######## mem_arbiter_rr_flat ########
**mem_arbiter_rr_flat: placed standard cells**

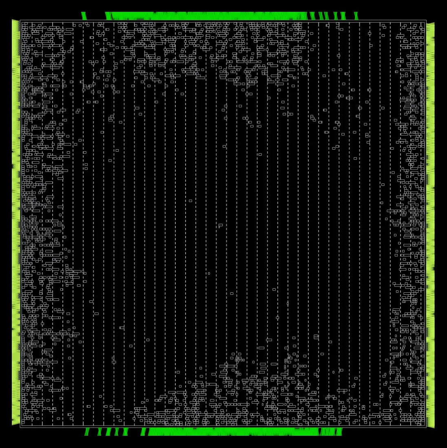

<file path="src/rtl/mem_arbiter_rr_pkg.sv">
// Shared types and helpers for the memory-side arbiter and its round-robin picker.
// The index helper is fixed at the widest supported port count (8).
package mem_arb_pkg;

  typedef enum logic {
    IDLE = 1'b0,
    BUSY = 1'b1
  } arb_state_e;

  localparam int ARB_FIXED = 0;
  localparam int ARB_RR    = 1;
  localparam int MAX_PORTS = 8;

  // Encodes a one-hot vector; narrower vectors are zero-extended by the caller.
  function automatic logic [2:0] onehot_to_index(input logic [MAX_PORTS-1:0] oh);
    logic [2:0] idx;
    idx = '0;
    for (int i = 0; i < MAX_PORTS; i++) begin
      if (oh[i]) idx = idx | 3'(i);
    end
    return idx;
  endfunction

endpackage

</file>
<file path="src/rtl/mem_arbiter_rr_if.sv">
// Arbiter <-> cacheline adapter bus: registered strobes/address/data out,
// completion pulse and read line back.
interface mem_arbiter_rr_if #(
  parameter int ADDR_WIDTH = 32,
  parameter int LINE_WIDTH = 256
);

  logic                  mem_read_o;
  logic                  mem_write_o;
  logic [ADDR_WIDTH-1:0] mem_addr_o;
  logic [LINE_WIDTH-1:0] mem_wdata_o;
  logic                  mem_resp_i;
  logic [LINE_WIDTH-1:0] mem_rdata_i;

  modport master (
    output mem_read_o,
    output mem_write_o,
    output mem_addr_o,
    output mem_wdata_o,
    input  mem_resp_i,
    input  mem_rdata_i
  );

  modport slave (
    input  mem_read_o,
    input  mem_write_o,
    input  mem_addr_o,
    input  mem_wdata_o,
    output mem_resp_i,
    output mem_rdata_i
  );

endinterface

</file>
<file path="src/rtl/mem_arbiter_rr_picker.sv">
// Combinational requester picker: lowest index at or after the pointer (wrapping),
// or plain lowest index when rr_mode is low.
module rr_picker #(
  parameter int NUM_PORTS = 2,
  parameter int PTR_W     = $clog2(NUM_PORTS)
) (
  input  logic [NUM_PORTS-1:0] req,
  input  logic [PTR_W-1:0]     ptr,
  input  logic                 rr_mode,
  output logic [NUM_PORTS-1:0] win,
  output logic                 vld
);

  localparam logic [NUM_PORTS-1:0] ONE = NUM_PORTS'(1);

  logic [NUM_PORTS-1:0] mask;
  logic [NUM_PORTS-1:0] req_hi;
  logic [NUM_PORTS-1:0] pick;

  // Requests at or above the pointer take precedence; if none, wrap to the full set.
  always_comb begin
    mask = '1;
    if (rr_mode) mask = mask << ptr;
    req_hi = req & mask;
    pick   = (|req_hi) ? req_hi : req;
    win    = pick & (~pick + ONE);
    vld    = |req;
  end

endmodule

</file>
<file path="src/rtl/mem_arbiter_rr.sv">
// N-port arbiter in front of the single cacheline adapter: one transaction at a
// time, registered memory-side outputs, response routed to the owning port only.
module mem_arbiter_rr
  import mem_arb_pkg::*;
#(
  parameter int NUM_PORTS  = 2,
  parameter int ADDR_WIDTH = 32,
  parameter int LINE_WIDTH = 256,
  parameter int ARB_MODE   = 1
) (
  input  logic                            clk,
  input  logic                            rst,
  input  logic [NUM_PORTS-1:0]            port_read_i,
  input  logic [NUM_PORTS-1:0]            port_write_i,
  input  logic [NUM_PORTS*ADDR_WIDTH-1:0] port_addr_i,
  input  logic [NUM_PORTS*LINE_WIDTH-1:0] port_wdata_i,
  output logic [LINE_WIDTH-1:0]           port_rdata_o,
  output logic [NUM_PORTS-1:0]            port_resp_o,
  output logic [NUM_PORTS-1:0]            grant_o,
  output logic                            err_o,
  mem_arbiter_rr_if.master                mif
);

  localparam int PTR_W = $clog2(NUM_PORTS);

  arb_state_e            state;
  logic [PTR_W-1:0]      ptr;
  logic [NUM_PORTS-1:0]  grant_q;
  logic                  rd_q;
  logic                  wr_q;
  logic                  err_q;
  logic [ADDR_WIDTH-1:0] addr_q;
  logic [LINE_WIDTH-1:0] wdata_q;

  logic [NUM_PORTS-1:0]  win_oh;
  logic                  win_vld;
  logic [2:0]            win_idx;
  logic [PTR_W-1:0]      ptr_next;
  logic                  sel_rd;
  logic                  sel_wr;
  logic [ADDR_WIDTH-1:0] sel_addr;
  logic [LINE_WIDTH-1:0] sel_wdata;

  rr_picker #(
    .NUM_PORTS (NUM_PORTS),
    .PTR_W     (PTR_W)
  ) u_picker (
    .req     (port_read_i | port_write_i),
    .ptr     (ptr),
    .rr_mode (ARB_MODE == ARB_RR),
    .win     (win_oh),
    .vld     (win_vld)
  );

  assign win_idx = onehot_to_index(8'(win_oh));

  always_comb begin
    if (int'(win_idx) == NUM_PORTS - 1) ptr_next = '0;
    else                                ptr_next = PTR_W'(win_idx + 3'd1);
  end

  always_comb begin
    sel_rd    = 1'b0;
    sel_wr    = 1'b0;
    sel_addr  = '0;
    sel_wdata = '0;
    for (int i = 0; i < NUM_PORTS; i++) begin
      if (win_oh[i]) begin
        sel_rd    = port_read_i[i];
        sel_wr    = port_write_i[i];
        sel_addr  = port_addr_i[i*ADDR_WIDTH +: ADDR_WIDTH];
        sel_wdata = port_wdata_i[i*LINE_WIDTH +: LINE_WIDTH];
      end
    end
  end

  always_ff @(posedge clk or negedge rst) begin
    if (!rst) begin
      state   <= IDLE;
      ptr     <= '0;
      grant_q <= '0;
      rd_q    <= 1'b0;
      wr_q    <= 1'b0;
      err_q   <= 1'b0;
      addr_q  <= '0;
      wdata_q <= '0;
    end else begin
      case (state)
        IDLE: begin
          if (win_vld) begin
            grant_q <= win_oh;
            addr_q  <= sel_addr;
            wdata_q <= sel_wdata;
            // A simultaneous read+write resolves to the write and is flagged.
            wr_q    <= sel_wr;
            rd_q    <= sel_rd & ~sel_wr;
            if (sel_rd && sel_wr) err_q <= 1'b1;
            if (ARB_MODE == ARB_RR) ptr <= ptr_next;
            state   <= BUSY;
          end
        end
        BUSY: begin
          if (mif.mem_resp_i) begin
            grant_q <= '0;
            rd_q    <= 1'b0;
            wr_q    <= 1'b0;
            state   <= IDLE;
          end
        end
        default: state <= IDLE;
      endcase
    end
  end

  assign grant_o         = grant_q;
  assign err_o           = err_q;
  assign mif.mem_read_o  = rd_q;
  assign mif.mem_write_o = wr_q;
  assign mif.mem_addr_o  = addr_q;
  assign mif.mem_wdata_o = wdata_q;
  assign port_rdata_o    = mif.mem_rdata_i;
  assign port_resp_o     = (state == BUSY && mif.mem_resp_i) ? grant_q : '0;

endmodule

</file>
<file path="src/flat_wrapper.sv">
// flat-port wrapper written by rule: the top's interface ports become plain ports
module mem_arbiter_rr_flat import mem_arb_pkg::*;
#(
  parameter int NUM_PORTS  = 2,
  parameter int ADDR_WIDTH = 32,
  parameter int LINE_WIDTH = 256,
  parameter int ARB_MODE   = 1
)
  (clk, rst, port_read_i, port_write_i, port_addr_i, port_wdata_i, port_rdata_o, port_resp_o, grant_o, err_o, mif_mem_read_o, mif_mem_write_o, mif_mem_addr_o, mif_mem_wdata_o, mif_mem_resp_i, mif_mem_rdata_i);
  mem_arbiter_rr_if #(.ADDR_WIDTH(ADDR_WIDTH), .LINE_WIDTH(LINE_WIDTH)) mif_i ();
  input  logic clk;
  input  logic rst;
  input  logic [NUM_PORTS-1:0] port_read_i;
  input  logic [NUM_PORTS-1:0] port_write_i;
  input  logic [NUM_PORTS*ADDR_WIDTH-1:0] port_addr_i;
  input  logic [NUM_PORTS*LINE_WIDTH-1:0] port_wdata_i;
  output logic [LINE_WIDTH-1:0] port_rdata_o;
  output logic [NUM_PORTS-1:0] port_resp_o;
  output logic [NUM_PORTS-1:0] grant_o;
  output logic err_o;
  output wire logic [$bits(mif_i.mem_read_o)-1:0] mif_mem_read_o;
  output wire logic [$bits(mif_i.mem_write_o)-1:0] mif_mem_write_o;
  output wire logic [$bits(mif_i.mem_addr_o)-1:0] mif_mem_addr_o;
  output wire logic [$bits(mif_i.mem_wdata_o)-1:0] mif_mem_wdata_o;
  input wire logic [$bits(mif_i.mem_resp_i)-1:0] mif_mem_resp_i;
  input wire logic [$bits(mif_i.mem_rdata_i)-1:0] mif_mem_rdata_i;
  assign mif_mem_read_o = mif_i.mem_read_o;
  assign mif_mem_write_o = mif_i.mem_write_o;
  assign mif_mem_addr_o = mif_i.mem_addr_o;
  assign mif_mem_wdata_o = mif_i.mem_wdata_o;
  assign mif_i.mem_resp_i = mif_mem_resp_i;
  assign mif_i.mem_rdata_i = mif_mem_rdata_i;
  mem_arbiter_rr #(.NUM_PORTS(NUM_PORTS), .ADDR_WIDTH(ADDR_WIDTH), .LINE_WIDTH(LINE_WIDTH), .ARB_MODE(ARB_MODE)) u_core (.clk(clk), .rst(rst), .port_read_i(port_read_i), .port_write_i(port_write_i), .port_addr_i(port_addr_i), .port_wdata_i(port_wdata_i), .port_rdata_o(port_rdata_o), .port_resp_o(port_resp_o), .grant_o(grant_o), .err_o(err_o), .mif(mif_i));
endmodule
</file>
<file path="config.mk">
export PLATFORM = sky130hd
export DESIGN_NAME = mem_arbiter_rr_flat
export DESIGN_NICKNAME = d
export VERILOG_FILES = /design/src/rtl/mem_arbiter_rr_pkg.sv /design/src/rtl/mem_arbiter_rr_if.sv /design/src/rtl/mem_arbiter_rr_picker.sv /design/src/rtl/mem_arbiter_rr.sv /design/src/flat_wrapper.sv
export SDC_FILE = /design/constraint.sdc
export NUM_CORES = 1
export LEC_CHECK = 0
export CELL_PAD_IN_SITES_DETAIL_PLACEMENT = 0
export CELL_PAD_IN_SITES_GLOBAL_PLACEMENT = 1
export CORE_AREA = 2 2 546 548
export CTS_BUF_LIST = sky130_fd_sc_hd__clkbuf_4 sky130_fd_sc_hd__clkbuf_8
export DETAILED_ROUTE_END_ITERATION = 10
export DIE_AREA = 0 0 548 550
export PLACE_DENSITY = 0.3
export SLEW_MARGIN = 0
export SYNTH_ARGS = -nofsm -noshare
export SYNTH_HDL_FRONTEND = slang
export SYNTH_SLANG_ARGS = --single-unit
</file>
<file path="constraint.sdc">
create_clock -name clk -period 2.1 [get_ports clk]
set_input_delay 0.21 -clock clk [delete_from_list [all_inputs] [get_ports clk]]
set_output_delay 0.21 -clock clk [all_outputs]
set_load 0.01 [all_outputs]
</file>
######## dmem_port_arbiter_flat ########
$ cat src/rtl/dmem_port_arbiter_if.sv
// Bundle of fetch, data-stage and memory-port signals around the port arbiter.
// Latency: none (wires only).
// Backpressure: fetch/load hold enables until ready; stores are held off by d_stall_out.
interface dmem_port_arbiter_if #(
  parameter int ADDR_W = 32,
  parameter int DATA_W = 32
);
  // fetch stage
  logic              i_rd_enable;
  logic [ADDR_W-1:0] i_addr;
  logic [DATA_W-1:0] i_rd_data;
  logic              i_rd_ready;
  // memory stage
  logic              d_rd_enable;
  logic [ADDR_W-1:0] d_addr;
  logic [DATA_W-1:0] d_rd_data;
  logic              d_rd_ready;
  logic              d_wr_enable;
  logic [ADDR_W-1:0] d_wr_addr;
  logic [DATA_W-1:0] d_wr_data;
  logic [1:0]        d_wr_size;
  logic              d_stall_out;
  // backing memory port
  logic [ADDR_W-1:0] m_addr;
  logic [DATA_W-1:0] m_wr_data;
  logic [1:0]        m_wr_size;
  logic              m_rd_enable;
  logic              m_wr_enable;
  logic [DATA_W-1:0] m_rd_data;
  logic              m_ready;
  // control / status
  logic              flush;
  logic              bus_error;
  logic              bus_error_src;

  // arbiter side
  modport slave (
    input  i_rd_enable, i_addr, d_rd_enable, d_addr,
           d_wr_enable, d_wr_addr, d_wr_data, d_wr_size,
           m_rd_data, m_ready, flush,
    output i_rd_data, i_rd_ready, d_rd_data, d_rd_ready, d_stall_out,
           m_addr, m_wr_data, m_wr_size, m_rd_enable, m_wr_enable,
           bus_error, bus_error_src
  );

  // pipeline + memory side
  modport master (
    output i_rd_enable, i_addr, d_rd_enable, d_addr,
           d_wr_enable, d_wr_addr, d_wr_data, d_wr_size,
           m_rd_data, m_ready, flush,
    input  i_rd_data, i_rd_ready, d_rd_data, d_rd_ready, d_stall_out,
           m_addr, m_wr_data, m_wr_size, m_rd_enable, m_wr_enable,
           bus_error, bus_error_src
  );
endinterface

$ cat src/rtl/dmem_port_arbiter.sv
// Shares one memory port between fetch reads and memory-stage loads/stores.
// Latency: grant edge + one edge per memory cycle; read ready one cycle after m_ready.
// Backpressure: reads held by level enables, stores stall via a one-entry write buffer.
module dmem_port_arbiter #(
  parameter int ADDR_W  = 32,
  parameter int DATA_W  = 32,
  parameter int TIMEOUT = 64
) (
  input  logic                  clk,
  input  logic                  reset,
  dmem_port_arbiter_if.slave    bus
);

  localparam int CNT_W = (TIMEOUT > 1) ? $clog2(TIMEOUT) : 1;
  localparam logic [CNT_W-1:0] TO_LAST = CNT_W'((TIMEOUT == 0) ? 0 : TIMEOUT - 1);

  typedef enum logic [1:0] {IDLE, RD_I, RD_D, WR} state_t;

  state_t            state_q, state_d;
  logic [CNT_W-1:0]  cnt_q, cnt_d;
  logic              last_d_q, last_d_d;
  logic              kill_q, kill_d;
  logic              wbuf_valid_q, wbuf_valid_d;
  logic [ADDR_W-1:0] wbuf_addr_q, wbuf_addr_d;
  logic [DATA_W-1:0] wbuf_data_q, wbuf_data_d;
  logic [1:0]        wbuf_size_q, wbuf_size_d;
  logic [ADDR_W-1:0] m_addr_q, m_addr_d;
  logic [DATA_W-1:0] m_wr_data_q, m_wr_data_d;
  logic [1:0]        m_wr_size_q, m_wr_size_d;
  logic              m_rd_en_q, m_rd_en_d;
  logic              m_wr_en_q, m_wr_en_d;
  logic [DATA_W-1:0] i_rd_data_q, i_rd_data_d;
  logic              i_rd_ready_q, i_rd_ready_d;
  logic [DATA_W-1:0] d_rd_data_q, d_rd_data_d;
  logic              d_rd_ready_q, d_rd_ready_d;
  logic              bus_error_q, bus_error_d;
  logic              bus_error_src_q, bus_error_src_d;

  logic i_ok, d_ok, done, expire, drain;

  // Next-state: grant selection in IDLE, completion/abort in busy states, store capture.
  always_comb begin
    state_d         = state_q;
    cnt_d           = cnt_q;
    last_d_d        = last_d_q;
    kill_d          = kill_q;
    wbuf_valid_d    = wbuf_valid_q;
    wbuf_addr_d     = wbuf_addr_q;
    wbuf_data_d     = wbuf_data_q;
    wbuf_size_d     = wbuf_size_q;
    m_addr_d        = m_addr_q;
    m_wr_data_d     = m_wr_data_q;
    m_wr_size_d     = m_wr_size_q;
    m_rd_en_d       = m_rd_en_q;
    m_wr_en_d       = m_wr_en_q;
    i_rd_data_d     = i_rd_data_q;
    i_rd_ready_d    = 1'b0;
    d_rd_data_d     = d_rd_data_q;
    d_rd_ready_d    = 1'b0;
    bus_error_d     = 1'b0;
    bus_error_src_d = bus_error_src_q;
    drain           = 1'b0;
    // a requester whose ready is pulsing this cycle is still holding its old enable
    i_ok            = bus.i_rd_enable && !i_rd_ready_q;
    d_ok            = bus.d_rd_enable && !d_rd_ready_q;
    done            = bus.m_ready;
    expire          = (TIMEOUT != 0) && !bus.m_ready && (cnt_q == TO_LAST);

    case (state_q)
      IDLE: begin
        cnt_d  = '0;
        kill_d = 1'b0;
        if (wbuf_valid_q) begin
          // buffered store first, so it lands before any later load
          state_d     = WR;
          m_addr_d    = wbuf_addr_q;
          m_wr_data_d = wbuf_data_q;
          m_wr_size_d = wbuf_size_q;
          m_wr_en_d   = 1'b1;
          last_d_d    = 1'b1;
        end else if (i_ok && (!d_ok || last_d_q)) begin
          state_d   = RD_I;
          m_addr_d  = bus.i_addr;
          m_rd_en_d = 1'b1;
          last_d_d  = 1'b0;
        end else if (d_ok) begin
          state_d   = RD_D;
          m_addr_d  = bus.d_addr;
          m_rd_en_d = 1'b1;
          last_d_d  = 1'b1;
        end
      end
      default: begin
        cnt_d  = cnt_q + 1'b1;
        // a flush seen at any busy edge swallows the read's ready pulse
        kill_d = kill_q | bus.flush;
        if (done || expire) begin
          state_d   = IDLE;
          m_rd_en_d = 1'b0;
          m_wr_en_d = 1'b0;
          if (expire) begin
            bus_error_d     = 1'b1;
            bus_error_src_d = (state_q != RD_I);
          end
          if (state_q == RD_I && !kill_d) begin
            i_rd_ready_d = 1'b1;
            i_rd_data_d  = done ? bus.m_rd_data : '0;
          end
          if (state_q == RD_D && !kill_d) begin
            d_rd_ready_d = 1'b1;
            d_rd_data_d  = done ? bus.m_rd_data : '0;
          end
          if (state_q == WR) begin
            drain = 1'b1;
          end
        end
      end
    endcase

    if (drain) begin
      wbuf_valid_d = 1'b0;
    end
    // a store pulse is taken if the buffer is empty or empties on this edge;
    // an overrun is reported as a data-side error and wins over a same-edge fetch abort
    if (bus.d_wr_enable) begin
      if (!wbuf_valid_q || drain) begin
        wbuf_valid_d = 1'b1;
        wbuf_addr_d  = bus.d_wr_addr;
        wbuf_data_d  = bus.d_wr_data;
        wbuf_size_d  = bus.d_wr_size;
      end else begin
        bus_error_d     = 1'b1;
        bus_error_src_d = 1'b1;
      end
    end
  end

  // State registers; async reset drops the memory request immediately.
  always_ff @(posedge clk or posedge reset) begin
    if (reset) begin
      state_q         <= IDLE;
      cnt_q           <= '0;
      last_d_q        <= 1'b1;
      kill_q          <= 1'b0;
      wbuf_valid_q    <= 1'b0;
      wbuf_addr_q     <= '0;
      wbuf_data_q     <= '0;
      wbuf_size_q     <= '0;
      m_addr_q        <= '0;
      m_wr_data_q     <= '0;
      m_wr_size_q     <= '0;
      m_rd_en_q       <= 1'b0;
      m_wr_en_q       <= 1'b0;
      i_rd_data_q     <= '0;
      i_rd_ready_q    <= 1'b0;
      d_rd_data_q     <= '0;
      d_rd_ready_q    <= 1'b0;
      bus_error_q     <= 1'b0;
      bus_error_src_q <= 1'b0;
    end else begin
      state_q         <= state_d;
      cnt_q           <= cnt_d;
      last_d_q        <= last_d_d;
      kill_q          <= kill_d;
      wbuf_valid_q    <= wbuf_valid_d;
      wbuf_addr_q     <= wbuf_addr_d;
      wbuf_data_q     <= wbuf_data_d;
      wbuf_size_q     <= wbuf_size_d;
      m_addr_q        <= m_addr_d;
      m_wr_data_q     <= m_wr_data_d;
      m_wr_size_q     <= m_wr_size_d;
      m_rd_en_q       <= m_rd_en_d;
      m_wr_en_q       <= m_wr_en_d;
      i_rd_data_q     <= i_rd_data_d;
      i_rd_ready_q    <= i_rd_ready_d;
      d_rd_data_q     <= d_rd_data_d;
      d_rd_ready_q    <= d_rd_ready_d;
      bus_error_q     <= bus_error_d;
      bus_error_src_q <= bus_error_src_d;
    end
  end

  assign bus.i_rd_data     = i_rd_data_q;
  assign bus.i_rd_ready    = i_rd_ready_q;
  assign bus.d_rd_data     = d_rd_data_q;
  assign bus.d_rd_ready    = d_rd_ready_q;
  assign bus.d_stall_out   = wbuf_valid_q;
  assign bus.m_addr        = m_addr_q;
  assign bus.m_wr_data     = m_wr_data_q;
  assign bus.m_wr_size     = m_wr_size_q;
  assign bus.m_rd_enable   = m_rd_en_q;
  assign bus.m_wr_enable   = m_wr_en_q;
  assign bus.bus_error     = bus_error_q;
  assign bus.bus_error_src = bus_error_src_q;

endmodule

$ cat src/flat_wrapper.sv
// flat-port wrapper written by rule: the top's interface ports become plain ports
module dmem_port_arbiter_flat 
#(
  parameter int ADDR_W  = 32,
  parameter int DATA_W  = 32,
  parameter int TIMEOUT = 64
)
  (clk, reset, bus_i_rd_enable, bus_i_addr, bus_d_rd_enable, bus_d_addr, bus_d_wr_enable, bus_d_wr_addr, bus_d_wr_data, bus_d_wr_size, bus_m_rd_data, bus_m_ready, bus_flush, bus_i_rd_data, bus_i_rd_ready, bus_d_rd_data, bus_d_rd_ready, bus_d_stall_out, bus_m_addr, bus_m_wr_data, bus_m_wr_size, bus_m_rd_enable, bus_m_wr_enable, bus_bus_error, bus_bus_error_src);
  dmem_port_arbiter_if #(.ADDR_W(ADDR_W), .DATA_W(DATA_W)) bus_i ();
  input  logic clk;
  input  logic reset;
  input wire logic [$bits(bus_i.i_rd_enable)-1:0] bus_i_rd_enable;
  input wire logic [$bits(bus_i.i_addr)-1:0] bus_i_addr;
  input wire logic [$bits(bus_i.d_rd_enable)-1:0] bus_d_rd_enable;
  input wire logic [$bits(bus_i.d_addr)-1:0] bus_d_addr;
  input wire logic [$bits(bus_i.d_wr_enable)-1:0] bus_d_wr_enable;
  input wire logic [$bits(bus_i.d_wr_addr)-1:0] bus_d_wr_addr;
  input wire logic [$bits(bus_i.d_wr_data)-1:0] bus_d_wr_data;
  input wire logic [$bits(bus_i.d_wr_size)-1:0] bus_d_wr_size;
  input wire logic [$bits(bus_i.m_rd_data)-1:0] bus_m_rd_data;
  input wire logic [$bits(bus_i.m_ready)-1:0] bus_m_ready;
  input wire logic [$bits(bus_i.flush)-1:0] bus_flush;
  output wire logic [$bits(bus_i.i_rd_data)-1:0] bus_i_rd_data;
  output wire logic [$bits(bus_i.i_rd_ready)-1:0] bus_i_rd_ready;
  output wire logic [$bits(bus_i.d_rd_data)-1:0] bus_d_rd_data;
  output wire logic [$bits(bus_i.d_rd_ready)-1:0] bus_d_rd_ready;
  output wire logic [$bits(bus_i.d_stall_out)-1:0] bus_d_stall_out;
  output wire logic [$bits(bus_i.m_addr)-1:0] bus_m_addr;
  output wire logic [$bits(bus_i.m_wr_data)-1:0] bus_m_wr_data;
  output wire logic [$bits(bus_i.m_wr_size)-1:0] bus_m_wr_size;
  output wire logic [$bits(bus_i.m_rd_enable)-1:0] bus_m_rd_enable;
  output wire logic [$bits(bus_i.m_wr_enable)-1:0] bus_m_wr_enable;
  output wire logic [$bits(bus_i.bus_error)-1:0] bus_bus_error;
  output wire logic [$bits(bus_i.bus_error_src)-1:0] bus_bus_error_src;
  assign bus_i.i_rd_enable = bus_i_rd_enable;
  assign bus_i.i_addr = bus_i_addr;
  assign bus_i.d_rd_enable = bus_d_rd_enable;
  assign bus_i.d_addr = bus_d_addr;
  assign bus_i.d_wr_enable = bus_d_wr_enable;
  assign bus_i.d_wr_addr = bus_d_wr_addr;
  assign bus_i.d_wr_data = bus_d_wr_data;
  assign bus_i.d_wr_size = bus_d_wr_size;
  assign bus_i.m_rd_data = bus_m_rd_data;
  assign bus_i.m_ready = bus_m_ready;
  assign bus_i.flush = bus_flush;
  assign bus_i_rd_data = bus_i.i_rd_data;
  assign bus_i_rd_ready = bus_i.i_rd_ready;
  assign bus_d_rd_data = bus_i.d_rd_data;
  assign bus_d_rd_ready = bus_i.d_rd_ready;
  assign bus_d_stall_out = bus_i.d_stall_out;
  assign bus_m_addr = bus_i.m_addr;
  assign bus_m_wr_data = bus_i.m_wr_data;
  assign bus_m_wr_size = bus_i.m_wr_size;
  assign bus_m_rd_enable = bus_i.m_rd_enable;
  assign bus_m_wr_enable = bus_i.m_wr_enable;
  assign bus_bus_error = bus_i.bus_error;
  assign bus_bus_error_src = bus_i.bus_error_src;
  dmem_port_arbiter #(.ADDR_W(ADDR_W), .DATA_W(DATA_W), .TIMEOUT(TIMEOUT)) u_core (.clk(clk), .reset(reset), .bus(bus_i));
endmodule
$ cat config.mk
export PLATFORM = sky130hd
export DESIGN_NAME = dmem_port_arbiter_flat
export DESIGN_NICKNAME = d
export VERILOG_FILES = /design/src/rtl/dmem_port_arbiter_if.sv /design/src/rtl/dmem_port_arbiter.sv /design/src/flat_wrapper.sv
export SDC_FILE = /design/constraint.sdc
export NUM_CORES = 1
export LEC_CHECK = 0
export CAP_MARGIN = 20
export CORE_MARGIN = 2
export CORE_UTILIZATION = 48
export DETAILED_ROUTE_END_ITERATION = 10
export HOLD_SLACK_MARGIN = 0.06
export PLACE_DENSITY = 0.83
export SYNTH_ARGS = -nofsm -noshare
export SYNTH_HDL_FRONTEND = slang
export SYNTH_SLANG_ARGS = --single-unit
$ cat constraint.sdc
create_clock -name clk -period 23 [get_ports clk]
set_input_delay 4.6 -clock clk [delete_from_list [all_inputs] [get_ports clk]]
set_output_delay 4.6 -clock clk [all_outputs]
set_load 0.005 [all_outputs]
**mem_arbiter_rr_flat: sequential cells colored by netlist name**

Other sequential cells in the stronger gray, the rest of the logic in the fainter gray.
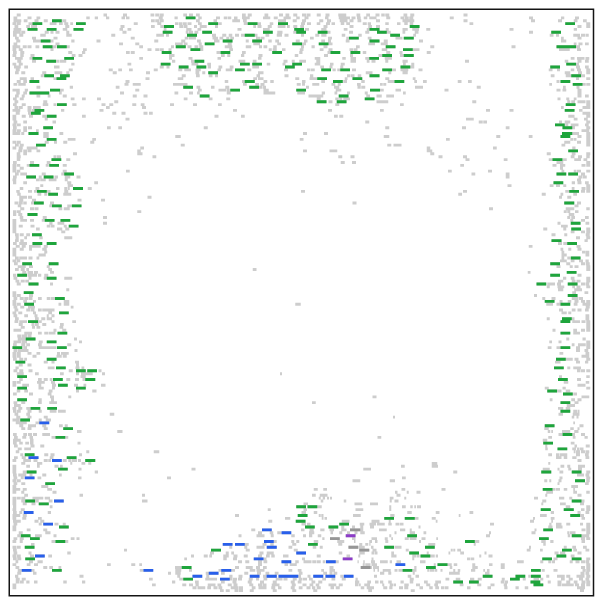
legend:
  green:
    signal: u_core.mif.mem_wdata_o
    placed_flops: 256
    where: all over the die
  purple:
    signal: u_core.grant_o
    placed_flops: 2
  blue:
    signal: u_core.mif.mem_addr_o
    placed_flops: 32
not colored: 5
Flop+latch power: 0.00804 W
register share of the cell area: 21.61%
register area: 7386 um2
Final Core Density: 11.56%

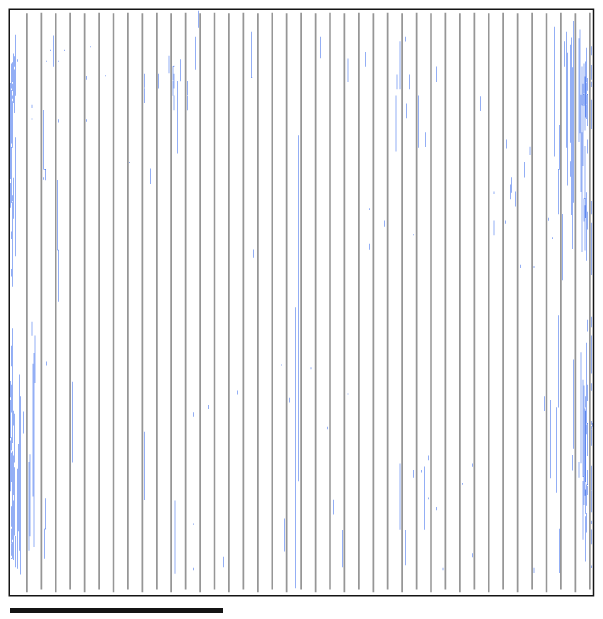
**Above:** mem_arbiter_rr_flat (metal 4).
Bar = 200 um. Supply wires on this layer in gray.
wire length on this layer: 8,140 um
nets with wire on the layer: 178
Via Count: 17,270
drt total wl: 154.3 mm

About 'placed standard cells' of mem_arbiter_rr_flat:
Core Region: 295,500 um2
Filler cells: 33,950
Flops: 295
final cell count without fillers: 6,562

==> impl_metrics.csv, mem_arbiter_rr_flat <==
group,metric,value,unit
outcome,status,"complete, no violations",
synthesis,async_reset_ff_share,100.0,%
finish,comb_share,16.51,%
synthesis,mux_area_share,2.658,%
floorplanning,rows,200,
timing,fin_ws,0.1368,ns
placed_design,place_inst,5922,
finish,fin_area,34170,um2
min_path,holdPathEnd,"u_core.mif.mem_wdata_o[188]",
global_routing,grt_max_degree,53,
pwr,p_leak,13.02,nW
finish,mostFrequentLayoutCells,"618 x clkdlybuf4s50_1, 474 x dlygate4sd3_1, 292 x dfrtp_1, 251 x a221o_1, 228 x dlygate4sd2_1",
synthesis,syn-instance-count,1377,
min_path,worstHoldPathType,"in2reg",
setup_path,worstRegToRegCells,5,
## mem_arbiter_rr_flat: synth_stat cells, types with 2 or more instances
cell and number:
buf_6 21, a21oi_1 3, buf_1 7, a21boi_2 3
dfrtp_1 295, o21ai_0 75, a21boi_0 83, a221o_1 251
buf_4 259, a21boi_1 167, a31o_2 2, o22ai_1 39
clkbuf_1 82, nor2_1 2, and3_1 2, nand2_1 4
inv_1 4, mux2_2 37, buf_2 28
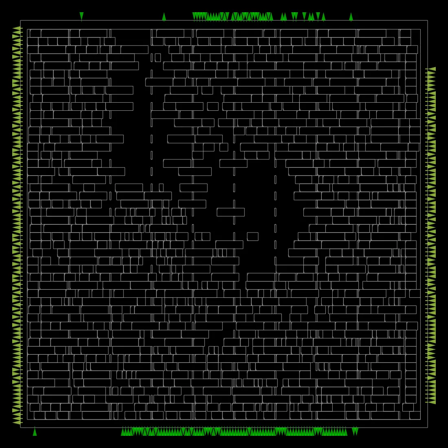
**Above:** dmem_port_arbiter_flat (placed standard cells).
FP Rows: 48
Final Core Density: 72.23%
final cell count without fillers: 1,117
register share of the cell area: 42.97%

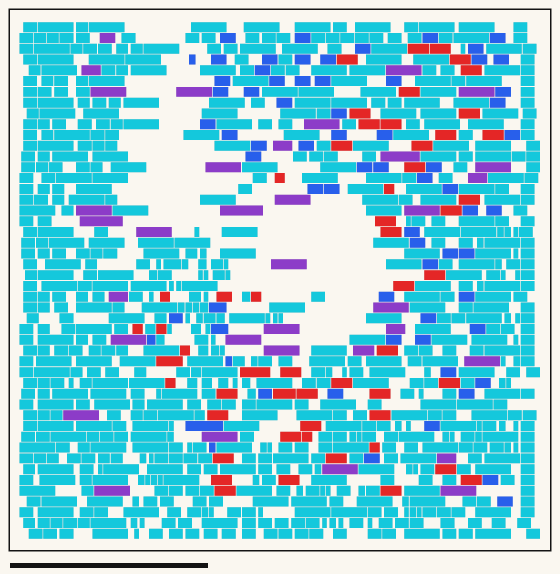
**Above:** dmem_port_arbiter_flat (sizing map).
Bar = 50 um.
legend:
  blue:
    size: x2
    cells: 69
  purple:
    size: x6 and larger
    cells: 34
  red:
    size: x3 and x4
    cells: 54
  cyan:
    size: x1 and smaller
    cells: 735
design area: 12,410 um2
layout overhead on the synthesized area: 47.76%
bufs w/o clock: 317
worst setup margin: 16.52 ns

==> impl_metrics.csv, dmem_port_arbiter_flat <==
group,metric,value,unit
flow_run,drv_cap,0,
global_routing,grt_overflow_total,0,
pwr,p_total,0.001692,W
finish,fillers,1176,
floorplanning,ios,306,
setup_path,crit_type,"in2reg",
finish,antenna_cells,0,
outcome,status,"complete, no violations",
clocking,cts_inserted_buffers,22,
finish,nClkBuffers,34,
clocking,postCtsResizedCells,0,
detailed_routing,remaining_drc_errors,0,
detailed_routing,dr_wl_met3,2.461,mm
timing,rsz0062_at_grt,"no",
detailed_routing,dr_wl_met2,10.86,mm
finish,seqCellArea,5331,um2
synthesis,avgSynthCellArea,14.48,um2
setup_path,worstRegToRegCells,5,
timing,maxSlewViolCount,0,
setup_path,rr_endpoint,"u_core.wbuf_addr_q[4]",
setup_path,path_cells,"clkdlybuf4s50_1, nand3_1, o211ai_2, nand2_4, buf_4, mux2_2",
clocking,cts_max_level,1,
pwr,netSwitchingFraction,28.32,%
timing,clock-skew-final,0.01457,ns
floorplanning,core-area,17180,um2
setup_path,cp.required,23.37,ns
clocking,worstSkewPairLatency,0.49,ns
timing,finalClockPeriodUsage,28.17,%
timing,setup_viol,0,
clocking,cts.sinks,213,
finish,nNetsFinal,1047,
finish,largest_class,"sequential cells",
detailed_routing,wl_per_cell,20.42,um
timing,layout_min_cycle_time,6.480,ns
synthesis,simple_gate_share,3.964,%
setup_path,worst-r2r-setup-slack,20.40,ns
global_routing,grt_usage,24.14,%
clocking,root_buffer,"clkbuf_16",
timing,fmax,0.1543,GHz
floorplanning,fp.dieW,136.3,um
pwr,p_per_area,136.3,nW/um2
## dmem_port_arbiter_flat: per-layer routing
layer | vias up | track usage [%]
met3 | 39 | 7.793
met1 | 3041 | 30.92
met5 | - | 0
met2 | 318 | 39.78
li1 | 2760 | -
met4 | 0 | 6.308
## dmem_port_arbiter_flat: worst max-delay path: cells and delay by family
family | cells | cell delay (ns)
buffers and inverters | 2 | 1.17
AND-OR/OR-AND | 1 | 0.14
AND/OR/NAND/NOR | 2 | 0.46
multiplexers | 1 | 0.41

==> notes/layouts.md <==
Pictures saved along the way, in no particular order.

Clock distribution.
picture 1
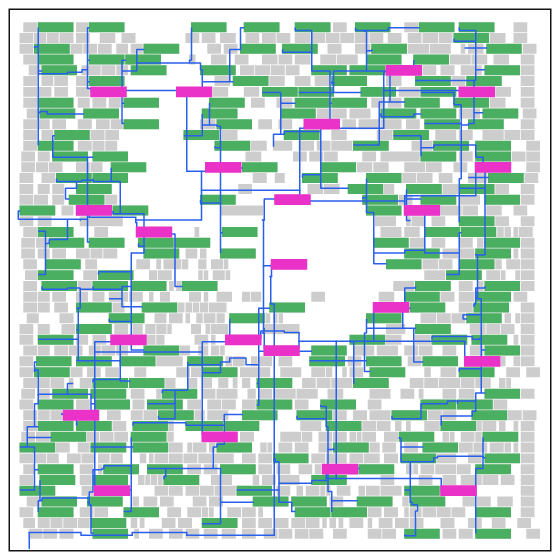
picture 2
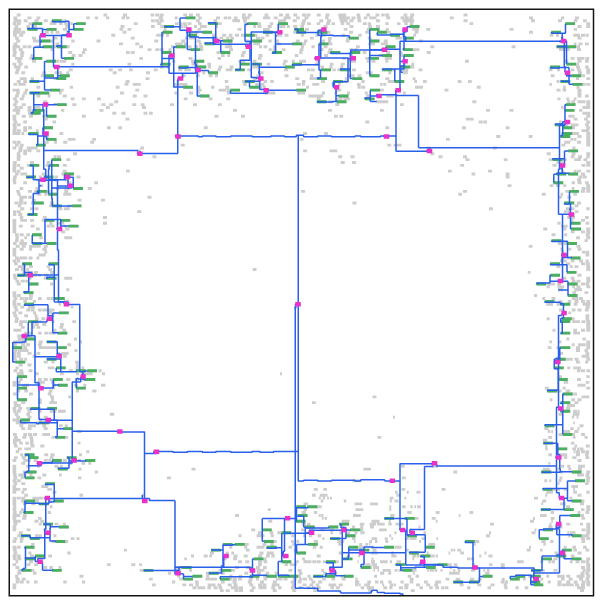
Of these, most sequential cells: picture 2
- dmem_port_arbiter_flat = picture 1
- mem_arbiter_rr_flat = picture 2

Key to picture 2:
legend:
  green:
    item: flip-flops
    count: 295
  magenta:
    item: clock-net drivers
    count: 78
  blue:
    item: clock wires
    length: 8,970 um
flops lie: all over the die


######## cl_sd_region_loader_flat ########
### src/rtl/cl_sd_region_loader_if.sv
// SD byte-stream and indexed word-write bundle between sd_controller, the region loader
// and the metadata/song consumers.
interface cl_sd_region_loader_if #(
  parameter int WORD_BYTES = 4,
  parameter int WADDR_W    = 16
);
  logic                    sd_ready;
  logic                    sd_byte_available;
  logic [7:0]              sd_dout;
  logic                    sd_rd;
  logic [31:0]             sd_address;
  logic                    word_valid;
  logic [8*WORD_BYTES-1:0] word_data;
  logic [WADDR_W-1:0]      word_addr;
  logic                    word_region;

  modport master (
    input  sd_ready, sd_byte_available, sd_dout,
    output sd_rd, sd_address, word_valid, word_data, word_addr, word_region
  );

  modport slave (
    output sd_ready, sd_byte_available, sd_dout,
    input  sd_rd, sd_address, word_valid, word_data, word_addr, word_region
  );
endinterface

### src/rtl/cl_sd_region_loader.sv
// Reads the metadata region and then the song region from sd_controller sector by sector,
// packs bytes into words and emits indexed word writes plus per-region loaded flags.
module cl_sd_region_loader #(
  parameter int          WORD_BYTES     = 4,
  parameter int          BIG_ENDIAN     = 1,
  parameter logic [31:0] DATA_ADR       = 32'h0000_0000,
  parameter int          DATA_SECTORS   = 1,
  parameter logic [31:0] SONG_ADR       = 32'h0001_0000,
  parameter int          SONG_SECTORS   = 0,
  parameter int          WADDR_W        = 16,
  parameter int          TIMEOUT_CYCLES = 25_000_000
) (
  input  logic                          clk25,
  input  logic                          reset,
  input  logic                          start,
  cl_sd_region_loader_if.master         bus,
  output logic                          data_loaded,
  output logic                          song_loaded,
  output logic                          busy,
  output logic                          error
);
  localparam int W = 8 * WORD_BYTES;

  typedef enum logic [2:0] {
    IDLE  = 3'd0,
    WAIT  = 3'd1,
    ISSUE = 3'd2,
    READ  = 3'd3,
    NEXT  = 3'd4,
    ERROR = 3'd5
  } state_t;

  state_t             state_r;
  logic               bav_d_r;
  logic               region_r;
  logic [31:0]        sector_r;
  logic [8:0]         byte_cnt_r;
  logic [W-1:0]       shift_r;
  logic [WADDR_W-1:0] word_cnt_r;
  logic [31:0]        tmo_r;
  logic               sd_rd_r;
  logic [31:0]        sd_address_r;
  logic               word_valid_r;
  logic [W-1:0]       word_data_r;
  logic [WADDR_W-1:0] word_addr_r;
  logic               word_region_r;

  logic               edge_s;
  logic               word_done_s;
  logic               tmo_hit_s;
  logic               sector_last_s;
  logic [31:0]        addr_s;
  logic [W-1:0]       shift_next_s;

  function automatic logic [W-1:0] shift_in(input logic [W-1:0] acc, input logic [7:0] b);
    if (BIG_ENDIAN != 0) shift_in = (acc << 8) | W'(b);
    else                 shift_in = (acc >> 8) | (W'(b) << (W - 8));
  endfunction

  assign edge_s        = bus.sd_byte_available & ~bav_d_r;
  assign word_done_s   = ((byte_cnt_r & 9'(WORD_BYTES - 1)) == 9'(WORD_BYTES - 1));
  assign tmo_hit_s     = (tmo_r == 32'(TIMEOUT_CYCLES - 1));
  assign sector_last_s = ((sector_r + 32'd1) == (region_r ? 32'(SONG_SECTORS) : 32'(DATA_SECTORS)));
  assign addr_s        = (region_r ? SONG_ADR : DATA_ADR) + (sector_r << 9);
  assign shift_next_s  = shift_in(shift_r, bus.sd_dout);

  assign bus.sd_rd       = sd_rd_r;
  assign bus.sd_address  = sd_address_r;
  assign bus.word_valid  = word_valid_r;
  assign bus.word_data   = word_data_r;
  assign bus.word_addr   = word_addr_r;
  assign bus.word_region = word_region_r;

  // Load sequencer: sector requests, byte packing, word strobes, flags and stall timeout.
  always_ff @(posedge clk25 or posedge reset) begin
    if (reset) begin
      state_r       <= IDLE;
      bav_d_r       <= 1'b0;
      region_r      <= 1'b0;
      sector_r      <= 32'd0;
      byte_cnt_r    <= 9'd0;
      shift_r       <= '0;
      word_cnt_r    <= '0;
      tmo_r         <= 32'd0;
      sd_rd_r       <= 1'b0;
      sd_address_r  <= DATA_ADR;
      word_valid_r  <= 1'b0;
      word_data_r   <= '0;
      word_addr_r   <= '0;
      word_region_r <= 1'b0;
      data_loaded   <= 1'b0;
      song_loaded   <= 1'b0;
      busy          <= 1'b0;
      error         <= 1'b0;
    end else begin
      bav_d_r      <= bus.sd_byte_available;
      word_valid_r <= 1'b0;
      case (state_r)
        IDLE, ERROR: begin
          if (start) begin
            state_r     <= WAIT;
            busy        <= 1'b1;
            data_loaded <= 1'b0;
            song_loaded <= 1'b0;
            error       <= 1'b0;
            region_r    <= 1'b0;
            sector_r    <= 32'd0;
            byte_cnt_r  <= 9'd0;
            word_cnt_r  <= '0;
            tmo_r       <= 32'd0;
          end
        end
        WAIT: begin
          if (bus.sd_ready) begin
            state_r      <= ISSUE;
            sd_rd_r      <= 1'b1;
            sd_address_r <= addr_s;
            tmo_r        <= 32'd0;
          end else if (tmo_hit_s) begin
            state_r <= ERROR;
            busy    <= 1'b0;
            error   <= 1'b1;
            sd_rd_r <= 1'b0;
          end else begin
            tmo_r <= tmo_r + 32'd1;
          end
        end
        ISSUE: begin
          if (!bus.sd_ready) begin
            state_r <= READ;
            sd_rd_r <= 1'b0;
            tmo_r   <= 32'd0;
          end else if (tmo_hit_s) begin
            state_r <= ERROR;
            busy    <= 1'b0;
            error   <= 1'b1;
            sd_rd_r <= 1'b0;
          end else begin
            tmo_r <= tmo_r + 32'd1;
          end
        end
        READ: begin
          if (edge_s) begin
            shift_r    <= shift_next_s;
            byte_cnt_r <= byte_cnt_r + 9'd1;
            tmo_r      <= 32'd0;
            if (word_done_s) begin
              word_valid_r  <= 1'b1;
              word_data_r   <= shift_next_s;
              word_addr_r   <= word_cnt_r;
              word_region_r <= region_r;
              word_cnt_r    <= word_cnt_r + 1'b1;
            end
            if (byte_cnt_r == 9'd511) state_r <= NEXT;
          end else if (tmo_hit_s) begin
            state_r <= ERROR;
            busy    <= 1'b0;
            error   <= 1'b1;
            sd_rd_r <= 1'b0;
          end else begin
            tmo_r <= tmo_r + 32'd1;
          end
        end
        NEXT: begin
          sector_r <= sector_r + 32'd1;
          tmo_r    <= 32'd0;
          if (!sector_last_s) begin
            state_r <= WAIT;
          end else if (!region_r && (SONG_SECTORS > 0)) begin
            data_loaded <= 1'b1;
            region_r    <= 1'b1;
            sector_r    <= 32'd0;
            word_cnt_r  <= '0;
            word_addr_r <= '0;
            state_r     <= WAIT;
          end else begin
            // Either region 1 finished, or region 0 finished with no song region.
            data_loaded <= 1'b1;
            song_loaded <= 1'b1;
            busy        <= 1'b0;
            state_r     <= IDLE;
          end
        end
        default: begin
          state_r <= IDLE;
          busy    <= 1'b0;
          sd_rd_r <= 1'b0;
        end
      endcase
    end
  end
endmodule
### src/flat_wrapper.sv
// flat-port wrapper written by rule: the top's interface ports become plain ports
module cl_sd_region_loader_flat 
#(
  parameter int          WORD_BYTES     = 4,
  parameter int          BIG_ENDIAN     = 1,
  parameter logic [31:0] DATA_ADR       = 32'h0000_0000,
  parameter int          DATA_SECTORS   = 1,
  parameter logic [31:0] SONG_ADR       = 32'h0001_0000,
  parameter int          SONG_SECTORS   = 0,
  parameter int          WADDR_W        = 16,
  parameter int          TIMEOUT_CYCLES = 25_000_000
)
  (clk25, reset, start, data_loaded, song_loaded, busy, error, bus_sd_ready, bus_sd_byte_available, bus_sd_dout, bus_sd_rd, bus_sd_address, bus_word_valid, bus_word_data, bus_word_addr, bus_word_region);
  cl_sd_region_loader_if #(.WORD_BYTES(WORD_BYTES), .WADDR_W(WADDR_W)) bus_i ();
  input  logic clk25;
  input  logic reset;
  input  logic start;
  output logic data_loaded;
  output logic song_loaded;
  output logic busy;
  output logic error;
  input wire logic [$bits(bus_i.sd_ready)-1:0] bus_sd_ready;
  input wire logic [$bits(bus_i.sd_byte_available)-1:0] bus_sd_byte_available;
  input wire logic [$bits(bus_i.sd_dout)-1:0] bus_sd_dout;
  output wire logic [$bits(bus_i.sd_rd)-1:0] bus_sd_rd;
  output wire logic [$bits(bus_i.sd_address)-1:0] bus_sd_address;
  output wire logic [$bits(bus_i.word_valid)-1:0] bus_word_valid;
  output wire logic [$bits(bus_i.word_data)-1:0] bus_word_data;
  output wire logic [$bits(bus_i.word_addr)-1:0] bus_word_addr;
  output wire logic [$bits(bus_i.word_region)-1:0] bus_word_region;
  assign bus_i.sd_ready = bus_sd_ready;
  assign bus_i.sd_byte_available = bus_sd_byte_available;
  assign bus_i.sd_dout = bus_sd_dout;
  assign bus_sd_rd = bus_i.sd_rd;
  assign bus_sd_address = bus_i.sd_address;
  assign bus_word_valid = bus_i.word_valid;
  assign bus_word_data = bus_i.word_data;
  assign bus_word_addr = bus_i.word_addr;
  assign bus_word_region = bus_i.word_region;
  cl_sd_region_loader #(.WORD_BYTES(WORD_BYTES), .BIG_ENDIAN(BIG_ENDIAN), .DATA_ADR(DATA_ADR), .DATA_SECTORS(DATA_SECTORS), .SONG_ADR(SONG_ADR), .SONG_SECTORS(SONG_SECTORS), .WADDR_W(WADDR_W), .TIMEOUT_CYCLES(TIMEOUT_CYCLES)) u_core (.clk25(clk25), .reset(reset), .start(start), .bus(bus_i), .data_loaded(data_loaded), .song_loaded(song_loaded), .busy(busy), .error(error));
endmodule
### config.mk
export PLATFORM = sky130hd
export DESIGN_NAME = cl_sd_region_loader_flat
export DESIGN_NICKNAME = d
export VERILOG_FILES = /design/src/rtl/cl_sd_region_loader_if.sv /design/src/rtl/cl_sd_region_loader.sv /design/src/flat_wrapper.sv
export SDC_FILE = /design/constraint.sdc
export NUM_CORES = 1
export LEC_CHECK = 0
export CAP_MARGIN = 10
export CORE_MARGIN = 2
export CORE_UTILIZATION = 30
export CTS_CLUSTER_SIZE = 20
export DETAILED_ROUTE_END_ITERATION = 8
export MAX_ROUTING_LAYER = met4
export PLACE_DENSITY = 0.49
export SKIP_LAST_GASP = 1
export SYNTH_ARGS = -nofsm -noshare
export SYNTH_HDL_FRONTEND = slang
export SYNTH_SLANG_ARGS = --single-unit
### constraint.sdc
create_clock -name clk25 -period 9.08 [get_ports clk25]
set_input_delay 1.362 -clock clk25 [delete_from_list [all_inputs] [get_ports clk25]]
set_output_delay 1.362 -clock clk25 [all_outputs]
set_load 0.05 [all_outputs]
######## edge_gen_flat ########
===== config.mk =====
export PLATFORM = sky130hd
export DESIGN_NAME = edge_gen_flat
export DESIGN_NICKNAME = d
export VERILOG_FILES = /design/src/rtl/edge_gen_if.sv /design/src/rtl/edge_gen.sv /design/src/flat_wrapper.sv
export SDC_FILE = /design/constraint.sdc
export NUM_CORES = 1
export LEC_CHECK = 0
export CORE_ASPECT_RATIO = 2
export CORE_MARGIN = 4
export CORE_UTILIZATION = 30
export CTS_CLUSTER_SIZE = 20
export DETAILED_ROUTE_END_ITERATION = 16
export PLACE_DENSITY = 0.58
export SETUP_SLACK_MARGIN = 0.05
export SLEW_MARGIN = 30
export SYNTH_ARGS = -nofsm -noshare
export SYNTH_HDL_FRONTEND = slang
export SYNTH_SLANG_ARGS = --single-unit
export TNS_END_PERCENT = 20

===== constraint.sdc =====
create_clock -name clk -period 2.7 [get_ports clk]
set_input_delay 0.405 -clock clk [delete_from_list [all_inputs] [get_ports clk]]
set_output_delay 0.405 -clock clk [all_outputs]
set_load 0.01 [all_outputs]

===== src/rtl/edge_gen_if.sv =====
// edge_gen request/status bundle.
// rise_req/down_req in; a, busy, done, err out.
interface edge_gen_if;
  logic rise_req;
  logic down_req;
  logic a;
  logic busy;
  logic done;
  logic err;

  modport master (
    output rise_req,
    output down_req,
    input  a,
    input  busy,
    input  done,
    input  err
  );

  modport slave (
    input  rise_req,
    input  down_req,
    output a,
    output busy,
    output done,
    output err
  );
endinterface


===== src/rtl/edge_gen.sv =====
// Edge generator with minimum high/low hold times.
// Ports: clk, rst (sync, active-high), bus (edge_gen_if.slave).
// Option: EDGE_GEN_PENDING_EN latches one opposite request during a hold.
module edge_gen #(
  parameter int MIN_HIGH = 4,
  parameter int MIN_LOW  = 4,
  parameter int CNT_W    = 8
) (
  input logic        clk,
  input logic        rst,
  edge_gen_if.slave  bus
);

  typedef enum logic [1:0] {
    LOW_IDLE,
    HIGH_HOLD,
    HIGH_IDLE,
    LOW_HOLD
  } state_t;

  localparam logic [CNT_W-1:0] HI_LD = CNT_W'(MIN_HIGH - 1);
  localparam logic [CNT_W-1:0] LO_LD = CNT_W'(MIN_LOW - 1);

  state_t           state_q;
  logic [CNT_W-1:0] cnt_q;
  logic             a_q;
  logic             busy_q;
  logic             done_q;
  logic             err_q;
  logic             rise;
  logic             down;
  logic             pend_v;

  assign rise = bus.rise_req;
  assign down = bus.down_req;

`ifdef EDGE_GEN_PENDING_EN
  logic pend_q;
  assign pend_v = pend_q;
`else
  assign pend_v = 1'b0;
`endif

  always_ff @(posedge clk) begin
    if (rst) begin
      state_q <= LOW_IDLE;
      cnt_q   <= '0;
      a_q     <= 1'b0;
      busy_q  <= 1'b0;
      done_q  <= 1'b0;
      err_q   <= 1'b0;
`ifdef EDGE_GEN_PENDING_EN
      pend_q  <= 1'b0;
`endif
    end else begin
      done_q <= 1'b0;
      err_q  <= 1'b0;
      unique case (state_q)
        LOW_IDLE: begin
          if (down) begin
            err_q <= 1'b1;
          end else if (rise) begin
            state_q <= HIGH_HOLD;
            cnt_q   <= HI_LD;
            a_q     <= 1'b1;
            done_q  <= 1'b1;
            busy_q  <= 1'b1;
          end
        end
        HIGH_IDLE: begin
          if (rise) begin
            err_q <= 1'b1;
          end else if (down) begin
            state_q <= LOW_HOLD;
            cnt_q   <= LO_LD;
            a_q     <= 1'b0;
            done_q  <= 1'b1;
            busy_q  <= 1'b1;
          end
        end
        HIGH_HOLD: begin
          if (cnt_q != '0) begin
            cnt_q <= cnt_q - 1'b1;
`ifdef EDGE_GEN_PENDING_EN
            if (down && !rise && !pend_q)
              pend_q <= 1'b1;
            else if (rise || down)
              err_q <= 1'b1;
`else
            err_q <= rise || down;
`endif
          end else if (pend_v || (down && !rise)) begin
            // Last hold cycle: the edge lands next cycle,
            // whether from the latch or a fresh request.
            state_q <= LOW_HOLD;
            cnt_q   <= LO_LD;
            a_q     <= 1'b0;
            done_q  <= 1'b1;
            busy_q  <= 1'b1;
            err_q   <= pend_v && (rise || down);
`ifdef EDGE_GEN_PENDING_EN
            pend_q  <= 1'b0;
`endif
          end else begin
            state_q <= HIGH_IDLE;
            busy_q  <= 1'b0;
            err_q   <= rise || down;
          end
        end
        LOW_HOLD: begin
          if (cnt_q != '0) begin
            cnt_q <= cnt_q - 1'b1;
`ifdef EDGE_GEN_PENDING_EN
            if (rise && !down && !pend_q)
              pend_q <= 1'b1;
            else if (rise || down)
              err_q <= 1'b1;
`else
            err_q <= rise || down;
`endif
          end else if (pend_v || (rise && !down)) begin
            state_q <= HIGH_HOLD;
            cnt_q   <= HI_LD;
            a_q     <= 1'b1;
            done_q  <= 1'b1;
            busy_q  <= 1'b1;
            err_q   <= pend_v && (rise || down);
`ifdef EDGE_GEN_PENDING_EN
            pend_q  <= 1'b0;
`endif
          end else begin
            state_q <= LOW_IDLE;
            busy_q  <= 1'b0;
            err_q   <= rise || down;
          end
        end
      endcase
    end
  end

  assign bus.a    = a_q;
  assign bus.busy = busy_q;
  assign bus.done = done_q;
  assign bus.err  = err_q;

endmodule


===== src/flat_wrapper.sv =====
// flat-port wrapper written by rule: the top's interface ports become plain ports
module edge_gen_flat 
#(
  parameter int MIN_HIGH = 4,
  parameter int MIN_LOW  = 4,
  parameter int CNT_W    = 8
)
  (clk, rst, bus_rise_req, bus_down_req, bus_a, bus_busy, bus_done, bus_err);
  edge_gen_if bus_i ();
  input logic clk;
  input logic rst;
  input wire logic [$bits(bus_i.rise_req)-1:0] bus_rise_req;
  input wire logic [$bits(bus_i.down_req)-1:0] bus_down_req;
  output wire logic [$bits(bus_i.a)-1:0] bus_a;
  output wire logic [$bits(bus_i.busy)-1:0] bus_busy;
  output wire logic [$bits(bus_i.done)-1:0] bus_done;
  output wire logic [$bits(bus_i.err)-1:0] bus_err;
  assign bus_i.rise_req = bus_rise_req;
  assign bus_i.down_req = bus_down_req;
  assign bus_a = bus_i.a;
  assign bus_busy = bus_i.busy;
  assign bus_done = bus_i.done;
  assign bus_err = bus_i.err;
  edge_gen #(.MIN_HIGH(MIN_HIGH), .MIN_LOW(MIN_LOW), .CNT_W(CNT_W)) u_core (.clk(clk), .rst(rst), .bus(bus_i));
endmodule

######## csr_uart_rx_fifo ########
### config.mk
export PLATFORM = sky130hd
export DESIGN_NAME = csr_uart_rx_fifo
export DESIGN_NICKNAME = d
export VERILOG_FILES = /design/src/rtl/csr_uart_rx_fifo.sv
export SDC_FILE = /design/constraint.sdc
export NUM_CORES = 1
export LEC_CHECK = 0
export CAP_MARGIN = 20
export CORE_AREA = 2 2 119 149
export DETAILED_ROUTE_END_ITERATION = 12
export DIE_AREA = 0 0 121 151
export GPL_TIMING_DRIVEN = 0
export PLACE_DENSITY = 0.79
export SYNTH_ARGS = -nofsm -noshare
export SYNTH_HDL_FRONTEND = slang
export SYNTH_SLANG_ARGS = --single-unit
### constraint.sdc
create_clock -name clk -period 5.6 [get_ports clk]
set_input_delay 1.12 -clock clk [delete_from_list [all_inputs] [get_ports clk]]
set_output_delay 1.12 -clock clk [all_outputs]
set_load 0.005 [all_outputs]
### src/rtl/csr_uart_rx_fifo.sv
// rtl/csr_uart_rx_fifo.sv - CSR-mapped 8N1 UART receiver with an 8-bit receive FIFO and irq.
module csr_uart_rx_fifo #(
    parameter logic [11:0] BASE_ADDR  = 12'hbc3,
    parameter int          CLOCK_RATE = 12_000_000,
    parameter int          BAUD_RATE  = 115200,
    parameter int          DEPTH_LOG2 = 4
) (
    input  logic        clk,
    input  logic        rst,
    input  logic        read,
    input  logic [2:0]  modify,
    input  logic [31:0] wdata,
    input  logic [11:0] addr,
    output logic [31:0] rdata,
    output logic        valid,
    input  logic        rx,
    output logic        irq
);

    localparam int                    DEPTH     = 1 << DEPTH_LOG2;
    localparam logic [15:0]           CLOCK_DIV = 16'(CLOCK_RATE / BAUD_RATE);
    localparam logic [15:0]           HALF_DIV  = 16'(CLOCK_RATE / BAUD_RATE / 2);
    localparam logic [DEPTH_LOG2:0]   DEPTH_CNT = (DEPTH_LOG2 + 1)'(DEPTH);
    localparam logic [DEPTH_LOG2:0]   CNT_ONE   = (DEPTH_LOG2 + 1)'(1);
    localparam logic [DEPTH_LOG2-1:0] PTR_ONE   = (DEPTH_LOG2)'(1);

    typedef enum logic [2:0] {
        S_IDLE,
        S_START,
        S_DATA,
        S_STOP,
        S_WAIT_HIGH
    } state_t;

    state_t state, state_nxt;

    logic                  rx_meta, rxs;
    logic [15:0]           baud_cnt;
    logic [2:0]            bit_idx;
    logic [7:0]            shreg;
    logic                  tick;
    logic                  load_half, load_full, cnt_dec, shift_en, clr_idx;
    logic                  push_req, ferr_set;

    logic [7:0]            mem [DEPTH];
    logic [DEPTH_LOG2-1:0] wr_ptr, rd_ptr;
    logic [DEPTH_LOG2:0]   count;
    logic                  ovr, ferr;
    logic                  csr_hit, csr_wr, pop_req, flush, fifo_empty, pop_ok, push_ok;
    logic [31:0]           rd_word;
    logic                  unused_bits;

    assign unused_bits = ^{read, wdata[31:11], wdata[8:2]};

    // rx is asynchronous; only rxs may feed the receiver logic
    always_ff @(posedge clk) begin
        if (rst) begin
            rx_meta <= 1'b1;
            rxs     <= 1'b1;
        end else begin
            rx_meta <= rx;
            rxs     <= rx_meta;
        end
    end

    assign tick = (baud_cnt == 16'd0);

    always_ff @(posedge clk) begin
        if (rst) state <= S_IDLE;
        else     state <= state_nxt;
    end

    always_comb begin
        state_nxt = state;
        case (state)
            S_IDLE:      if (!rxs) state_nxt = S_START;
            S_START:     if (tick) state_nxt = rxs ? S_IDLE : S_DATA;
            S_DATA:      if (tick && bit_idx == 3'd7) state_nxt = S_STOP;
            S_STOP:      if (tick) state_nxt = rxs ? S_IDLE : S_WAIT_HIGH;
            S_WAIT_HIGH: if (rxs) state_nxt = S_IDLE;
            default:     state_nxt = S_IDLE;
        endcase
    end

    always_comb begin
        load_half = 1'b0;
        load_full = 1'b0;
        cnt_dec   = 1'b0;
        shift_en  = 1'b0;
        clr_idx   = 1'b0;
        push_req  = 1'b0;
        ferr_set  = 1'b0;
        case (state)
            S_IDLE: load_half = !rxs;
            S_START: begin
                if (!tick)     cnt_dec = 1'b1;
                else if (!rxs) begin
                    load_full = 1'b1;
                    clr_idx   = 1'b1;
                end
            end
            S_DATA: begin
                if (!tick) cnt_dec = 1'b1;
                else begin
                    shift_en  = 1'b1;
                    load_full = 1'b1;
                end
            end
            S_STOP: begin
                if (!tick) cnt_dec = 1'b1;
                else if (rxs) push_req = 1'b1;
                else ferr_set = 1'b1;
            end
            default: ;
        endcase
    end

    always_ff @(posedge clk) begin
        if (rst) begin
            baud_cnt <= 16'd0;
            bit_idx  <= 3'd0;
            shreg    <= 8'd0;
        end else begin
            if (load_half)      baud_cnt <= HALF_DIV;
            else if (load_full) baud_cnt <= CLOCK_DIV - 16'd1;
            else if (cnt_dec)   baud_cnt <= baud_cnt - 16'd1;
            if (clr_idx)        bit_idx <= 3'd0;
            else if (shift_en)  bit_idx <= bit_idx + 3'd1;
            if (shift_en)       shreg <= {rxs, shreg[7:1]};
        end
    end

    assign csr_hit    = (addr == BASE_ADDR);
    assign csr_wr     = csr_hit && (modify == 3'b001);
    assign pop_req    = csr_wr && wdata[0];
    assign flush      = csr_wr && wdata[1];
    assign fifo_empty = (count == '0);
    assign pop_ok     = pop_req && !fifo_empty;
    // A pop in the same cycle frees the slot the incoming byte needs
    assign push_ok    = push_req && ((count < DEPTH_CNT) || pop_ok);

    always_ff @(posedge clk) begin
        if (push_ok && !flush) mem[wr_ptr] <= shreg;
    end

    always_ff @(posedge clk) begin
        if (rst || flush) begin
            wr_ptr <= '0;
            rd_ptr <= '0;
            count  <= '0;
        end else begin
            if (push_ok) wr_ptr <= wr_ptr + PTR_ONE;
            if (pop_ok)  rd_ptr <= rd_ptr + PTR_ONE;
            case ({push_ok, pop_ok})
                2'b10:   count <= count + CNT_ONE;
                2'b01:   count <= count - CNT_ONE;
                default: count <= count;
            endcase
        end
    end

    always_ff @(posedge clk) begin
        if (rst) begin
            ovr  <= 1'b0;
            ferr <= 1'b0;
        end else begin
            if (push_req && !push_ok && !flush) ovr <= 1'b1;
            else if (csr_wr && wdata[9])        ovr <= 1'b0;
            if (ferr_set)                       ferr <= 1'b1;
            else if (csr_wr && wdata[10])       ferr <= 1'b0;
        end
    end

    always_comb begin
        rd_word                     = 32'd0;
        rd_word[7:0]                = fifo_empty ? 8'd0 : mem[rd_ptr];
        rd_word[8]                  = fifo_empty;
        rd_word[9]                  = ovr;
        rd_word[10]                 = ferr;
        rd_word[16 +: DEPTH_LOG2+1] = count;
    end

    always_ff @(posedge clk) begin
        if (rst) begin
            rdata <= 32'd0;
            valid <= 1'b0;
            irq   <= 1'b0;
        end else begin
            rdata <= csr_hit ? rd_word : 32'd0;
            valid <= csr_hit;
            irq   <= !fifo_empty;
        end
    end

endmodule
**csr_uart_rx_fifo: signal metal coverage by tile**

Bar = 20 um. 24 x 30 tiles, from dark purple (low) to yellow (high), scaled to the fullest tile. Values are wire area over tile area, all layers added.
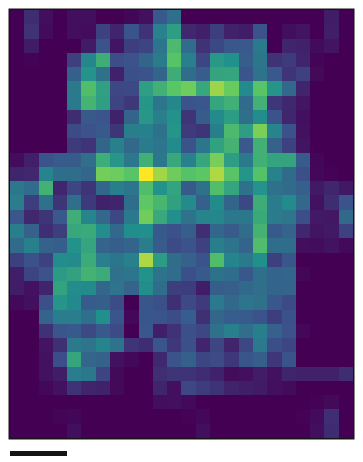
emptiest ninth of the die: bottom right
fullest tile: 0.60
nearly empty tiles: 27%
tiles over half the peak: 13%
mean over tiles: 0.14
Routed WL per cell: 18.48 um
drt total wl: 15.80 mm
Via Count: 4,682

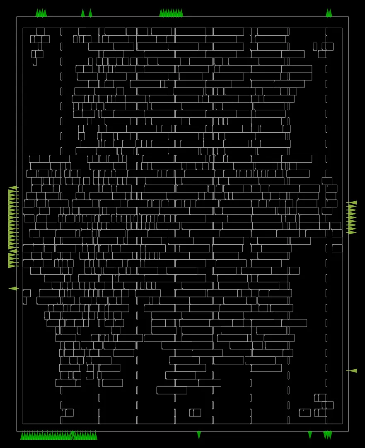
**Above:** csr_uart_rx_fifo (placed standard cells).
Filler cells: 1,326
Final Core Density: 55.14%
Flops: 193
FP Rows: 53
tap cells: 220

==> impl_metrics.csv, csr_uart_rx_fifo <==
group,metric,value,unit
timing,hold_viol_final,0,
setup_path,cp-end-kind,"flip-flop",
global_routing,antenna_found_initial,0,
detailed_routing,dr_wl_met3,913,um
synthesis,ys_ff,193,
pwr,seq_power_share,54.5,%
finish,antenna_cells,0,
setup_path,crit_type,"in2reg",
finish,sh_seq_area,55.61,%
global_routing,grtUsageMet2,32.13,%
global_routing,gr-usage-met3,5.346,%
floorplanning,ios,85,
synthesis,synthDistinctLibCells,57,
setup_path,startpoint_type,"input port",
finish,comb_share,28.28,%
floorplanning,core-area,16780,um2
placed_design,hpwl,11.15,mm
setup_path,worst-r2r-setup-slack,1.83,ns
synthesis,syn-cell-area,7955,um2
finish,layout_top_cell,"edfxtp_1",
detailed_routing,remaining_drc_errors,0,
pwr,p_clk,0.00111,W
synthesis,simple_gate_share,11.70,%
finish,instances_no_fill,855,
timing,maxSlewViolCount,0,
finish,buffer_area_share,6.911,%
placed_design,port_buffers,39,
outcome,status,"complete, no violations",
timing,tightest_slew,0.9073,ns
synthesis,mux_area_share,10.85,%
-- csr_uart_rx_fifo: synth_stat cells (8+ instances only) --
library cell / count / area, um2
nor3_1: 8 / 40.04
dfxtp_1: 65 / 1301
mux4_2: 32 / 720.7
and2_1: 24 / 150.1
nor2b_1: 9 / 56.30
a21oi_1: 28 / 140.1
nand2_1: 38 / 142.6
xnor2_1: 12 / 105.1
ha_1: 13 / 162.7
a211oi_1: 16 / 120.1
nor2_1: 29 / 108.9
clkbuf_1: 13 / 48.80
edfxtp_1: 128 / 3844
buf_4: 16 / 120.1
mux2i_1: 12 / 120.1
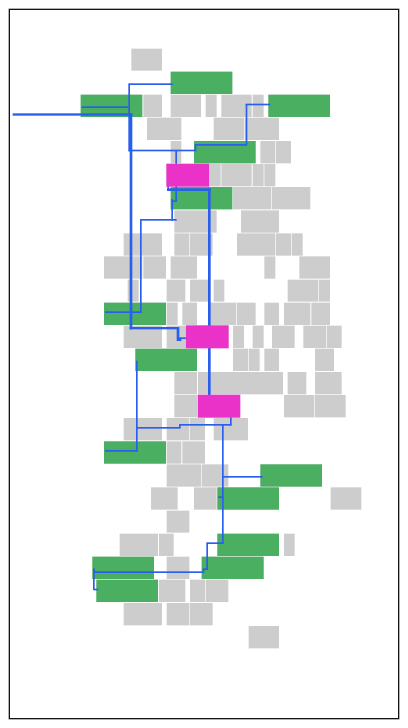
**Above:** edge_gen_flat (clock distribution).
legend:
  magenta:
    item: clock-net drivers
    count: 3
  green:
    item: flip-flops
    count: 14
  blue:
    item: clock wires
    length: 225 um
routed clock nets: 4
clock skew: 0.0006110 ns
Clk pwr share: 15.6%

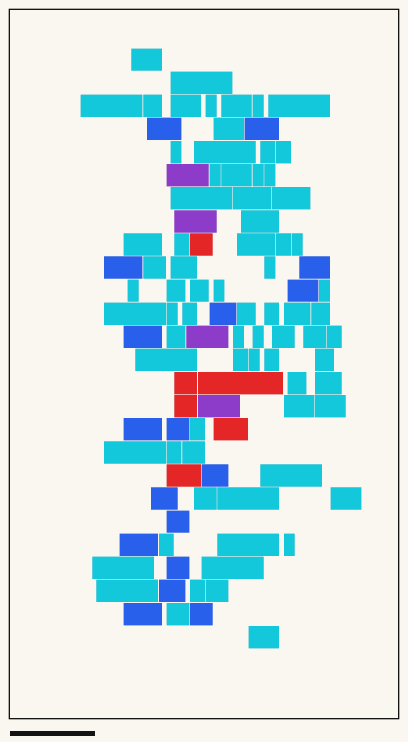
**Above:** edge_gen_flat (sizing map).
Bar = 10 um.
legend:
  blue:
    size: x2
    cells: 17
  purple:
    size: x6 and larger
    cells: 4
  red:
    size: x3 and x4
    cells: 6
  cyan:
    size: x1 and smaller
    cells: 75
design area: 1021 um2
layout overhead on the synthesized area: 19.82%
worst setup margin: 0.3933 ns
bufs w/o clock: 10

==> impl_metrics.csv, edge_gen_flat <==
group,metric,value,unit
outcome,status,"complete, no violations",
detailed_routing,dr_wl_met3,79,um
timing,hold_viol_final,0,
finish,multi_input_comb_cells,68,
timing,tns,0,ns
finish,largest_class,"combinational gates",
pwr,p_total,0.001318,W
synthesis,async_reset_ff_share,0,%
global_routing,grtUsageMet2,19.36,%
synthesis,ys_area,852.1,um2
global_routing,grt_usage,11.37,%
timing,fmax,0.4335,GHz
floorplanning,dieArea,3809,um2
placed_design,place_inst,127,
global_routing,antenna_found_initial,0,
finish,nNetsFinal,112,
finish,clock_cell_area_share,5.392,%
detailed_routing,drtPass1Iterations,4,
clocking,cts_max_level,1,
finish,inverters,6,
finish,comb_share,52.33,%
synthesis,netlist.area_leader.share,32.89,%
min_path,min-delay-start,"u_core.cnt_q[1]",
clocking,cts_max_path_buffers,2,
synthesis,top_cells_by_area,"dfxtp_1 33%, a211oi_2 7.3%, ha_1 7.3%",
placed_design,port_buffers,7,
placed_design,hpwl,1.353,mm
setup_path,cp-startpoint,"u_core.cnt_q[3]",
finish,antenna_cells,0,
synthesis,synth_seq_share,32.89,%
clocking,cts_tree,"done",
finish,largest_register_ffs,8,
timing,fin_hold_ws,0.4962,ns
global_routing,grt_pass1_vias,724,
[edge_gen_flat: power by group]
group,switching (W),internal [W],total [W]
logic,0.000420,0.000368,0.000789
registers,0.0000454,0.000277,0.000323
clock network,0.0000769,0.000129,0.000206
total,0.000543,0.000775,0.00132
[edge_gen_flat: logic make-up after synthesis]
logic type,Yosys count,share of synthesized area (%)
adders and majority gates,5,7.342
muxes,3,3.671
and+or+nand+nor,31,22.47
AOI/OAI and AO/OA,29,29.22
buffers and inverters,8,4.405
DFF,14,32.89
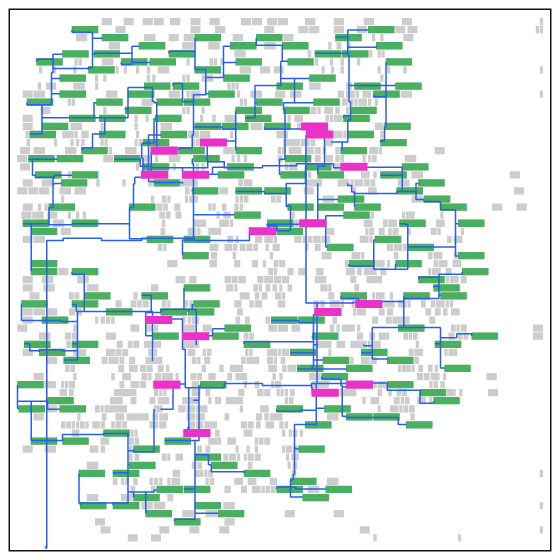
**Above:** cl_sd_region_loader_flat (clock distribution).
legend:
  green:
    item: flip-flops
    count: 193
  magenta:
    item: clock-net drivers
    count: 17
  blue:
    item: clock wires
    length: 2,590 um
routed clock nets: 18
Clk pwr share: 26.7%
clk pwr: 0.000799 W
clock skew: 0.01845 ns
Latency at later pin: 0.45 ns

==> impl_metrics.csv, cl_sd_region_loader_flat <==
group,metric,value,unit
outcome,status,"complete, no violations",
synthesis,synth-edff-count,0,
detailed_routing,dr_wl_met2,9.998,mm
floorplanning,die.size.y,182.1,um
flow_run,tool_warnings,29,
setup_path,crit_path_end,"u_core.sector_r[17]",
clocking,postCtsResizedCells,0,
clocking,post-cts-setup-buffers,0,
clocking,holdBufCountCts,0,
min_path,worstHoldPathType,"reg2reg",
synthesis,ys_area,9510,um2
synthesis,syn-instance-count,968,
finish,largest_class,"sequential cells",
floorplanning,dieArea,33140,um2
global_routing,grt.busiest_layer,"met2",
clocking,cts.sinks,193,
setup_path,worst-r2r-setup-slack,5.82,ns
setup_path,cp.arrival,4.08,ns
detailed_routing,wl_per_cell,15.42,um
global_routing,gr-usage-met3,2.794,%
pwr,internal_power,0.001767,W
global_routing,grtUsageMet2,21.28,%
synthesis,ff_type,"dfrtp_1",
finish,buffer_area_share,8.456,%
timing,tns,0,ns
finish,flop-count,193,
synthesis,common_cells,"193 x dfrtp_1, 154 x nand2_1, 90 x nor2_1, 65 x mux2_2, 65 x o21ai_0",
finish,fin_area,11330,um2
finish,layout_top_cell,"dfrtp_1",
finish,seqCellArea,4830,um2
pwr,sequentialPower,0.00121,W
[cl_sd_region_loader_flat: kinds of logic after synthesis]
family                     synth area share [%]
xor gates and xnor gates                  5.526
and+or+nand+nor                           22.01
muxes                                     8.012
other                                   0.03943
AOI/OAI and AO/OA                         8.802
buffers and inverters                     4.039
DFF                                       50.78
adders and majority gates                0.7893
[cl_sd_region_loader_flat: through the flow]
stage               total power (W)  utilization (%)  hold slack, ns
floorplan                  0.001899                -          0.4402
global route               0.003181            36.11          0.5108
CTS                        0.003040            36.09          0.4839
detailed placement         0.002227            34.06          0.4600
global placement           0.002220            34.06          0.4561
finish                     0.002997            36.11          0.4757

######## upcounter_ctrl ########
**upcounter_ctrl: clock distribution**

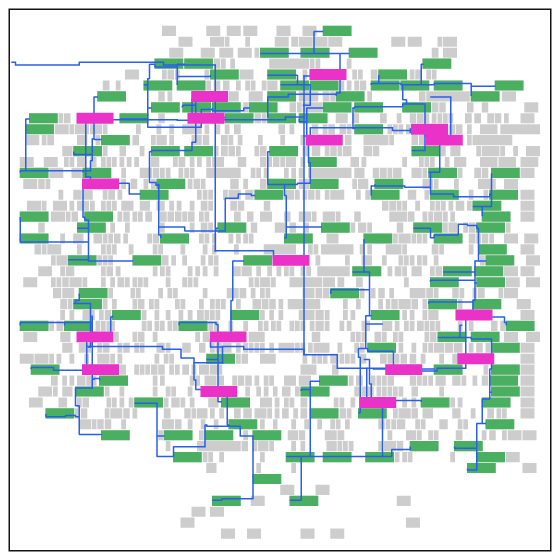

==> src/rtl/upcounter_ctrl_pkg.sv <==
// Shared definitions for the Avalon-MM event counter: register map,
// register bit positions and the sequencing FSM state encoding.
package upcounter_ctrl_pkg;

    // Word addresses on the Avalon-MM slave
    localparam logic [1:0] ADDR_CTRL    = 2'd0;
    localparam logic [1:0] ADDR_COUNT   = 2'd1;
    localparam logic [1:0] ADDR_COMPARE = 2'd2;
    localparam logic [1:0] ADDR_STATUS  = 2'd3;

    // CTRL register bits
    localparam int CTRL_EN     = 0;
    localparam int CTRL_IRQ_EN = 1;
    localparam int CTRL_WRAP   = 2;
    localparam int CTRL_BITS   = 3;

    // STATUS register bits (write-1-to-clear)
    localparam int STAT_MATCH = 0;
    localparam int STAT_EXT   = 1;
    localparam int STAT_BITS  = 2;

    // Counter sequencing states
    typedef enum logic [1:0] {
        ST_DISABLED = 2'd0,
        ST_RUN      = 2'd1,
        ST_HOLD     = 2'd2
    } state_t;

endpackage : upcounter_ctrl_pkg

==> src/rtl/upcounter_ctrl_edge_sync.sv <==
// Synchroniser chain for one asynchronous input followed by a registered
// rising-edge detector producing a single-cycle pulse.
module edge_sync #(
    parameter int SYNC_STAGES = 2
) (
    input  logic clk,
    input  logic reset,
    input  logic async_i,
    output logic pulse_o
);

    logic [SYNC_STAGES-1:0] sync_q;
    // fill_q[k] is set once sync_q[k] holds a real sample rather than a
    // reset zero; until the chain is full the previous level is treated as
    // high, so an input already high at reset release never reads as an edge.
    logic [SYNC_STAGES-1:0] fill_q;
    logic                   prev_q;
    logic                   pulse_q;

    // Shift the input through the synchroniser and detect 0->1 on its output
    always_ff @(posedge clk) begin
        if (reset) begin
            sync_q  <= '0;
            fill_q  <= '0;
            prev_q  <= 1'b1;
            pulse_q <= 1'b0;
        end else begin
            sync_q  <= {sync_q[SYNC_STAGES-2:0], async_i};
            fill_q  <= {fill_q[SYNC_STAGES-2:0], 1'b1};
            prev_q  <= fill_q[SYNC_STAGES-1] ? sync_q[SYNC_STAGES-1] : 1'b1;
            pulse_q <= fill_q[SYNC_STAGES-1] & sync_q[SYNC_STAGES-1] & ~prev_q;
        end
    end

    assign pulse_o = pulse_q;

endmodule : edge_sync

==> src/rtl/upcounter_ctrl.sv <==
// Avalon-MM controlled event counter: synchronised count/irq inputs, a
// DISABLED/RUN/HOLD sequencer with compare match, W1C status, a level
// interrupt and a registered 16-bit copy of the count for the hex display.
module upcounter_ctrl #(
    parameter int WIDTH       = 32,
    parameter int SYNC_STAGES = 2
) (
    input  logic        clk,
    input  logic        reset,
    input  logic [1:0]  avs_address,
    input  logic        avs_write,
    input  logic [31:0] avs_writedata,
    input  logic        avs_read,
    output logic [31:0] avs_readdata,
    input  logic        counter_in,
    input  logic        ext_irq_in,
    output logic        irq,
    output logic [15:0] hex_value
);

    import upcounter_ctrl_pkg::*;

    // ------------------------------------------------------------------
    // Input synchronisers
    // ------------------------------------------------------------------
    logic count_pulse;
    logic ext_pulse;

    edge_sync #(.SYNC_STAGES(SYNC_STAGES)) u_count_sync (
        .clk     (clk),
        .reset   (reset),
        .async_i (counter_in),
        .pulse_o (count_pulse)
    );

    edge_sync #(.SYNC_STAGES(SYNC_STAGES)) u_ext_sync (
        .clk     (clk),
        .reset   (reset),
        .async_i (ext_irq_in),
        .pulse_o (ext_pulse)
    );

    // ------------------------------------------------------------------
    // Registers
    // ------------------------------------------------------------------
    logic [CTRL_BITS-1:0] ctrl_q;
    logic [WIDTH-1:0]     count_q;
    logic [WIDTH-1:0]     compare_q;
    logic [STAT_BITS-1:0] status_q;
    logic [STAT_BITS-1:0] status_d;
    state_t               state_q;
    logic                 irq_q;
    logic [15:0]          hex_q;
    logic [31:0]          rdata_q;
    logic [31:0]          rdata_d;

    // ------------------------------------------------------------------
    // Bus decode and counting helpers
    // ------------------------------------------------------------------
    logic             wr_ctrl;
    logic             wr_count;
    logic             wr_compare;
    logic             wr_status;
    logic [WIDTH-1:0] wdata_w;
    logic [WIDTH-1:0] count_inc_w;
    logic             match_w;
    logic             take_pulse_w;
    logic             unused_wdata;

    assign wr_ctrl    = avs_write && (avs_address == ADDR_CTRL);
    assign wr_count   = avs_write && (avs_address == ADDR_COUNT);
    assign wr_compare = avs_write && (avs_address == ADDR_COMPARE);
    assign wr_status  = avs_write && (avs_address == ADDR_STATUS);
    assign wdata_w    = avs_writedata[WIDTH-1:0];
    // Bits above the implemented fields are accepted and discarded
    assign unused_wdata = ^avs_writedata;

    assign count_inc_w = count_q + {{(WIDTH-1){1'b0}}, 1'b1};
    // compare_q is the pre-write value, so a COMPARE write in the same cycle
    // as a pulse does not affect that pulse
    assign match_w     = (count_inc_w == compare_q);
    // A COUNT write in the same cycle as a pulse wins; the pulse is dropped
    assign take_pulse_w = count_pulse && (state_q == ST_RUN) && !wr_count;

    // Zero-extended views of the count/compare for readback and display
    logic [31:0] count_ext;
    logic [31:0] compare_ext;
    logic [15:0] hex_src;

    generate
        if (WIDTH < 32) begin : g_ext_narrow
            assign count_ext   = {{(32-WIDTH){1'b0}}, count_q};
            assign compare_ext = {{(32-WIDTH){1'b0}}, compare_q};
        end else begin : g_ext_full
            assign count_ext   = count_q;
            assign compare_ext = compare_q;
        end

        if (WIDTH < 16) begin : g_hex_narrow
            assign hex_src = {{(16-WIDTH){1'b0}}, count_q};
        end else begin : g_hex_full
            assign hex_src = count_q[15:0];
        end
    endgenerate

    // ------------------------------------------------------------------
    // Sequencer: CTRL/COUNT/COMPARE registers and the counting FSM
    // ------------------------------------------------------------------
    always_ff @(posedge clk) begin
        if (reset) begin
            ctrl_q    <= '0;
            count_q   <= '0;
            compare_q <= '1;
            state_q   <= ST_DISABLED;
        end else begin
            if (wr_ctrl) begin
                ctrl_q <= avs_writedata[CTRL_BITS-1:0];
            end
            if (wr_compare) begin
                compare_q <= wdata_w;
            end

            if (wr_count) begin
                count_q <= wdata_w;
            end else if (take_pulse_w) begin
                if (match_w && ctrl_q[CTRL_WRAP]) begin
                    count_q <= '0;
                end else begin
                    count_q <= count_inc_w;
                end
            end

            case (state_q)
                ST_DISABLED: begin
                    if (wr_ctrl && avs_writedata[CTRL_EN]) begin
                        state_q <= ST_RUN;
                    end
                end
                ST_RUN: begin
                    if (wr_ctrl && !avs_writedata[CTRL_EN]) begin
                        state_q <= ST_DISABLED;
                    end else if (take_pulse_w && match_w && !ctrl_q[CTRL_WRAP]) begin
                        state_q <= ST_HOLD;
                    end
                end
                ST_HOLD: begin
                    // Re-enabling via CTRL alone keeps the frozen count;
                    // reloading COUNT or COMPARE restarts counting.
                    if (wr_ctrl && !avs_writedata[CTRL_EN]) begin
                        state_q <= ST_DISABLED;
                    end else if ((wr_count || wr_compare) && ctrl_q[CTRL_EN]) begin
                        state_q <= ST_RUN;
                    end
                end
                default: begin
                    state_q <= ST_DISABLED;
                end
            endcase
        end
    end

    // Status next value: new events take priority over a same-cycle W1C
    always_comb begin
        status_d = status_q;
        if (wr_status) begin
            status_d = status_d & ~avs_writedata[STAT_BITS-1:0];
        end
        if (take_pulse_w && match_w) begin
            status_d[STAT_MATCH] = 1'b1;
        end
        if (ext_pulse) begin
            status_d[STAT_EXT] = 1'b1;
        end
    end

    // Status register
    always_ff @(posedge clk) begin
        if (reset) begin
            status_q <= '0;
        end else begin
            status_q <= status_d;
        end
    end

    // Read mux; unimplemented bits read as zero
    always_comb begin
        rdata_d = 32'd0;
        case (avs_address)
            ADDR_CTRL:    rdata_d[CTRL_BITS-1:0] = ctrl_q;
            ADDR_COUNT:   rdata_d = count_ext;
            ADDR_COMPARE: rdata_d = compare_ext;
            ADDR_STATUS:  rdata_d[STAT_BITS-1:0] = status_q;
            default:      rdata_d = 32'd0;
        endcase
    end

    // Registered outputs: read data held between reads, irq level, display
    always_ff @(posedge clk) begin
        if (reset) begin
            rdata_q <= '0;
            irq_q   <= 1'b0;
            hex_q   <= '0;
        end else begin
            if (avs_read) begin
                rdata_q <= rdata_d;
            end
            irq_q <= ctrl_q[CTRL_IRQ_EN] & (status_q[STAT_MATCH] | status_q[STAT_EXT]);
            hex_q <= hex_src;
        end
    end

    assign avs_readdata = rdata_q;
    assign irq          = irq_q;
    assign hex_value    = hex_q;

endmodule : upcounter_ctrl

==> config.mk <==
export PLATFORM = sky130hd
export DESIGN_NAME = upcounter_ctrl
export DESIGN_NICKNAME = d
export VERILOG_FILES = /design/src/rtl/upcounter_ctrl_pkg.sv /design/src/rtl/upcounter_ctrl_edge_sync.sv /design/src/rtl/upcounter_ctrl.sv
export SDC_FILE = /design/constraint.sdc
export NUM_CORES = 1
export LEC_CHECK = 0
export ABC_AREA = 1
export CAP_MARGIN = 40
export CORE_MARGIN = 2
export CORE_UTILIZATION = 40
export DETAILED_ROUTE_END_ITERATION = 10
export PLACE_DENSITY = 0.68
export SLEW_MARGIN = 20
export SYNTH_ARGS = -nofsm -noshare
export SYNTH_HDL_FRONTEND = slang
export SYNTH_SLANG_ARGS = --single-unit
==> constraint.sdc <==
create_clock -name clk -period 5.75 [get_ports clk]
set_input_delay 0.8625 -clock clk [delete_from_list [all_inputs] [get_ports clk]]
set_output_delay 0.8625 -clock clk [all_outputs]
set_load 0.05 [all_outputs]
######## mem_fill_verify_flat ########
## src/rtl/mem_fill_verify_if.sv

```systemverilog
// RAM-side bus of the fill/verify sequencer: write port (waddr/din) and read port (raddr/dout).
// Latency: none, plain wires; the RAM behind it returns dout one cycle after raddr.
// Backpressure: none, the RAM accepts a write and a read on every clock.
interface mem_fill_verify_if #(
    parameter int ADDR_W = 13,
    parameter int WID    = 1
);
    logic [ADDR_W-1:0] waddr;
    logic [WID-1:0]    din;
    logic [ADDR_W-1:0] raddr;
    logic [WID-1:0]    dout;

    // Sequencer side drives addresses and write data, consumes read data.
    modport master (
        output waddr,
        output din,
        output raddr,
        input  dout
    );

    // RAM side.
    modport slave (
        input  waddr,
        input  din,
        input  raddr,
        output dout
    );
endinterface

```

## src/rtl/mem_fill_verify.sv

```systemverilog
// BRAM self-test: fills DEPTH words with a Galois LFSR pattern, reads them back, counts mismatches.
// Latency: run is 2*DEPTH+2 cycles from accepted start to the done pulse; all outputs registered.
// Backpressure: none; start is only taken in IDLE. Optional MEM_FILL_VERIFY_INJECT_EN adds 'inject'.
module mem_fill_verify #(
    parameter int          ADDR_W = 13,
    parameter int          WID    = 1,
    parameter int          DEPTH  = 8192,
    parameter logic [15:0] SEED   = 16'hACE1
) (
    input  logic              clk,
    input  logic              reset,
    input  logic              start,
`ifdef MEM_FILL_VERIFY_INJECT_EN
    input  logic              inject,
`endif
    mem_fill_verify_if.master ram,
    output logic              busy,
    output logic              done,
    output logic              pass,
    output logic [ADDR_W:0]   err_count,
    output logic [ADDR_W-1:0] first_err_addr
);

    typedef enum logic [2:0] {
        S_IDLE,
        S_FILL,
        S_VERIFY,
        S_DRAIN,
        S_DONE
    } state_t;

    localparam logic [ADDR_W-1:0] LAST_ADDR = ADDR_W'(DEPTH - 1);
    localparam logic [WID-1:0]    BIT0      = WID'(1);

    // Galois right-shift step, taps x^16+x^14+x^13+x^11+1.
    function automatic logic [15:0] lfsr_adv(input logic [15:0] s);
        return (s >> 1) ^ (s[0] ? 16'hB400 : 16'h0000);
    endfunction

    state_t            r_state;
    state_t            w_state_nxt;

    logic [15:0]       r_lfsr;      // LFSR state of the next word to present
    logic [ADDR_W-1:0] r_waddr;
    logic [WID-1:0]    r_din;
    logic [ADDR_W-1:0] r_raddr;
    logic [WID-1:0]    r_vexp;      // expected word for the address currently on raddr
    logic              r_cmp_vld;   // dout this cycle belongs to a VERIFY read
    logic [WID-1:0]    r_cmp_exp;
    logic [ADDR_W-1:0] r_cmp_addr;

    logic              w_accept;
    logic              w_mismatch;
    logic [ADDR_W:0]   w_err_nxt;
    logic [WID-1:0]    w_word0;

    assign w_accept = (r_state == S_IDLE) && start;

    // Word written at address 0; the inject option corrupts only this one write.
`ifdef MEM_FILL_VERIFY_INJECT_EN
    assign w_word0 = SEED[WID-1:0] ^ (inject ? BIT0 : '0);
`else
    assign w_word0 = SEED[WID-1:0];
`endif

    assign w_mismatch = r_cmp_vld && (ram.dout != r_cmp_exp);
    assign w_err_nxt  = err_count + (ADDR_W+1)'(w_mismatch);

    assign ram.waddr = r_waddr;
    assign ram.din   = r_din;
    assign ram.raddr = r_raddr;

    // State register.
    always_ff @(posedge clk or posedge reset) begin
        if (reset) r_state <= S_IDLE;
        else       r_state <= w_state_nxt;
    end

    // Next-state logic: each phase ends once its last address has been presented.
    always_comb begin
        w_state_nxt = r_state;
        case (r_state)
            S_IDLE:   if (start) w_state_nxt = S_FILL;
            S_FILL:   if (r_waddr == LAST_ADDR) w_state_nxt = S_VERIFY;
            S_VERIFY: if (r_raddr == LAST_ADDR) w_state_nxt = S_DRAIN;
            S_DRAIN:  w_state_nxt = S_DONE;
            S_DONE:   w_state_nxt = S_IDLE;
            default:  w_state_nxt = S_IDLE;
        endcase
    end

    // Address/data generation; outside FILL the write port keeps rewriting the last word with itself.
    always_ff @(posedge clk or posedge reset) begin
        if (reset) begin
            r_lfsr     <= SEED;
            r_waddr    <= '0;
            r_din      <= '0;
            r_raddr    <= '0;
            r_vexp     <= '0;
            r_cmp_vld  <= 1'b0;
            r_cmp_exp  <= '0;
            r_cmp_addr <= '0;
        end else begin
            r_cmp_vld  <= (r_state == S_VERIFY);
            r_cmp_exp  <= r_vexp;
            r_cmp_addr <= r_raddr;
            case (r_state)
                S_IDLE: begin
                    if (start) begin
                        r_waddr <= '0;
                        r_din   <= w_word0;
                        r_lfsr  <= lfsr_adv(SEED);
                    end
                end
                S_FILL: begin
                    if (r_waddr == LAST_ADDR) begin
                        r_raddr <= '0;
                        r_vexp  <= SEED[WID-1:0];
                        r_lfsr  <= lfsr_adv(SEED);
                    end else begin
                        r_waddr <= r_waddr + 1'b1;
                        r_din   <= r_lfsr[WID-1:0];
                        r_lfsr  <= lfsr_adv(r_lfsr);
                    end
                end
                S_VERIFY: begin
                    if (r_raddr != LAST_ADDR) begin
                        r_raddr <= r_raddr + 1'b1;
                        r_vexp  <= r_lfsr[WID-1:0];
                        r_lfsr  <= lfsr_adv(r_lfsr);
                    end
                end
                default: ;
            endcase
        end
    end

    // Status: flags follow the next state so they line up with it; results cleared on an accepted start.
    always_ff @(posedge clk or posedge reset) begin
        if (reset) begin
            busy           <= 1'b0;
            done           <= 1'b0;
            pass           <= 1'b0;
            err_count      <= '0;
            first_err_addr <= '0;
        end else begin
            busy <= (w_state_nxt == S_FILL) || (w_state_nxt == S_VERIFY) ||
                    (w_state_nxt == S_DRAIN);
            done <= (w_state_nxt == S_DONE);
            if (w_accept) begin
                pass           <= 1'b0;
                err_count      <= '0;
                first_err_addr <= '0;
            end else begin
                if (w_mismatch) begin
                    err_count <= w_err_nxt;
                    if (err_count == '0) first_err_addr <= r_cmp_addr;
                end
                if (r_state == S_DRAIN) pass <= (w_err_nxt == '0);
            end
        end
    end

endmodule
```

## src/flat_wrapper.sv

```systemverilog
// flat-port wrapper written by rule: the top's interface ports become plain ports
module mem_fill_verify_flat 
#(
    parameter int          ADDR_W = 13,
    parameter int          WID    = 1,
    parameter int          DEPTH  = 8192,
    parameter logic [15:0] SEED   = 16'hACE1
)
  (clk, reset, start, busy, done, pass, err_count, first_err_addr, ram_waddr, ram_din, ram_raddr, ram_dout);
  mem_fill_verify_if #(.ADDR_W(ADDR_W), .WID(WID)) ram_i ();
  input  logic clk;
  input  logic reset;
  input  logic start;
  output logic busy;
  output logic done;
  output logic pass;
  output logic [ADDR_W:0] err_count;
  output logic [ADDR_W-1:0] first_err_addr;
  output wire logic [$bits(ram_i.waddr)-1:0] ram_waddr;
  output wire logic [$bits(ram_i.din)-1:0] ram_din;
  output wire logic [$bits(ram_i.raddr)-1:0] ram_raddr;
  input wire logic [$bits(ram_i.dout)-1:0] ram_dout;
  assign ram_waddr = ram_i.waddr;
  assign ram_din = ram_i.din;
  assign ram_raddr = ram_i.raddr;
  assign ram_i.dout = ram_dout;
  mem_fill_verify #(.ADDR_W(ADDR_W), .WID(WID), .DEPTH(DEPTH), .SEED(SEED)) u_core (.clk(clk), .reset(reset), .start(start), .ram(ram_i), .busy(busy), .done(done), .pass(pass), .err_count(err_count), .first_err_addr(first_err_addr));
endmodule
```

## config.mk

```make
export PLATFORM = sky130hd
export DESIGN_NAME = mem_fill_verify_flat
export DESIGN_NICKNAME = d
export VERILOG_FILES = /design/src/rtl/mem_fill_verify_if.sv /design/src/rtl/mem_fill_verify.sv /design/src/flat_wrapper.sv
export SDC_FILE = /design/constraint.sdc
export NUM_CORES = 1
export LEC_CHECK = 0
export ABC_CLOCK_PERIOD_IN_PS = 3200
export CAP_MARGIN = 25
export CORE_MARGIN = 2
export CORE_UTILIZATION = 49
export DETAILED_ROUTE_END_ITERATION = 7
export PLACE_DENSITY = 0.73
export SETUP_SLACK_MARGIN = 0.5
export SLEW_MARGIN = 20
export SYNTH_ARGS = -nofsm -noshare
export SYNTH_HDL_FRONTEND = slang
export SYNTH_SLANG_ARGS = --single-unit
export TNS_END_PERCENT = 50
```

## constraint.sdc

```tcl
create_clock -name clk -period 3.2 [get_ports clk]
set_clock_uncertainty 0.1 [all_clocks]
set_input_delay 0.64 -clock clk [delete_from_list [all_inputs] [get_ports clk]]
set_output_delay 0.64 -clock clk [all_outputs]
set_load 0.03 [all_outputs]
```

######## insertion_sorter ########
$ cat src/rtl/insertion_sorter.sv
// insertion_sorter: in-place insertion sort of an external memory holding
// locations 0..arr_size-1. The memory has a one-cycle read latency.
// Ports:
//   clk, rst          clock and synchronous active-high reset
//   start, desc       start a sort (IDLE only); desc=1 sorts descending
//   arr_size          element count, clamped to 2^ADDR_WDTH
//   ar_en/ar_address  read request; r_data is valid one cycle after ar_en
//   write_en/_addr/_data  write strobe, address and data
//   busy, done        sort in progress / one-cycle completion pulse
//   shift_count       number of SHIFT writes in the current or last sort
module insertion_sorter #(
    parameter int unsigned ADDR_WDTH  = 4,
    parameter int unsigned DATA_WDTH  = 32,
    parameter int unsigned SIGNED_CMP = 0
) (
    input  logic                   clk,
    input  logic                   rst,
    input  logic                   start,
    input  logic                   desc,
    input  logic [ADDR_WDTH:0]     arr_size,
    output logic                   ar_en,
    output logic [ADDR_WDTH-1:0]   ar_address,
    input  logic [DATA_WDTH-1:0]   r_data,
    output logic                   write_en,
    output logic [ADDR_WDTH-1:0]   write_addr,
    output logic [DATA_WDTH-1:0]   write_data,
    output logic                   busy,
    output logic                   done,
    output logic [2*ADDR_WDTH:0]   shift_count
);

    localparam int unsigned IW = ADDR_WDTH + 1;
    localparam int unsigned CW = 2 * ADDR_WDTH + 1;
    localparam logic [IW-1:0] MAX_N = IW'(1) << ADDR_WDTH;

    typedef enum logic [2:0] {
        IDLE, RD_KEY, WT_KEY, RD_CMP, WT_CMP, SHIFT, INSERT, DONE
    } state_t;

    state_t                 state, state_n;
    logic [IW-1:0]          size_q, size_n;
    logic                   desc_q, desc_n;
    logic [IW-1:0]          i_q, i_n;
    // j counts down to -1 (all ones); j+1 then wraps back to address 0
    logic [IW-1:0]          j_q, j_n;
    logic [DATA_WDTH-1:0]   key_q, key_n;
    logic [DATA_WDTH-1:0]   cmp_q, cmp_n;
    logic [CW-1:0]          cnt_n;
    logic [IW-1:0]          clamp;
    logic                   gt, lt, out_of_order;

    logic                   ar_en_n, write_en_n, busy_n, done_n;
    logic [ADDR_WDTH-1:0]   ar_address_n, write_addr_n;
    logic [DATA_WDTH-1:0]   write_data_n;

    // Strict compare of the freshly read element against the key
    always_comb begin
        if (SIGNED_CMP != 0) begin
            gt = $signed(r_data) > $signed(key_q);
            lt = $signed(r_data) < $signed(key_q);
        end else begin
            gt = r_data > key_q;
            lt = r_data < key_q;
        end
        out_of_order = desc_q ? lt : gt;
    end

    // Next-state logic; outputs are derived from the next state so that they
    // come straight from flops and line up with the state they belong to
    always_comb begin
        state_n = state;
        size_n  = size_q;
        desc_n  = desc_q;
        i_n     = i_q;
        j_n     = j_q;
        key_n   = key_q;
        cmp_n   = cmp_q;
        cnt_n   = shift_count;
        clamp   = (arr_size > MAX_N) ? MAX_N : arr_size;

        case (state)
            IDLE: begin
                if (start) begin
                    desc_n = desc;
                    size_n = clamp;
                    cnt_n  = '0;
                    if (clamp < IW'(2)) begin
                        state_n = DONE;
                    end else begin
                        i_n     = IW'(1);
                        state_n = RD_KEY;
                    end
                end
            end
            RD_KEY: state_n = WT_KEY;
            WT_KEY: begin
                key_n   = r_data;
                j_n     = i_q - IW'(1);
                state_n = RD_CMP;
            end
            RD_CMP: state_n = WT_CMP;
            WT_CMP: begin
                cmp_n   = r_data;
                state_n = out_of_order ? SHIFT : INSERT;
            end
            SHIFT: begin
                cnt_n   = shift_count + CW'(1);
                j_n     = j_q - IW'(1);
                state_n = (j_q == '0) ? INSERT : RD_CMP;
            end
            INSERT: begin
                if (i_q + IW'(1) == size_q) begin
                    state_n = DONE;
                end else begin
                    i_n     = i_q + IW'(1);
                    state_n = RD_KEY;
                end
            end
            DONE:    state_n = IDLE;
            default: state_n = IDLE;
        endcase

        ar_en_n      = (state_n == RD_KEY) || (state_n == RD_CMP);
        write_en_n   = (state_n == SHIFT) || (state_n == INSERT);
        busy_n       = (state_n != IDLE);
        done_n       = (state_n == DONE);
        ar_address_n = '0;
        write_addr_n = '0;
        write_data_n = '0;
        if (state_n == RD_KEY) ar_address_n = ADDR_WDTH'(i_n);
        if (state_n == RD_CMP) ar_address_n = ADDR_WDTH'(j_n);
        if (write_en_n)        write_addr_n = ADDR_WDTH'(j_n + IW'(1));
        if (state_n == SHIFT)  write_data_n = cmp_n;
        if (state_n == INSERT) write_data_n = key_n;
    end

    // State and output registers
    always_ff @(posedge clk) begin
        if (rst) begin
            state       <= IDLE;
            size_q      <= '0;
            desc_q      <= 1'b0;
            i_q         <= '0;
            j_q         <= '0;
            key_q       <= '0;
            cmp_q       <= '0;
            shift_count <= '0;
            ar_en       <= 1'b0;
            ar_address  <= '0;
            write_en    <= 1'b0;
            write_addr  <= '0;
            write_data  <= '0;
            busy        <= 1'b0;
            done        <= 1'b0;
        end else begin
            state       <= state_n;
            size_q      <= size_n;
            desc_q      <= desc_n;
            i_q         <= i_n;
            j_q         <= j_n;
            key_q       <= key_n;
            cmp_q       <= cmp_n;
            shift_count <= cnt_n;
            ar_en       <= ar_en_n;
            ar_address  <= ar_address_n;
            write_en    <= write_en_n;
            write_addr  <= write_addr_n;
            write_data  <= write_data_n;
            busy        <= busy_n;
            done        <= done_n;
        end
    end

endmodule
$ cat config.mk
export PLATFORM = sky130hd
export DESIGN_NAME = insertion_sorter
export DESIGN_NICKNAME = d
export VERILOG_FILES = /design/src/rtl/insertion_sorter.sv
export SDC_FILE = /design/constraint.sdc
export NUM_CORES = 1
export LEC_CHECK = 0
export CAP_MARGIN = 25
export CORE_ASPECT_RATIO = 0.8
export CORE_MARGIN = 5
export CORE_UTILIZATION = 51
export DETAILED_ROUTE_END_ITERATION = 10
export PLACE_DENSITY = 0.74
export SLEW_MARGIN = 0
export SYNTH_ARGS = -nofsm -noshare
export SYNTH_HDL_FRONTEND = slang
export SYNTH_SLANG_ARGS = --single-unit
$ cat constraint.sdc
create_clock -name clk -period 3.54 [get_ports clk]
set_input_delay 0.531 -clock clk [delete_from_list [all_inputs] [get_ports clk]]
set_output_delay 0.531 -clock clk [all_outputs]
set_load 0.01 [all_outputs]
**upcounter_ctrl: placed standard cells**

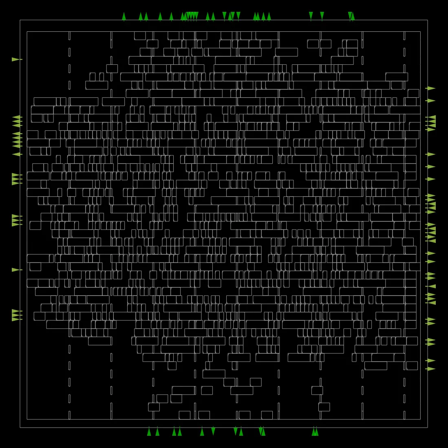
tap cells: 220
Core Region: 16,580 um2
FP Rows: 47
register share of the cell area: 30.58%

Notes on 'clock distribution' of upcounter_ctrl above:
legend:
  green:
    item: flip-flops
    count: 130
  magenta:
    item: clock-net drivers
    count: 17
  blue:
    item: clock wires
    length: 1,750 um
flops lie: all over the die
clk pwr: 0.00113 W
Latency at later pin: 0.43 ns

==> impl_metrics.csv, upcounter_ctrl <==
group,metric,value,unit
outcome,status,"complete, no violations",
finish,nClkBuffers,21,
min_path,hold_depth,1,
clocking,cts_max_level,4,
finish,seqCellArea,2603,um2
setup_path,rr_endpoint,"count_ext[16]",
finish,comb_share,41.99,%
floorplanning,dieArea,18060,um2
setup_path,cpPeakStageDelay,0.71,ns
global_routing,grt_pass1_vias,6304,
setup_path,worstRegToRegCells,16,
synthesis,yosys_warnings,0,
pwr,p_total,0.002348,W
placed_design,hpwl,14.14,mm
finish,buffer_area_share,11.88,%
placed_design,dp_slack,1.963,ns
finish,final_util,51.31,%
setup_path,cp_max_fo,24,
synthesis,synth_seq_share,38.27,%
synthesis,ys_area,6800,um2
clocking,cts_inserted_buffers,17,
synthesis,synth-edff-count,0,
timing,fin_ws,2.231,ns
floorplanning,ios,89,
min_path,worstHoldPathType,"reg2reg",
global_routing,gr-usage-met3,5.178,%
setup_path,crit_family,"buffers and inverters",
finish,nNetsFinal,1139,
global_routing,grt_usage,23.02,%
clocking,postCtsResizedCells,0,
finish,inverters,116,
floorplanning,initCoreUtil,41.01,%
min_path,holdPathEnd,"u_count_sync.pulse_o",
detailed_routing,dr_wl_met3,1.477,mm
finish,mostFrequentLayoutCells,"322 x nand2_1, 130 x dfxtp_1, 113 x inv_1, 110 x nor2_1, 87 x clkdlybuf4s50_1",
timing,rsz0062_at_grt,"no",
clocking,clk_pin_slew,0.06,ns
finish,fin_area,8509,um2
global_routing,antenna_found_initial,0,
setup_path,crit_path_end,"state_q[1]",
clocking,holdBufCountCts,0,
placed_design,place_inst,1293,
-- upcounter_ctrl: where the power goes --
group | total [W] | internal (W) | switching [W]
Clock | 0.00113 | 0.000708 | 0.000420
Combinational | 0.000262 | 0.000102 | 0.000161
Sequential | 0.000958 | 0.000934 | 0.0000238
Total | 0.00235 | 0.00174 | 0.000605
-- upcounter_ctrl: cells by family (layout without fill, tap and decap cells) --
family	count (synthesis)	after routing	synth area share, %
compound gates	186	186	16.47
xor+xnor	16	16	3.293
fa+ha+maj	7	7	1.288
buf+inv	162	246	9.218
flops	130	130	38.27
simple gates	520	520	31.46
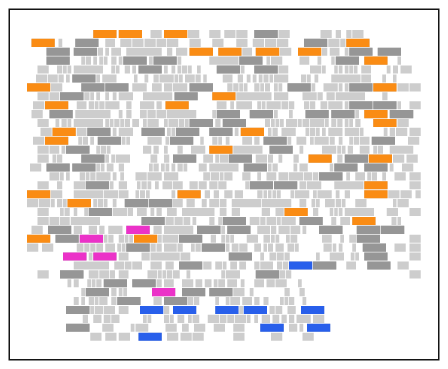
**Above:** insertion_sorter (sequential cells colored by netlist name).
Other sequential cells in the stronger gray, the rest of the logic in the fainter gray.
legend:
  orange:
    signal: write_data
    placed_flops: 32
  magenta:
    signal: i_q
    placed_flops: 5
  blue:
    signal: shift_count
    placed_flops: 9
not colored: 90
register share of the cell area: 35.61%
Flop+latch power: 0.00169 W
Final Core Density: 66.63%
register area: 2723 um2

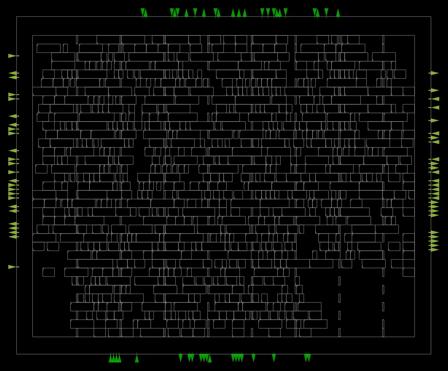
**Above:** insertion_sorter (placed standard cells).
Filler cells: 938
final cell count without fillers: 954
tap cells: 148

==> impl_metrics.csv, insertion_sorter <==
group,metric,value,unit
pwr,p_leak,2.841,nW
timing,maxSlewHeadroom,45.70,%
setup_path,crit_path_top_delay_cell,"a2111oi_0",
setup_path,critPathMostFrequentCell,"o31a_1",
setup_path,cp_max_fo,6,
outcome,status,"complete, no violations",
setup_path,crit_path_end,"ar_address[3]",
synthesis,mux_area_share,1.073,%
finish,layout_top_cell,"nand2_1",
pwr,p_per_area,551.3,nW/um2
finish,clock_cell_area_share,8.216,%
global_routing,gr-usage-met1,31.88,%
detailed_routing,highest_layer,"met4",
clocking,cts_inserted_buffers,17,
synthesis,top_cells_by_area,"dfxtp_1 46%, nand2_1 10%, a21oi_1 7.9%",
timing,clock-skew-final,0.009568,ns
finish,nNetsFinal,871,
synthesis,yosysMostFrequentCell,"nand2_1",
setup_path,cpPeakStageDelay,0.48,ns
pwr,netSwitchingPower,0.001121,W
timing,hold_viol_final,0,
pwr,vdd_drop_max,0.0003984,V
finish,comb_share,37.99,%
detailed_routing,dr_wl_met2,7.014,mm
finish,buffers_excl_clock,110,
global_routing,antenna_found_initial,0,
finish,flop-count,136,
==> insertion_sorter: cells by family after synthesis <==
group | count (synthesis)
adder cells (fa/ha/maj) | 36
AND/OR/NAND/NOR | 254
flip-flops | 136
buffers and inverters | 80
AND-OR/OR-AND | 185
multiplexers | 6
XOR/XNOR | 11
==> insertion_sorter: state kept, by name, summed over array words and instances, names as in the netlist <==
register and cells:
write_addr 4, busy 1, write_en 1, state 3, done 1, size_q 5, cmp_q 32, i_q 5
desc_q 1, write_data 32, ar_en 1, key_q 32, shift_count 9, ar_address 4, j_q 5
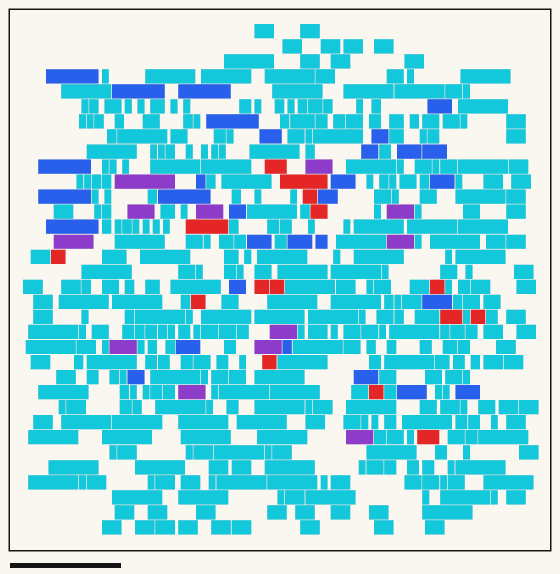
**Above:** mem_fill_verify_flat (sizing map).
Bar = 20 um.
legend:
  purple:
    size: x6 and larger
    cells: 12
  cyan:
    size: x1 and smaller
    cells: 414
  red:
    size: x3 and x4
    cells: 15
  blue:
    size: x2
    cells: 30
layout overhead on the synthesized area: 21.21%
design area: 5213 um2
worst setup margin: 0.6153 ns
bufs w/o clock: 67

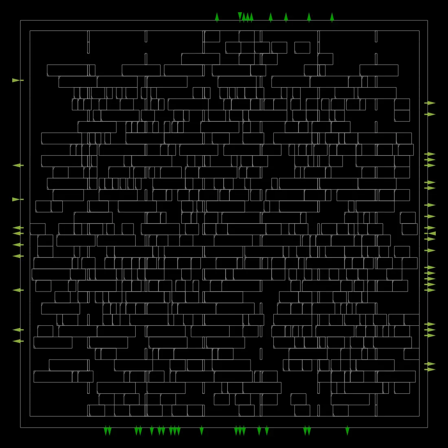
**Above:** mem_fill_verify_flat (placed standard cells).
register share of the cell area: 44.36%
Final Core Density: 60.36%

==> impl_metrics.csv, mem_fill_verify_flat <==
group,metric,value,unit
outcome,status,"complete, no violations",
synthesis,common_cells,"84 x dfrtp_1, 51 x nand2_1, 46 x nor2_1, 17 x mux2i_1, 15 x xor2_1",
synthesis,yosys.area_share.xor_xnor,5.906,%
clocking,clk_pin_slew,0.08,ns
floorplanning,ios,61,
setup_path,cp-startpoint,"ram_dout",
setup_path,critPathBufInv,1,
setup_path,rr_startpoint,"u_core.r_cmp_exp",
detailed_routing,remaining_drc_errors,0,
timing,tightest_slew,0.7031,ns
synthesis,ff_type,"dfrtp_1",
detailed_routing,dr_wl_met3,426,um
timing,maxSlewViolCount,0,
global_routing,grt_max_degree,37,
synthesis,syn-instance-count,410,
synthesis,simple_gate_share,20.22,%
floorplanning,dieArea,9541,um2
timing,setup_viol,0,
timing,layout_min_cycle_time,2.585,ns
synthesis,netlist.area_leader.share,48.88,%
finish,reg_top3,"u_core.r_lfsr: 16 flops, u_core.err_count: 14 flops",
clocking,holdBufCountCts,0,
finish,inverters,9,
pwr,power_frac_clock,19.1,%
synthesis,mux_area_share,4.219,%
global_routing,grt_usage,19.05,%
pwr,p_total,0.004035,W
flow_run,drv_cap,0,
clocking,root_buffer,"clkbuf_8",
floorplanning,fp.dieW,97.68,um
global_routing,grt_pass1_vias,3014,
finish,drive_above_1_share,12.10,%
pwr,internal_power,0.002470,W
clocking,post-cts-setup-buffers,0,
timing,hold_viol_final,0,
## mem_fill_verify_flat: stage by stage
stage	cell area, um2	utilization [%]
floorplan	4304	-
global placement	4992	57.81
detailed placement	4992	57.81
CTS	5201	60.23
global route	5213	60.36
finish	5213	60.36
## mem_fill_verify_flat: power by group through the flow
stage | Clock, W | Sequential, W | Combinational [W]
after detailed placement | 0 | 0.00175 | 0.00154
after global routing | 0.000849 | 0.00178 | 0.00168
final | 0.000771 | 0.00173 | 0.00154
after floorplan | 0 | 0.00193 | 0.000888
after CTS | 0.000795 | 0.00173 | 0.00154
after global placement | 0 | 0.00174 | 0.00151

######## dac_spi_writer ########
**dac_spi_writer: placed standard cells**

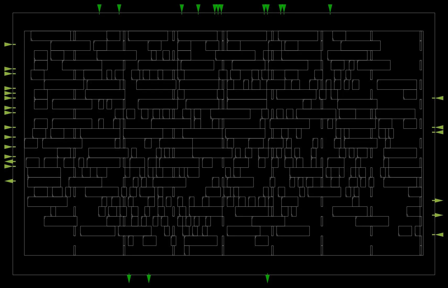

**src/rtl/dac_spi_writer.sv**
```systemverilog
// Latches two 12-bit DAC codes per sample strobe, sends them as MCP4922-style SPI frames
// (channel A then B) and pulses LDAC. Define DAC_SPI_OVERRUN_CNT_EN to add overrun_count.
module dac_spi_writer #(
    parameter int CLK_DIV       = 4,
    parameter int CS_GAP_CYCLES = 2,
    parameter int LDAC_CYCLES   = 2,
    parameter int GAIN_1X       = 1
) (
    input  logic        clk,
    input  logic        rst,
    input  logic        clk_sampling,
    input  logic        enableA,
    input  logic        enableB,
    input  logic [11:0] dacA_word,
    input  logic [11:0] dacB_word,
    output logic        sclk,
    output logic        mosi,
    output logic        cs_n,
    output logic        ldac_n,
    output logic        busy,
    output logic        done,
    output logic        overrun
`ifdef DAC_SPI_OVERRUN_CNT_EN
    ,
    output logic [7:0]  overrun_count
`endif
);

    localparam int CNT_MAX = (CS_GAP_CYCLES > LDAC_CYCLES) ? CS_GAP_CYCLES : LDAC_CYCLES;
    localparam int DIV_W   = $clog2(CLK_DIV);
    localparam int CNT_W   = $clog2(CNT_MAX + 1);

    localparam logic [DIV_W-1:0] DIV_LAST  = DIV_W'(CLK_DIV - 1);
    localparam logic [CNT_W-1:0] GAP_LAST  = CNT_W'(CS_GAP_CYCLES - 1);
    localparam logic [CNT_W-1:0] LDAC_LAST = CNT_W'(LDAC_CYCLES - 1);
    localparam logic             GAIN_BIT  = (GAIN_1X != 0);

    typedef enum logic [2:0] {
        S_IDLE,
        S_FRAME_A,
        S_GAP,
        S_FRAME_B,
        S_PRE_LDAC,
        S_LDAC
    } state_t;

    // Command word: channel, BUF=0, GA_n, SHDN_n, data (data forced to 0 when shut down).
    function automatic logic [15:0] frame_word(input logic ch, input logic en,
                                               input logic [11:0] word);
        return {ch, 1'b0, GAIN_BIT, en, en ? word : 12'h000};
    endfunction

    state_t            state_q, state_d;
    logic              cs_active_q, cs_active_d;
    logic [DIV_W-1:0]  div_q, div_d;
    logic [4:0]        half_q, half_d;
    logic [CNT_W-1:0]  cnt_q, cnt_d;
    logic [15:0]       shift_q, shift_d;
    logic [11:0]       a_word_q, a_word_d;
    logic [11:0]       b_word_q, b_word_d;
    logic              a_en_q, a_en_d;
    logic              b_en_q, b_en_d;
    logic              sclk_q, sclk_d;
    logic              mosi_q, mosi_d;
    logic              cs_n_q, cs_n_d;
    logic              ldac_n_q, ldac_n_d;
    logic              busy_q, busy_d;
    logic              done_q, done_d;
    logic              overrun_q, overrun_d;
    logic              strobe_drop;
    logic              frame_live;
`ifdef DAC_SPI_OVERRUN_CNT_EN
    logic [7:0]        ovr_cnt_q, ovr_cnt_d;
`endif

    assign strobe_drop = clk_sampling && (state_q != S_IDLE);

    always_comb begin
        state_d     = state_q;
        cs_active_d = cs_active_q;
        div_d       = div_q;
        half_d      = half_q;
        cnt_d       = cnt_q;
        shift_d     = shift_q;
        a_word_d    = a_word_q;
        b_word_d    = b_word_q;
        a_en_d      = a_en_q;
        b_en_d      = b_en_q;
        overrun_d   = overrun_q | strobe_drop;
`ifdef DAC_SPI_OVERRUN_CNT_EN
        ovr_cnt_d   = ovr_cnt_q;
        if (strobe_drop && (ovr_cnt_q != 8'hFF)) begin
            ovr_cnt_d = ovr_cnt_q + 8'd1;
        end
`endif

        unique case (state_q)
            S_IDLE: begin
                if (clk_sampling) begin
                    a_word_d    = dacA_word;
                    b_word_d    = dacB_word;
                    a_en_d      = enableA;
                    b_en_d      = enableB;
                    cs_active_d = 1'b0;
                    state_d     = S_FRAME_A;
                end
            end
            S_FRAME_A, S_FRAME_B: begin
                if (!cs_active_q) begin
                    // Setup cycle: cs_n still high, word staged so bit15 leads the cs_n fall.
                    cs_active_d = 1'b1;
                    div_d       = '0;
                    half_d      = '0;
                    shift_d     = frame_word(1'b0, a_en_q, a_word_q);
                end else if (div_q != DIV_LAST) begin
                    div_d = div_q + 1'b1;
                end else begin
                    div_d = '0;
                    if (half_q != 5'd31) begin
                        half_d = half_q + 5'd1;
                        // Odd half-periods are sclk high; leaving one is a falling edge.
                        if (half_q[0]) begin
                            shift_d = {shift_q[14:0], 1'b0};
                        end
                    end else if (state_q == S_FRAME_A) begin
                        cs_active_d = 1'b0;
                        cnt_d       = '0;
                        state_d     = S_GAP;
                    end else begin
                        cs_active_d = 1'b0;
                        state_d     = S_PRE_LDAC;
                    end
                end
            end
            S_GAP: begin
                if (cnt_q == GAP_LAST) begin
                    cs_active_d = 1'b1;
                    div_d       = '0;
                    half_d      = '0;
                    shift_d     = frame_word(1'b1, b_en_q, b_word_q);
                    state_d     = S_FRAME_B;
                end else begin
                    cnt_d = cnt_q + 1'b1;
                end
            end
            S_PRE_LDAC: begin
                cnt_d   = '0;
                state_d = S_LDAC;
            end
            S_LDAC: begin
                if (cnt_q == LDAC_LAST) begin
                    state_d = S_IDLE;
                end else begin
                    cnt_d = cnt_q + 1'b1;
                end
            end
            default: begin
                state_d = S_IDLE;
            end
        endcase

        // Outputs are registered from the next-state view so they line up with state_q.
        frame_live = ((state_d == S_FRAME_A) || (state_d == S_FRAME_B)) && cs_active_d;
        cs_n_d     = !frame_live;
        sclk_d     = frame_live && half_d[0];
        mosi_d     = frame_live && shift_d[15];
        ldac_n_d   = (state_d != S_LDAC);
        done_d     = (state_d == S_LDAC) && (cnt_d == LDAC_LAST);
        busy_d     = (state_d != S_IDLE);
    end

    always_ff @(posedge clk or posedge rst) begin
        if (rst) begin
            state_q     <= S_IDLE;
            cs_active_q <= 1'b0;
            div_q       <= '0;
            half_q      <= '0;
            cnt_q       <= '0;
            sclk_q      <= 1'b0;
            mosi_q      <= 1'b0;
            cs_n_q      <= 1'b1;
            ldac_n_q    <= 1'b1;
            busy_q      <= 1'b0;
            done_q      <= 1'b0;
            overrun_q   <= 1'b0;
`ifdef DAC_SPI_OVERRUN_CNT_EN
            ovr_cnt_q   <= 8'd0;
`endif
        end else begin
            state_q     <= state_d;
            cs_active_q <= cs_active_d;
            div_q       <= div_d;
            half_q      <= half_d;
            cnt_q       <= cnt_d;
            sclk_q      <= sclk_d;
            mosi_q      <= mosi_d;
            cs_n_q      <= cs_n_d;
            ldac_n_q    <= ldac_n_d;
            busy_q      <= busy_d;
            done_q      <= done_d;
            overrun_q   <= overrun_d;
`ifdef DAC_SPI_OVERRUN_CNT_EN
            ovr_cnt_q   <= ovr_cnt_d;
`endif
        end
    end

    // Sample shadows and the shift register carry data only; the FSM decides when they matter.
    always_ff @(posedge clk) begin
        shift_q  <= shift_d;
        a_word_q <= a_word_d;
        b_word_q <= b_word_d;
        a_en_q   <= a_en_d;
        b_en_q   <= b_en_d;
    end

    assign sclk    = sclk_q;
    assign mosi    = mosi_q;
    assign cs_n    = cs_n_q;
    assign ldac_n  = ldac_n_q;
    assign busy    = busy_q;
    assign done    = done_q;
    assign overrun = overrun_q;
`ifdef DAC_SPI_OVERRUN_CNT_EN
    assign overrun_count = ovr_cnt_q;
`endif

endmodule

```
**config.mk**
```make
export PLATFORM = sky130hd
export DESIGN_NAME = dac_spi_writer
export DESIGN_NICKNAME = d
export VERILOG_FILES = /design/src/rtl/dac_spi_writer.sv
export SDC_FILE = /design/constraint.sdc
export NUM_CORES = 1
export LEC_CHECK = 0
export ABC_AREA = 1
export CELL_PAD_IN_SITES_DETAIL_PLACEMENT = 1
export CELL_PAD_IN_SITES_GLOBAL_PLACEMENT = 2
export CORE_ASPECT_RATIO = 0.6
export CORE_MARGIN = 3
export CORE_UTILIZATION = 35
export DETAILED_ROUTE_END_ITERATION = 8
export PLACE_DENSITY_LB_ADDON = 0.3
export SLEW_MARGIN = 25
export SYNTH_ARGS = -nofsm -noshare
export SYNTH_HDL_FRONTEND = slang
export SYNTH_SLANG_ARGS = --single-unit
```
**constraint.sdc**
```tcl
create_clock -name clk -period 3.27 [get_ports clk]
set_input_delay 0.654 -clock clk [delete_from_list [all_inputs] [get_ports clk]]
set_output_delay 0.654 -clock clk [all_outputs]
set_load 0.02 [all_outputs]
```
######## qbus_slave_cycle ########
## src/rtl/qbus_slave_cycle.sv

```systemverilog
// qbus_slave_cycle: Qbus slave-cycle controller.
// Synchronizes the asynchronous bus control lines to qclk, latches the
// address phase and runs the slave side of DATI, DATO(B) and DATIO(B).
// Ports:
//   qclk, reset            - 20 MHz clock, synchronous active-high reset
//   BDAL, BBS7             - raw DAL / BS7 receiver outputs
//   BSYNC, BDIN, BDOUT,
//   BWTBT                  - raw asynchronous control receivers
//   dev_match              - OR of device address decoders
//   RAL, RBS7, RDL         - latched address, BS7 and write data
//   write_pulse,
//   write_lo, write_hi     - one-cycle write strobe and byte-lane enables
//   read_cycle, TDL_EN     - DATI in progress / device data driver enable
//   TRPLY                  - bus RPLY driver
`timescale 1ns/1ps
module qbus_slave_cycle #(
  parameter int unsigned READ_SETUP = 2
) (
  input  logic        qclk,
  input  logic        reset,
  input  logic [21:0] BDAL,
  input  logic        BBS7,
  input  logic        BSYNC,
  input  logic        BDIN,
  input  logic        BDOUT,
  input  logic        BWTBT,
  input  logic        dev_match,
  output logic [21:0] RAL,
  output logic        RBS7,
  output logic [15:0] RDL,
  output logic        write_pulse,
  output logic        write_lo,
  output logic        write_hi,
  output logic        read_cycle,
  output logic        TDL_EN,
  output logic        TRPLY
);

  localparam int unsigned DAL_W  = 22;
  localparam int unsigned DATA_W = 16;
  localparam int unsigned CTL_W  = 4;
  localparam int unsigned CNT_W  = (READ_SETUP > 1) ? $clog2(READ_SETUP) : 1;

  typedef enum logic [2:0] {
    ST_IDLE, ST_ADDR, ST_WAIT, ST_READ, ST_RREPLY, ST_WRITE, ST_WREPLY, ST_IGNORE
  } state_t;

  // Two-stage synchronizers; control bits ordered {sync, din, dout, wtbt}
  logic [CTL_W-1:0] ctl_s1_q, ctl_s1_d, ctl_s2_q, ctl_s2_d;
  logic [DAL_W-1:0] dal_s1_q, dal_s1_d, dal_s2_q, dal_s2_d;
  logic             bs7_s1_q, bs7_s1_d, bs7_s2_q, bs7_s2_d;

  logic             sync_prev_q, sync_prev_d;
  logic [1:0]       fill_q, fill_d;
  logic             armed_q, armed_d;

  state_t           state_q, state_d;
  logic [CNT_W-1:0] cnt_q, cnt_d;

  logic [DAL_W-1:0]  ral_q, ral_d;
  logic              rbs7_q, rbs7_d;
  logic [DATA_W-1:0] rdl_q, rdl_d;
  logic              write_pulse_q, write_pulse_d;
  logic              write_lo_q, write_lo_d;
  logic              write_hi_q, write_hi_d;
  logic              read_cycle_q, read_cycle_d;
  logic              tdl_en_q, tdl_en_d;
  logic              trply_q, trply_d;

  logic s_sync, s_din, s_dout, s_wtbt, sync_rise;

  assign s_sync = ctl_s2_q[3];
  assign s_din  = ctl_s2_q[2];
  assign s_dout = ctl_s2_q[1];
  assign s_wtbt = ctl_s2_q[0];

  // A SYNC that was already high through reset is not a new cycle: only
  // accept a rise once the synchronizers are full and SYNC has been seen low.
  assign sync_rise = armed_q & s_sync & ~sync_prev_q;

  // Next-state and output logic
  always_comb begin
    ctl_s1_d      = {BSYNC, BDIN, BDOUT, BWTBT};
    ctl_s2_d      = ctl_s1_q;
    dal_s1_d      = BDAL;
    dal_s2_d      = dal_s1_q;
    bs7_s1_d      = BBS7;
    bs7_s2_d      = bs7_s1_q;
    sync_prev_d   = s_sync;
    fill_d        = {fill_q[0], 1'b1};
    armed_d       = armed_q | (fill_q[1] & ~s_sync);

    state_d       = state_q;
    cnt_d         = cnt_q;
    ral_d         = ral_q;
    rbs7_d        = rbs7_q;
    rdl_d         = rdl_q;
    write_pulse_d = 1'b0;
    write_lo_d    = 1'b0;
    write_hi_d    = 1'b0;
    read_cycle_d  = read_cycle_q;
    tdl_en_d      = tdl_en_q;
    trply_d       = trply_q;

    if (state_q != ST_IDLE && !s_sync) begin
      // Master abort: release everything and wait for the next cycle
      state_d      = ST_IDLE;
      read_cycle_d = 1'b0;
      tdl_en_d     = 1'b0;
      trply_d      = 1'b0;
    end else begin
      case (state_q)
        ST_IDLE: begin
          if (sync_rise) begin
            ral_d   = dal_s2_q;
            rbs7_d  = bs7_s2_q;
            state_d = ST_ADDR;
          end
        end
        ST_ADDR: state_d = dev_match ? ST_WAIT : ST_IGNORE;
        ST_WAIT: begin
          if (s_din) begin
            state_d      = ST_READ;
            tdl_en_d     = 1'b1;
            read_cycle_d = 1'b1;
            cnt_d        = '0;
          end else if (s_dout) begin
            state_d = ST_WRITE;
            rdl_d   = dal_s2_q[DATA_W-1:0];
          end
        end
        ST_READ: begin
          if (cnt_q == CNT_W'(READ_SETUP - 1)) begin
            trply_d = 1'b1;
            state_d = ST_RREPLY;
          end else begin
            cnt_d = cnt_q + CNT_W'(1);
          end
        end
        ST_RREPLY: begin
          if (!s_din) begin
            trply_d      = 1'b0;
            tdl_en_d     = 1'b0;
            read_cycle_d = 1'b0;
            state_d      = ST_WAIT;
          end
        end
        ST_WRITE: begin
          write_pulse_d = 1'b1;
          write_lo_d    = s_wtbt ? ~ral_q[0] : 1'b1;
          write_hi_d    = s_wtbt ?  ral_q[0] : 1'b1;
          state_d       = ST_WREPLY;
        end
        ST_WREPLY: begin
          // Reply follows the strobe by one cycle
          if (!s_dout) begin
            trply_d = 1'b0;
            state_d = ST_WAIT;
          end else if (write_pulse_q) begin
            trply_d = 1'b1;
          end
        end
        ST_IGNORE: state_d = ST_IGNORE;
        default:   state_d = ST_IDLE;
      endcase
    end
  end

  // State and output registers
  always_ff @(posedge qclk) begin
    if (reset) begin
      ctl_s1_q      <= '0;
      ctl_s2_q      <= '0;
      dal_s1_q      <= '0;
      dal_s2_q      <= '0;
      bs7_s1_q      <= 1'b0;
      bs7_s2_q      <= 1'b0;
      sync_prev_q   <= 1'b0;
      fill_q        <= '0;
      armed_q       <= 1'b0;
      state_q       <= ST_IDLE;
      cnt_q         <= '0;
      ral_q         <= '0;
      rbs7_q        <= 1'b0;
      rdl_q         <= '0;
      write_pulse_q <= 1'b0;
      write_lo_q    <= 1'b0;
      write_hi_q    <= 1'b0;
      read_cycle_q  <= 1'b0;
      tdl_en_q      <= 1'b0;
      trply_q       <= 1'b0;
    end else begin
      ctl_s1_q      <= ctl_s1_d;
      ctl_s2_q      <= ctl_s2_d;
      dal_s1_q      <= dal_s1_d;
      dal_s2_q      <= dal_s2_d;
      bs7_s1_q      <= bs7_s1_d;
      bs7_s2_q      <= bs7_s2_d;
      sync_prev_q   <= sync_prev_d;
      fill_q        <= fill_d;
      armed_q       <= armed_d;
      state_q       <= state_d;
      cnt_q         <= cnt_d;
      ral_q         <= ral_d;
      rbs7_q        <= rbs7_d;
      rdl_q         <= rdl_d;
      write_pulse_q <= write_pulse_d;
      write_lo_q    <= write_lo_d;
      write_hi_q    <= write_hi_d;
      read_cycle_q  <= read_cycle_d;
      tdl_en_q      <= tdl_en_d;
      trply_q       <= trply_d;
    end
  end

  assign RAL         = ral_q;
  assign RBS7        = rbs7_q;
  assign RDL         = rdl_q;
  assign write_pulse = write_pulse_q;
  assign write_lo    = write_lo_q;
  assign write_hi    = write_hi_q;
  assign read_cycle  = read_cycle_q;
  assign TDL_EN      = tdl_en_q;
  assign TRPLY       = trply_q;

endmodule

```

## config.mk

```make
export PLATFORM = sky130hd
export DESIGN_NAME = qbus_slave_cycle
export DESIGN_NICKNAME = d
export VERILOG_FILES = /design/src/rtl/qbus_slave_cycle.sv
export SDC_FILE = /design/constraint.sdc
export NUM_CORES = 1
export LEC_CHECK = 0
export CAP_MARGIN = 20
export CORE_MARGIN = 2
export CORE_UTILIZATION = 45
export DETAILED_ROUTE_END_ITERATION = 10
export GPL_ROUTABILITY_DRIVEN = 0
export GPL_TIMING_DRIVEN = 0
export HOLD_SLACK_MARGIN = 0.1
export PLACE_DENSITY = 0.75
export SYNTH_ARGS = -nofsm -noshare
export SYNTH_HDL_FRONTEND = slang
export SYNTH_SLANG_ARGS = --single-unit
```

## constraint.sdc

```tcl
create_clock -name qclk -period 1.6 [get_ports qclk]
set_input_delay 0.16 -clock qclk [delete_from_list [all_inputs] [get_ports qclk]]
set_output_delay 0.16 -clock qclk [all_outputs]
set_load 0.02 [all_outputs]
```

######## phys_tag_release_queue ########
## config.mk

```make
export PLATFORM = sky130hd
export DESIGN_NAME = phys_tag_release_queue
export DESIGN_NICKNAME = d
export VERILOG_FILES = /design/src/rtl/phys_tag_release_queue_pkg.sv /design/src/rtl/phys_tag_release_queue_release_compactor.sv /design/src/rtl/phys_tag_release_queue.sv
export SDC_FILE = /design/constraint.sdc
export NUM_CORES = 1
export LEC_CHECK = 0
export ABC_AREA = 0
export ABC_CLOCK_PERIOD_IN_PS = 6630
export CAP_MARGIN = 25
export CORE_MARGIN = 2
export CORE_UTILIZATION = 55
export CTS_CLUSTER_DIAMETER = 60
export DETAILED_ROUTE_END_ITERATION = 7
export GPL_ROUTABILITY_DRIVEN = 0
export PLACE_DENSITY_LB_ADDON = 0.25
export SETUP_SLACK_MARGIN = 0.05
export SYNTH_ARGS = -nofsm -noshare
export SYNTH_HDL_FRONTEND = slang
export SYNTH_SLANG_ARGS = --single-unit
```

## constraint.sdc

```tcl
create_clock -name clk -period 6.63 [get_ports clk]
set_clock_uncertainty 0.05 [all_clocks]
set_input_delay 0.9945 -clock clk [delete_from_list [all_inputs] [get_ports clk]]
set_output_delay 0.9945 -clock clk [all_outputs]
set_load 0.02 [all_outputs]
```

## src/rtl/phys_tag_release_queue_pkg.sv

```systemverilog
// Shared rename / free-list types.
// Tag width and the release bundle seen by the free list.
package phys_tag_release_queue_pkg;

    localparam int NUM_PHYS = 32;
    localparam int TAG_W    = $clog2(NUM_PHYS);

    typedef logic [TAG_W-1:0] ptag_t;

    typedef struct packed {
        logic [2:0]  en;
        ptag_t [2:0] tag;
    } rel_bundle_t;

endpackage

```

## src/rtl/phys_tag_release_queue_release_compactor.sv

```systemverilog
// Packs the qualified commit slots, in slot order,
// into consecutive lanes and counts them.
module release_compactor
    import phys_tag_release_queue_pkg::*;
(
    input  logic [2:0]  slot_v,
    input  ptag_t [2:0] slot_tag,
    output ptag_t [2:0] tags,
    output logic [1:0]  n_in
);

    logic [1:0] cnt;

    always_comb begin
        tags = '0;
        cnt  = '0;
        for (int i = 0; i < 3; i++) begin
            if (slot_v[i]) begin
                tags[cnt] = slot_tag[i];
                cnt       = cnt + 2'd1;
            end
        end
        n_in = cnt;
    end

endmodule

```

## src/rtl/phys_tag_release_queue.sv

```systemverilog
// Stages tags freed at commit and drains them, in order,
// into the free list's three write ports.
module phys_tag_release_queue
    import phys_tag_release_queue_pkg::*;
#(
    parameter int Q_DEPTH = 8,
    localparam int QPTR_W = $clog2(Q_DEPTH)
) (
    input  logic              clk,
    input  logic              rst_n,
    input  logic              commit_valid_0,
    input  logic              commit_valid_1,
    input  logic              commit_valid_2,
    input  logic              commit_has_dest_0,
    input  logic              commit_has_dest_1,
    input  logic              commit_has_dest_2,
    input  logic [TAG_W-1:0]  commit_tag_0,
    input  logic [TAG_W-1:0]  commit_tag_1,
    input  logic [TAG_W-1:0]  commit_tag_2,
    output logic              commit_ready,
    input  logic [TAG_W:0]    fl_space,
    output logic              rel_en_0,
    output logic              rel_en_1,
    output logic              rel_en_2,
    output logic [TAG_W-1:0]  rel_tag_0,
    output logic [TAG_W-1:0]  rel_tag_1,
    output logic [TAG_W-1:0]  rel_tag_2,
    output logic [QPTR_W:0]   q_count,
    output logic              q_empty,
    output logic              overflow_err
);

    localparam logic [QPTR_W:0] DEPTH_V = (QPTR_W+1)'(Q_DEPTH);
    localparam logic [QPTR_W:0] THREE_Q = (QPTR_W+1)'(3);
    localparam logic [TAG_W:0]  THREE_F = (TAG_W+1)'(3);

    ptag_t             mem [Q_DEPTH];
    logic [QPTR_W:0]   rd_ptr;
    logic [QPTR_W:0]   wr_ptr;
    logic [QPTR_W:0]   count;
    logic [QPTR_W-1:0] rd_idx;
    logic [QPTR_W-1:0] wr_idx;
    logic [2:0]        slot_v;
    ptag_t [2:0]       slot_tag;
    ptag_t [2:0]       in_tags;
    logic [1:0]        n_in;
    logic [1:0]        cnt3;
    logic [1:0]        spc3;
    logic [1:0]        n_out;
    logic              enq;
    rel_bundle_t       rel;

    assign slot_v = {commit_valid_2 & commit_has_dest_2,
                     commit_valid_1 & commit_has_dest_1,
                     commit_valid_0 & commit_has_dest_0};
    assign slot_tag = {commit_tag_2, commit_tag_1, commit_tag_0};

    release_compactor u_compact (
        .slot_v   (slot_v),
        .slot_tag (slot_tag),
        .tags     (in_tags),
        .n_in     (n_in)
    );

    assign count  = wr_ptr - rd_ptr;
    assign rd_idx = rd_ptr[QPTR_W-1:0];
    assign wr_idx = wr_ptr[QPTR_W-1:0];

    // Readiness deliberately ignores this cycle's drain.
    assign commit_ready = (DEPTH_V - count) >= THREE_Q;
    assign enq          = commit_ready && (n_in != 2'd0);

    assign cnt3  = (count >= THREE_Q) ? 2'd3 : count[1:0];
    assign spc3  = (fl_space >= THREE_F) ? 2'd3 : fl_space[1:0];
    assign n_out = (cnt3 < spc3) ? cnt3 : spc3;

    always_comb begin
        rel = '0;
        for (int k = 0; k < 3; k++) begin
            rel.en[k] = 2'(k) < n_out;
            if (rel.en[k]) begin
                rel.tag[k] = mem[rd_idx + QPTR_W'(k)];
            end
        end
    end

    assign {rel_en_2, rel_en_1, rel_en_0}    = rel.en;
    assign {rel_tag_2, rel_tag_1, rel_tag_0} = rel.tag;
    assign q_count = count;
    assign q_empty = (count == '0);

    always_ff @(posedge clk or negedge rst_n) begin
        if (!rst_n) begin
            rd_ptr       <= '0;
            wr_ptr       <= '0;
            overflow_err <= 1'b0;
        end else begin
            rd_ptr <= rd_ptr + (QPTR_W+1)'(n_out);
            if (enq) begin
                wr_ptr <= wr_ptr + (QPTR_W+1)'(n_in);
            end
            if (!commit_ready && (n_in != 2'd0)) begin
                overflow_err <= 1'b1;
            end
        end
    end

    always_ff @(posedge clk or negedge rst_n) begin
        if (!rst_n) begin
            for (int k = 0; k < Q_DEPTH; k++) begin
                mem[k] <= '0;
            end
        end else if (enq) begin
            for (int k = 0; k < 3; k++) begin
                if (2'(k) < n_in) begin
                    mem[wr_idx + QPTR_W'(k)] <= in_tags[k];
                end
            end
        end
    end

endmodule

```

**dac_spi_writer: sizing map**

Bar = 20 um.
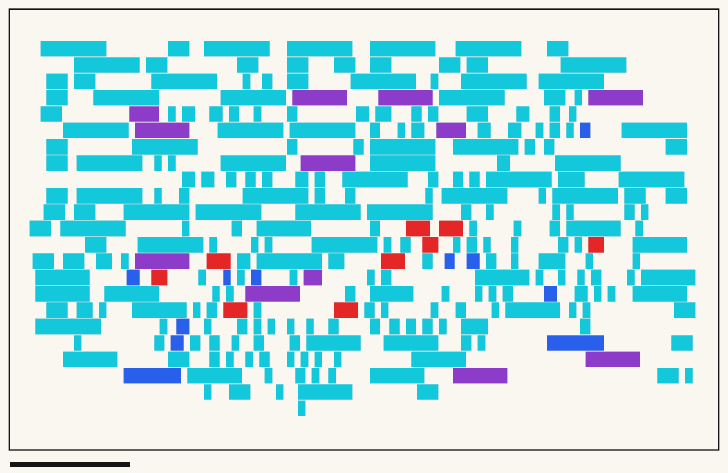
legend:
  red:
    size: x3 and x4
    cells: 9
  blue:
    size: x2
    cells: 11
  cyan:
    size: x1 and smaller
    cells: 250
  purple:
    size: x6 and larger
    cells: 12
worst setup margin: 1.103 ns
bufs w/o clock: 37

## Picture notes: 'placed standard cells' of dac_spi_writer
Filler cells: 768
final cell count without fillers: 382
register share of the cell area: 52.27%
Final Core Density: 48.19%

==> impl_metrics.csv, dac_spi_writer <==
group,metric,value,unit
outcome,status,"complete, no violations",
setup_path,cp_max_fo,12,
synthesis,yosys_warnings,0,
clocking,cts_tree,"done",
setup_path,cp-startpoint,"half_q[0]",
clocking,clk_pin_slew,0.05,ns
detailed_routing,vias,1875,
clocking,root_buffer,"clkbuf_16",
finish,seqCellArea,1754,um2
global_routing,grt_pass1_wl,9.908,mm
clocking,cts_max_path_buffers,2,
finish,buffer_area_share,10.89,%
setup_path,worstRegToRegCells,7,
finish,largest_register_ffs,16,
floorplanning,fp.dieW,117.8,um
floorplanning,initCoreUtil,37.68,%
setup_path,crit_path_top_delay_cell,"nor2_1",
flow_run,drv_cap,0,
synthesis,avgSynthCellArea,11.16,um2
timing,fmax,0.4615,GHz
clocking,post-cts-setup-buffers,0,
synthesis,yosysMostFrequentCell,"nand2_1",
synthesis,synth_seq_share,66.86,%
setup_path,cp-end-kind,"flip-flop",
synthesis,synth-edff-count,41,
floorplanning,rows,23,
placed_design,dpl-instance-area,3077,um2
synthesis,netlist.area_leader.share,46.92,%
placed_design,hpwl,4.189,mm
synthesis,simple_gate_share,22.27,%
finish,mostFrequentLayoutCells,"45 x nand2_1, 41 x edfxtp_1, 36 x nand3_1, 35 x clkdlybuf4s50_1, 23 x inv_1",
timing,finalClockPeriodUsage,66.26,%
finish,top_register,"shift_q",
synthesis,ys_cells,235,
setup_path,cp.required,3.46,ns
synthesis,syn-num-nets,267,
synthesis,top_area_cell,"edfxtp_1",
synthesis,ys_ff,62,
floorplanning,tap_cells,100,
clocking,cts_max_level,3,
finish,nNetsFinal,309,
finish,reg_top3,"shift_q: 16 flops, a_word_q: 12 flops, b_word_q: 12 flops",
detailed_routing,drtPass1Iterations,4,
finish,multi_input_comb_cells,142,
timing,tns,0,ns
finish,area_growth,27.90,%
detailed_routing,remaining_drc_errors,0,
setup_path,rr_startpoint,"half_q[0]",
synthesis,yosys.area_share.xor_xnor,0,%
detailed_routing,drtIter0Drc,137,
detailed_routing,wirelength,6.055,mm
finish,layout_top_cell,"nand2_1",
-- dac_spi_writer: how the worst max path moves through the flow --
| stage | slack, ns | depth (start not counted) | end |
|---|---|---|---|
| floorplan | 0.95 | 7 | shift_q[0] |
| global placement | 1.27 | 7 | shift_q[6] |
| detailed placement | 1.14 | 7 | shift_q[4] |
| CTS | 1.10 | 7 | shift_q[4] |
| global route | 0.94 | 7 | shift_q[12] |
| finish | 1.10 | 7 | shift_q[12] |
-- dac_spi_writer: metal layers --
layer,routed length [um],GRT usage (%)
met5,0,0
met3,303,5.809
met2,2481,20.23
met4,44,5.455
met1,3225,22.34
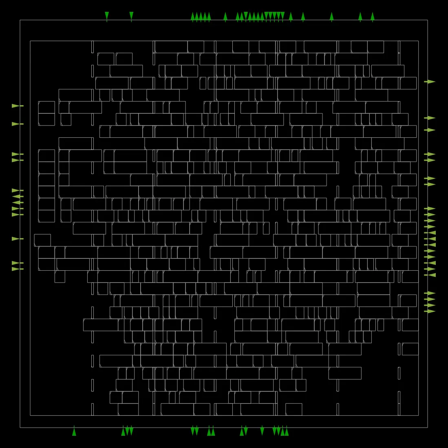
**Above:** qbus_slave_cycle (placed standard cells).
Final Core Density: 61.41%
final cell count without fillers: 538
Filler cells: 627

==> impl_metrics.csv, qbus_slave_cycle <==
group,metric,value,unit
placed_design,place_inst,522,
clocking,cts_max_level,3,
min_path,hold_depth,2,
setup_path,worstRegToRegCells,4,
setup_path,cp-end-kind,"output port",
global_routing,grt_max_degree,19,
floorplanning,rows,31,
setup_path,rr_endpoint,"state_q[2]",
timing,finalClockPeriodUsage,95.97,%
setup_path,cpPeakStageDelay,0.63,ns
global_routing,antenna_found_initial,0,
min_path,min-delay-start,"reset",
floorplanning,core-area,7370,um2
timing,maxSlewHeadroom,62.57,%
synthesis,ys_area,3465,um2
synthesis,syn-instance-count,350,
placed_design,port_buffers,73,
min_path,worstHoldPathType,"in2reg",
timing,hold_viol_final,0,
finish,nNetsFinal,465,
detailed_routing,dr_wl_met2,3.174,mm
outcome,status,"complete, no violations",
clocking,cts.sinks,106,
synthesis,logic_family,"simple AND/OR/NAND/NOR gates",
timing,fin_hold_ws,0.1216,ns
timing,clock-skew-final,0.01184,ns
setup_path,critPathBufInv,1,
flow_run,drv_cap,0,
global_routing,grt_pass1_wl,11.18,mm
finish,area_growth,30.62,%
synthesis,avgSynthCellArea,9.899,um2
detailed_routing,dr_wl_met3,323,um
synthesis,mux_area_share,4.948,%
flow_run,tool_warnings,26,
setup_path,crit_path_top_delay_cell,"clkdlybuf4s50_1",
clocking,clk_pin_slew,0.09,ns
synthesis,yosys_warnings,0,
floorplanning,initCoreUtil,47.01,%
global_routing,grt.busiest_layer,"met2",
detailed_routing,wirelength,6.676,mm
detailed_routing,vias,2522,
synthesis,yosys.area_share.xor_xnor,0,%
-- qbus_slave_cycle: cell type report --
type | count | area [um2] | area share [%]
Clock inverter | 6 | 51.30 | 1.134
Clock buffer | 9 | 123.9 | 2.737
Inverter | 7 | 26.28 | 0.5806
Tap cell | 99 | 123.9 | 2.737
Buffer | 21 | 101.3 | 2.239
Sequential cell | 106 | 2123 | 46.92
Multi-Input combinational cell | 213 | 1212 | 26.79
Timing Repair Buffer | 77 | 763.2 | 16.86
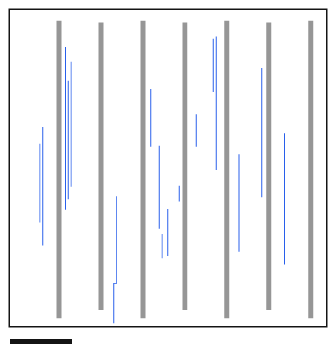
**Above:** phys_tag_release_queue (metal 4).
Bar = 20 um. Supply wires on this layer in gray.
nets with wire on the layer: 15
main direction: vertical
drt total wl: 16.74 mm
Via Count: 5,145

==> impl_metrics.csv, phys_tag_release_queue <==
group,metric,value,unit
timing,fmax,0.1702,GHz
clocking,cts_tree,"done",
timing,maxSlewHeadroom,19.66,%
finish,area_growth,12.35,%
global_routing,gr-usage-met1,46.68,%
clocking,post-cts-setup-buffers,0,
setup_path,crit_type,"reg2out",
finish,multi_input_comb_cells,481,
synthesis,common_cells,"88 x nand2_1, 83 x nor3_1, 49 x dfrtp_1, 42 x a21o_1, 41 x o211ai_1",
timing,finalClockPeriodUsage,88.61,%
setup_path,worst-path-stages,13,
floorplanning,ios,54,
placed_design,dpl-instance-area,5848,um2
finish,sh_seq_area,20.56,%
setup_path,worstRegToRegCells,13,
timing,setup_viol,0,
synthesis,ys_sh_adder,4.196,%
clocking,cts.sinks,49,
min_path,min-delay-start,"overflow_err",
setup_path,cp-end-kind,"output port",
detailed_routing,highest_layer,"met4",
global_routing,grt_max_degree,45,
synthesis,ys_ff,49,
clocking,cts_max_path_buffers,2,
finish,fin_area,5963,um2
floorplanning,fp.dieW,102.2,um
synthesis,yosys.area_share.xor_xnor,1.650,%
detailed_routing,dr_wl_met2,7.615,mm
synthesis,async_reset_ff_share,100.0,%
global_routing,grt_overflow_total,0,
floorplanning,core-area,9284,um2
floorplanning,rows,35,
synthesis,aoi_share,28.93,%
placed_design,place_inst,730,
outcome,status,"complete, no violations",
clocking,worstSkewPairLatency,0.32,ns
global_routing,grt_pass1_vias,4792,
global_routing,grt_pass1_wl,26.21,mm
detailed_routing,remaining_drc_errors,0,
setup_path,rr_endpoint,"rd_ptr[2]",
placed_design,dp_slack,1.051,ns
synthesis,yosys_warnings,0,
synthesis,logic_family,"AND-OR/OR-AND gates",
global_routing,grt_usage,32.95,%
timing,maxSlewViolCount,0,
synthesis,avgSynthCellArea,9.167,um2
placed_design,port_buffers,53,
global_routing,grt.busiest_layer,"met2",
floorplanning,dieArea,10450,um2
timing,tns,0,ns
global_routing,grtUsageMet2,50.66,%
clocking,postCtsResizedCells,0,
synthesis,synth-edff-count,0,
setup_path,startpoint_type,"flip-flop",
synthesis,syn-instance-count,579,
==> phys_tag_release_queue: cell usage in the layout (no fill, tap or decap), drive strengths merged, types with 9 or more instances in the layout <==
cell,count
a21o,42
mux2i,27
nand3,10
nor2,19
nand4,9
nor3,87
o211ai,41
clkdlybuf4s50,52
buf,9
ha,13
mux4,20
a31oi,46
inv,11
nand2,88
and3,15
dfrtp,49
==> phys_tag_release_queue: registers in the layout, indices dropped and copies added, names as in the netlist <==
| register | count |
|---|---|
| mem | 40 |
| rd_ptr | 4 |
| wr_ptr | 4 |
| overflow_err | 1 |

## Gallery

Clock distribution.
shot_01.png
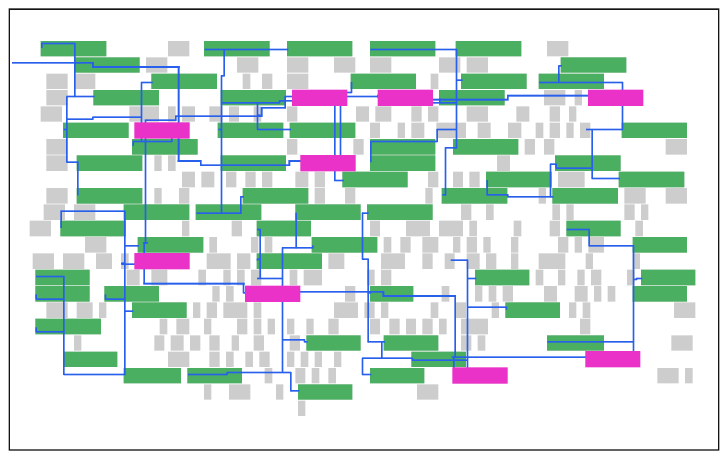
shot_02.png
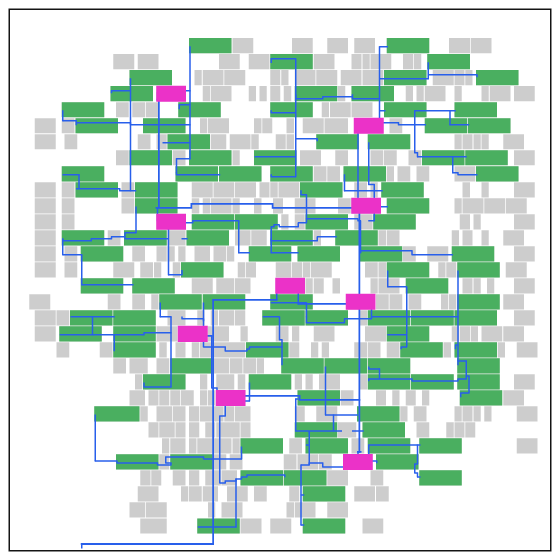
shot_03.png
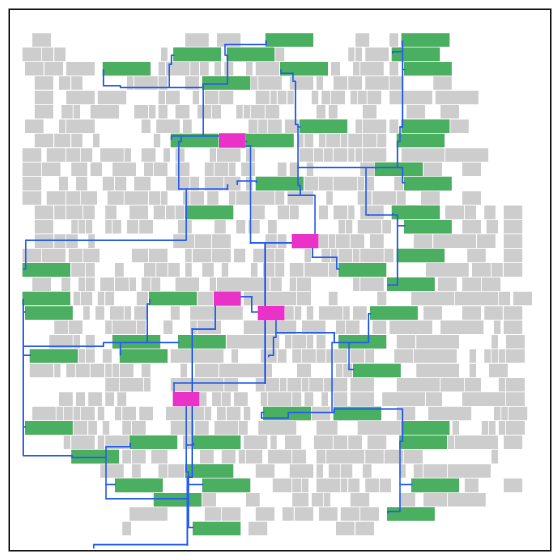
phys_tag_release_queue is shot_03.png.
dac_spi_writer is shot_01.png.
qbus_slave_cycle is shot_02.png.


######## portal_mem_slave ########
**portal_mem_slave: placed standard cells**

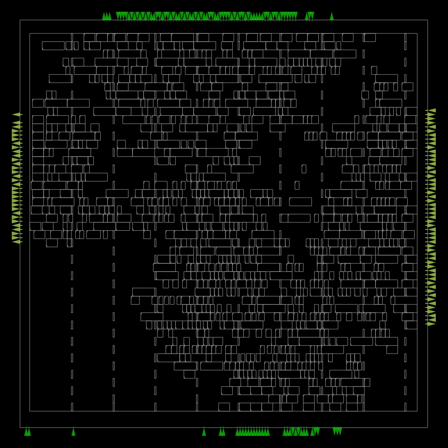

--- config.mk ---
export PLATFORM = sky130hd
export DESIGN_NAME = portal_mem_slave
export DESIGN_NICKNAME = d
export VERILOG_FILES = /design/src/rtl/portal_mem_slave.sv
export SDC_FILE = /design/constraint.sdc
export NUM_CORES = 1
export LEC_CHECK = 0
export ABC_AREA = 1
export CAP_MARGIN = 15
export CORE_MARGIN = 3
export CORE_UTILIZATION = 30
export CTS_BUF_LIST = sky130_fd_sc_hd__clkbuf_2 sky130_fd_sc_hd__clkbuf_4 sky130_fd_sc_hd__clkbuf_8
export DETAILED_ROUTE_END_ITERATION = 8
export GPL_ROUTABILITY_DRIVEN = 0
export PLACE_DENSITY = 0.69
export SLEW_MARGIN = 25
export SYNTH_ARGS = -nofsm -noshare
export SYNTH_HDL_FRONTEND = slang
export SYNTH_SLANG_ARGS = --single-unit
--- constraint.sdc ---
create_clock -name CLK -period 4.9 [get_ports CLK]
set_input_delay 0.98 -clock CLK [delete_from_list [all_inputs] [get_ports CLK]]
set_output_delay 0.98 -clock CLK [all_outputs]
set_load 0.02 [all_outputs]
--- src/rtl/portal_mem_slave.sv ---
// portal_mem_slave: bus slave bridging word transactions to portal request/indication channels.
// Define PORTAL_TIMEOUT_EN to add a ready-wait timeout that returns an error response.
module portal_mem_slave #(
    parameter int ADDR_W  = 12,
    parameter int NUM_REQ = 3,
    parameter int NUM_IND = 2,
    parameter int TIMEOUT = 1024
) (
    input  logic              CLK,
    input  logic              RST,
    input  logic              req_valid,
    output logic              req_ready,
    input  logic              req_write,
    input  logic [ADDR_W-1:0] req_addr,
    input  logic [31:0]       req_wdata,
    output logic              rsp_valid,
    input  logic              rsp_ready,
    output logic [31:0]       rsp_rdata,
    output logic              rsp_err,
    output logic [31:0]       requestEnqV,
    output logic              EN_request,
    input  logic              RDY_requestEnq,
    output logic [1:0]        selectRequest,
    output logic              EN_indication,
    output logic [1:0]        selectIndication,
    input  logic [31:0]       indicationData,
    input  logic              RDY_indication,
    input  logic [31:0]       indIntrChannel,
    output logic              intr
);
    typedef enum logic [1:0] {IDLE, REQ_WAIT, IND_WAIT, RESP} state_t;
    state_t state;
    logic intrEnable;
    logic [15:0] errCount;
    logic [15:0] errInc;
    logic [ADDR_W-9:0] region;
    logic [5:0] idx;
    logic reqHit;
    logic indHit;
    logic ctrlOk;
    logic timedOut;
    logic unusedAddr;
    logic [31:0] ctrlData;

    assign region = req_addr[ADDR_W-1:8];
    assign idx = req_addr[7:2];
    assign unusedAddr = ^req_addr[1:0];
    assign reqHit = region == (ADDR_W-8)'(1) && req_write && 32'(idx) < NUM_REQ;
    assign indHit = region == (ADDR_W-8)'(2) && !req_write && 32'(idx) < NUM_IND;
    assign ctrlOk = region == '0 && (req_write ? (idx == 6'd2 || idx == 6'd5) : idx <= 6'd5);
    assign errInc = errCount + 16'(errCount != 16'hFFFF);

    always_comb
        ctrlData = idx == 6'd0 ? {31'd0, indIntrChannel != '0} :
                   idx == 6'd1 ? indIntrChannel :
                   idx == 6'd2 ? {31'd0, intrEnable} :
                   idx == 6'd3 ? 32'(NUM_REQ) :
                   idx == 6'd4 ? 32'(NUM_IND) :
                   {16'd0, errCount};

    // Strobes are gated by RST so a reset landing mid-wait never fires a handshake
    assign req_ready = state == IDLE;
    assign rsp_valid = !RST && state == RESP;
    assign EN_request = !RST && state == REQ_WAIT && RDY_requestEnq;
    assign EN_indication = !RST && state == IND_WAIT && RDY_indication;

`ifdef PORTAL_TIMEOUT_EN
    logic [15:0] waitCnt;
    assign timedOut = waitCnt == 16'(TIMEOUT - 1);
    always_ff @(posedge CLK)
        waitCnt <= (RST || state == IDLE || state == RESP) ? 16'd0 : waitCnt + 16'd1;
`else
    localparam int unusedTimeout = TIMEOUT;
    assign timedOut = 1'b0;
`endif

    always_ff @(posedge CLK) begin
        if (RST) begin
            state <= IDLE;
            intrEnable <= 1'b0;
            errCount <= '0;
            intr <= 1'b0;
            selectRequest <= '0;
            selectIndication <= '0;
            requestEnqV <= '0;
            rsp_rdata <= '0;
            rsp_err <= 1'b0;
        end else begin
            intr <= intrEnable && indIntrChannel != '0;
            case (state)
                IDLE: if (req_valid) begin
                    if (reqHit) begin
                        state <= REQ_WAIT;
                        selectRequest <= idx[1:0];
                        requestEnqV <= req_wdata;
                    end else if (indHit) begin
                        state <= IND_WAIT;
                        selectIndication <= idx[1:0];
                    end else begin
                        state <= RESP;
                        rsp_err <= !ctrlOk;
                        rsp_rdata <= ctrlOk && !req_write ? ctrlData : 32'd0;
                        if (!ctrlOk)
                            errCount <= errInc;
                        else if (req_write && idx == 6'd5)
                            errCount <= '0;
                        if (ctrlOk && req_write && idx == 6'd2)
                            intrEnable <= req_wdata[0];
                    end
                end
                REQ_WAIT, IND_WAIT: begin
                    if (state == REQ_WAIT ? RDY_requestEnq : RDY_indication) begin
                        state <= RESP;
                        rsp_err <= 1'b0;
                        rsp_rdata <= state == REQ_WAIT ? 32'd0 : indicationData;
                    end else if (timedOut) begin
                        state <= RESP;
                        rsp_err <= 1'b1;
                        rsp_rdata <= 32'hDEADBEEF;
                        errCount <= errInc;
                    end
                end
                default: if (rsp_ready) state <= IDLE;
            endcase
        end
    end
endmodule

######## dmem_load_arbiter ########
==> src/rtl/dmem_load_arbiter.sv <==
// rtl/dmem_load_arbiter.sv - bank I write-port arbiter (sample stream vs host) and DSP reset sequencer
module dmem_load_arbiter #(
  parameter int          FRAME_LEN  = 64,
  parameter logic [14:0] BASE_ADDR  = 15'd0,
  parameter int          RUN_CYCLES = 256
) (
  input  logic        clk,
  input  logic        rst,
  input  logic        enable,
  input  logic        s_valid,
  input  logic [15:0] s_data,
  output logic        s_ready,
  input  logic        h_req,
  input  logic [14:0] h_addr,
  input  logic [15:0] h_data,
  output logic        h_gnt,
  output logic        write_en_1,
  output logic [14:0] write_addr_1,
  output logic [15:0] write_data_1,
  output logic        dsp_rst,
  output logic        frame_done,
  output logic        busy
);

  localparam int RUN_W = (RUN_CYCLES > 1) ? $clog2(RUN_CYCLES) : 1;

  typedef enum logic [1:0] {IDLE, FILL, RUN} state_t;

  state_t           state, state_next;
  logic [15:0]      wr_ptr, wr_ptr_next;
  logic [RUN_W-1:0] run_cnt, run_cnt_next;
  logic             rr_last_host;
  logic             stream_req;
  logic             s_gnt;
  logic             h_win;
  logic             fill_last;
  logic             run_last;

  // Grants are combinational; on a tie the requester that did not win last time goes first.
  always_comb begin
    stream_req = (state == FILL) && s_valid;
    s_gnt      = !rst && stream_req && (!h_req || rr_last_host);
    h_win      = !rst && h_req && !s_gnt;
    fill_last  = s_gnt && (wr_ptr == 16'(FRAME_LEN - 1));
    run_last   = (state == RUN) && (run_cnt == RUN_W'(RUN_CYCLES - 1));
  end

  assign s_ready = s_gnt;
  assign h_gnt   = h_win;
  assign busy    = (state != IDLE);

  always_comb begin
    state_next   = state;
    wr_ptr_next  = wr_ptr;
    run_cnt_next = run_cnt;
    case (state)
      IDLE: begin
        if (enable) begin
          state_next  = FILL;
          wr_ptr_next = '0;
        end
      end
      FILL: begin
        if (s_gnt) wr_ptr_next = wr_ptr + 16'd1;
        if (fill_last) begin
          state_next   = RUN;
          run_cnt_next = '0;
        end
      end
      RUN: begin
        if (run_last) begin
          state_next  = enable ? FILL : IDLE;
          wr_ptr_next = '0;
        end else begin
          run_cnt_next = run_cnt + RUN_W'(1);
        end
      end
      default: state_next = IDLE;
    endcase
  end

  always_ff @(posedge clk) begin
    if (rst) begin
      state        <= IDLE;
      wr_ptr       <= '0;
      run_cnt      <= '0;
      rr_last_host <= 1'b1;
      write_en_1   <= 1'b0;
      write_addr_1 <= '0;
      write_data_1 <= '0;
      dsp_rst      <= 1'b1;
      frame_done   <= 1'b0;
    end else begin
      state      <= state_next;
      wr_ptr     <= wr_ptr_next;
      run_cnt    <= run_cnt_next;
      write_en_1 <= s_gnt || h_win;
      if (s_gnt) begin
        write_addr_1 <= BASE_ADDR + wr_ptr[14:0];
        write_data_1 <= s_data;
      end else if (h_win) begin
        write_addr_1 <= h_addr;
        write_data_1 <= h_data;
      end
      // Round-robin pointer only moves when both sides actually contended.
      if (stream_req && h_req) rr_last_host <= h_win;
      dsp_rst    <= (state_next != RUN);
      frame_done <= fill_last;
    end
  end

endmodule

==> config.mk <==
export PLATFORM = sky130hd
export DESIGN_NAME = dmem_load_arbiter
export DESIGN_NICKNAME = d
export VERILOG_FILES = /design/src/rtl/dmem_load_arbiter.sv
export SDC_FILE = /design/constraint.sdc
export NUM_CORES = 1
export LEC_CHECK = 0
export CAP_MARGIN = 25
export CORE_MARGIN = 2
export CORE_UTILIZATION = 42
export CTS_CLUSTER_SIZE = 14
export DETAILED_ROUTE_END_ITERATION = 10
export GPL_TIMING_DRIVEN = 1
export PLACE_DENSITY = 0.77
export SLEW_MARGIN = 20
export SYNTH_ARGS = -nofsm -noshare
export SYNTH_HDL_FRONTEND = slang
export SYNTH_SLANG_ARGS = --single-unit
==> constraint.sdc <==
create_clock -name clk -period 1.65 [get_ports clk]
set_input_delay 0.33 -clock clk [delete_from_list [all_inputs] [get_ports clk]]
set_output_delay 0.33 -clock clk [all_outputs]
set_load 0.02 [all_outputs]
######## wb_sdram_arbiter ########
===== src/rtl/wb_sdram_arbiter.sv =====
// wb_sdram_arbiter: round-robin Wishbone B4 arbiter that shares the SDRAM controller slave port.
// Optional stall watchdog (err on timeout) is compiled in with WB_SDRAM_ARBITER_TIMEOUT_EN.
module wb_sdram_arbiter #(
  parameter int NUM_MASTERS    = 2,
  parameter int TIMEOUT_CYCLES = 1023
) (
  input  logic                      clock,
  input  logic                      reset,
  input  logic [32*NUM_MASTERS-1:0] m_adr_i,
  input  logic [32*NUM_MASTERS-1:0] m_dat_i,
  input  logic [4*NUM_MASTERS-1:0]  m_sel_i,
  input  logic [NUM_MASTERS-1:0]    m_we_i,
  input  logic [NUM_MASTERS-1:0]    m_cyc_i,
  input  logic [NUM_MASTERS-1:0]    m_stb_i,
  input  logic [3*NUM_MASTERS-1:0]  m_cti_i,
  input  logic [2*NUM_MASTERS-1:0]  m_bte_i,
  output logic [31:0]               m_dat_o,
  output logic [NUM_MASTERS-1:0]    m_ack_o,
  output logic [NUM_MASTERS-1:0]    m_err_o,
  output logic [31:0]               s_adr_o,
  output logic [31:0]               s_dat_o,
  output logic [3:0]                s_sel_o,
  output logic                      s_we_o,
  output logic                      s_cyc_o,
  output logic                      s_stb_o,
  output logic [2:0]                s_cti_o,
  output logic [1:0]                s_bte_o,
  input  logic [31:0]               s_dat_i,
  input  logic                      s_ack_i,
  input  logic                      s_err_i,
  output logic [NUM_MASTERS-1:0]    grant_o
);
  localparam int N = NUM_MASTERS;

  if (N < 2 || N > 4) begin : g_bad_num_masters
    $error("wb_sdram_arbiter: NUM_MASTERS must be 2..4");
  end
  if (TIMEOUT_CYCLES < 1 || TIMEOUT_CYCLES > 65535) begin : g_bad_timeout
    $error("wb_sdram_arbiter: TIMEOUT_CYCLES must be 1..65535");
  end

`ifdef WB_SDRAM_ARBITER_TIMEOUT_EN
  typedef enum logic [1:0] {IDLE, BUSY, ABORT} state_t;
`else
  typedef enum logic [1:0] {IDLE, BUSY} state_t;
`endif

  state_t       state_q, state_d;
  logic [1:0]   cur_q, cur_d;
  logic [1:0]   last_q, last_d;
  logic [N-1:0] grant_q, grant_d;
  logic [1:0]   pick;
  logic         own_cyc;
`ifdef WB_SDRAM_ARBITER_TIMEOUT_EN
  logic [15:0]  wdog_q, wdog_d;
`endif

  // First requester searching upward from last+1, wrapping modulo N.
  function automatic logic [1:0] rr_pick(input logic [1:0] last, input logic [N-1:0] req);
    logic [1:0] win;
    logic       found;
    int         j;
    win   = '0;
    found = 1'b0;
    for (int i = 1; i <= N; i++) begin
      j = (int'(last) + i) % N;
      if (!found && req[j]) begin
        found = 1'b1;
        win   = 2'(j);
      end
    end
    return win;
  endfunction

  assign pick    = rr_pick(last_q, m_cyc_i);
  assign grant_o = grant_q;

  always_comb begin
    s_adr_o = '0;
    s_dat_o = '0;
    s_sel_o = '0;
    s_we_o  = 1'b0;
    s_cyc_o = 1'b0;
    s_stb_o = 1'b0;
    s_cti_o = '0;
    s_bte_o = '0;
    own_cyc = 1'b0;
    m_dat_o = s_dat_i;
    m_ack_o = '0;
    m_err_o = '0;
    for (int k = 0; k < N; k++) begin
      if (cur_q == 2'(k)) begin
        own_cyc = m_cyc_i[k];
        if (state_q == BUSY) begin
          s_adr_o = m_adr_i[32*k +: 32];
          s_dat_o = m_dat_i[32*k +: 32];
          s_sel_o = m_sel_i[4*k +: 4];
          s_we_o  = m_we_i[k];
          s_cyc_o = m_cyc_i[k];
          s_stb_o = m_stb_i[k];
          s_cti_o = m_cti_i[3*k +: 3];
          s_bte_o = m_bte_i[2*k +: 2];
        end
      end
    end
    if (state_q == BUSY) begin
      m_ack_o = grant_q & {N{s_ack_i}};
      m_err_o = grant_q & {N{s_err_i}};
    end
`ifdef WB_SDRAM_ARBITER_TIMEOUT_EN
    if (state_q == ABORT) m_err_o = grant_q;
`endif
  end

  always_comb begin
    state_d = state_q;
    cur_d   = cur_q;
    last_d  = last_q;
    grant_d = grant_q;
`ifdef WB_SDRAM_ARBITER_TIMEOUT_EN
    wdog_d  = '0;
`endif
    case (state_q)
      IDLE: begin
        if (|m_cyc_i) begin
          state_d = BUSY;
          cur_d   = pick;
          last_d  = pick;
          grant_d = {{(N-1){1'b0}}, 1'b1} << pick;
        end
      end
      BUSY: begin
        if (!own_cyc) begin
          state_d = IDLE;
          grant_d = '0;
        end
`ifdef WB_SDRAM_ARBITER_TIMEOUT_EN
        else if (s_stb_o && !s_ack_i && !s_err_i) begin
          // This cycle is stall number wdog_q+1.
          if (wdog_q == 16'(TIMEOUT_CYCLES - 1)) state_d = ABORT;
          else                                   wdog_d  = wdog_q + 16'd1;
        end
      end
      ABORT: begin
        // last stays on the aborted owner so the others win next.
        state_d = IDLE;
        grant_d = '0;
`endif
      end
      default: begin
        state_d = IDLE;
        grant_d = '0;
      end
    endcase
  end

  always_ff @(posedge clock) begin
    if (reset) begin
      state_q <= IDLE;
      cur_q   <= '0;
      last_q  <= 2'(N - 1);
      grant_q <= '0;
`ifdef WB_SDRAM_ARBITER_TIMEOUT_EN
      wdog_q  <= '0;
`endif
    end else begin
      state_q <= state_d;
      cur_q   <= cur_d;
      last_q  <= last_d;
      grant_q <= grant_d;
`ifdef WB_SDRAM_ARBITER_TIMEOUT_EN
      wdog_q  <= wdog_d;
`endif
    end
  end

endmodule


===== config.mk =====
export PLATFORM = sky130hd
export DESIGN_NAME = wb_sdram_arbiter
export DESIGN_NICKNAME = d
export VERILOG_FILES = /design/src/rtl/wb_sdram_arbiter.sv
export SDC_FILE = /design/constraint.sdc
export NUM_CORES = 1
export LEC_CHECK = 0
export CAP_MARGIN = 0
export CORE_AREA = 2 2 118 120
export DETAILED_ROUTE_END_ITERATION = 16
export DIE_AREA = 0 0 120 122
export PLACE_DENSITY_LB_ADDON = 0.1
export SYNTH_ARGS = -nofsm -noshare
export SYNTH_HDL_FRONTEND = slang
export SYNTH_SLANG_ARGS = --single-unit

===== constraint.sdc =====
create_clock -name clock -period 1.3 [get_ports clock]
set_input_delay 0.195 -clock clock [delete_from_list [all_inputs] [get_ports clock]]
set_output_delay 0.195 -clock clock [all_outputs]
set_load 0.01 [all_outputs]

######## mux_nto1_arb ########
<file path="config.mk">
export PLATFORM = sky130hd
export DESIGN_NAME = mux_nto1_arb
export DESIGN_NICKNAME = d
export VERILOG_FILES = /design/src/rtl/mux_pkg.sv /design/src/rtl/mux_nto1_arb_rr_arbiter.sv /design/src/rtl/mux_nto1_arb.sv
export SDC_FILE = /design/constraint.sdc
export NUM_CORES = 1
export LEC_CHECK = 0
export CAP_MARGIN = 20
export CORE_MARGIN = 4
export CORE_UTILIZATION = 60
export DETAILED_ROUTE_END_ITERATION = 8
export DONT_BUFFER_PORTS = 1
export GPL_TIMING_DRIVEN = 1
export PLACE_DENSITY = 0.77
export SETUP_SLACK_MARGIN = 0.4
export SYNTH_ARGS = -nofsm -noshare
export SYNTH_HDL_FRONTEND = slang
export SYNTH_HIERARCHICAL = 1
export SYNTH_SLANG_ARGS = --single-unit
</file>
<file path="constraint.sdc">
create_clock -name clk -period 3.9 [get_ports clk]
set_input_delay 0.78 -clock clk [delete_from_list [all_inputs] [get_ports clk]]
set_output_delay 0.78 -clock clk [all_outputs]
set_load 0.01 [all_outputs]
</file>
<file path="src/rtl/mux_pkg.sv">
// Shared definitions for the N:1 valid/ready channel mux.
// Holds mode encodings, default sizing and the channel slice helper.
package mux_pkg;

    localparam logic MODE_DIRECT = 1'b0;
    localparam logic MODE_RR     = 1'b1;

    localparam int DEF_N = 4;
    localparam int DEF_W = 8;

    localparam int MAX_N   = 16;
    localparam int MAX_W   = 64;
    localparam int MAX_BUS = MAX_N * MAX_W;

    // Bus is zero-extended to the largest legal size so one helper serves every N/W.
    function automatic logic [MAX_W-1:0] chan_slice(
        input logic [MAX_BUS-1:0] bus,
        input int                 idx,
        input int                 w
    );
        logic [MAX_BUS-1:0] sh;
        sh = bus >> (idx * w);
        return sh[MAX_W-1:0];
    endfunction

endpackage

</file>
<file path="src/rtl/mux_nto1_arb_rr_arbiter.sv">
// Combinational rotating-priority arbiter.
// Searches ptr+1, ptr+2, ... modulo N and grants the first requester.
module rr_arbiter #(
    parameter  int N  = 4,
    localparam int SW = (N > 1) ? $clog2(N) : 1
) (
    input  logic [N-1:0]  req,
    input  logic [SW-1:0] ptr,
    output logic [N-1:0]  gnt,
    output logic [SW-1:0] gnt_idx
);

    logic [SW-1:0] idx;
    logic          found;

    always_comb begin
        gnt     = '0;
        gnt_idx = '0;
        idx     = '0;
        found   = 1'b0;
        for (int k = 1; k <= N; k++) begin
            idx = SW'((int'(ptr) + k) % N);
            if (!found && req[idx]) begin
                found        = 1'b1;
                gnt[idx]     = 1'b1;
                gnt_idx      = idx;
            end
        end
    end

endmodule

</file>
<file path="src/rtl/mux_nto1_arb.sv">
// N:1 valid/ready channel mux with direct-select or round-robin grant
// feeding a one-entry registered output buffer.
module mux_nto1_arb
    import mux_pkg::*;
#(
    parameter  int N  = DEF_N,
    parameter  int W  = DEF_W,
    localparam int SW = (N > 1) ? $clog2(N) : 1
) (
    input  logic          clk,
    input  logic          rst_n,
    input  logic [N*W-1:0] in_data,
    input  logic [N-1:0]  in_valid,
    output logic [N-1:0]  in_ready,
    input  logic          mode,
    input  logic [SW-1:0] sel,
    output logic [W-1:0]  out_data,
    output logic [SW-1:0] out_chan,
    output logic          out_valid,
    input  logic          out_ready
);

    logic [W-1:0]  out_data_q,  out_data_d;
    logic [SW-1:0] out_chan_q,  out_chan_d;
    logic          out_valid_q, out_valid_d;
    logic [SW-1:0] rr_ptr_q,    rr_ptr_d;

    logic [N-1:0]  rr_gnt;
    logic [SW-1:0] rr_idx;
    logic [N-1:0]  dir_gnt;
    logic [N-1:0]  grant;
    logic [SW-1:0] g_idx;
    logic          can_load;
    logic          xfer;
    logic [MAX_BUS-1:0] bus_ext;

    rr_arbiter #(.N(N)) u_rr (
        .req     (in_valid),
        .ptr     (rr_ptr_q),
        .gnt     (rr_gnt),
        .gnt_idx (rr_idx)
    );

    // Out-of-range sel never matches any channel, so it grants nothing.
    always_comb begin
        dir_gnt = '0;
        for (int i = 0; i < N; i++) begin
            dir_gnt[i] = (sel == SW'(i)) && in_valid[i];
        end
    end

    always_comb begin
        can_load = !out_valid_q || out_ready;
        grant    = (mode == MODE_RR) ? rr_gnt : dir_gnt;
        g_idx    = (mode == MODE_RR) ? rr_idx : sel;
        in_ready = grant & {N{can_load}};
        xfer     = |in_ready;
        bus_ext  = MAX_BUS'(in_data);
    end

    always_comb begin
        out_data_d  = out_data_q;
        out_chan_d  = out_chan_q;
        out_valid_d = out_valid_q;
        rr_ptr_d    = rr_ptr_q;
        if (xfer) begin
            out_data_d  = W'(chan_slice(bus_ext, int'(g_idx), W));
            out_chan_d  = g_idx;
            out_valid_d = 1'b1;
            if (mode == MODE_RR) begin
                rr_ptr_d = g_idx;
            end
        end else if (can_load) begin
            out_valid_d = 1'b0;
        end
    end

    always_ff @(posedge clk or negedge rst_n) begin
        if (!rst_n) begin
            out_data_q  <= '0;
            out_chan_q  <= '0;
            out_valid_q <= 1'b0;
            rr_ptr_q    <= SW'(N - 1);
        end else begin
            out_data_q  <= out_data_d;
            out_chan_q  <= out_chan_d;
            out_valid_q <= out_valid_d;
            rr_ptr_q    <= rr_ptr_d;
        end
    end

    assign out_data  = out_data_q;
    assign out_chan  = out_chan_q;
    assign out_valid = out_valid_q;

endmodule

</file>
######## rotary_encoder_counter ########
--- config.mk ---
export PLATFORM = sky130hd
export DESIGN_NAME = rotary_encoder_counter
export DESIGN_NICKNAME = d
export VERILOG_FILES = /design/src/rtl/rotary_encoder_pkg.sv /design/src/rtl/quad_step_detect.sv /design/src/rtl/rotary_encoder_counter.sv
export SDC_FILE = /design/constraint.sdc
export NUM_CORES = 1
export LEC_CHECK = 0
export CAP_MARGIN = 30
export CORE_MARGIN = 2
export CORE_UTILIZATION = 52
export DETAILED_ROUTE_END_ITERATION = 8
export GPL_ROUTABILITY_DRIVEN = 0
export MAX_ROUTING_LAYER = met4
export PLACE_DENSITY_LB_ADDON = 0.15
export SYNTH_ARGS = -nofsm -noshare
export SYNTH_HDL_FRONTEND = slang
export SYNTH_SLANG_ARGS = --single-unit
--- constraint.sdc ---
create_clock -name clk -period 3.5 [get_ports clk]
set_input_delay 0.35 -clock clk [delete_from_list [all_inputs] [get_ports clk]]
set_output_delay 0.35 -clock clk [all_outputs]
set_load 0.02 [all_outputs]
--- src/rtl/rotary_encoder_pkg.sv ---
// Shared quadrature definitions for the rotary encoder counter.
// Phase encoding is {A,B}; forward rotation walks 00 -> 01 -> 11 -> 10 -> 00.
package rotary_encoder_pkg;

  localparam logic [1:0] PH_00 = 2'b00;
  localparam logic [1:0] PH_01 = 2'b01;
  localparam logic [1:0] PH_11 = 2'b11;
  localparam logic [1:0] PH_10 = 2'b10;

  localparam int DETENT_COUNT = 4;

  typedef enum logic [1:0] {
    QD_NONE,
    QD_FWD,
    QD_REV,
    QD_ILLEGAL
  } quad_delta_e;

  function automatic logic [1:0] fwd_next(input logic [1:0] ph);
    case (ph)
      PH_00:   return PH_01;
      PH_01:   return PH_11;
      PH_11:   return PH_10;
      default: return PH_00;
    endcase
  endfunction

  // Classifies one sampled transition; both bits flipping means a phase was missed.
  function automatic quad_delta_e quad_delta(input logic [1:0] prev, input logic [1:0] cur);
    if (prev == cur)                return QD_NONE;
    else if ((prev ^ cur) == 2'b11) return QD_ILLEGAL;
    else if (cur == fwd_next(prev)) return QD_FWD;
    else                            return QD_REV;
  endfunction

endpackage

--- src/rtl/quad_step_detect.sv ---
// Tracks quadrature phase progress and reports completed detents and illegal jumps.
// inc_step/dec_step are the same-edge strobes; the *_pulse outputs are their registered copies.
module quad_step_detect
  import rotary_encoder_pkg::*;
(
  input  logic clk,
  input  logic reset,
  input  logic enc_a,
  input  logic enc_b,
  output logic inc_step,
  output logic dec_step,
  output logic inc_pulse,
  output logic dec_pulse,
  output logic err_pulse
);

  localparam logic signed [3:0] ACC_FWD = 4'(DETENT_COUNT);
  localparam logic signed [3:0] ACC_REV = -ACC_FWD;

  logic [1:0]        ab_q;
  logic [1:0]        cur;
  logic signed [3:0] acc;
  logic signed [3:0] acc_d;
  logic signed [3:0] acc_sum;
  logic              err_d;
  quad_delta_e       dir;

  // NOTE: every combinational output gets a default first so no path leaves it unassigned (no latch).
  always_comb begin
    cur      = {enc_a, enc_b};
    dir      = quad_delta(ab_q, cur);
    acc_d    = acc;
    acc_sum  = acc;
    inc_step = 1'b0;
    dec_step = 1'b0;
    err_d    = 1'b0;
    case (dir)
      QD_FWD:  acc_sum = acc + 4'sd1;
      QD_REV:  acc_sum = acc - 4'sd1;
      default: ;
    endcase
    case (dir)
      QD_NONE: ;
      QD_ILLEGAL: begin
        err_d = 1'b1;
        acc_d = '0;
      end
      default: begin
        // Reaching the detent always clears progress; only a full cycle counts.
        if (cur == PH_00) begin
          acc_d    = '0;
          inc_step = (acc_sum == ACC_FWD);
          dec_step = (acc_sum == ACC_REV);
        end else begin
          acc_d = acc_sum;
        end
      end
    endcase
  end

  // NOTE: sequential state uses non-blocking assignments so all registers update from pre-edge values.
  always_ff @(posedge clk) begin
    if (reset) begin
      ab_q      <= cur;
      acc       <= '0;
      inc_pulse <= 1'b0;
      dec_pulse <= 1'b0;
      err_pulse <= 1'b0;
    end else begin
      ab_q      <= cur;
      acc       <= acc_d;
      inc_pulse <= inc_step;
      dec_pulse <= dec_step;
      err_pulse <= err_d;
    end
  end

endmodule

--- src/rtl/rotary_encoder_counter.sv ---
// Per-channel setting register driven by a quadrature encoder, with saturate/wrap
// arithmetic and a synchronous preload that takes priority over steps.
module rotary_encoder_counter
  import rotary_encoder_pkg::*;
#(
  parameter int WIDTH       = 8,
  parameter int STEP        = 1,
  parameter int WRAP        = 0,
  parameter int RESET_VALUE = 0
) (
  input  logic             clk,
  input  logic             reset,
  input  logic             enc_a,
  input  logic             enc_b,
  input  logic             load,
  input  logic [WIDTH-1:0] load_value,
  output logic [WIDTH-1:0] value,
  output logic             inc_pulse,
  output logic             dec_pulse,
  output logic             err_pulse
);

  localparam logic [WIDTH:0]   STEP_W = (WIDTH+1)'(STEP);
  localparam logic [WIDTH-1:0] RST_V  = WIDTH'(RESET_VALUE);

  logic             inc_step;
  logic             dec_step;
  logic [WIDTH:0]   sum_up;
  logic [WIDTH:0]   sum_dn;
  logic [WIDTH-1:0] value_d;

  quad_step_detect u_detect (
    .clk       (clk),
    .reset     (reset),
    .enc_a     (enc_a),
    .enc_b     (enc_b),
    .inc_step  (inc_step),
    .dec_step  (dec_step),
    .inc_pulse (inc_pulse),
    .dec_pulse (dec_pulse),
    .err_pulse (err_pulse)
  );

  // The extra top bit is the carry on increment and the borrow on decrement.
  always_comb begin
    sum_up  = {1'b0, value} + STEP_W;
    sum_dn  = {1'b0, value} - STEP_W;
    value_d = value;
    if (load) begin
      value_d = load_value;
    end else if (inc_step) begin
      if (WRAP == 0 && sum_up[WIDTH]) value_d = '1;
      else                            value_d = sum_up[WIDTH-1:0];
    end else if (dec_step) begin
      if (WRAP == 0 && sum_dn[WIDTH]) value_d = '0;
      else                            value_d = sum_dn[WIDTH-1:0];
    end
  end

  always_ff @(posedge clk) begin
    if (reset) value <= RST_V;
    else       value <= value_d;
  end

endmodule

**mux_nto1_arb: sequential cells colored by netlist name**

Other sequential cells in the stronger gray, the rest of the logic in the fainter gray.
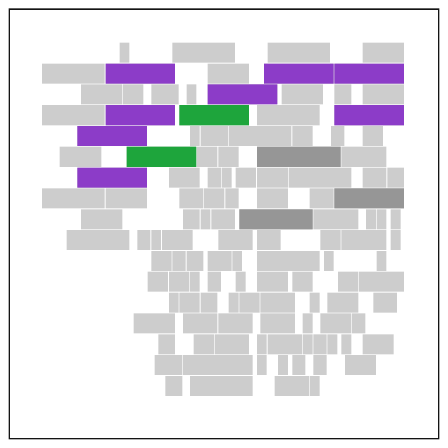
legend:
  green:
    signal: out_chan
    placed_flops: 2
  purple:
    signal: out_data
    placed_flops: 8
not colored: 3
register share of the cell area: 22.96%
Flop+latch power: 0.000320 W

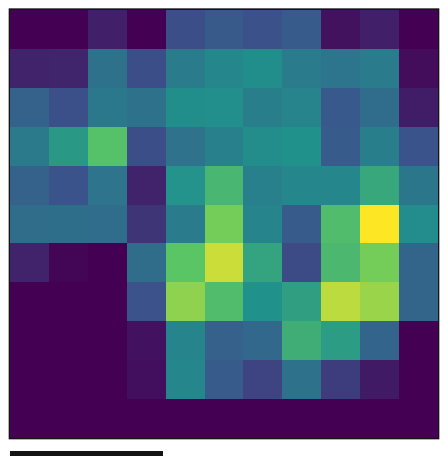
**Above:** mux_nto1_arb (signal metal coverage by tile).
Bar = 20 um. 11 x 11 tiles, from dark purple (low) to yellow (high), scaled to the fullest tile. Values are wire area over tile area, all layers added.
fullest tile: 0.53
nearly empty tiles: 23%
emptiest ninth of the die: bottom left
mean over tiles: 0.16
tiles over half the peak: 17%
Via Count: 1,047
Routed WL per cell: 20.45 um

==> impl_metrics.csv, mux_nto1_arb <==
group,metric,value,unit
outcome,status,"complete, no violations",
synthesis,ys_sh_adder,7.273,%
detailed_routing,dr_wl_met3,291,um
global_routing,antenna_found_initial,0,
finish,area_growth,4.909,%
setup_path,cpPeakStageDelay,0.69,ns
placed_design,dpl-instance-area,1344,um2
floorplanning,core-area,2191,um2
synthesis,ff_type,"dfrtp_1",
timing,rsz0062_at_grt,"no",
pwr,p_clk,0.0000825,W
detailed_routing,viasPerCell,6.888,
detailed_routing,wirelength,3.109,mm
finish,multi_input_comb_cells,96,
timing,fmax,0.2951,GHz
detailed_routing,dr_wl_met2,1.525,mm
pwr,seq_power_share,25.1,%
pwr,power_frac_clock,6.5,%
global_routing,grt.busiest_layer,"met2",
setup_path,critPathBufInv,1,
setup_path,startpoint_type,"flip-flop",
timing,maxSlewHeadroom,66.81,%
clocking,worstSkewPairLatency,0.28,ns
flow_run,drv_cap,0,
floorplanning,initCoreUtil,62.82,%
detailed_routing,wl_met1,1.266,mm
timing,fin_ws,0.5113,ns
synthesis,syn-cell-area,1376,um2
pwr,p_total,0.001276,W
finish,fin_area,1444,um2
floorplanning,ios,57,
clocking,clk_pin_slew,0.08,ns
finish,instances_no_fill,152,
clocking,root_buffer,"clkbuf_4",
finish,drive_above_1_share,37.90,%
pwr,internal_power,0.0007296,W
global_routing,grtUsageMet2,31.93,%
placed_design,gp_congestion,0.8363,
==> mux_nto1_arb: final timing paths <==
check                               to  slack (ns)   startpoint
max in group asynchronous  rr_ptr_q[1]        3.55        rst_n
min reg2reg                out_chan[1]        0.59  out_chan[1]
min in group clk           out_chan[1]        0.59  out_chan[1]
max reg2reg                out_data[5]        0.74  rr_ptr_q[0]
min                          out_valid        0.19        rst_n
max                        in_ready[2]        0.51  rr_ptr_q[0]
==> mux_nto1_arb: flip-flops by register name, indices dropped and copies added, names as in the netlist <==
register   cells
rr_ptr_q       2
out_data       8
out_valid      1
out_chan       2
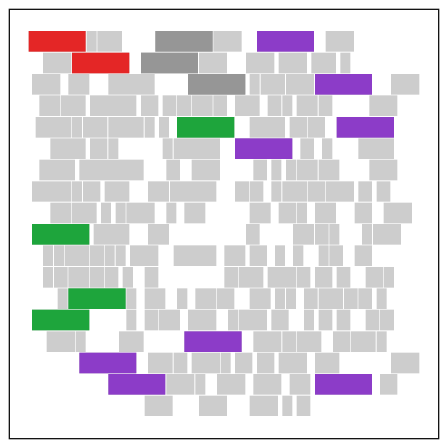
**Above:** rotary_encoder_counter (sequential cells colored by netlist name).
Other sequential cells in the stronger gray, the rest of the logic in the fainter gray.
legend:
  green:
    signal: u_detect.acc
    placed_flops: 4
  red:
    signal: u_detect.ab_q
    placed_flops: 2
  purple:
    signal: value
    placed_flops: 8
not colored: 3
register share of the cell area: 20.76%
Flop+latch power: 0.000229 W
Final Core Density: 67.39%
register area: 340.3 um2

==> impl_metrics.csv, rotary_encoder_counter <==
group,metric,value,unit
setup_path,crit_type,"in2reg",
pwr,internal_power,0.0003584,W
synthesis,common_cells,"19 x inv_1, 17 x dfxtp_1, 16 x nor2_1, 14 x a21oi_1, 9 x nand2_1",
synthesis,netlist.area_leader.share,25.86,%
clocking,root_buffer,"clkbuf_4",
outcome,status,"complete, no violations",
global_routing,grt_pass1_wl,5.106,mm
synthesis,synth-edff-count,0,
setup_path,cp_max_fo,13,
pwr,p_leak,0.6686,nW
timing,clock-skew-final,0.003941,ns
detailed_routing,remaining_drc_errors,0,
synthesis,ys_sh_adder,6.654,%
finish,logic_area,864.6,um2
setup_path,startpoint_type,"input port",
setup_path,path_cells,"clkdlybuf4s50_1, xor2_2, inv_1, ha_1, or4b_4, mux2i_4, xor2_2, nand3_1, a2111oi_0, a311oi_1",
finish,drive_above_1_share,10.26,%
synthesis,synth_seq_share,25.86,%
placed_design,dp_slack,-0.09905,ns
timing,finalClockPeriodUsage,93.02,%
setup_path,worst-path-stages,10,
detailed_routing,wl_met1,1.392,mm
rotary_encoder_counter: cell type report:
class                           count  share of cell area [%]
Multi-Input combinational cell    123                   52.75
Inverter                           19                   4.351
Timing Repair Buffer               32                   18.17
Sequential cell                    17                   20.76
Tap cell                           30                   2.290
Clock buffer                        3                   1.374
Clock inverter                      1                  0.3053
rotary_encoder_counter: state kept, by name, indices dropped and copies added, names as in the netlist:
signal	flops
u_detect.inc_pulse	1
u_detect.acc	4
u_detect.ab_q	2
u_detect.dec_pulse	1
u_detect.err_pulse	1
value	8
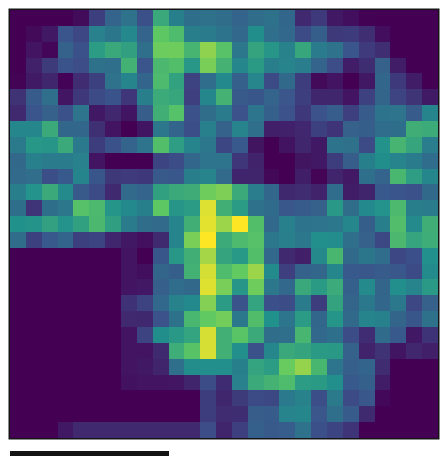
**Above:** portal_mem_slave (signal metal coverage by tile).
Bar = 50 um. 27 x 27 tiles, from dark purple (low) to yellow (high), scaled to the fullest tile. Values are wire area over tile area, all layers added.
mean over tiles: 0.14
nearly empty tiles: 20%
tiles over half the peak: 19%
densest ninth of the die: middle
Via Count: 5,458
drt total wl: 16.10 mm

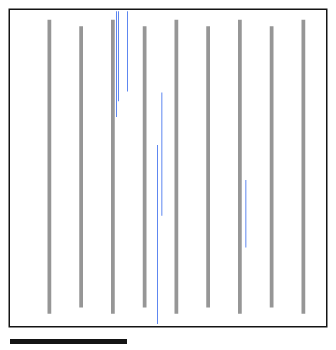
**Above:** portal_mem_slave (metal 4).
Bar = 50 um. Supply wires on this layer in gray.
main direction: vertical
longest straight run: 76.2 um

## Picture notes: 'placed standard cells' of portal_mem_slave
Final Core Density: 44.76%
Core Region: 16,060 um2

==> impl_metrics.csv, portal_mem_slave <==
group,metric,value,unit
synthesis,logic_family,"simple AND/OR/NAND/NOR gates",
pwr,seq_power_share,33.1,%
synthesis,ys_ff,89,
setup_path,cp.arrival,2.28,ns
synthesis,synth_seq_share,35.68,%
synthesis,syn-cell-area,4994,um2
pwr,p_total,0.002644,W
global_routing,gr-usage-met3,3.838,%
synthesis,yosys_warnings,0,
outcome,status,"complete, no violations",
floorplanning,initCoreUtil,31.10,%
detailed_routing,dr_wl_met3,972,um
detailed_routing,wl_per_cell,13.76,um
global_routing,gr-usage-met1,23.42,%
pwr,p_comb_share,46.1,%
pwr,power_frac_clock,20.8,%
==> portal_mem_slave: worst min-delay path by stage <==
stage                     cells after the start                   to                start
after floorplan                               2                 intr           intrEnable
after global placement                        2  selectIndication[0]  selectIndication[0]
after detailed placement                      2  selectIndication[0]  selectIndication[0]
after CTS                                     2  selectIndication[0]  selectIndication[0]
after global routing                          2  selectIndication[1]  selectIndication[1]
final                                         2  selectIndication[0]  selectIndication[0]
==> portal_mem_slave: critical path: cells and delay by family <==
| kind | cells | cell delay (ns) |
|---|---|---|
| buf+inv | 2 | 1.13 |
| simple gates | 1 | 0.17 |
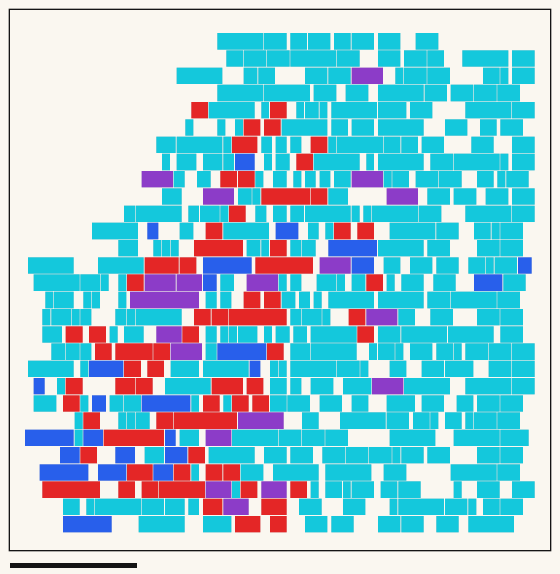
**Above:** dmem_load_arbiter (sizing map).
Bar = 20 um.
legend:
  blue:
    size: x2
    cells: 25
  purple:
    size: x6 and larger
    cells: 19
  cyan:
    size: x1 and smaller
    cells: 336
  red:
    size: x3 and x4
    cells: 67
worst setup margin: -0.03158 ns
layout overhead on the synthesized area: 62.84%

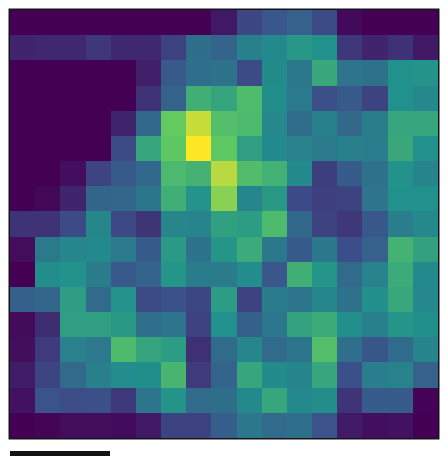
**Above:** dmem_load_arbiter (signal metal coverage by tile).
Bar = 20 um. 17 x 17 tiles, from dark purple (low) to yellow (high), scaled to the fullest tile. Values are wire area over tile area, all layers added.
nearly empty tiles: 13%
mean over tiles: 0.17
emptiest ninth of the die: top left
gr usage total: 21.76%
drt total wl: 7.667 mm
Routed WL per cell: 14.63 um
Via Count: 2,715

==> impl_metrics.csv, dmem_load_arbiter <==
group,metric,value,unit
outcome,status,"finished with violations",
synthesis,ff_type,"dfxtp_1",
clocking,worstSkewPairLatency,0.33,ns
outcome,violations,"negative setup slack",
synthesis,synthDistinctLibCells,39,
setup_path,cp.required,1.91,ns
synthesis,synth_seq_share,44.12,%
synthesis,avgSynthCellArea,8.957,um2
clocking,cts_inserted_buffers,9,
pwr,netSwitchingFraction,25.22,%
timing,setup_viol,7,
timing,fin_ws,-0.03158,ns
finish,mostFrequentLayoutCells,"76 x clkdlybuf4s50_1, 56 x nor2_1, 54 x dfxtp_1, 49 x buf_4, 31 x mux2i_1",
floorplanning,initCoreUtil,43.59,%
clocking,postCtsResizedCells,32,
finish,flop-count,61,
synthesis,ys_sh_adder,0.9042,%
finish,layout_top_cell,"clkdlybuf4s50_1",
pwr,netSwitchingPower,0.0009058,W
setup_path,crit_family,"simple AND/OR/NAND/NOR gates",
setup_path,cpPeakStageDelay,0.38,ns
[dmem_load_arbiter: stage by stage]
step,total power (W),setup WS [ns],area [um2]
floorplan,0.001937,-0.03784,2861
global placement,0.002258,-0.6066,4111
detailed placement,0.002271,-0.6305,4111
CTS,0.003615,-0.05273,4373
global route,0.003739,-0.1265,4507
finish,0.003591,-0.03158,4507
[dmem_load_arbiter: metal layers]
layer	up-vias	wire [um]	GRT usage (%)
li1	1366	-	-
met1	1266	3210	25.94
met2	77	3930	38.28
met3	6	452	4.961
met4	0	75	7.648
met5	-	0	0
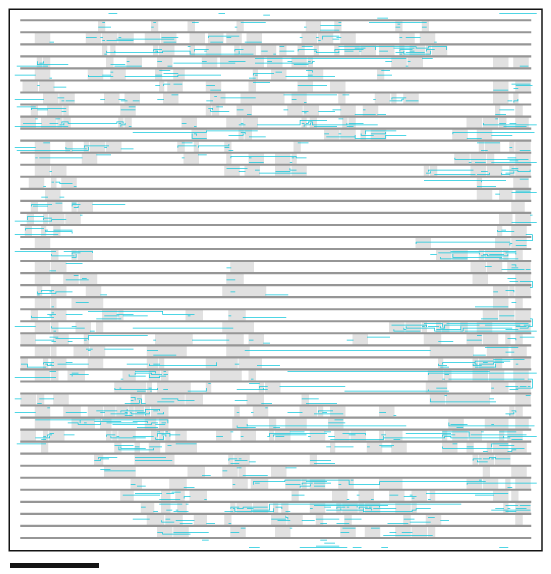
**Above:** wb_sdram_arbiter (metal 1).
Bar = 20 um. Supply wires on this layer in gray.
share of all routed wire: 34%
longest straight run: 45.5 um
nets with wire on the layer: 509
Via Count: 2,413
drt total wl: 8.622 mm
met1 usage in global routing: 11.65%

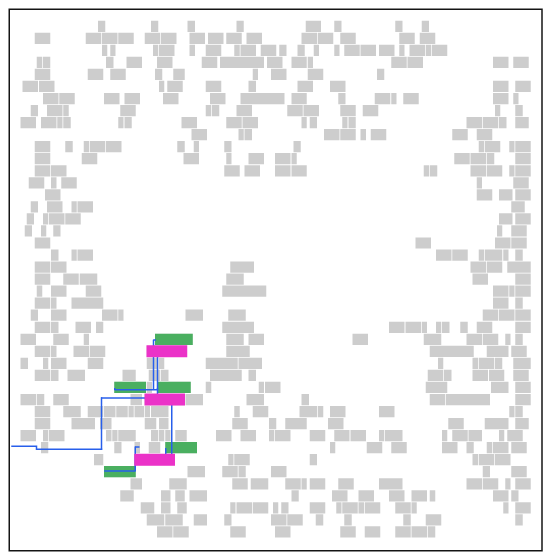
**Above:** wb_sdram_arbiter (clock distribution).
legend:
  green:
    item: flip-flops
    count: 5
  magenta:
    item: clock-net drivers
    count: 3
  blue:
    item: clock wires
    length: 131 um
routed clock nets: 4
clk pwr: 0.000503 W
Latency at later pin: 0.23 ns
clock skew: 0.0008332 ns
Clk pwr share: 23.6%

==> impl_metrics.csv, wb_sdram_arbiter <==
group,metric,value,unit
finish,sh_seq_area,2.515,%
pwr,p_per_area,510.0,nW/um2
timing,setup_viol,76,
finish,antenna_cells,0,
synthesis,synth_seq_share,5.882,%
finish,instances_no_fill,639,
global_routing,gr-usage-met3,3.090,%
setup_path,crit_type,"reg2out",
detailed_routing,drtIter0Drc,48,
setup_path,crit_path_end,"s_adr_o[11]",
synthesis,common_cells,"77 x nor2_1, 75 x mux2i_1, 36 x buf_4, 7 x clkbuf_1",
timing,fin_ws,-0.2568,ns
global_routing,grt_pass1_vias,2317,
global_routing,grt_pass1_wl,12.39,mm
pwr,top_power_group,"combinational cells",
global_routing,grt_max_degree,40,
global_routing,grt_overflow_total,0,
outcome,violations,"negative setup slack",
timing,tightest_slew,0.2022,ns
detailed_routing,drtPass1Iterations,4,
pwr,p_comb_share,67.9,%
finish,logic_area,1191,um2
finish,flop-count,5,
timing,finalClockPeriodUsage,119.8,%
clocking,clk_pin_slew,0.03,ns
outcome,status,"finished with violations",
## wb_sdram_arbiter: logic make-up after synthesis
family / after synthesis / synth area share, %
AOI/OAI and AO/OA: 6 / 2.647
muxes: 76 / 45.00
and+or+nand+nor: 91 / 21.54
buffers and inverters: 53 / 24.93
DFF: 5 / 5.883
## wb_sdram_arbiter: registers in the layout (all words and copies together), names as in the netlist
signal	cells
grant_o	2
cur_q	1
last_q	1
state_q	1

######## adder_operand_packer_flat ########
**adder_operand_packer_flat: signal metal coverage by tile**

Bar = 20 um. 20 x 29 tiles, from dark purple (low) to yellow (high), scaled to the fullest tile. Values are wire area over tile area, all layers added.
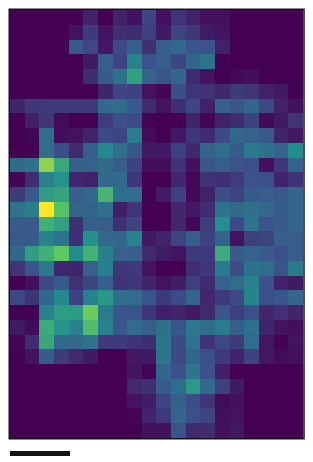

$ cat config.mk
export PLATFORM = sky130hd
export DESIGN_NAME = adder_operand_packer_flat
export DESIGN_NICKNAME = d
export VERILOG_FILES = /design/src/rtl/adder_operand_packer_pkg.sv /design/src/rtl/adder_operand_packer_if.sv /design/src/rtl/adder_operand_packer.sv /design/src/flat_wrapper.sv
export SDC_FILE = /design/constraint.sdc
export NUM_CORES = 1
export LEC_CHECK = 0
export ABC_CLOCK_PERIOD_IN_PS = 4100
export CAP_MARGIN = 20
export CORE_AREA = 5 5 93 138
export DETAILED_ROUTE_END_ITERATION = 10
export DIE_AREA = 0 0 98 143
export GPL_TIMING_DRIVEN = 1
export PLACE_DENSITY = 0.64
export SYNTH_ARGS = -nofsm -noshare
export SYNTH_HDL_FRONTEND = slang
export SYNTH_SLANG_ARGS = --single-unit
$ cat constraint.sdc
create_clock -name clk -period 4.1 [get_ports clk]
set_clock_uncertainty 0.15 [all_clocks]
set_input_delay 0.82 -clock clk [delete_from_list [all_inputs] [get_ports clk]]
set_output_delay 0.82 -clock clk [all_outputs]
set_load 0.05 [all_outputs]
$ cat src/rtl/adder_operand_packer_pkg.sv
// Shared definitions for the adder operand packer: default widths, record layout
// helpers and FSM state encoding.
package adder_operand_packer_pkg;

    localparam int FIELD_W_DEF  = 8;
    localparam int N_FIELDS_DEF = 4;
    localparam int ERR_W_DEF    = 8;

    typedef enum logic [1:0] {
        ST_IDLE    = 2'd0,
        ST_COLLECT = 2'd1,
        ST_FULL    = 2'd2
    } pack_state_t;

    function automatic int ins_w(input int field_w, input int n_fields);
        return 2 * n_fields * field_w + 1;
    endfunction

    // s2 fields sit one bit higher than a plain concatenation to make room for cin
    function automatic int field_off(input int k, input int field_w, input int n_fields);
        return k * field_w + ((k >= n_fields) ? 1 : 0);
    endfunction

endpackage

$ cat src/rtl/adder_operand_packer_if.sv
// Byte-stream input and packed-record output of the adder operand packer.
interface adder_operand_packer_if
    import adder_operand_packer_pkg::*;
#(
    parameter int FIELD_W  = FIELD_W_DEF,
    parameter int N_FIELDS = N_FIELDS_DEF,
    parameter int ERR_W    = ERR_W_DEF
) ();

    localparam int INS_W = ins_w(FIELD_W, N_FIELDS);

    logic [FIELD_W-1:0] in_data;
    logic               in_first;
    logic               in_cin;
    logic               in_valid;
    logic               in_ready;
    logic [INS_W-1:0]   ins;
    logic               ins_valid;
    logic               ins_ready;
    logic [ERR_W-1:0]   err_cnt;

    // master: producer of beats and consumer of records
    modport master (
        output in_data, in_first, in_cin, in_valid, ins_ready,
        input  in_ready, ins, ins_valid, err_cnt
    );

    // slave: the packer itself
    modport slave (
        input  in_data, in_first, in_cin, in_valid, ins_ready,
        output in_ready, ins, ins_valid, err_cnt
    );

endinterface

$ cat src/rtl/adder_operand_packer.sv
// Assembles a byte stream into one s1/s2/cin operand record for the adder stage
// and holds it until the consumer takes it; counts framing errors.
//
// state      | meaning
// -----------+-----------------------------------------------------------
// ST_IDLE    | no partial record; waiting for a first beat
// ST_COLLECT | fields 0..idx-1 stored; waiting for field idx
// ST_FULL    | complete record on ins, ins_valid=1, frozen until ins_ready
module adder_operand_packer
    import adder_operand_packer_pkg::*;
#(
    parameter int FIELD_W  = FIELD_W_DEF,
    parameter int N_FIELDS = N_FIELDS_DEF,
    parameter int ERR_W    = ERR_W_DEF
) (
    input  logic                  clk,
    input  logic                  rst,
    adder_operand_packer_if.slave bus
);

    localparam int INS_W = ins_w(FIELD_W, N_FIELDS);
    localparam int IDX_W = (2 * N_FIELDS > 1) ? $clog2(2 * N_FIELDS) : 1;
    localparam logic [IDX_W-1:0] LAST_IDX = IDX_W'(2 * N_FIELDS - 1);
    localparam int CIN_BIT = N_FIELDS * FIELD_W;

    pack_state_t      state;
    logic [IDX_W-1:0] idx;
    logic [INS_W-1:0] ins_r;
    logic             ins_valid_r;
    logic [ERR_W-1:0] err_r;

    logic             accept;
    logic             wr_en;
    logic [IDX_W-1:0] wr_idx;
    logic             err_evt;

    assign bus.in_ready  = (state != ST_FULL) || bus.ins_ready;
    assign bus.ins       = ins_r;
    assign bus.ins_valid = ins_valid_r;
    assign bus.err_cnt   = err_r;

    assign accept = bus.in_valid && bus.in_ready;

    // Outside COLLECT (incl. the FULL handoff cycle) only a first beat is legal.
    always_comb begin
        wr_en   = 1'b0;
        wr_idx  = '0;
        err_evt = 1'b0;
        if (accept) begin
            if (state != ST_COLLECT) begin
                if (bus.in_first) begin
                    wr_en = 1'b1;
                end else begin
                    err_evt = 1'b1;
                end
            end else begin
                wr_en   = 1'b1;
                wr_idx  = bus.in_first ? '0 : idx;
                err_evt = bus.in_first;
            end
        end
    end

    always_ff @(posedge clk or posedge rst) begin
        if (rst) begin
            state       <= ST_IDLE;
            idx         <= '0;
            ins_valid_r <= 1'b0;
        end else begin
            case (state)
                ST_IDLE: begin
                    if (wr_en) begin
                        idx   <= IDX_W'(1);
                        state <= ST_COLLECT;
                    end
                end
                ST_COLLECT: begin
                    if (wr_en) begin
                        if (wr_idx == LAST_IDX) begin
                            idx         <= '0;
                            ins_valid_r <= 1'b1;
                            state       <= ST_FULL;
                        end else begin
                            idx <= wr_idx + IDX_W'(1);
                        end
                    end
                end
                ST_FULL: begin
                    if (bus.ins_ready) begin
                        ins_valid_r <= 1'b0;
                        if (wr_en) begin
                            idx   <= IDX_W'(1);
                            state <= ST_COLLECT;
                        end else begin
                            state <= ST_IDLE;
                        end
                    end
                end
                default: begin
                    idx         <= '0;
                    ins_valid_r <= 1'b0;
                    state       <= ST_IDLE;
                end
            endcase
        end
    end

    always_ff @(posedge clk or posedge rst) begin
        if (rst) begin
            ins_r <= '0;
        end else if (wr_en) begin
            for (int k = 0; k < 2 * N_FIELDS; k++) begin
                if (wr_idx == IDX_W'(k)) begin
                    ins_r[field_off(k, FIELD_W, N_FIELDS) +: FIELD_W] <= bus.in_data;
                end
            end
            if (wr_idx == LAST_IDX) begin
                ins_r[CIN_BIT] <= bus.in_cin;
            end
        end
    end

    always_ff @(posedge clk or posedge rst) begin
        if (rst) begin
            err_r <= '0;
        end else if (err_evt && (err_r != {ERR_W{1'b1}})) begin
            err_r <= err_r + ERR_W'(1);
        end
    end

endmodule

$ cat src/flat_wrapper.sv
// flat-port wrapper written by rule: the top's interface ports become plain ports
module adder_operand_packer_flat import adder_operand_packer_pkg::*;
#(
    parameter int FIELD_W  = FIELD_W_DEF,
    parameter int N_FIELDS = N_FIELDS_DEF,
    parameter int ERR_W    = ERR_W_DEF
)
  (clk, rst, bus_in_data, bus_in_first, bus_in_cin, bus_in_valid, bus_ins_ready, bus_in_ready, bus_ins, bus_ins_valid, bus_err_cnt);
  adder_operand_packer_if #(.FIELD_W(FIELD_W), .N_FIELDS(N_FIELDS), .ERR_W(ERR_W)) bus_i ();
  input  logic clk;
  input  logic rst;
  input wire logic [$bits(bus_i.in_data)-1:0] bus_in_data;
  input wire logic [$bits(bus_i.in_first)-1:0] bus_in_first;
  input wire logic [$bits(bus_i.in_cin)-1:0] bus_in_cin;
  input wire logic [$bits(bus_i.in_valid)-1:0] bus_in_valid;
  input wire logic [$bits(bus_i.ins_ready)-1:0] bus_ins_ready;
  output wire logic [$bits(bus_i.in_ready)-1:0] bus_in_ready;
  output wire logic [$bits(bus_i.ins)-1:0] bus_ins;
  output wire logic [$bits(bus_i.ins_valid)-1:0] bus_ins_valid;
  output wire logic [$bits(bus_i.err_cnt)-1:0] bus_err_cnt;
  assign bus_i.in_data = bus_in_data;
  assign bus_i.in_first = bus_in_first;
  assign bus_i.in_cin = bus_in_cin;
  assign bus_i.in_valid = bus_in_valid;
  assign bus_i.ins_ready = bus_ins_ready;
  assign bus_in_ready = bus_i.in_ready;
  assign bus_ins = bus_i.ins;
  assign bus_ins_valid = bus_i.ins_valid;
  assign bus_err_cnt = bus_i.err_cnt;
  adder_operand_packer #(.FIELD_W(FIELD_W), .N_FIELDS(N_FIELDS), .ERR_W(ERR_W)) u_core (.clk(clk), .rst(rst), .bus(bus_i));
endmodule
######## wb_regfile ########
`src/rtl/rf_pkg.sv`:
```
// Shared constants and types for the writeback register file.
package rf_pkg;

  localparam int DATA_W    = 32;
  localparam int ADDR_W    = 4;
  localparam int NUM_REGS  = 2 ** ADDR_W;
  localparam int ZERO_ADDR = 0;

  typedef logic [ADDR_W-1:0] reg_addr_t;
  typedef logic [DATA_W-1:0] word_t;

endpackage

```
`src/rtl/rf_core.sv`:
```
// Register storage: one synchronous write port, two combinational read
// ports, and a synchronous clear of every entry on reset.
module rf_core #(
  parameter int DATA_W = rf_pkg::DATA_W,
  parameter int ADDR_W = rf_pkg::ADDR_W
) (
  input  logic              clk,
  input  logic              rst,
  input  logic              we,
  input  logic [ADDR_W-1:0] waddr,
  input  logic [DATA_W-1:0] wdata,
  input  logic [ADDR_W-1:0] raddr1,
  input  logic [ADDR_W-1:0] raddr2,
  output logic [DATA_W-1:0] rdata1,
  output logic [DATA_W-1:0] rdata2
);

  localparam int NUM_REGS = 2 ** ADDR_W;

  logic [DATA_W-1:0] regs [NUM_REGS];

  // Clear all entries on reset, otherwise commit the write port.
  // NOTE: the array is reset because software may read registers it never
  // wrote; this forces flops rather than a RAM macro, which is fine at 16 x 32.
  always_ff @(posedge clk) begin
    if (rst) begin
      for (int i = 0; i < NUM_REGS; i++) regs[i] <= '0;
    end else if (we) begin
      regs[waddr] <= wdata;
    end
  end

  assign rdata1 = regs[raddr1];
  assign rdata2 = regs[raddr2];

endmodule

```
`src/rtl/wb_regfile.sv`:
```
// Writeback stage: selects load data or ALU result, commits it to the
// architectural register file, serves the two decode read ports and counts
// retired writes.
// Optional macro RF_BYPASS_EN: when defined, a write in flight is forwarded
// to a read port addressing the same register in the same cycle.
module wb_regfile
  import rf_pkg::*;
#(
  parameter int DATA_W  = rf_pkg::DATA_W,
  parameter int ADDR_W  = rf_pkg::ADDR_W,
  parameter int ZERO_R0 = 1,
  parameter int CNT_W   = 32
) (
  input  logic              clk,
  input  logic              rst,
  input  logic              MReg,
  input  logic              EnRW,
  input  logic [DATA_W-1:0] read_data,
  input  logic [DATA_W-1:0] ALU_out,
  input  logic [ADDR_W-1:0] reg_rd,
  input  logic [ADDR_W-1:0] rs1_addr,
  input  logic [ADDR_W-1:0] rs2_addr,
  output logic [DATA_W-1:0] rs1_data,
  output logic [DATA_W-1:0] rs2_data,
  output logic [DATA_W-1:0] wb_data,
  output logic              wb_commit,
  output logic [CNT_W-1:0]  wr_count
);

  localparam logic [ADDR_W-1:0] R0 = ADDR_W'(ZERO_ADDR);
  localparam logic HARD_ZERO = (ZERO_R0 != 0);

  logic              wr_eff;
  logic [DATA_W-1:0] raw1;
  logic [DATA_W-1:0] raw2;

  assign wb_data = MReg ? read_data : ALU_out;
  assign wr_eff  = EnRW && !(HARD_ZERO && (reg_rd == R0));

  rf_core #(
    .DATA_W (DATA_W),
    .ADDR_W (ADDR_W)
  ) u_core (
    .clk    (clk),
    .rst    (rst),
    .we     (wr_eff),
    .waddr  (reg_rd),
    .wdata  (wb_data),
    .raddr1 (rs1_addr),
    .raddr2 (rs2_addr),
    .rdata1 (raw1),
    .rdata2 (raw2)
  );

  // Read-port shaping: hard-wired zero for R0, then optional write-through.
  // NOTE: every output gets a default first so no path can infer a latch.
  always_comb begin
    rs1_data = raw1;
    rs2_data = raw2;
    if (HARD_ZERO && (rs1_addr == R0)) rs1_data = '0;
    if (HARD_ZERO && (rs2_addr == R0)) rs2_data = '0;
`ifdef RF_BYPASS_EN
    // wr_eff already excludes R0 when it is hard-wired, so no extra guard.
    if (wr_eff && (reg_rd == rs1_addr)) rs1_data = wb_data;
    if (wr_eff && (reg_rd == rs2_addr)) rs2_data = wb_data;
`endif
  end

  // Retirement tracking: one-cycle commit pulse and a wrapping write counter.
  // NOTE: sequential state uses non-blocking assignments so all flops update
  // from the same pre-edge values.
  always_ff @(posedge clk) begin
    if (rst) begin
      wb_commit <= 1'b0;
      wr_count  <= '0;
    end else begin
      wb_commit <= wr_eff;
      if (wr_eff) wr_count <= wr_count + 1'b1;
    end
  end

  // An unknown write enable outside reset would corrupt state silently.
  always_ff @(posedge clk) begin
    if (!rst) assert (!$isunknown(EnRW));
  end

endmodule

```
`config.mk`:
```
export PLATFORM = sky130hd
export DESIGN_NAME = wb_regfile
export DESIGN_NICKNAME = d
export VERILOG_FILES = /design/src/rtl/rf_pkg.sv /design/src/rtl/rf_core.sv /design/src/rtl/wb_regfile.sv
export SDC_FILE = /design/constraint.sdc
export NUM_CORES = 1
export LEC_CHECK = 0
export CAP_MARGIN = 20
export CORE_ASPECT_RATIO = 1.2
export CORE_MARGIN = 4
export CORE_UTILIZATION = 54
export CTS_CLUSTER_DIAMETER = 50
export DETAILED_ROUTE_END_ITERATION = 10
export PLACE_DENSITY = 0.77
export SYNTH_ARGS = -nofsm -noshare
export SYNTH_HDL_FRONTEND = slang
export SYNTH_HIERARCHICAL = 1
export SYNTH_SLANG_ARGS = --single-unit
export TNS_END_PERCENT = 100
```
`constraint.sdc`:
```
create_clock -name clk -period 2.6 [get_ports clk]
set_clock_uncertainty 0.2 [all_clocks]
set_input_delay 0.26 -clock clk [delete_from_list [all_inputs] [get_ports clk]]
set_output_delay 0.26 -clock clk [all_outputs]
set_load 0.03 [all_outputs]
```
######## fm_frag_reader ########
File: src/rtl/proj_pkg.sv
// Shared FM sizes and fragment types for the seed-extension datapath.
// Reads the FM buffer with FM_READ_LATENCY, fragment is FRAG_LEN bases of FM_DATA_BITS each.
package proj_pkg;

   localparam int FRAG_LEN          = 8;
   localparam int FM_DATA_BITS      = 2;
   localparam int INDICE_LEN        = 5;
   localparam int SIGNED_INDICE_LEN = 6;
   localparam int FM_BUFFER_COUNT   = 2;
   localparam int FM_BUFFER_SIZE    = 1 << INDICE_LEN;
   localparam int FM_READ_LATENCY   = 1;

   localparam int FM_EXTENDER_FRAG_LEN_BITS = FRAG_LEN * FM_DATA_BITS;

   typedef logic [FM_EXTENDER_FRAG_LEN_BITS-1:0] frag_t;
   typedef logic [FRAG_LEN-1:0]                  frag_mask_t;

   // p is a widened signed position; it lies in 0..FM_BUFFER_SIZE-1 exactly when
   // the sign bit and every bit at or above INDICE_LEN are clear.
   function automatic logic fm_pos_in_range(input logic [SIGNED_INDICE_LEN:0] p);
      return p[SIGNED_INDICE_LEN:INDICE_LEN] == '0;
   endfunction

endpackage

File: src/rtl/fm_frag_reader.sv
// Gathers FRAG_LEN bases from one FM buffer into a masked fragment; response 10 cycles after acceptance.
// One request in flight: req_ready only in IDLE, fragment held stable until resp_ready.
module fm_frag_reader
   import proj_pkg::*;
(
   input  logic                                clk,
   input  logic                                rst,
   input  logic                                req_valid,
   output logic                                req_ready,
   input  logic signed [SIGNED_INDICE_LEN-1:0] req_start,
   input  logic                                req_buf,
   output logic                                mem_rd_en,
   output logic                                mem_rd_buf,
   output logic        [INDICE_LEN-1:0]        mem_rd_addr,
   input  logic        [FM_DATA_BITS-1:0]      mem_rd_data,
   output logic                                resp_valid,
   input  logic                                resp_ready,
   output frag_t                               resp_frag,
   output frag_mask_t                          resp_mask
);

   localparam logic [1:0] ST_IDLE = 2'd0;
   localparam logic [1:0] ST_READ = 2'd1;
   localparam logic [1:0] ST_WAIT = 2'd2;
   localparam logic [1:0] ST_RESP = 2'd3;

   localparam int CNT_BITS = $clog2(FRAG_LEN + 1);
   localparam int IDX_BITS = $clog2(FRAG_LEN);

   logic [1:0]                   state;
   logic [CNT_BITS-1:0]          base_cnt;
   logic [SIGNED_INDICE_LEN-1:0] start_q;
   logic                         buf_q;
   logic [SIGNED_INDICE_LEN:0]   pos;
   logic                         pos_ok;
   logic                         cap_vld;
   logic                         cap_hit;
   logic [IDX_BITS-1:0]          cap_idx;
   frag_t                        frag_q;
   frag_mask_t                   mask_q;

   // Sign-extend the start by one bit so start+7 can never wrap into range.
   assign pos    = {start_q[SIGNED_INDICE_LEN-1], start_q}
                 + {{(SIGNED_INDICE_LEN + 1 - CNT_BITS){1'b0}}, base_cnt};
   assign pos_ok = fm_pos_in_range(pos);

   assign req_ready   = (state == ST_IDLE) && !rst;
   assign resp_valid  = (state == ST_RESP) && !rst;
   assign mem_rd_en   = (state == ST_READ) && pos_ok && !rst;
   assign mem_rd_addr = mem_rd_en ? pos[INDICE_LEN-1:0] : '0;
   assign mem_rd_buf  = mem_rd_en ? buf_q : 1'b0;
   assign resp_frag   = rst ? '0 : frag_q;
   assign resp_mask   = rst ? '0 : mask_q;

   always_ff @(posedge clk) begin
      if (rst) begin
         state    <= ST_IDLE;
         base_cnt <= '0;
         start_q  <= '0;
         buf_q    <= 1'b0;
         cap_vld  <= 1'b0;
         cap_hit  <= 1'b0;
         cap_idx  <= '0;
         frag_q   <= '0;
         mask_q   <= '0;
      end else begin
         // Every READ cycle yields a capture slot next cycle, in range or not.
         cap_vld <= (state == ST_READ);
         cap_hit <= pos_ok;
         cap_idx <= base_cnt[IDX_BITS-1:0];

         case (state)
            ST_IDLE: begin
               if (req_valid) begin
                  state    <= ST_READ;
                  start_q  <= req_start;
                  buf_q    <= req_buf;
                  base_cnt <= '0;
                  frag_q   <= '0;
                  mask_q   <= '0;
               end
            end
            ST_READ: begin
               base_cnt <= base_cnt + 1'b1;
               if (base_cnt == CNT_BITS'(FRAG_LEN - 1)) state <= ST_WAIT;
            end
            ST_WAIT: state <= ST_RESP;
            ST_RESP: if (resp_ready) state <= ST_IDLE;
            default: state <= ST_IDLE;
         endcase

         if (cap_vld) begin
            frag_q[FM_DATA_BITS*cap_idx +: FM_DATA_BITS] <= cap_hit ? mem_rd_data : '0;
            mask_q[cap_idx]                              <= cap_hit;
         end
      end
   end

endmodule

File: config.mk
export PLATFORM = sky130hd
export DESIGN_NAME = fm_frag_reader
export DESIGN_NICKNAME = d
export VERILOG_FILES = /design/src/rtl/proj_pkg.sv /design/src/rtl/fm_frag_reader.sv
export SDC_FILE = /design/constraint.sdc
export NUM_CORES = 1
export LEC_CHECK = 0
export ABC_AREA = 1
export CORE_UTILIZATION = 35
export CTS_CLUSTER_SIZE = 28
export DETAILED_ROUTE_END_ITERATION = 7
export GPL_ROUTABILITY_DRIVEN = 1
export REMOVE_ABC_BUFFERS = 1
export SLEW_MARGIN = 20
export SYNTH_ARGS = -nofsm -noshare
export SYNTH_HDL_FRONTEND = slang
export SYNTH_SLANG_ARGS = --single-unit
File: constraint.sdc
create_clock -name clk -period 3.4 [get_ports clk]
set_clock_uncertainty 0.1 [all_clocks]
set_input_delay 0.34 -clock clk [delete_from_list [all_inputs] [get_ports clk]]
set_output_delay 0.34 -clock clk [all_outputs]
set_load 0.1 [all_outputs]
######## uart_rx_apb_read ########
$ cat config.mk
export PLATFORM = sky130hd
export DESIGN_NAME = uart_rx_apb_read
export DESIGN_NICKNAME = d
export VERILOG_FILES = /design/src/rtl/uart_apb_pkg.sv /design/src/rtl/uart_rx_fifo.sv /design/src/rtl/uart_rx_apb_read.sv
export SDC_FILE = /design/constraint.sdc
export NUM_CORES = 1
export LEC_CHECK = 0
export ABC_AREA = 1
export CORE_MARGIN = 2
export CORE_UTILIZATION = 45
export DETAILED_ROUTE_END_ITERATION = 10
export GPL_TIMING_DRIVEN = 0
export MAX_ROUTING_LAYER = met4
export PLACE_DENSITY = 0.74
export RECOVER_POWER = 100
export SYNTH_ARGS = -nofsm -noshare
export SYNTH_HDL_FRONTEND = slang
export SYNTH_SLANG_ARGS = --single-unit
export TNS_END_PERCENT = 5
$ cat constraint.sdc
create_clock -name clk -period 1.8 [get_ports clk]
set_input_delay 0.27 -clock clk [delete_from_list [all_inputs] [get_ports clk]]
set_output_delay 0.27 -clock clk [all_outputs]
set_load 0.01 [all_outputs]
$ cat src/rtl/uart_apb_pkg.sv
// Register map, bit positions and threshold helper shared by the UART RX APB read block.
package uart_apb_pkg;

    localparam logic [31:0] RXDATA_OFS = 32'h0000_0000;
    localparam logic [31:0] STATUS_OFS = 32'h0000_0004;
    localparam logic [31:0] CTRL_OFS   = 32'h0000_0008;

    localparam int ST_NOT_EMPTY = 0;
    localparam int ST_FULL      = 1;
    localparam int ST_OVERRUN   = 2;
    localparam int ST_RX_BUSY   = 3;
    localparam int ST_LEVEL_LSB = 8;

    localparam int CTRL_IRQ_EN   = 0;
    localparam int CTRL_FLUSH    = 1;
    localparam int CTRL_THR_LSB  = 8;

    // A zero threshold behaves as one; anything beyond the FIFO depth saturates.
    function automatic logic [8:0] thr_effective(input logic [7:0] thr, input logic [8:0] depth);
        logic [8:0] t;
        t = {1'b0, thr};
        if (t == 9'd0) begin
            t = 9'd1;
        end else if (t > depth) begin
            t = depth;
        end else begin
            t = t;
        end
        return t;
    endfunction

endpackage

$ cat src/rtl/uart_rx_fifo.sv
// Synchronous first-word-fall-through FIFO with flush; a push is accepted when full if a pop coincides.
module uart_rx_fifo
    import uart_apb_pkg::*;
#(
    parameter int DATA_WIDTH = 8,
    parameter int FIFO_DEPTH = 16
) (
    input  logic                          clk,
    input  logic                          rstn,
    input  logic                          push,
    input  logic                          pop,
    input  logic                          flush,
    input  logic [DATA_WIDTH-1:0]         din,
    output logic [DATA_WIDTH-1:0]         dout,
    output logic                          full,
    output logic                          empty,
    output logic [$clog2(FIFO_DEPTH):0]   level
);
    localparam int AW = $clog2(FIFO_DEPTH);
    localparam int LW = AW + 1;

    logic [DATA_WIDTH-1:0] mem_r [FIFO_DEPTH];
    logic [AW-1:0]         wptr_r;
    logic [AW-1:0]         rptr_r;
    logic [LW-1:0]         level_r;
    logic                  full_s;
    logic                  empty_s;
    logic                  pop_ok_s;
    logic                  push_ok_s;

    // Occupancy flags and accepted push/pop qualifiers.
    always_comb begin
        empty_s   = (level_r == {LW{1'b0}});
        full_s    = (level_r == LW'(FIFO_DEPTH));
        pop_ok_s  = pop & ~empty_s;
        push_ok_s = push & (~full_s | pop_ok_s);
        full      = full_s;
        empty     = empty_s;
        level     = level_r;
        dout      = mem_r[rptr_r];
    end

    // Pointer and level update; flush discards everything including a coincident push.
    always_ff @(posedge clk or negedge rstn) begin
        if (!rstn) begin
            wptr_r  <= {AW{1'b0}};
            rptr_r  <= {AW{1'b0}};
            level_r <= {LW{1'b0}};
        end else if (flush) begin
            wptr_r  <= {AW{1'b0}};
            rptr_r  <= {AW{1'b0}};
            level_r <= {LW{1'b0}};
        end else begin
            if (push_ok_s) wptr_r <= wptr_r + AW'(1);
            if (pop_ok_s)  rptr_r <= rptr_r + AW'(1);
            case ({push_ok_s, pop_ok_s})
                2'b10:   level_r <= level_r + LW'(1);
                2'b01:   level_r <= level_r - LW'(1);
                default: level_r <= level_r;
            endcase
        end
    end

    // Storage array.
    always_ff @(posedge clk or negedge rstn) begin
        if (!rstn) begin
            for (int i = 0; i < FIFO_DEPTH; i++) mem_r[i] <= {DATA_WIDTH{1'b0}};
        end else if (push_ok_s & ~flush) begin
            mem_r[wptr_r] <= din;
        end
    end

endmodule

$ cat src/rtl/uart_rx_apb_read.sv
// APB3 register front-end for the UART receiver: RX FIFO, sticky overrun, CTRL.
// Optional level interrupt with threshold is built only when UART_RX_IRQ_EN is defined.
module uart_rx_apb_read
    import uart_apb_pkg::*;
#(
    parameter int DATA_WIDTH = 8,
    parameter int FIFO_DEPTH = 16,
    parameter int ADDR_WIDTH = 4
) (
    input  logic                  clk,
    input  logic                  rstn,
    input  logic [DATA_WIDTH-1:0] rx_data_i,
    input  logic                  rx_done_i,
    input  logic                  rx_busy_i,
    input  logic                  psel,
    input  logic                  penable,
    input  logic                  pwrite,
    input  logic [ADDR_WIDTH-1:0] paddr,
    input  logic [31:0]           pwdata,
    output logic [31:0]           prdata,
    output logic                  pready,
    output logic                  pslverr
`ifdef UART_RX_IRQ_EN
    ,
    output logic                  irq
`endif
);
    localparam int LW = $clog2(FIFO_DEPTH) + 1;

    logic [31:0]           addr_s;
    logic                  access_s;
    logic                  rd_s;
    logic                  wr_s;
    logic                  sel_rx_s;
    logic                  sel_st_s;
    logic                  sel_ctrl_s;
    logic                  fifo_pop_s;
    logic                  flush_s;
    logic                  ovr_set_s;
    logic                  ovr_clr_s;
    logic                  unused_s;
    logic [DATA_WIDTH-1:0] fifo_dout_s;
    logic                  fifo_full_s;
    logic                  fifo_empty_s;
    logic [LW-1:0]         fifo_level_s;
    logic                  overrun_r;
    logic [31:0]           status_s;
    logic [31:0]           ctrl_rd_s;
`ifdef UART_RX_IRQ_EN
    logic                  irq_en_r;
    logic [7:0]            thr_r;
    logic                  irq_r;
`endif

    // Address decode and the qualified side effects of the current access phase.
    always_comb begin
        addr_s     = {{(32-ADDR_WIDTH){1'b0}}, paddr[ADDR_WIDTH-1:2], 2'b00};
        access_s   = psel & penable;
        rd_s       = access_s & ~pwrite;
        wr_s       = access_s & pwrite;
        sel_rx_s   = (addr_s == RXDATA_OFS);
        sel_st_s   = (addr_s == STATUS_OFS);
        sel_ctrl_s = (addr_s == CTRL_OFS);
        fifo_pop_s = rd_s & sel_rx_s & ~fifo_empty_s;
        flush_s    = wr_s & sel_ctrl_s & pwdata[CTRL_FLUSH];
        // A push dropped by flush is discarded on purpose, so it never counts as overrun.
        ovr_set_s  = rx_done_i & fifo_full_s & ~fifo_pop_s & ~flush_s;
        ovr_clr_s  = wr_s & sel_st_s & pwdata[ST_OVERRUN];
        unused_s   = ^{pwdata, paddr[1:0]};
        pready     = 1'b1;
    end

    uart_rx_fifo #(
        .DATA_WIDTH (DATA_WIDTH),
        .FIFO_DEPTH (FIFO_DEPTH)
    ) u_fifo (
        .clk   (clk),
        .rstn  (rstn),
        .push  (rx_done_i),
        .pop   (fifo_pop_s),
        .flush (flush_s),
        .din   (rx_data_i),
        .dout  (fifo_dout_s),
        .full  (fifo_full_s),
        .empty (fifo_empty_s),
        .level (fifo_level_s)
    );

    // Sticky overrun; a new overrun in the same cycle beats the W1C clear.
    always_ff @(posedge clk or negedge rstn) begin
        if (!rstn) begin
            overrun_r <= 1'b0;
        end else if (ovr_set_s) begin
            overrun_r <= 1'b1;
        end else if (ovr_clr_s) begin
            overrun_r <= 1'b0;
        end else begin
            overrun_r <= overrun_r;
        end
    end

`ifdef UART_RX_IRQ_EN
    // CTRL enable/threshold fields; flush is a pulse and is not stored.
    always_ff @(posedge clk or negedge rstn) begin
        if (!rstn) begin
            irq_en_r <= 1'b0;
            thr_r    <= 8'h00;
        end else if (wr_s & sel_ctrl_s) begin
            irq_en_r <= pwdata[CTRL_IRQ_EN];
            thr_r    <= pwdata[CTRL_THR_LSB +: 8];
        end else begin
            irq_en_r <= irq_en_r;
            thr_r    <= thr_r;
        end
    end

    // Registered level interrupt.
    always_ff @(posedge clk or negedge rstn) begin
        if (!rstn) begin
            irq_r <= 1'b0;
        end else begin
            irq_r <= irq_en_r &
                     ((9'(fifo_level_s) >= thr_effective(thr_r, 9'(FIFO_DEPTH))) | overrun_r);
        end
    end

    // Interrupt output.
    always_comb begin
        irq = irq_r;
    end
`endif

    // STATUS and CTRL read views.
    always_comb begin
        status_s                       = 32'h0000_0000;
        status_s[ST_NOT_EMPTY]         = ~fifo_empty_s;
        status_s[ST_FULL]              = fifo_full_s;
        status_s[ST_OVERRUN]           = overrun_r;
        status_s[ST_RX_BUSY]           = rx_busy_i;
        status_s[ST_LEVEL_LSB +: 8]    = 8'(fifo_level_s);
        ctrl_rd_s                      = 32'h0000_0000;
`ifdef UART_RX_IRQ_EN
        ctrl_rd_s[CTRL_IRQ_EN]         = irq_en_r;
        ctrl_rd_s[CTRL_THR_LSB +: 8]   = thr_r;
`endif
    end

    // APB response: driven only during the access phase.
    always_comb begin
        prdata  = 32'h0000_0000;
        pslverr = 1'b0;
        if (access_s) begin
            case (addr_s)
                RXDATA_OFS: begin
                    if (pwrite | fifo_empty_s) begin
                        pslverr = 1'b1;
                    end else begin
                        prdata = 32'(fifo_dout_s);
                    end
                end
                STATUS_OFS: begin
                    if (!pwrite) prdata = status_s;
                    else         prdata = 32'h0000_0000;
                end
                CTRL_OFS: begin
                    if (!pwrite) prdata = ctrl_rd_s;
                    else         prdata = 32'h0000_0000;
                end
                default: begin
                    pslverr = 1'b1;
                end
            endcase
        end else begin
            prdata  = 32'h0000_0000;
            pslverr = 1'b0;
        end
    end

endmodule

**wb_regfile: clock distribution**

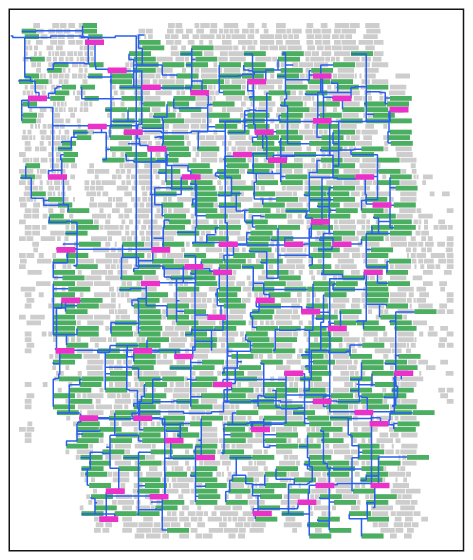
legend:
  magenta:
    item: clock-net drivers
    count: 56
  green:
    item: flip-flops
    count: 545
  blue:
    item: clock wires
    length: 6,430 um
flops lie: all over the die
routed clock nets: 57
Clk pwr share: 37.2%
clk pwr: 0.00844 W
Latency at later pin: 0.61 ns

==> impl_metrics.csv, wb_regfile <==
group,metric,value,unit
outcome,violations,"negative setup slack",
synthesis,syn-num-nets,2066,
timing,fin_ws,-0.1368,ns
placed_design,hpwl,54.65,mm
timing,setup_viol,18,
global_routing,grtUsageMet2,52.91,%
clocking,cts_max_path_buffers,3,
placed_design,dp_slack,-0.2201,ns
finish,nNetsFinal,2317,
outcome,status,"finished with violations",
synthesis,yosysMostFrequentCell,"edfxtp_1",
finish,buffers_excl_clock,381,
synthesis,synthDistinctLibCells,42,
finish,top_register,"u_core/regs",
placed_design,gp_congestion,0.8518,
-- wb_regfile: worst max-delay path by stage --
| stage | endpoint | depth (start not counted) |
|---|---|---|
| floorplan | u_core/regs[0][0] | 7 |
| global placement | u_core/regs[1][4] | 8 |
| detailed placement | u_core/regs[4][4] | 8 |
| CTS | rs2_data[22] | 6 |
| global route | rs2_data[22] | 6 |
| finish | rs2_data[22] | 6 |
-- wb_regfile: cell families (layout without fill, tap and decap cells) --
family	after synthesis	after routing
simple gates	778	778
other cells	0	1
compound gates	169	169
flops	545	545
fa+ha+maj	1	1
mux	289	289
xor+xnor	10	10
buf+inv	193	491
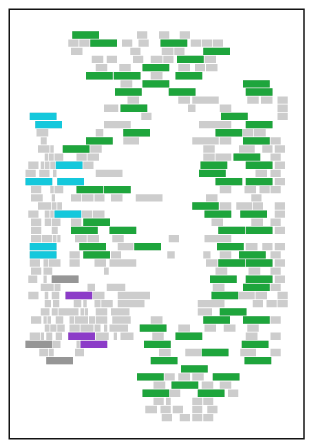
**Above:** adder_operand_packer_flat (sequential cells colored by netlist name).
Other sequential cells in the stronger gray, the rest of the logic in the fainter gray.
legend:
  purple:
    signal: u_core.idx
    placed_flops: 3
  cyan:
    signal: u_core.bus.err_cnt
    placed_flops: 8
  green:
    signal: u_core.bus.ins
    placed_flops: 65
not colored: 3
register share of the cell area: 41.66%
Flop+latch power: 0.000995 W

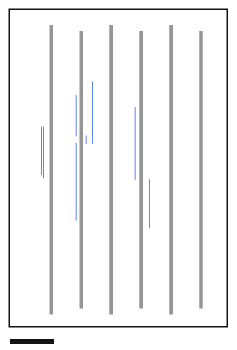
**Above:** adder_operand_packer_flat (metal 4).
Bar = 20 um. Supply wires on this layer in gray.
main direction: vertical
wire length on this layer: 184 um
longest straight run: 34.7 um
share of all routed wire: 2.3%
drt total wl: 8.074 mm
Via Count: 2,182

About 'signal metal coverage by tile' of adder_operand_packer_flat:
tiles over half the peak: 4.5%
densest ninth of the die: left middle
emptiest ninth of the die: top left
Routed WL per cell: 16.89 um
gr usage total: 12.10%

==> impl_metrics.csv, adder_operand_packer_flat <==
group,metric,value,unit
setup_path,cp-startpoint,"bus_ins_ready",
finish,nNetsFinal,343,
floorplanning,rows,48,
timing,maxSlewViolCount,0,
synthesis,ff_type,"dfrtp_1",
detailed_routing,remaining_drc_errors,0,
global_routing,grt_pass1_wl,12.99,mm
floorplanning,core-area,11470,um2
detailed_routing,viasPerCell,4.565,
timing,setup_viol,0,
placed_design,port_buffers,88,
clocking,cts_inserted_buffers,9,
timing,fin_hold_ws,0.3535,ns
setup_path,worst-path-stages,3,
pwr,vdd_drop_max,0.0003989,V
finish,mostFrequentLayoutCells,"88 x clkdlybuf4s50_1, 79 x dfrtp_1, 61 x mux2_2, 9 x clkbuf_16",
synthesis,yosysMostFrequentCell,"dfrtp_1",
global_routing,grt_pass1_vias,2356,
synthesis,ys_sh_adder,2.228,%
global_routing,antenna_found_initial,0,
global_routing,grt_overflow_total,0,
pwr,p_leak,2.142,nW
outcome,status,"complete, no violations",
global_routing,grtUsageMet2,20.32,%
timing,fin_ws,0.6613,ns
floorplanning,dieArea,14010,um2
synthesis,simple_gate_share,9.135,%
## adder_operand_packer_flat: where the power goes
part,switching [W],internal [W]
clock network,0.000303,0.000565
logic,0.000579,0.000321
registers,0.0000916,0.000904
## adder_operand_packer_flat: state kept, by name, indices dropped and copies added, names as in the netlist
name,flops
u_core.bus.ins,65
u_core.bus.err_cnt,8
u_core.idx,3
u_core.state,2
u_core.bus.ins_valid,1
## adder_operand_packer_flat: cell type report
cell class,instances,area (um2)
fill,1081,6725
sequential,79,1977
multi-input combinational,134,1314
timing repair buffer,91,903.4
clock buffer,11,252.7
tap,150,187.7
clock inverter,5,80.08
inverter,8,31.28
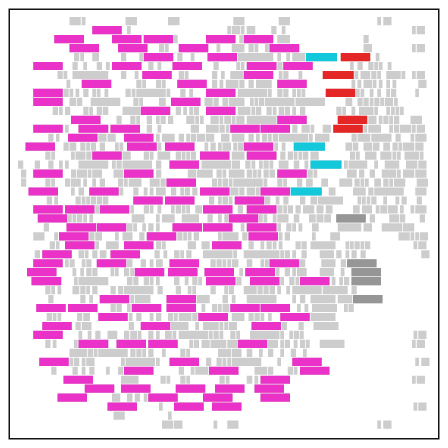
**Above:** uart_rx_apb_read (sequential cells colored by netlist name).
Other sequential cells in the stronger gray, the rest of the logic in the fainter gray.
legend:
  magenta:
    signal: u_fifo.mem_r
    placed_flops: 128
  red:
    signal: u_fifo.level
    placed_flops: 5
    where: top right
  cyan:
    signal: u_fifo.rptr_r
    placed_flops: 4
not colored: 5
register area: 3560 um2
register share of the cell area: 39.91%
Final Core Density: 56.76%

==> impl_metrics.csv, uart_rx_apb_read <==
group,metric,value,unit
synthesis,ys_ff,142,
setup_path,cp.required,1.53,ns
setup_path,worst-path-stages,9,
finish,buffers_excl_clock,122,
synthesis,async_reset_ff_share,100.0,%
synthesis,top_cells_by_area,"dfrtp_1 50%, o21ai_0 14%, nand2_1 11%",
detailed_routing,viasPerCell,5.548,
synthesis,ys_area,7131,um2
synthesis,ys_cells,855,
finish,mostFrequentLayoutCells,"198 x nand2_1, 177 x o21ai_0, 137 x dfrtp_1, 67 x nor2_1, 42 x nand3_1",
setup_path,cp_max_fo,10,
finish,layout_top_cell,"nand2_1",
placed_design,dpl-instance-area,7823,um2
timing,rsz0062_at_grt,"yes",
global_routing,antenna_found_initial,0,
timing,fin_ws,-0.6273,ns
global_routing,gr-usage-met3,5.289,%
clocking,holdBufCountCts,1,
timing,tightest_slew,0.8765,ns
clocking,post-cts-setup-buffers,10,
detailed_routing,remaining_drc_errors,0,
floorplanning,tap_cells,216,
min_path,min-delay-start,"u_fifo.mem_r[9]",
timing,setup_viol,144,
timing,hold_viol_final,0,
clocking,cts_max_path_buffers,2,
outcome,violations,"negative setup slack",
finish,inverters,37,
finish,fillers,1410,
flow_run,tool_warnings,66,
floorplanning,initCoreUtil,45.38,%
outcome,status,"finished with violations",
finish,instances_no_fill,1171,
detailed_routing,dr_wl_met3,1.633,mm
clocking,cts.sinks,142,
finish,nClkBuffers,18,
min_path,holdPathEnd,"u_fifo.mem_r[9]",
global_routing,grtUsageMet2,41.21,%
detailed_routing,wl_per_cell,17.34,um
uart_rx_apb_read: where the power goes:
part	internal (W)	leakage, nW	switching, W
Clock	0.00218	0.286	0.00138
Sequential	0.00465	1.79	0.000984
Combinational	0.00264	2.07	0.00396
uart_rx_apb_read: sequential cells by signal (all words and copies together) (netlist names):
| name | flops |
|---|---|
| u_fifo.level | 5 |
| u_fifo.rptr_r | 4 |
| overrun_r | 1 |
| u_fifo.mem_r | 128 |
| u_fifo.wptr_r | 4 |
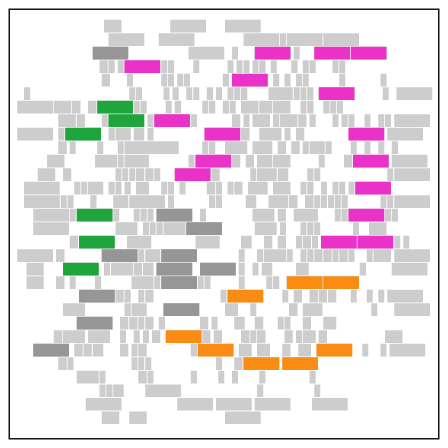
**Above:** fm_frag_reader (sequential cells colored by netlist name).
Other sequential cells in the stronger gray, the rest of the logic in the fainter gray.
legend:
  magenta:
    signal: frag_q
    placed_flops: 16
  green:
    signal: start_q
    placed_flops: 6
  orange:
    signal: mask_q
    placed_flops: 8
register area: 840.8 um2
Flop+latch power: 0.000595 W
Final Core Density: 50.37%
register share of the cell area: 24.44%

==> impl_metrics.csv, fm_frag_reader <==
group,metric,value,unit
setup_path,crit_type,"reg2out",
finish,antenna_cells,0,
finish,flop-count,42,
finish,drive_above_1_share,15.35,%
pwr,p_leak,1.490,nW
clocking,worstSkewPairLatency,0.30,ns
synthesis,yosysMostFrequentCell,"nand2_1",
finish,logic_area,1292,um2
floorplanning,tap_cells,96,
setup_path,cp-end-kind,"output port",
synthesis,synthDistinctLibCells,36,
synthesis,synth-edff-count,0,
setup_path,critPathBufInv,2,
finish,clock_cell_area_share,3.164,%
detailed_routing,vias,2348,
placed_design,place_inst,505,
detailed_routing,remaining_drc_errors,0,
pwr,power_frac_clock,24.0,%
synthesis,simple_gate_share,33.64,%
clocking,cts_max_level,2,
synthesis,top_area_cell,"dfxtp_1",
finish,nClkBuffers,5,
global_routing,grt_pass1_vias,2277,
flow_run,drv_cap,0,
synthesis,ff_type,"dfxtp_1",
finish,buffers_excl_clock,47,
pwr,seq_power_share,35.9,%
finish,nNetsFinal,444,
pwr,internal_power,0.0009750,W
clocking,holdBufCountCts,0,
global_routing,gr-usage-met3,3.143,%
synthesis,synth_seq_share,33.89,%
placed_design,port_buffers,45,
clocking,cts_inserted_buffers,5,
synthesis,yosys_warnings,0,
setup_path,startpoint_type,"flip-flop",
placed_design,hpwl,4.155,mm
timing,hold_viol_final,0,
synthesis,netlist.area_leader.share,33.89,%
finish,layout_top_cell,"nand2_1",
synthesis,yosys.area_share.xor_xnor,1.412,%
timing,maxSlewViolCount,0,
synthesis,syn-instance-count,372,
outcome,status,"complete, no violations",
## fm_frag_reader: worst paths after layout
check	start	to	slack [ns]	depth (start not counted)
min	buf_q	buf_q	0.35	2
min reg2reg	buf_q	buf_q	0.35	2
max	base_cnt[0]	mem_rd_addr[2]	0.60	11
max reg2reg	cap_idx[0]	frag_q[13]	1.24	9
## fm_frag_reader: routing by layer
layer	wire (um)	vias to the layer above	part of all wire (%)
li1	-	1230	-
met5	0	-	0
met2	2695	61	48
met4	106	0	1.9
met3	266	11	4.8
met1	2505	1046	45


==> layout pictures side by side <==
Sizing map.
Plate I
Bar = 20 um.
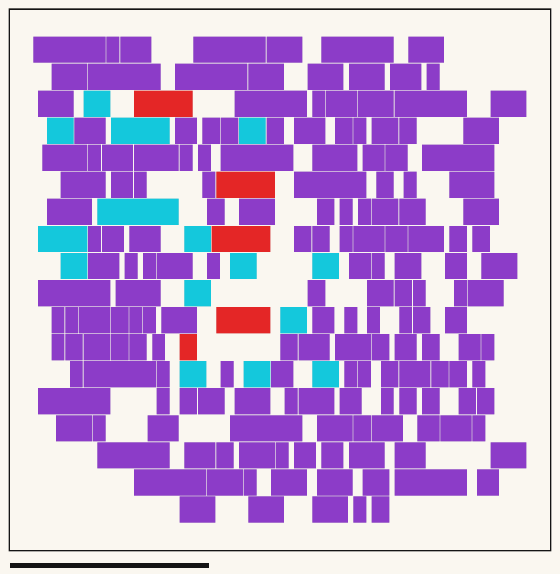
Plate II
Bar = 20 um.
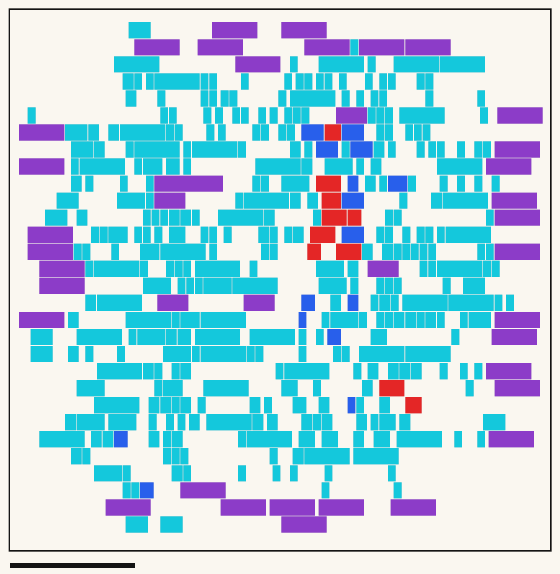
Plate III
Bar = 20 um.
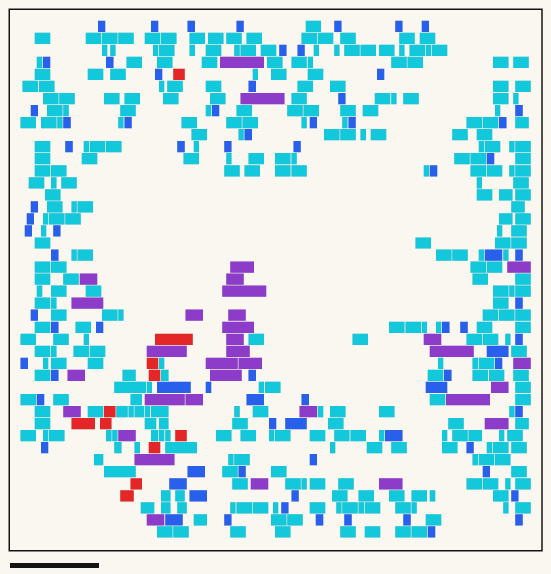
Plate IV
Bar = 20 um.
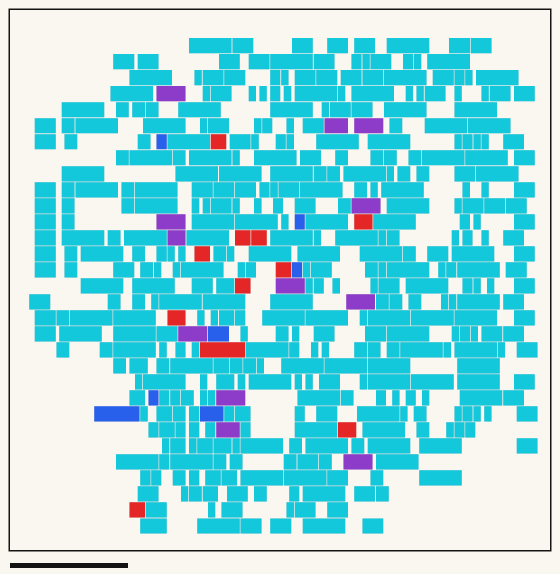
Plate V
Bar = 20 um.
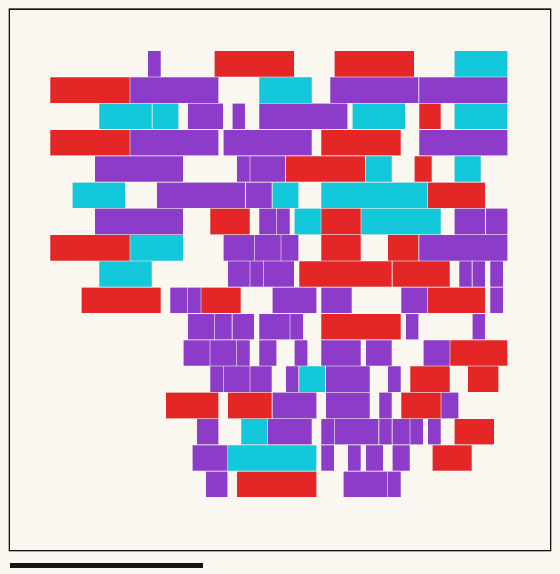
Plate VI
Bar = 50 um.
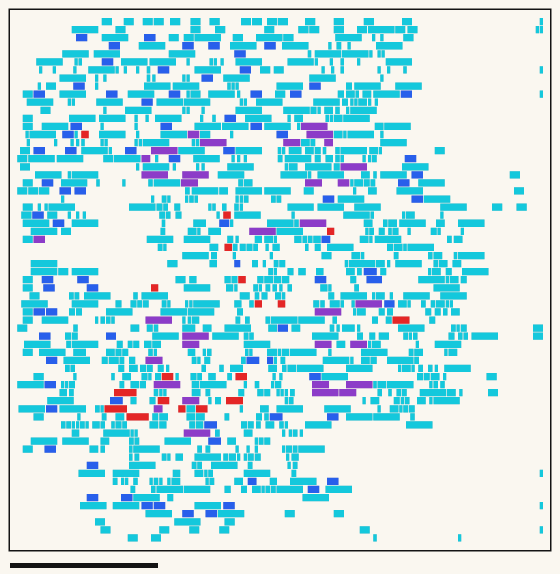
- largest die: Plate VI
- Plate V = mux_nto1_arb
- Plate II = fm_frag_reader
- Plate I = rotary_encoder_counter
- Plate IV = qbus_slave_cycle
- Plate III = wb_sdram_arbiter
- Plate VI = cl_sd_region_loader_flat

Key to Plate V:
legend:
  cyan:
    size: x3 and x4
    cells: 18
  purple:
    size: x1 and smaller
    cells: 77
  red:
    size: x2
    cells: 29


==> screenshots <==
Signal metal coverage by tile.
(a)
Bar = 50 um. 27 x 27 tiles, from dark purple (low) to yellow (high), scaled to the fullest tile. Values are wire area over tile area, all layers added.
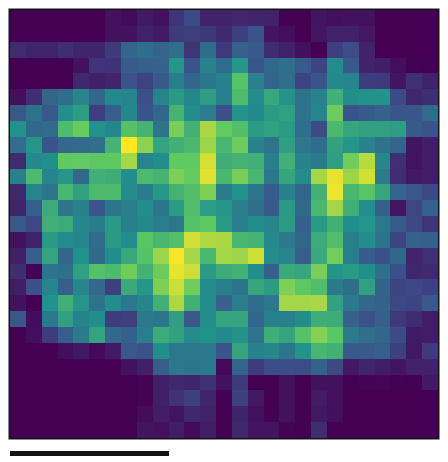
(b)
Bar = 50 um. 22 x 26 tiles, from dark purple (low) to yellow (high), scaled to the fullest tile. Values are wire area over tile area, all layers added.
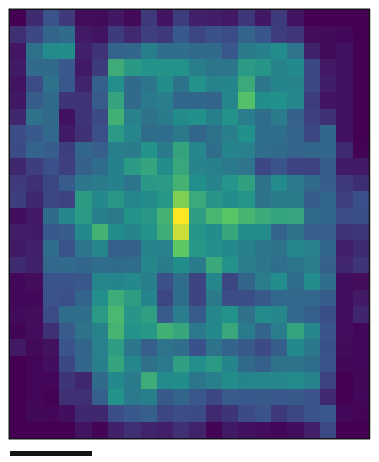
(c)
Bar = 20 um. 20 x 20 tiles, from dark purple (low) to yellow (high), scaled to the fullest tile. Values are wire area over tile area, all layers added.
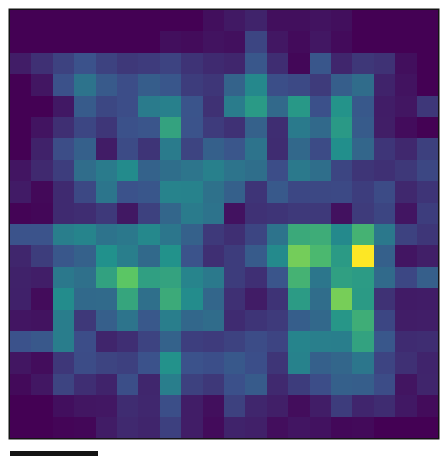
(d)
Bar = 200 um. 27 x 28 tiles, from dark purple (low) to yellow (high), scaled to the fullest tile. Values are wire area over tile area, all layers added.
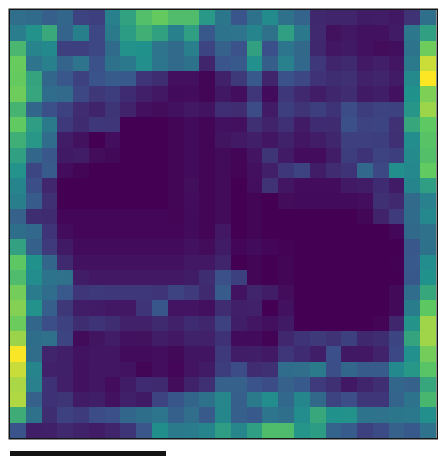
(e)
Bar = 20 um. 24 x 24 tiles, from dark purple (low) to yellow (high), scaled to the fullest tile. Values are wire area over tile area, all layers added.
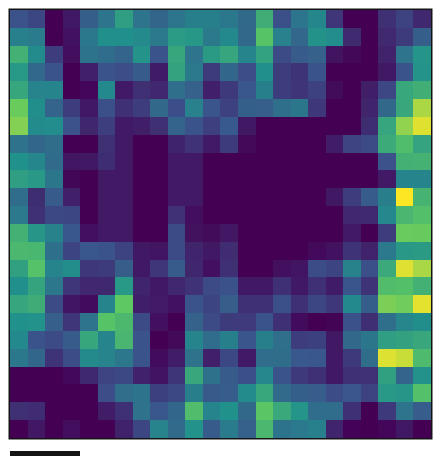
(f)
Bar = 20 um. 20 x 20 tiles, from dark purple (low) to yellow (high), scaled to the fullest tile. Values are wire area over tile area, all layers added.
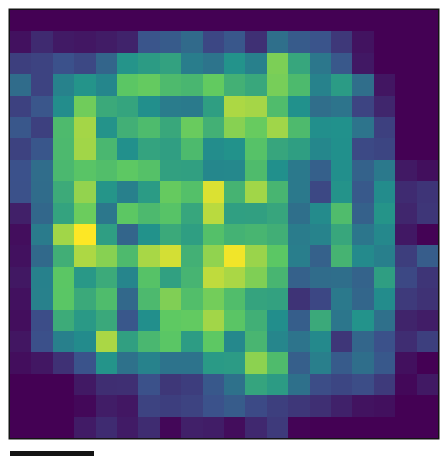
Of these, largest die: (d)
wb_regfile: (b)
wb_sdram_arbiter: (e)
mem_fill_verify_flat: (c)
mem_arbiter_rr_flat: (d)
upcounter_ctrl: (a)
phys_tag_release_queue: (f)

Power and IR drop assume default switching activity.
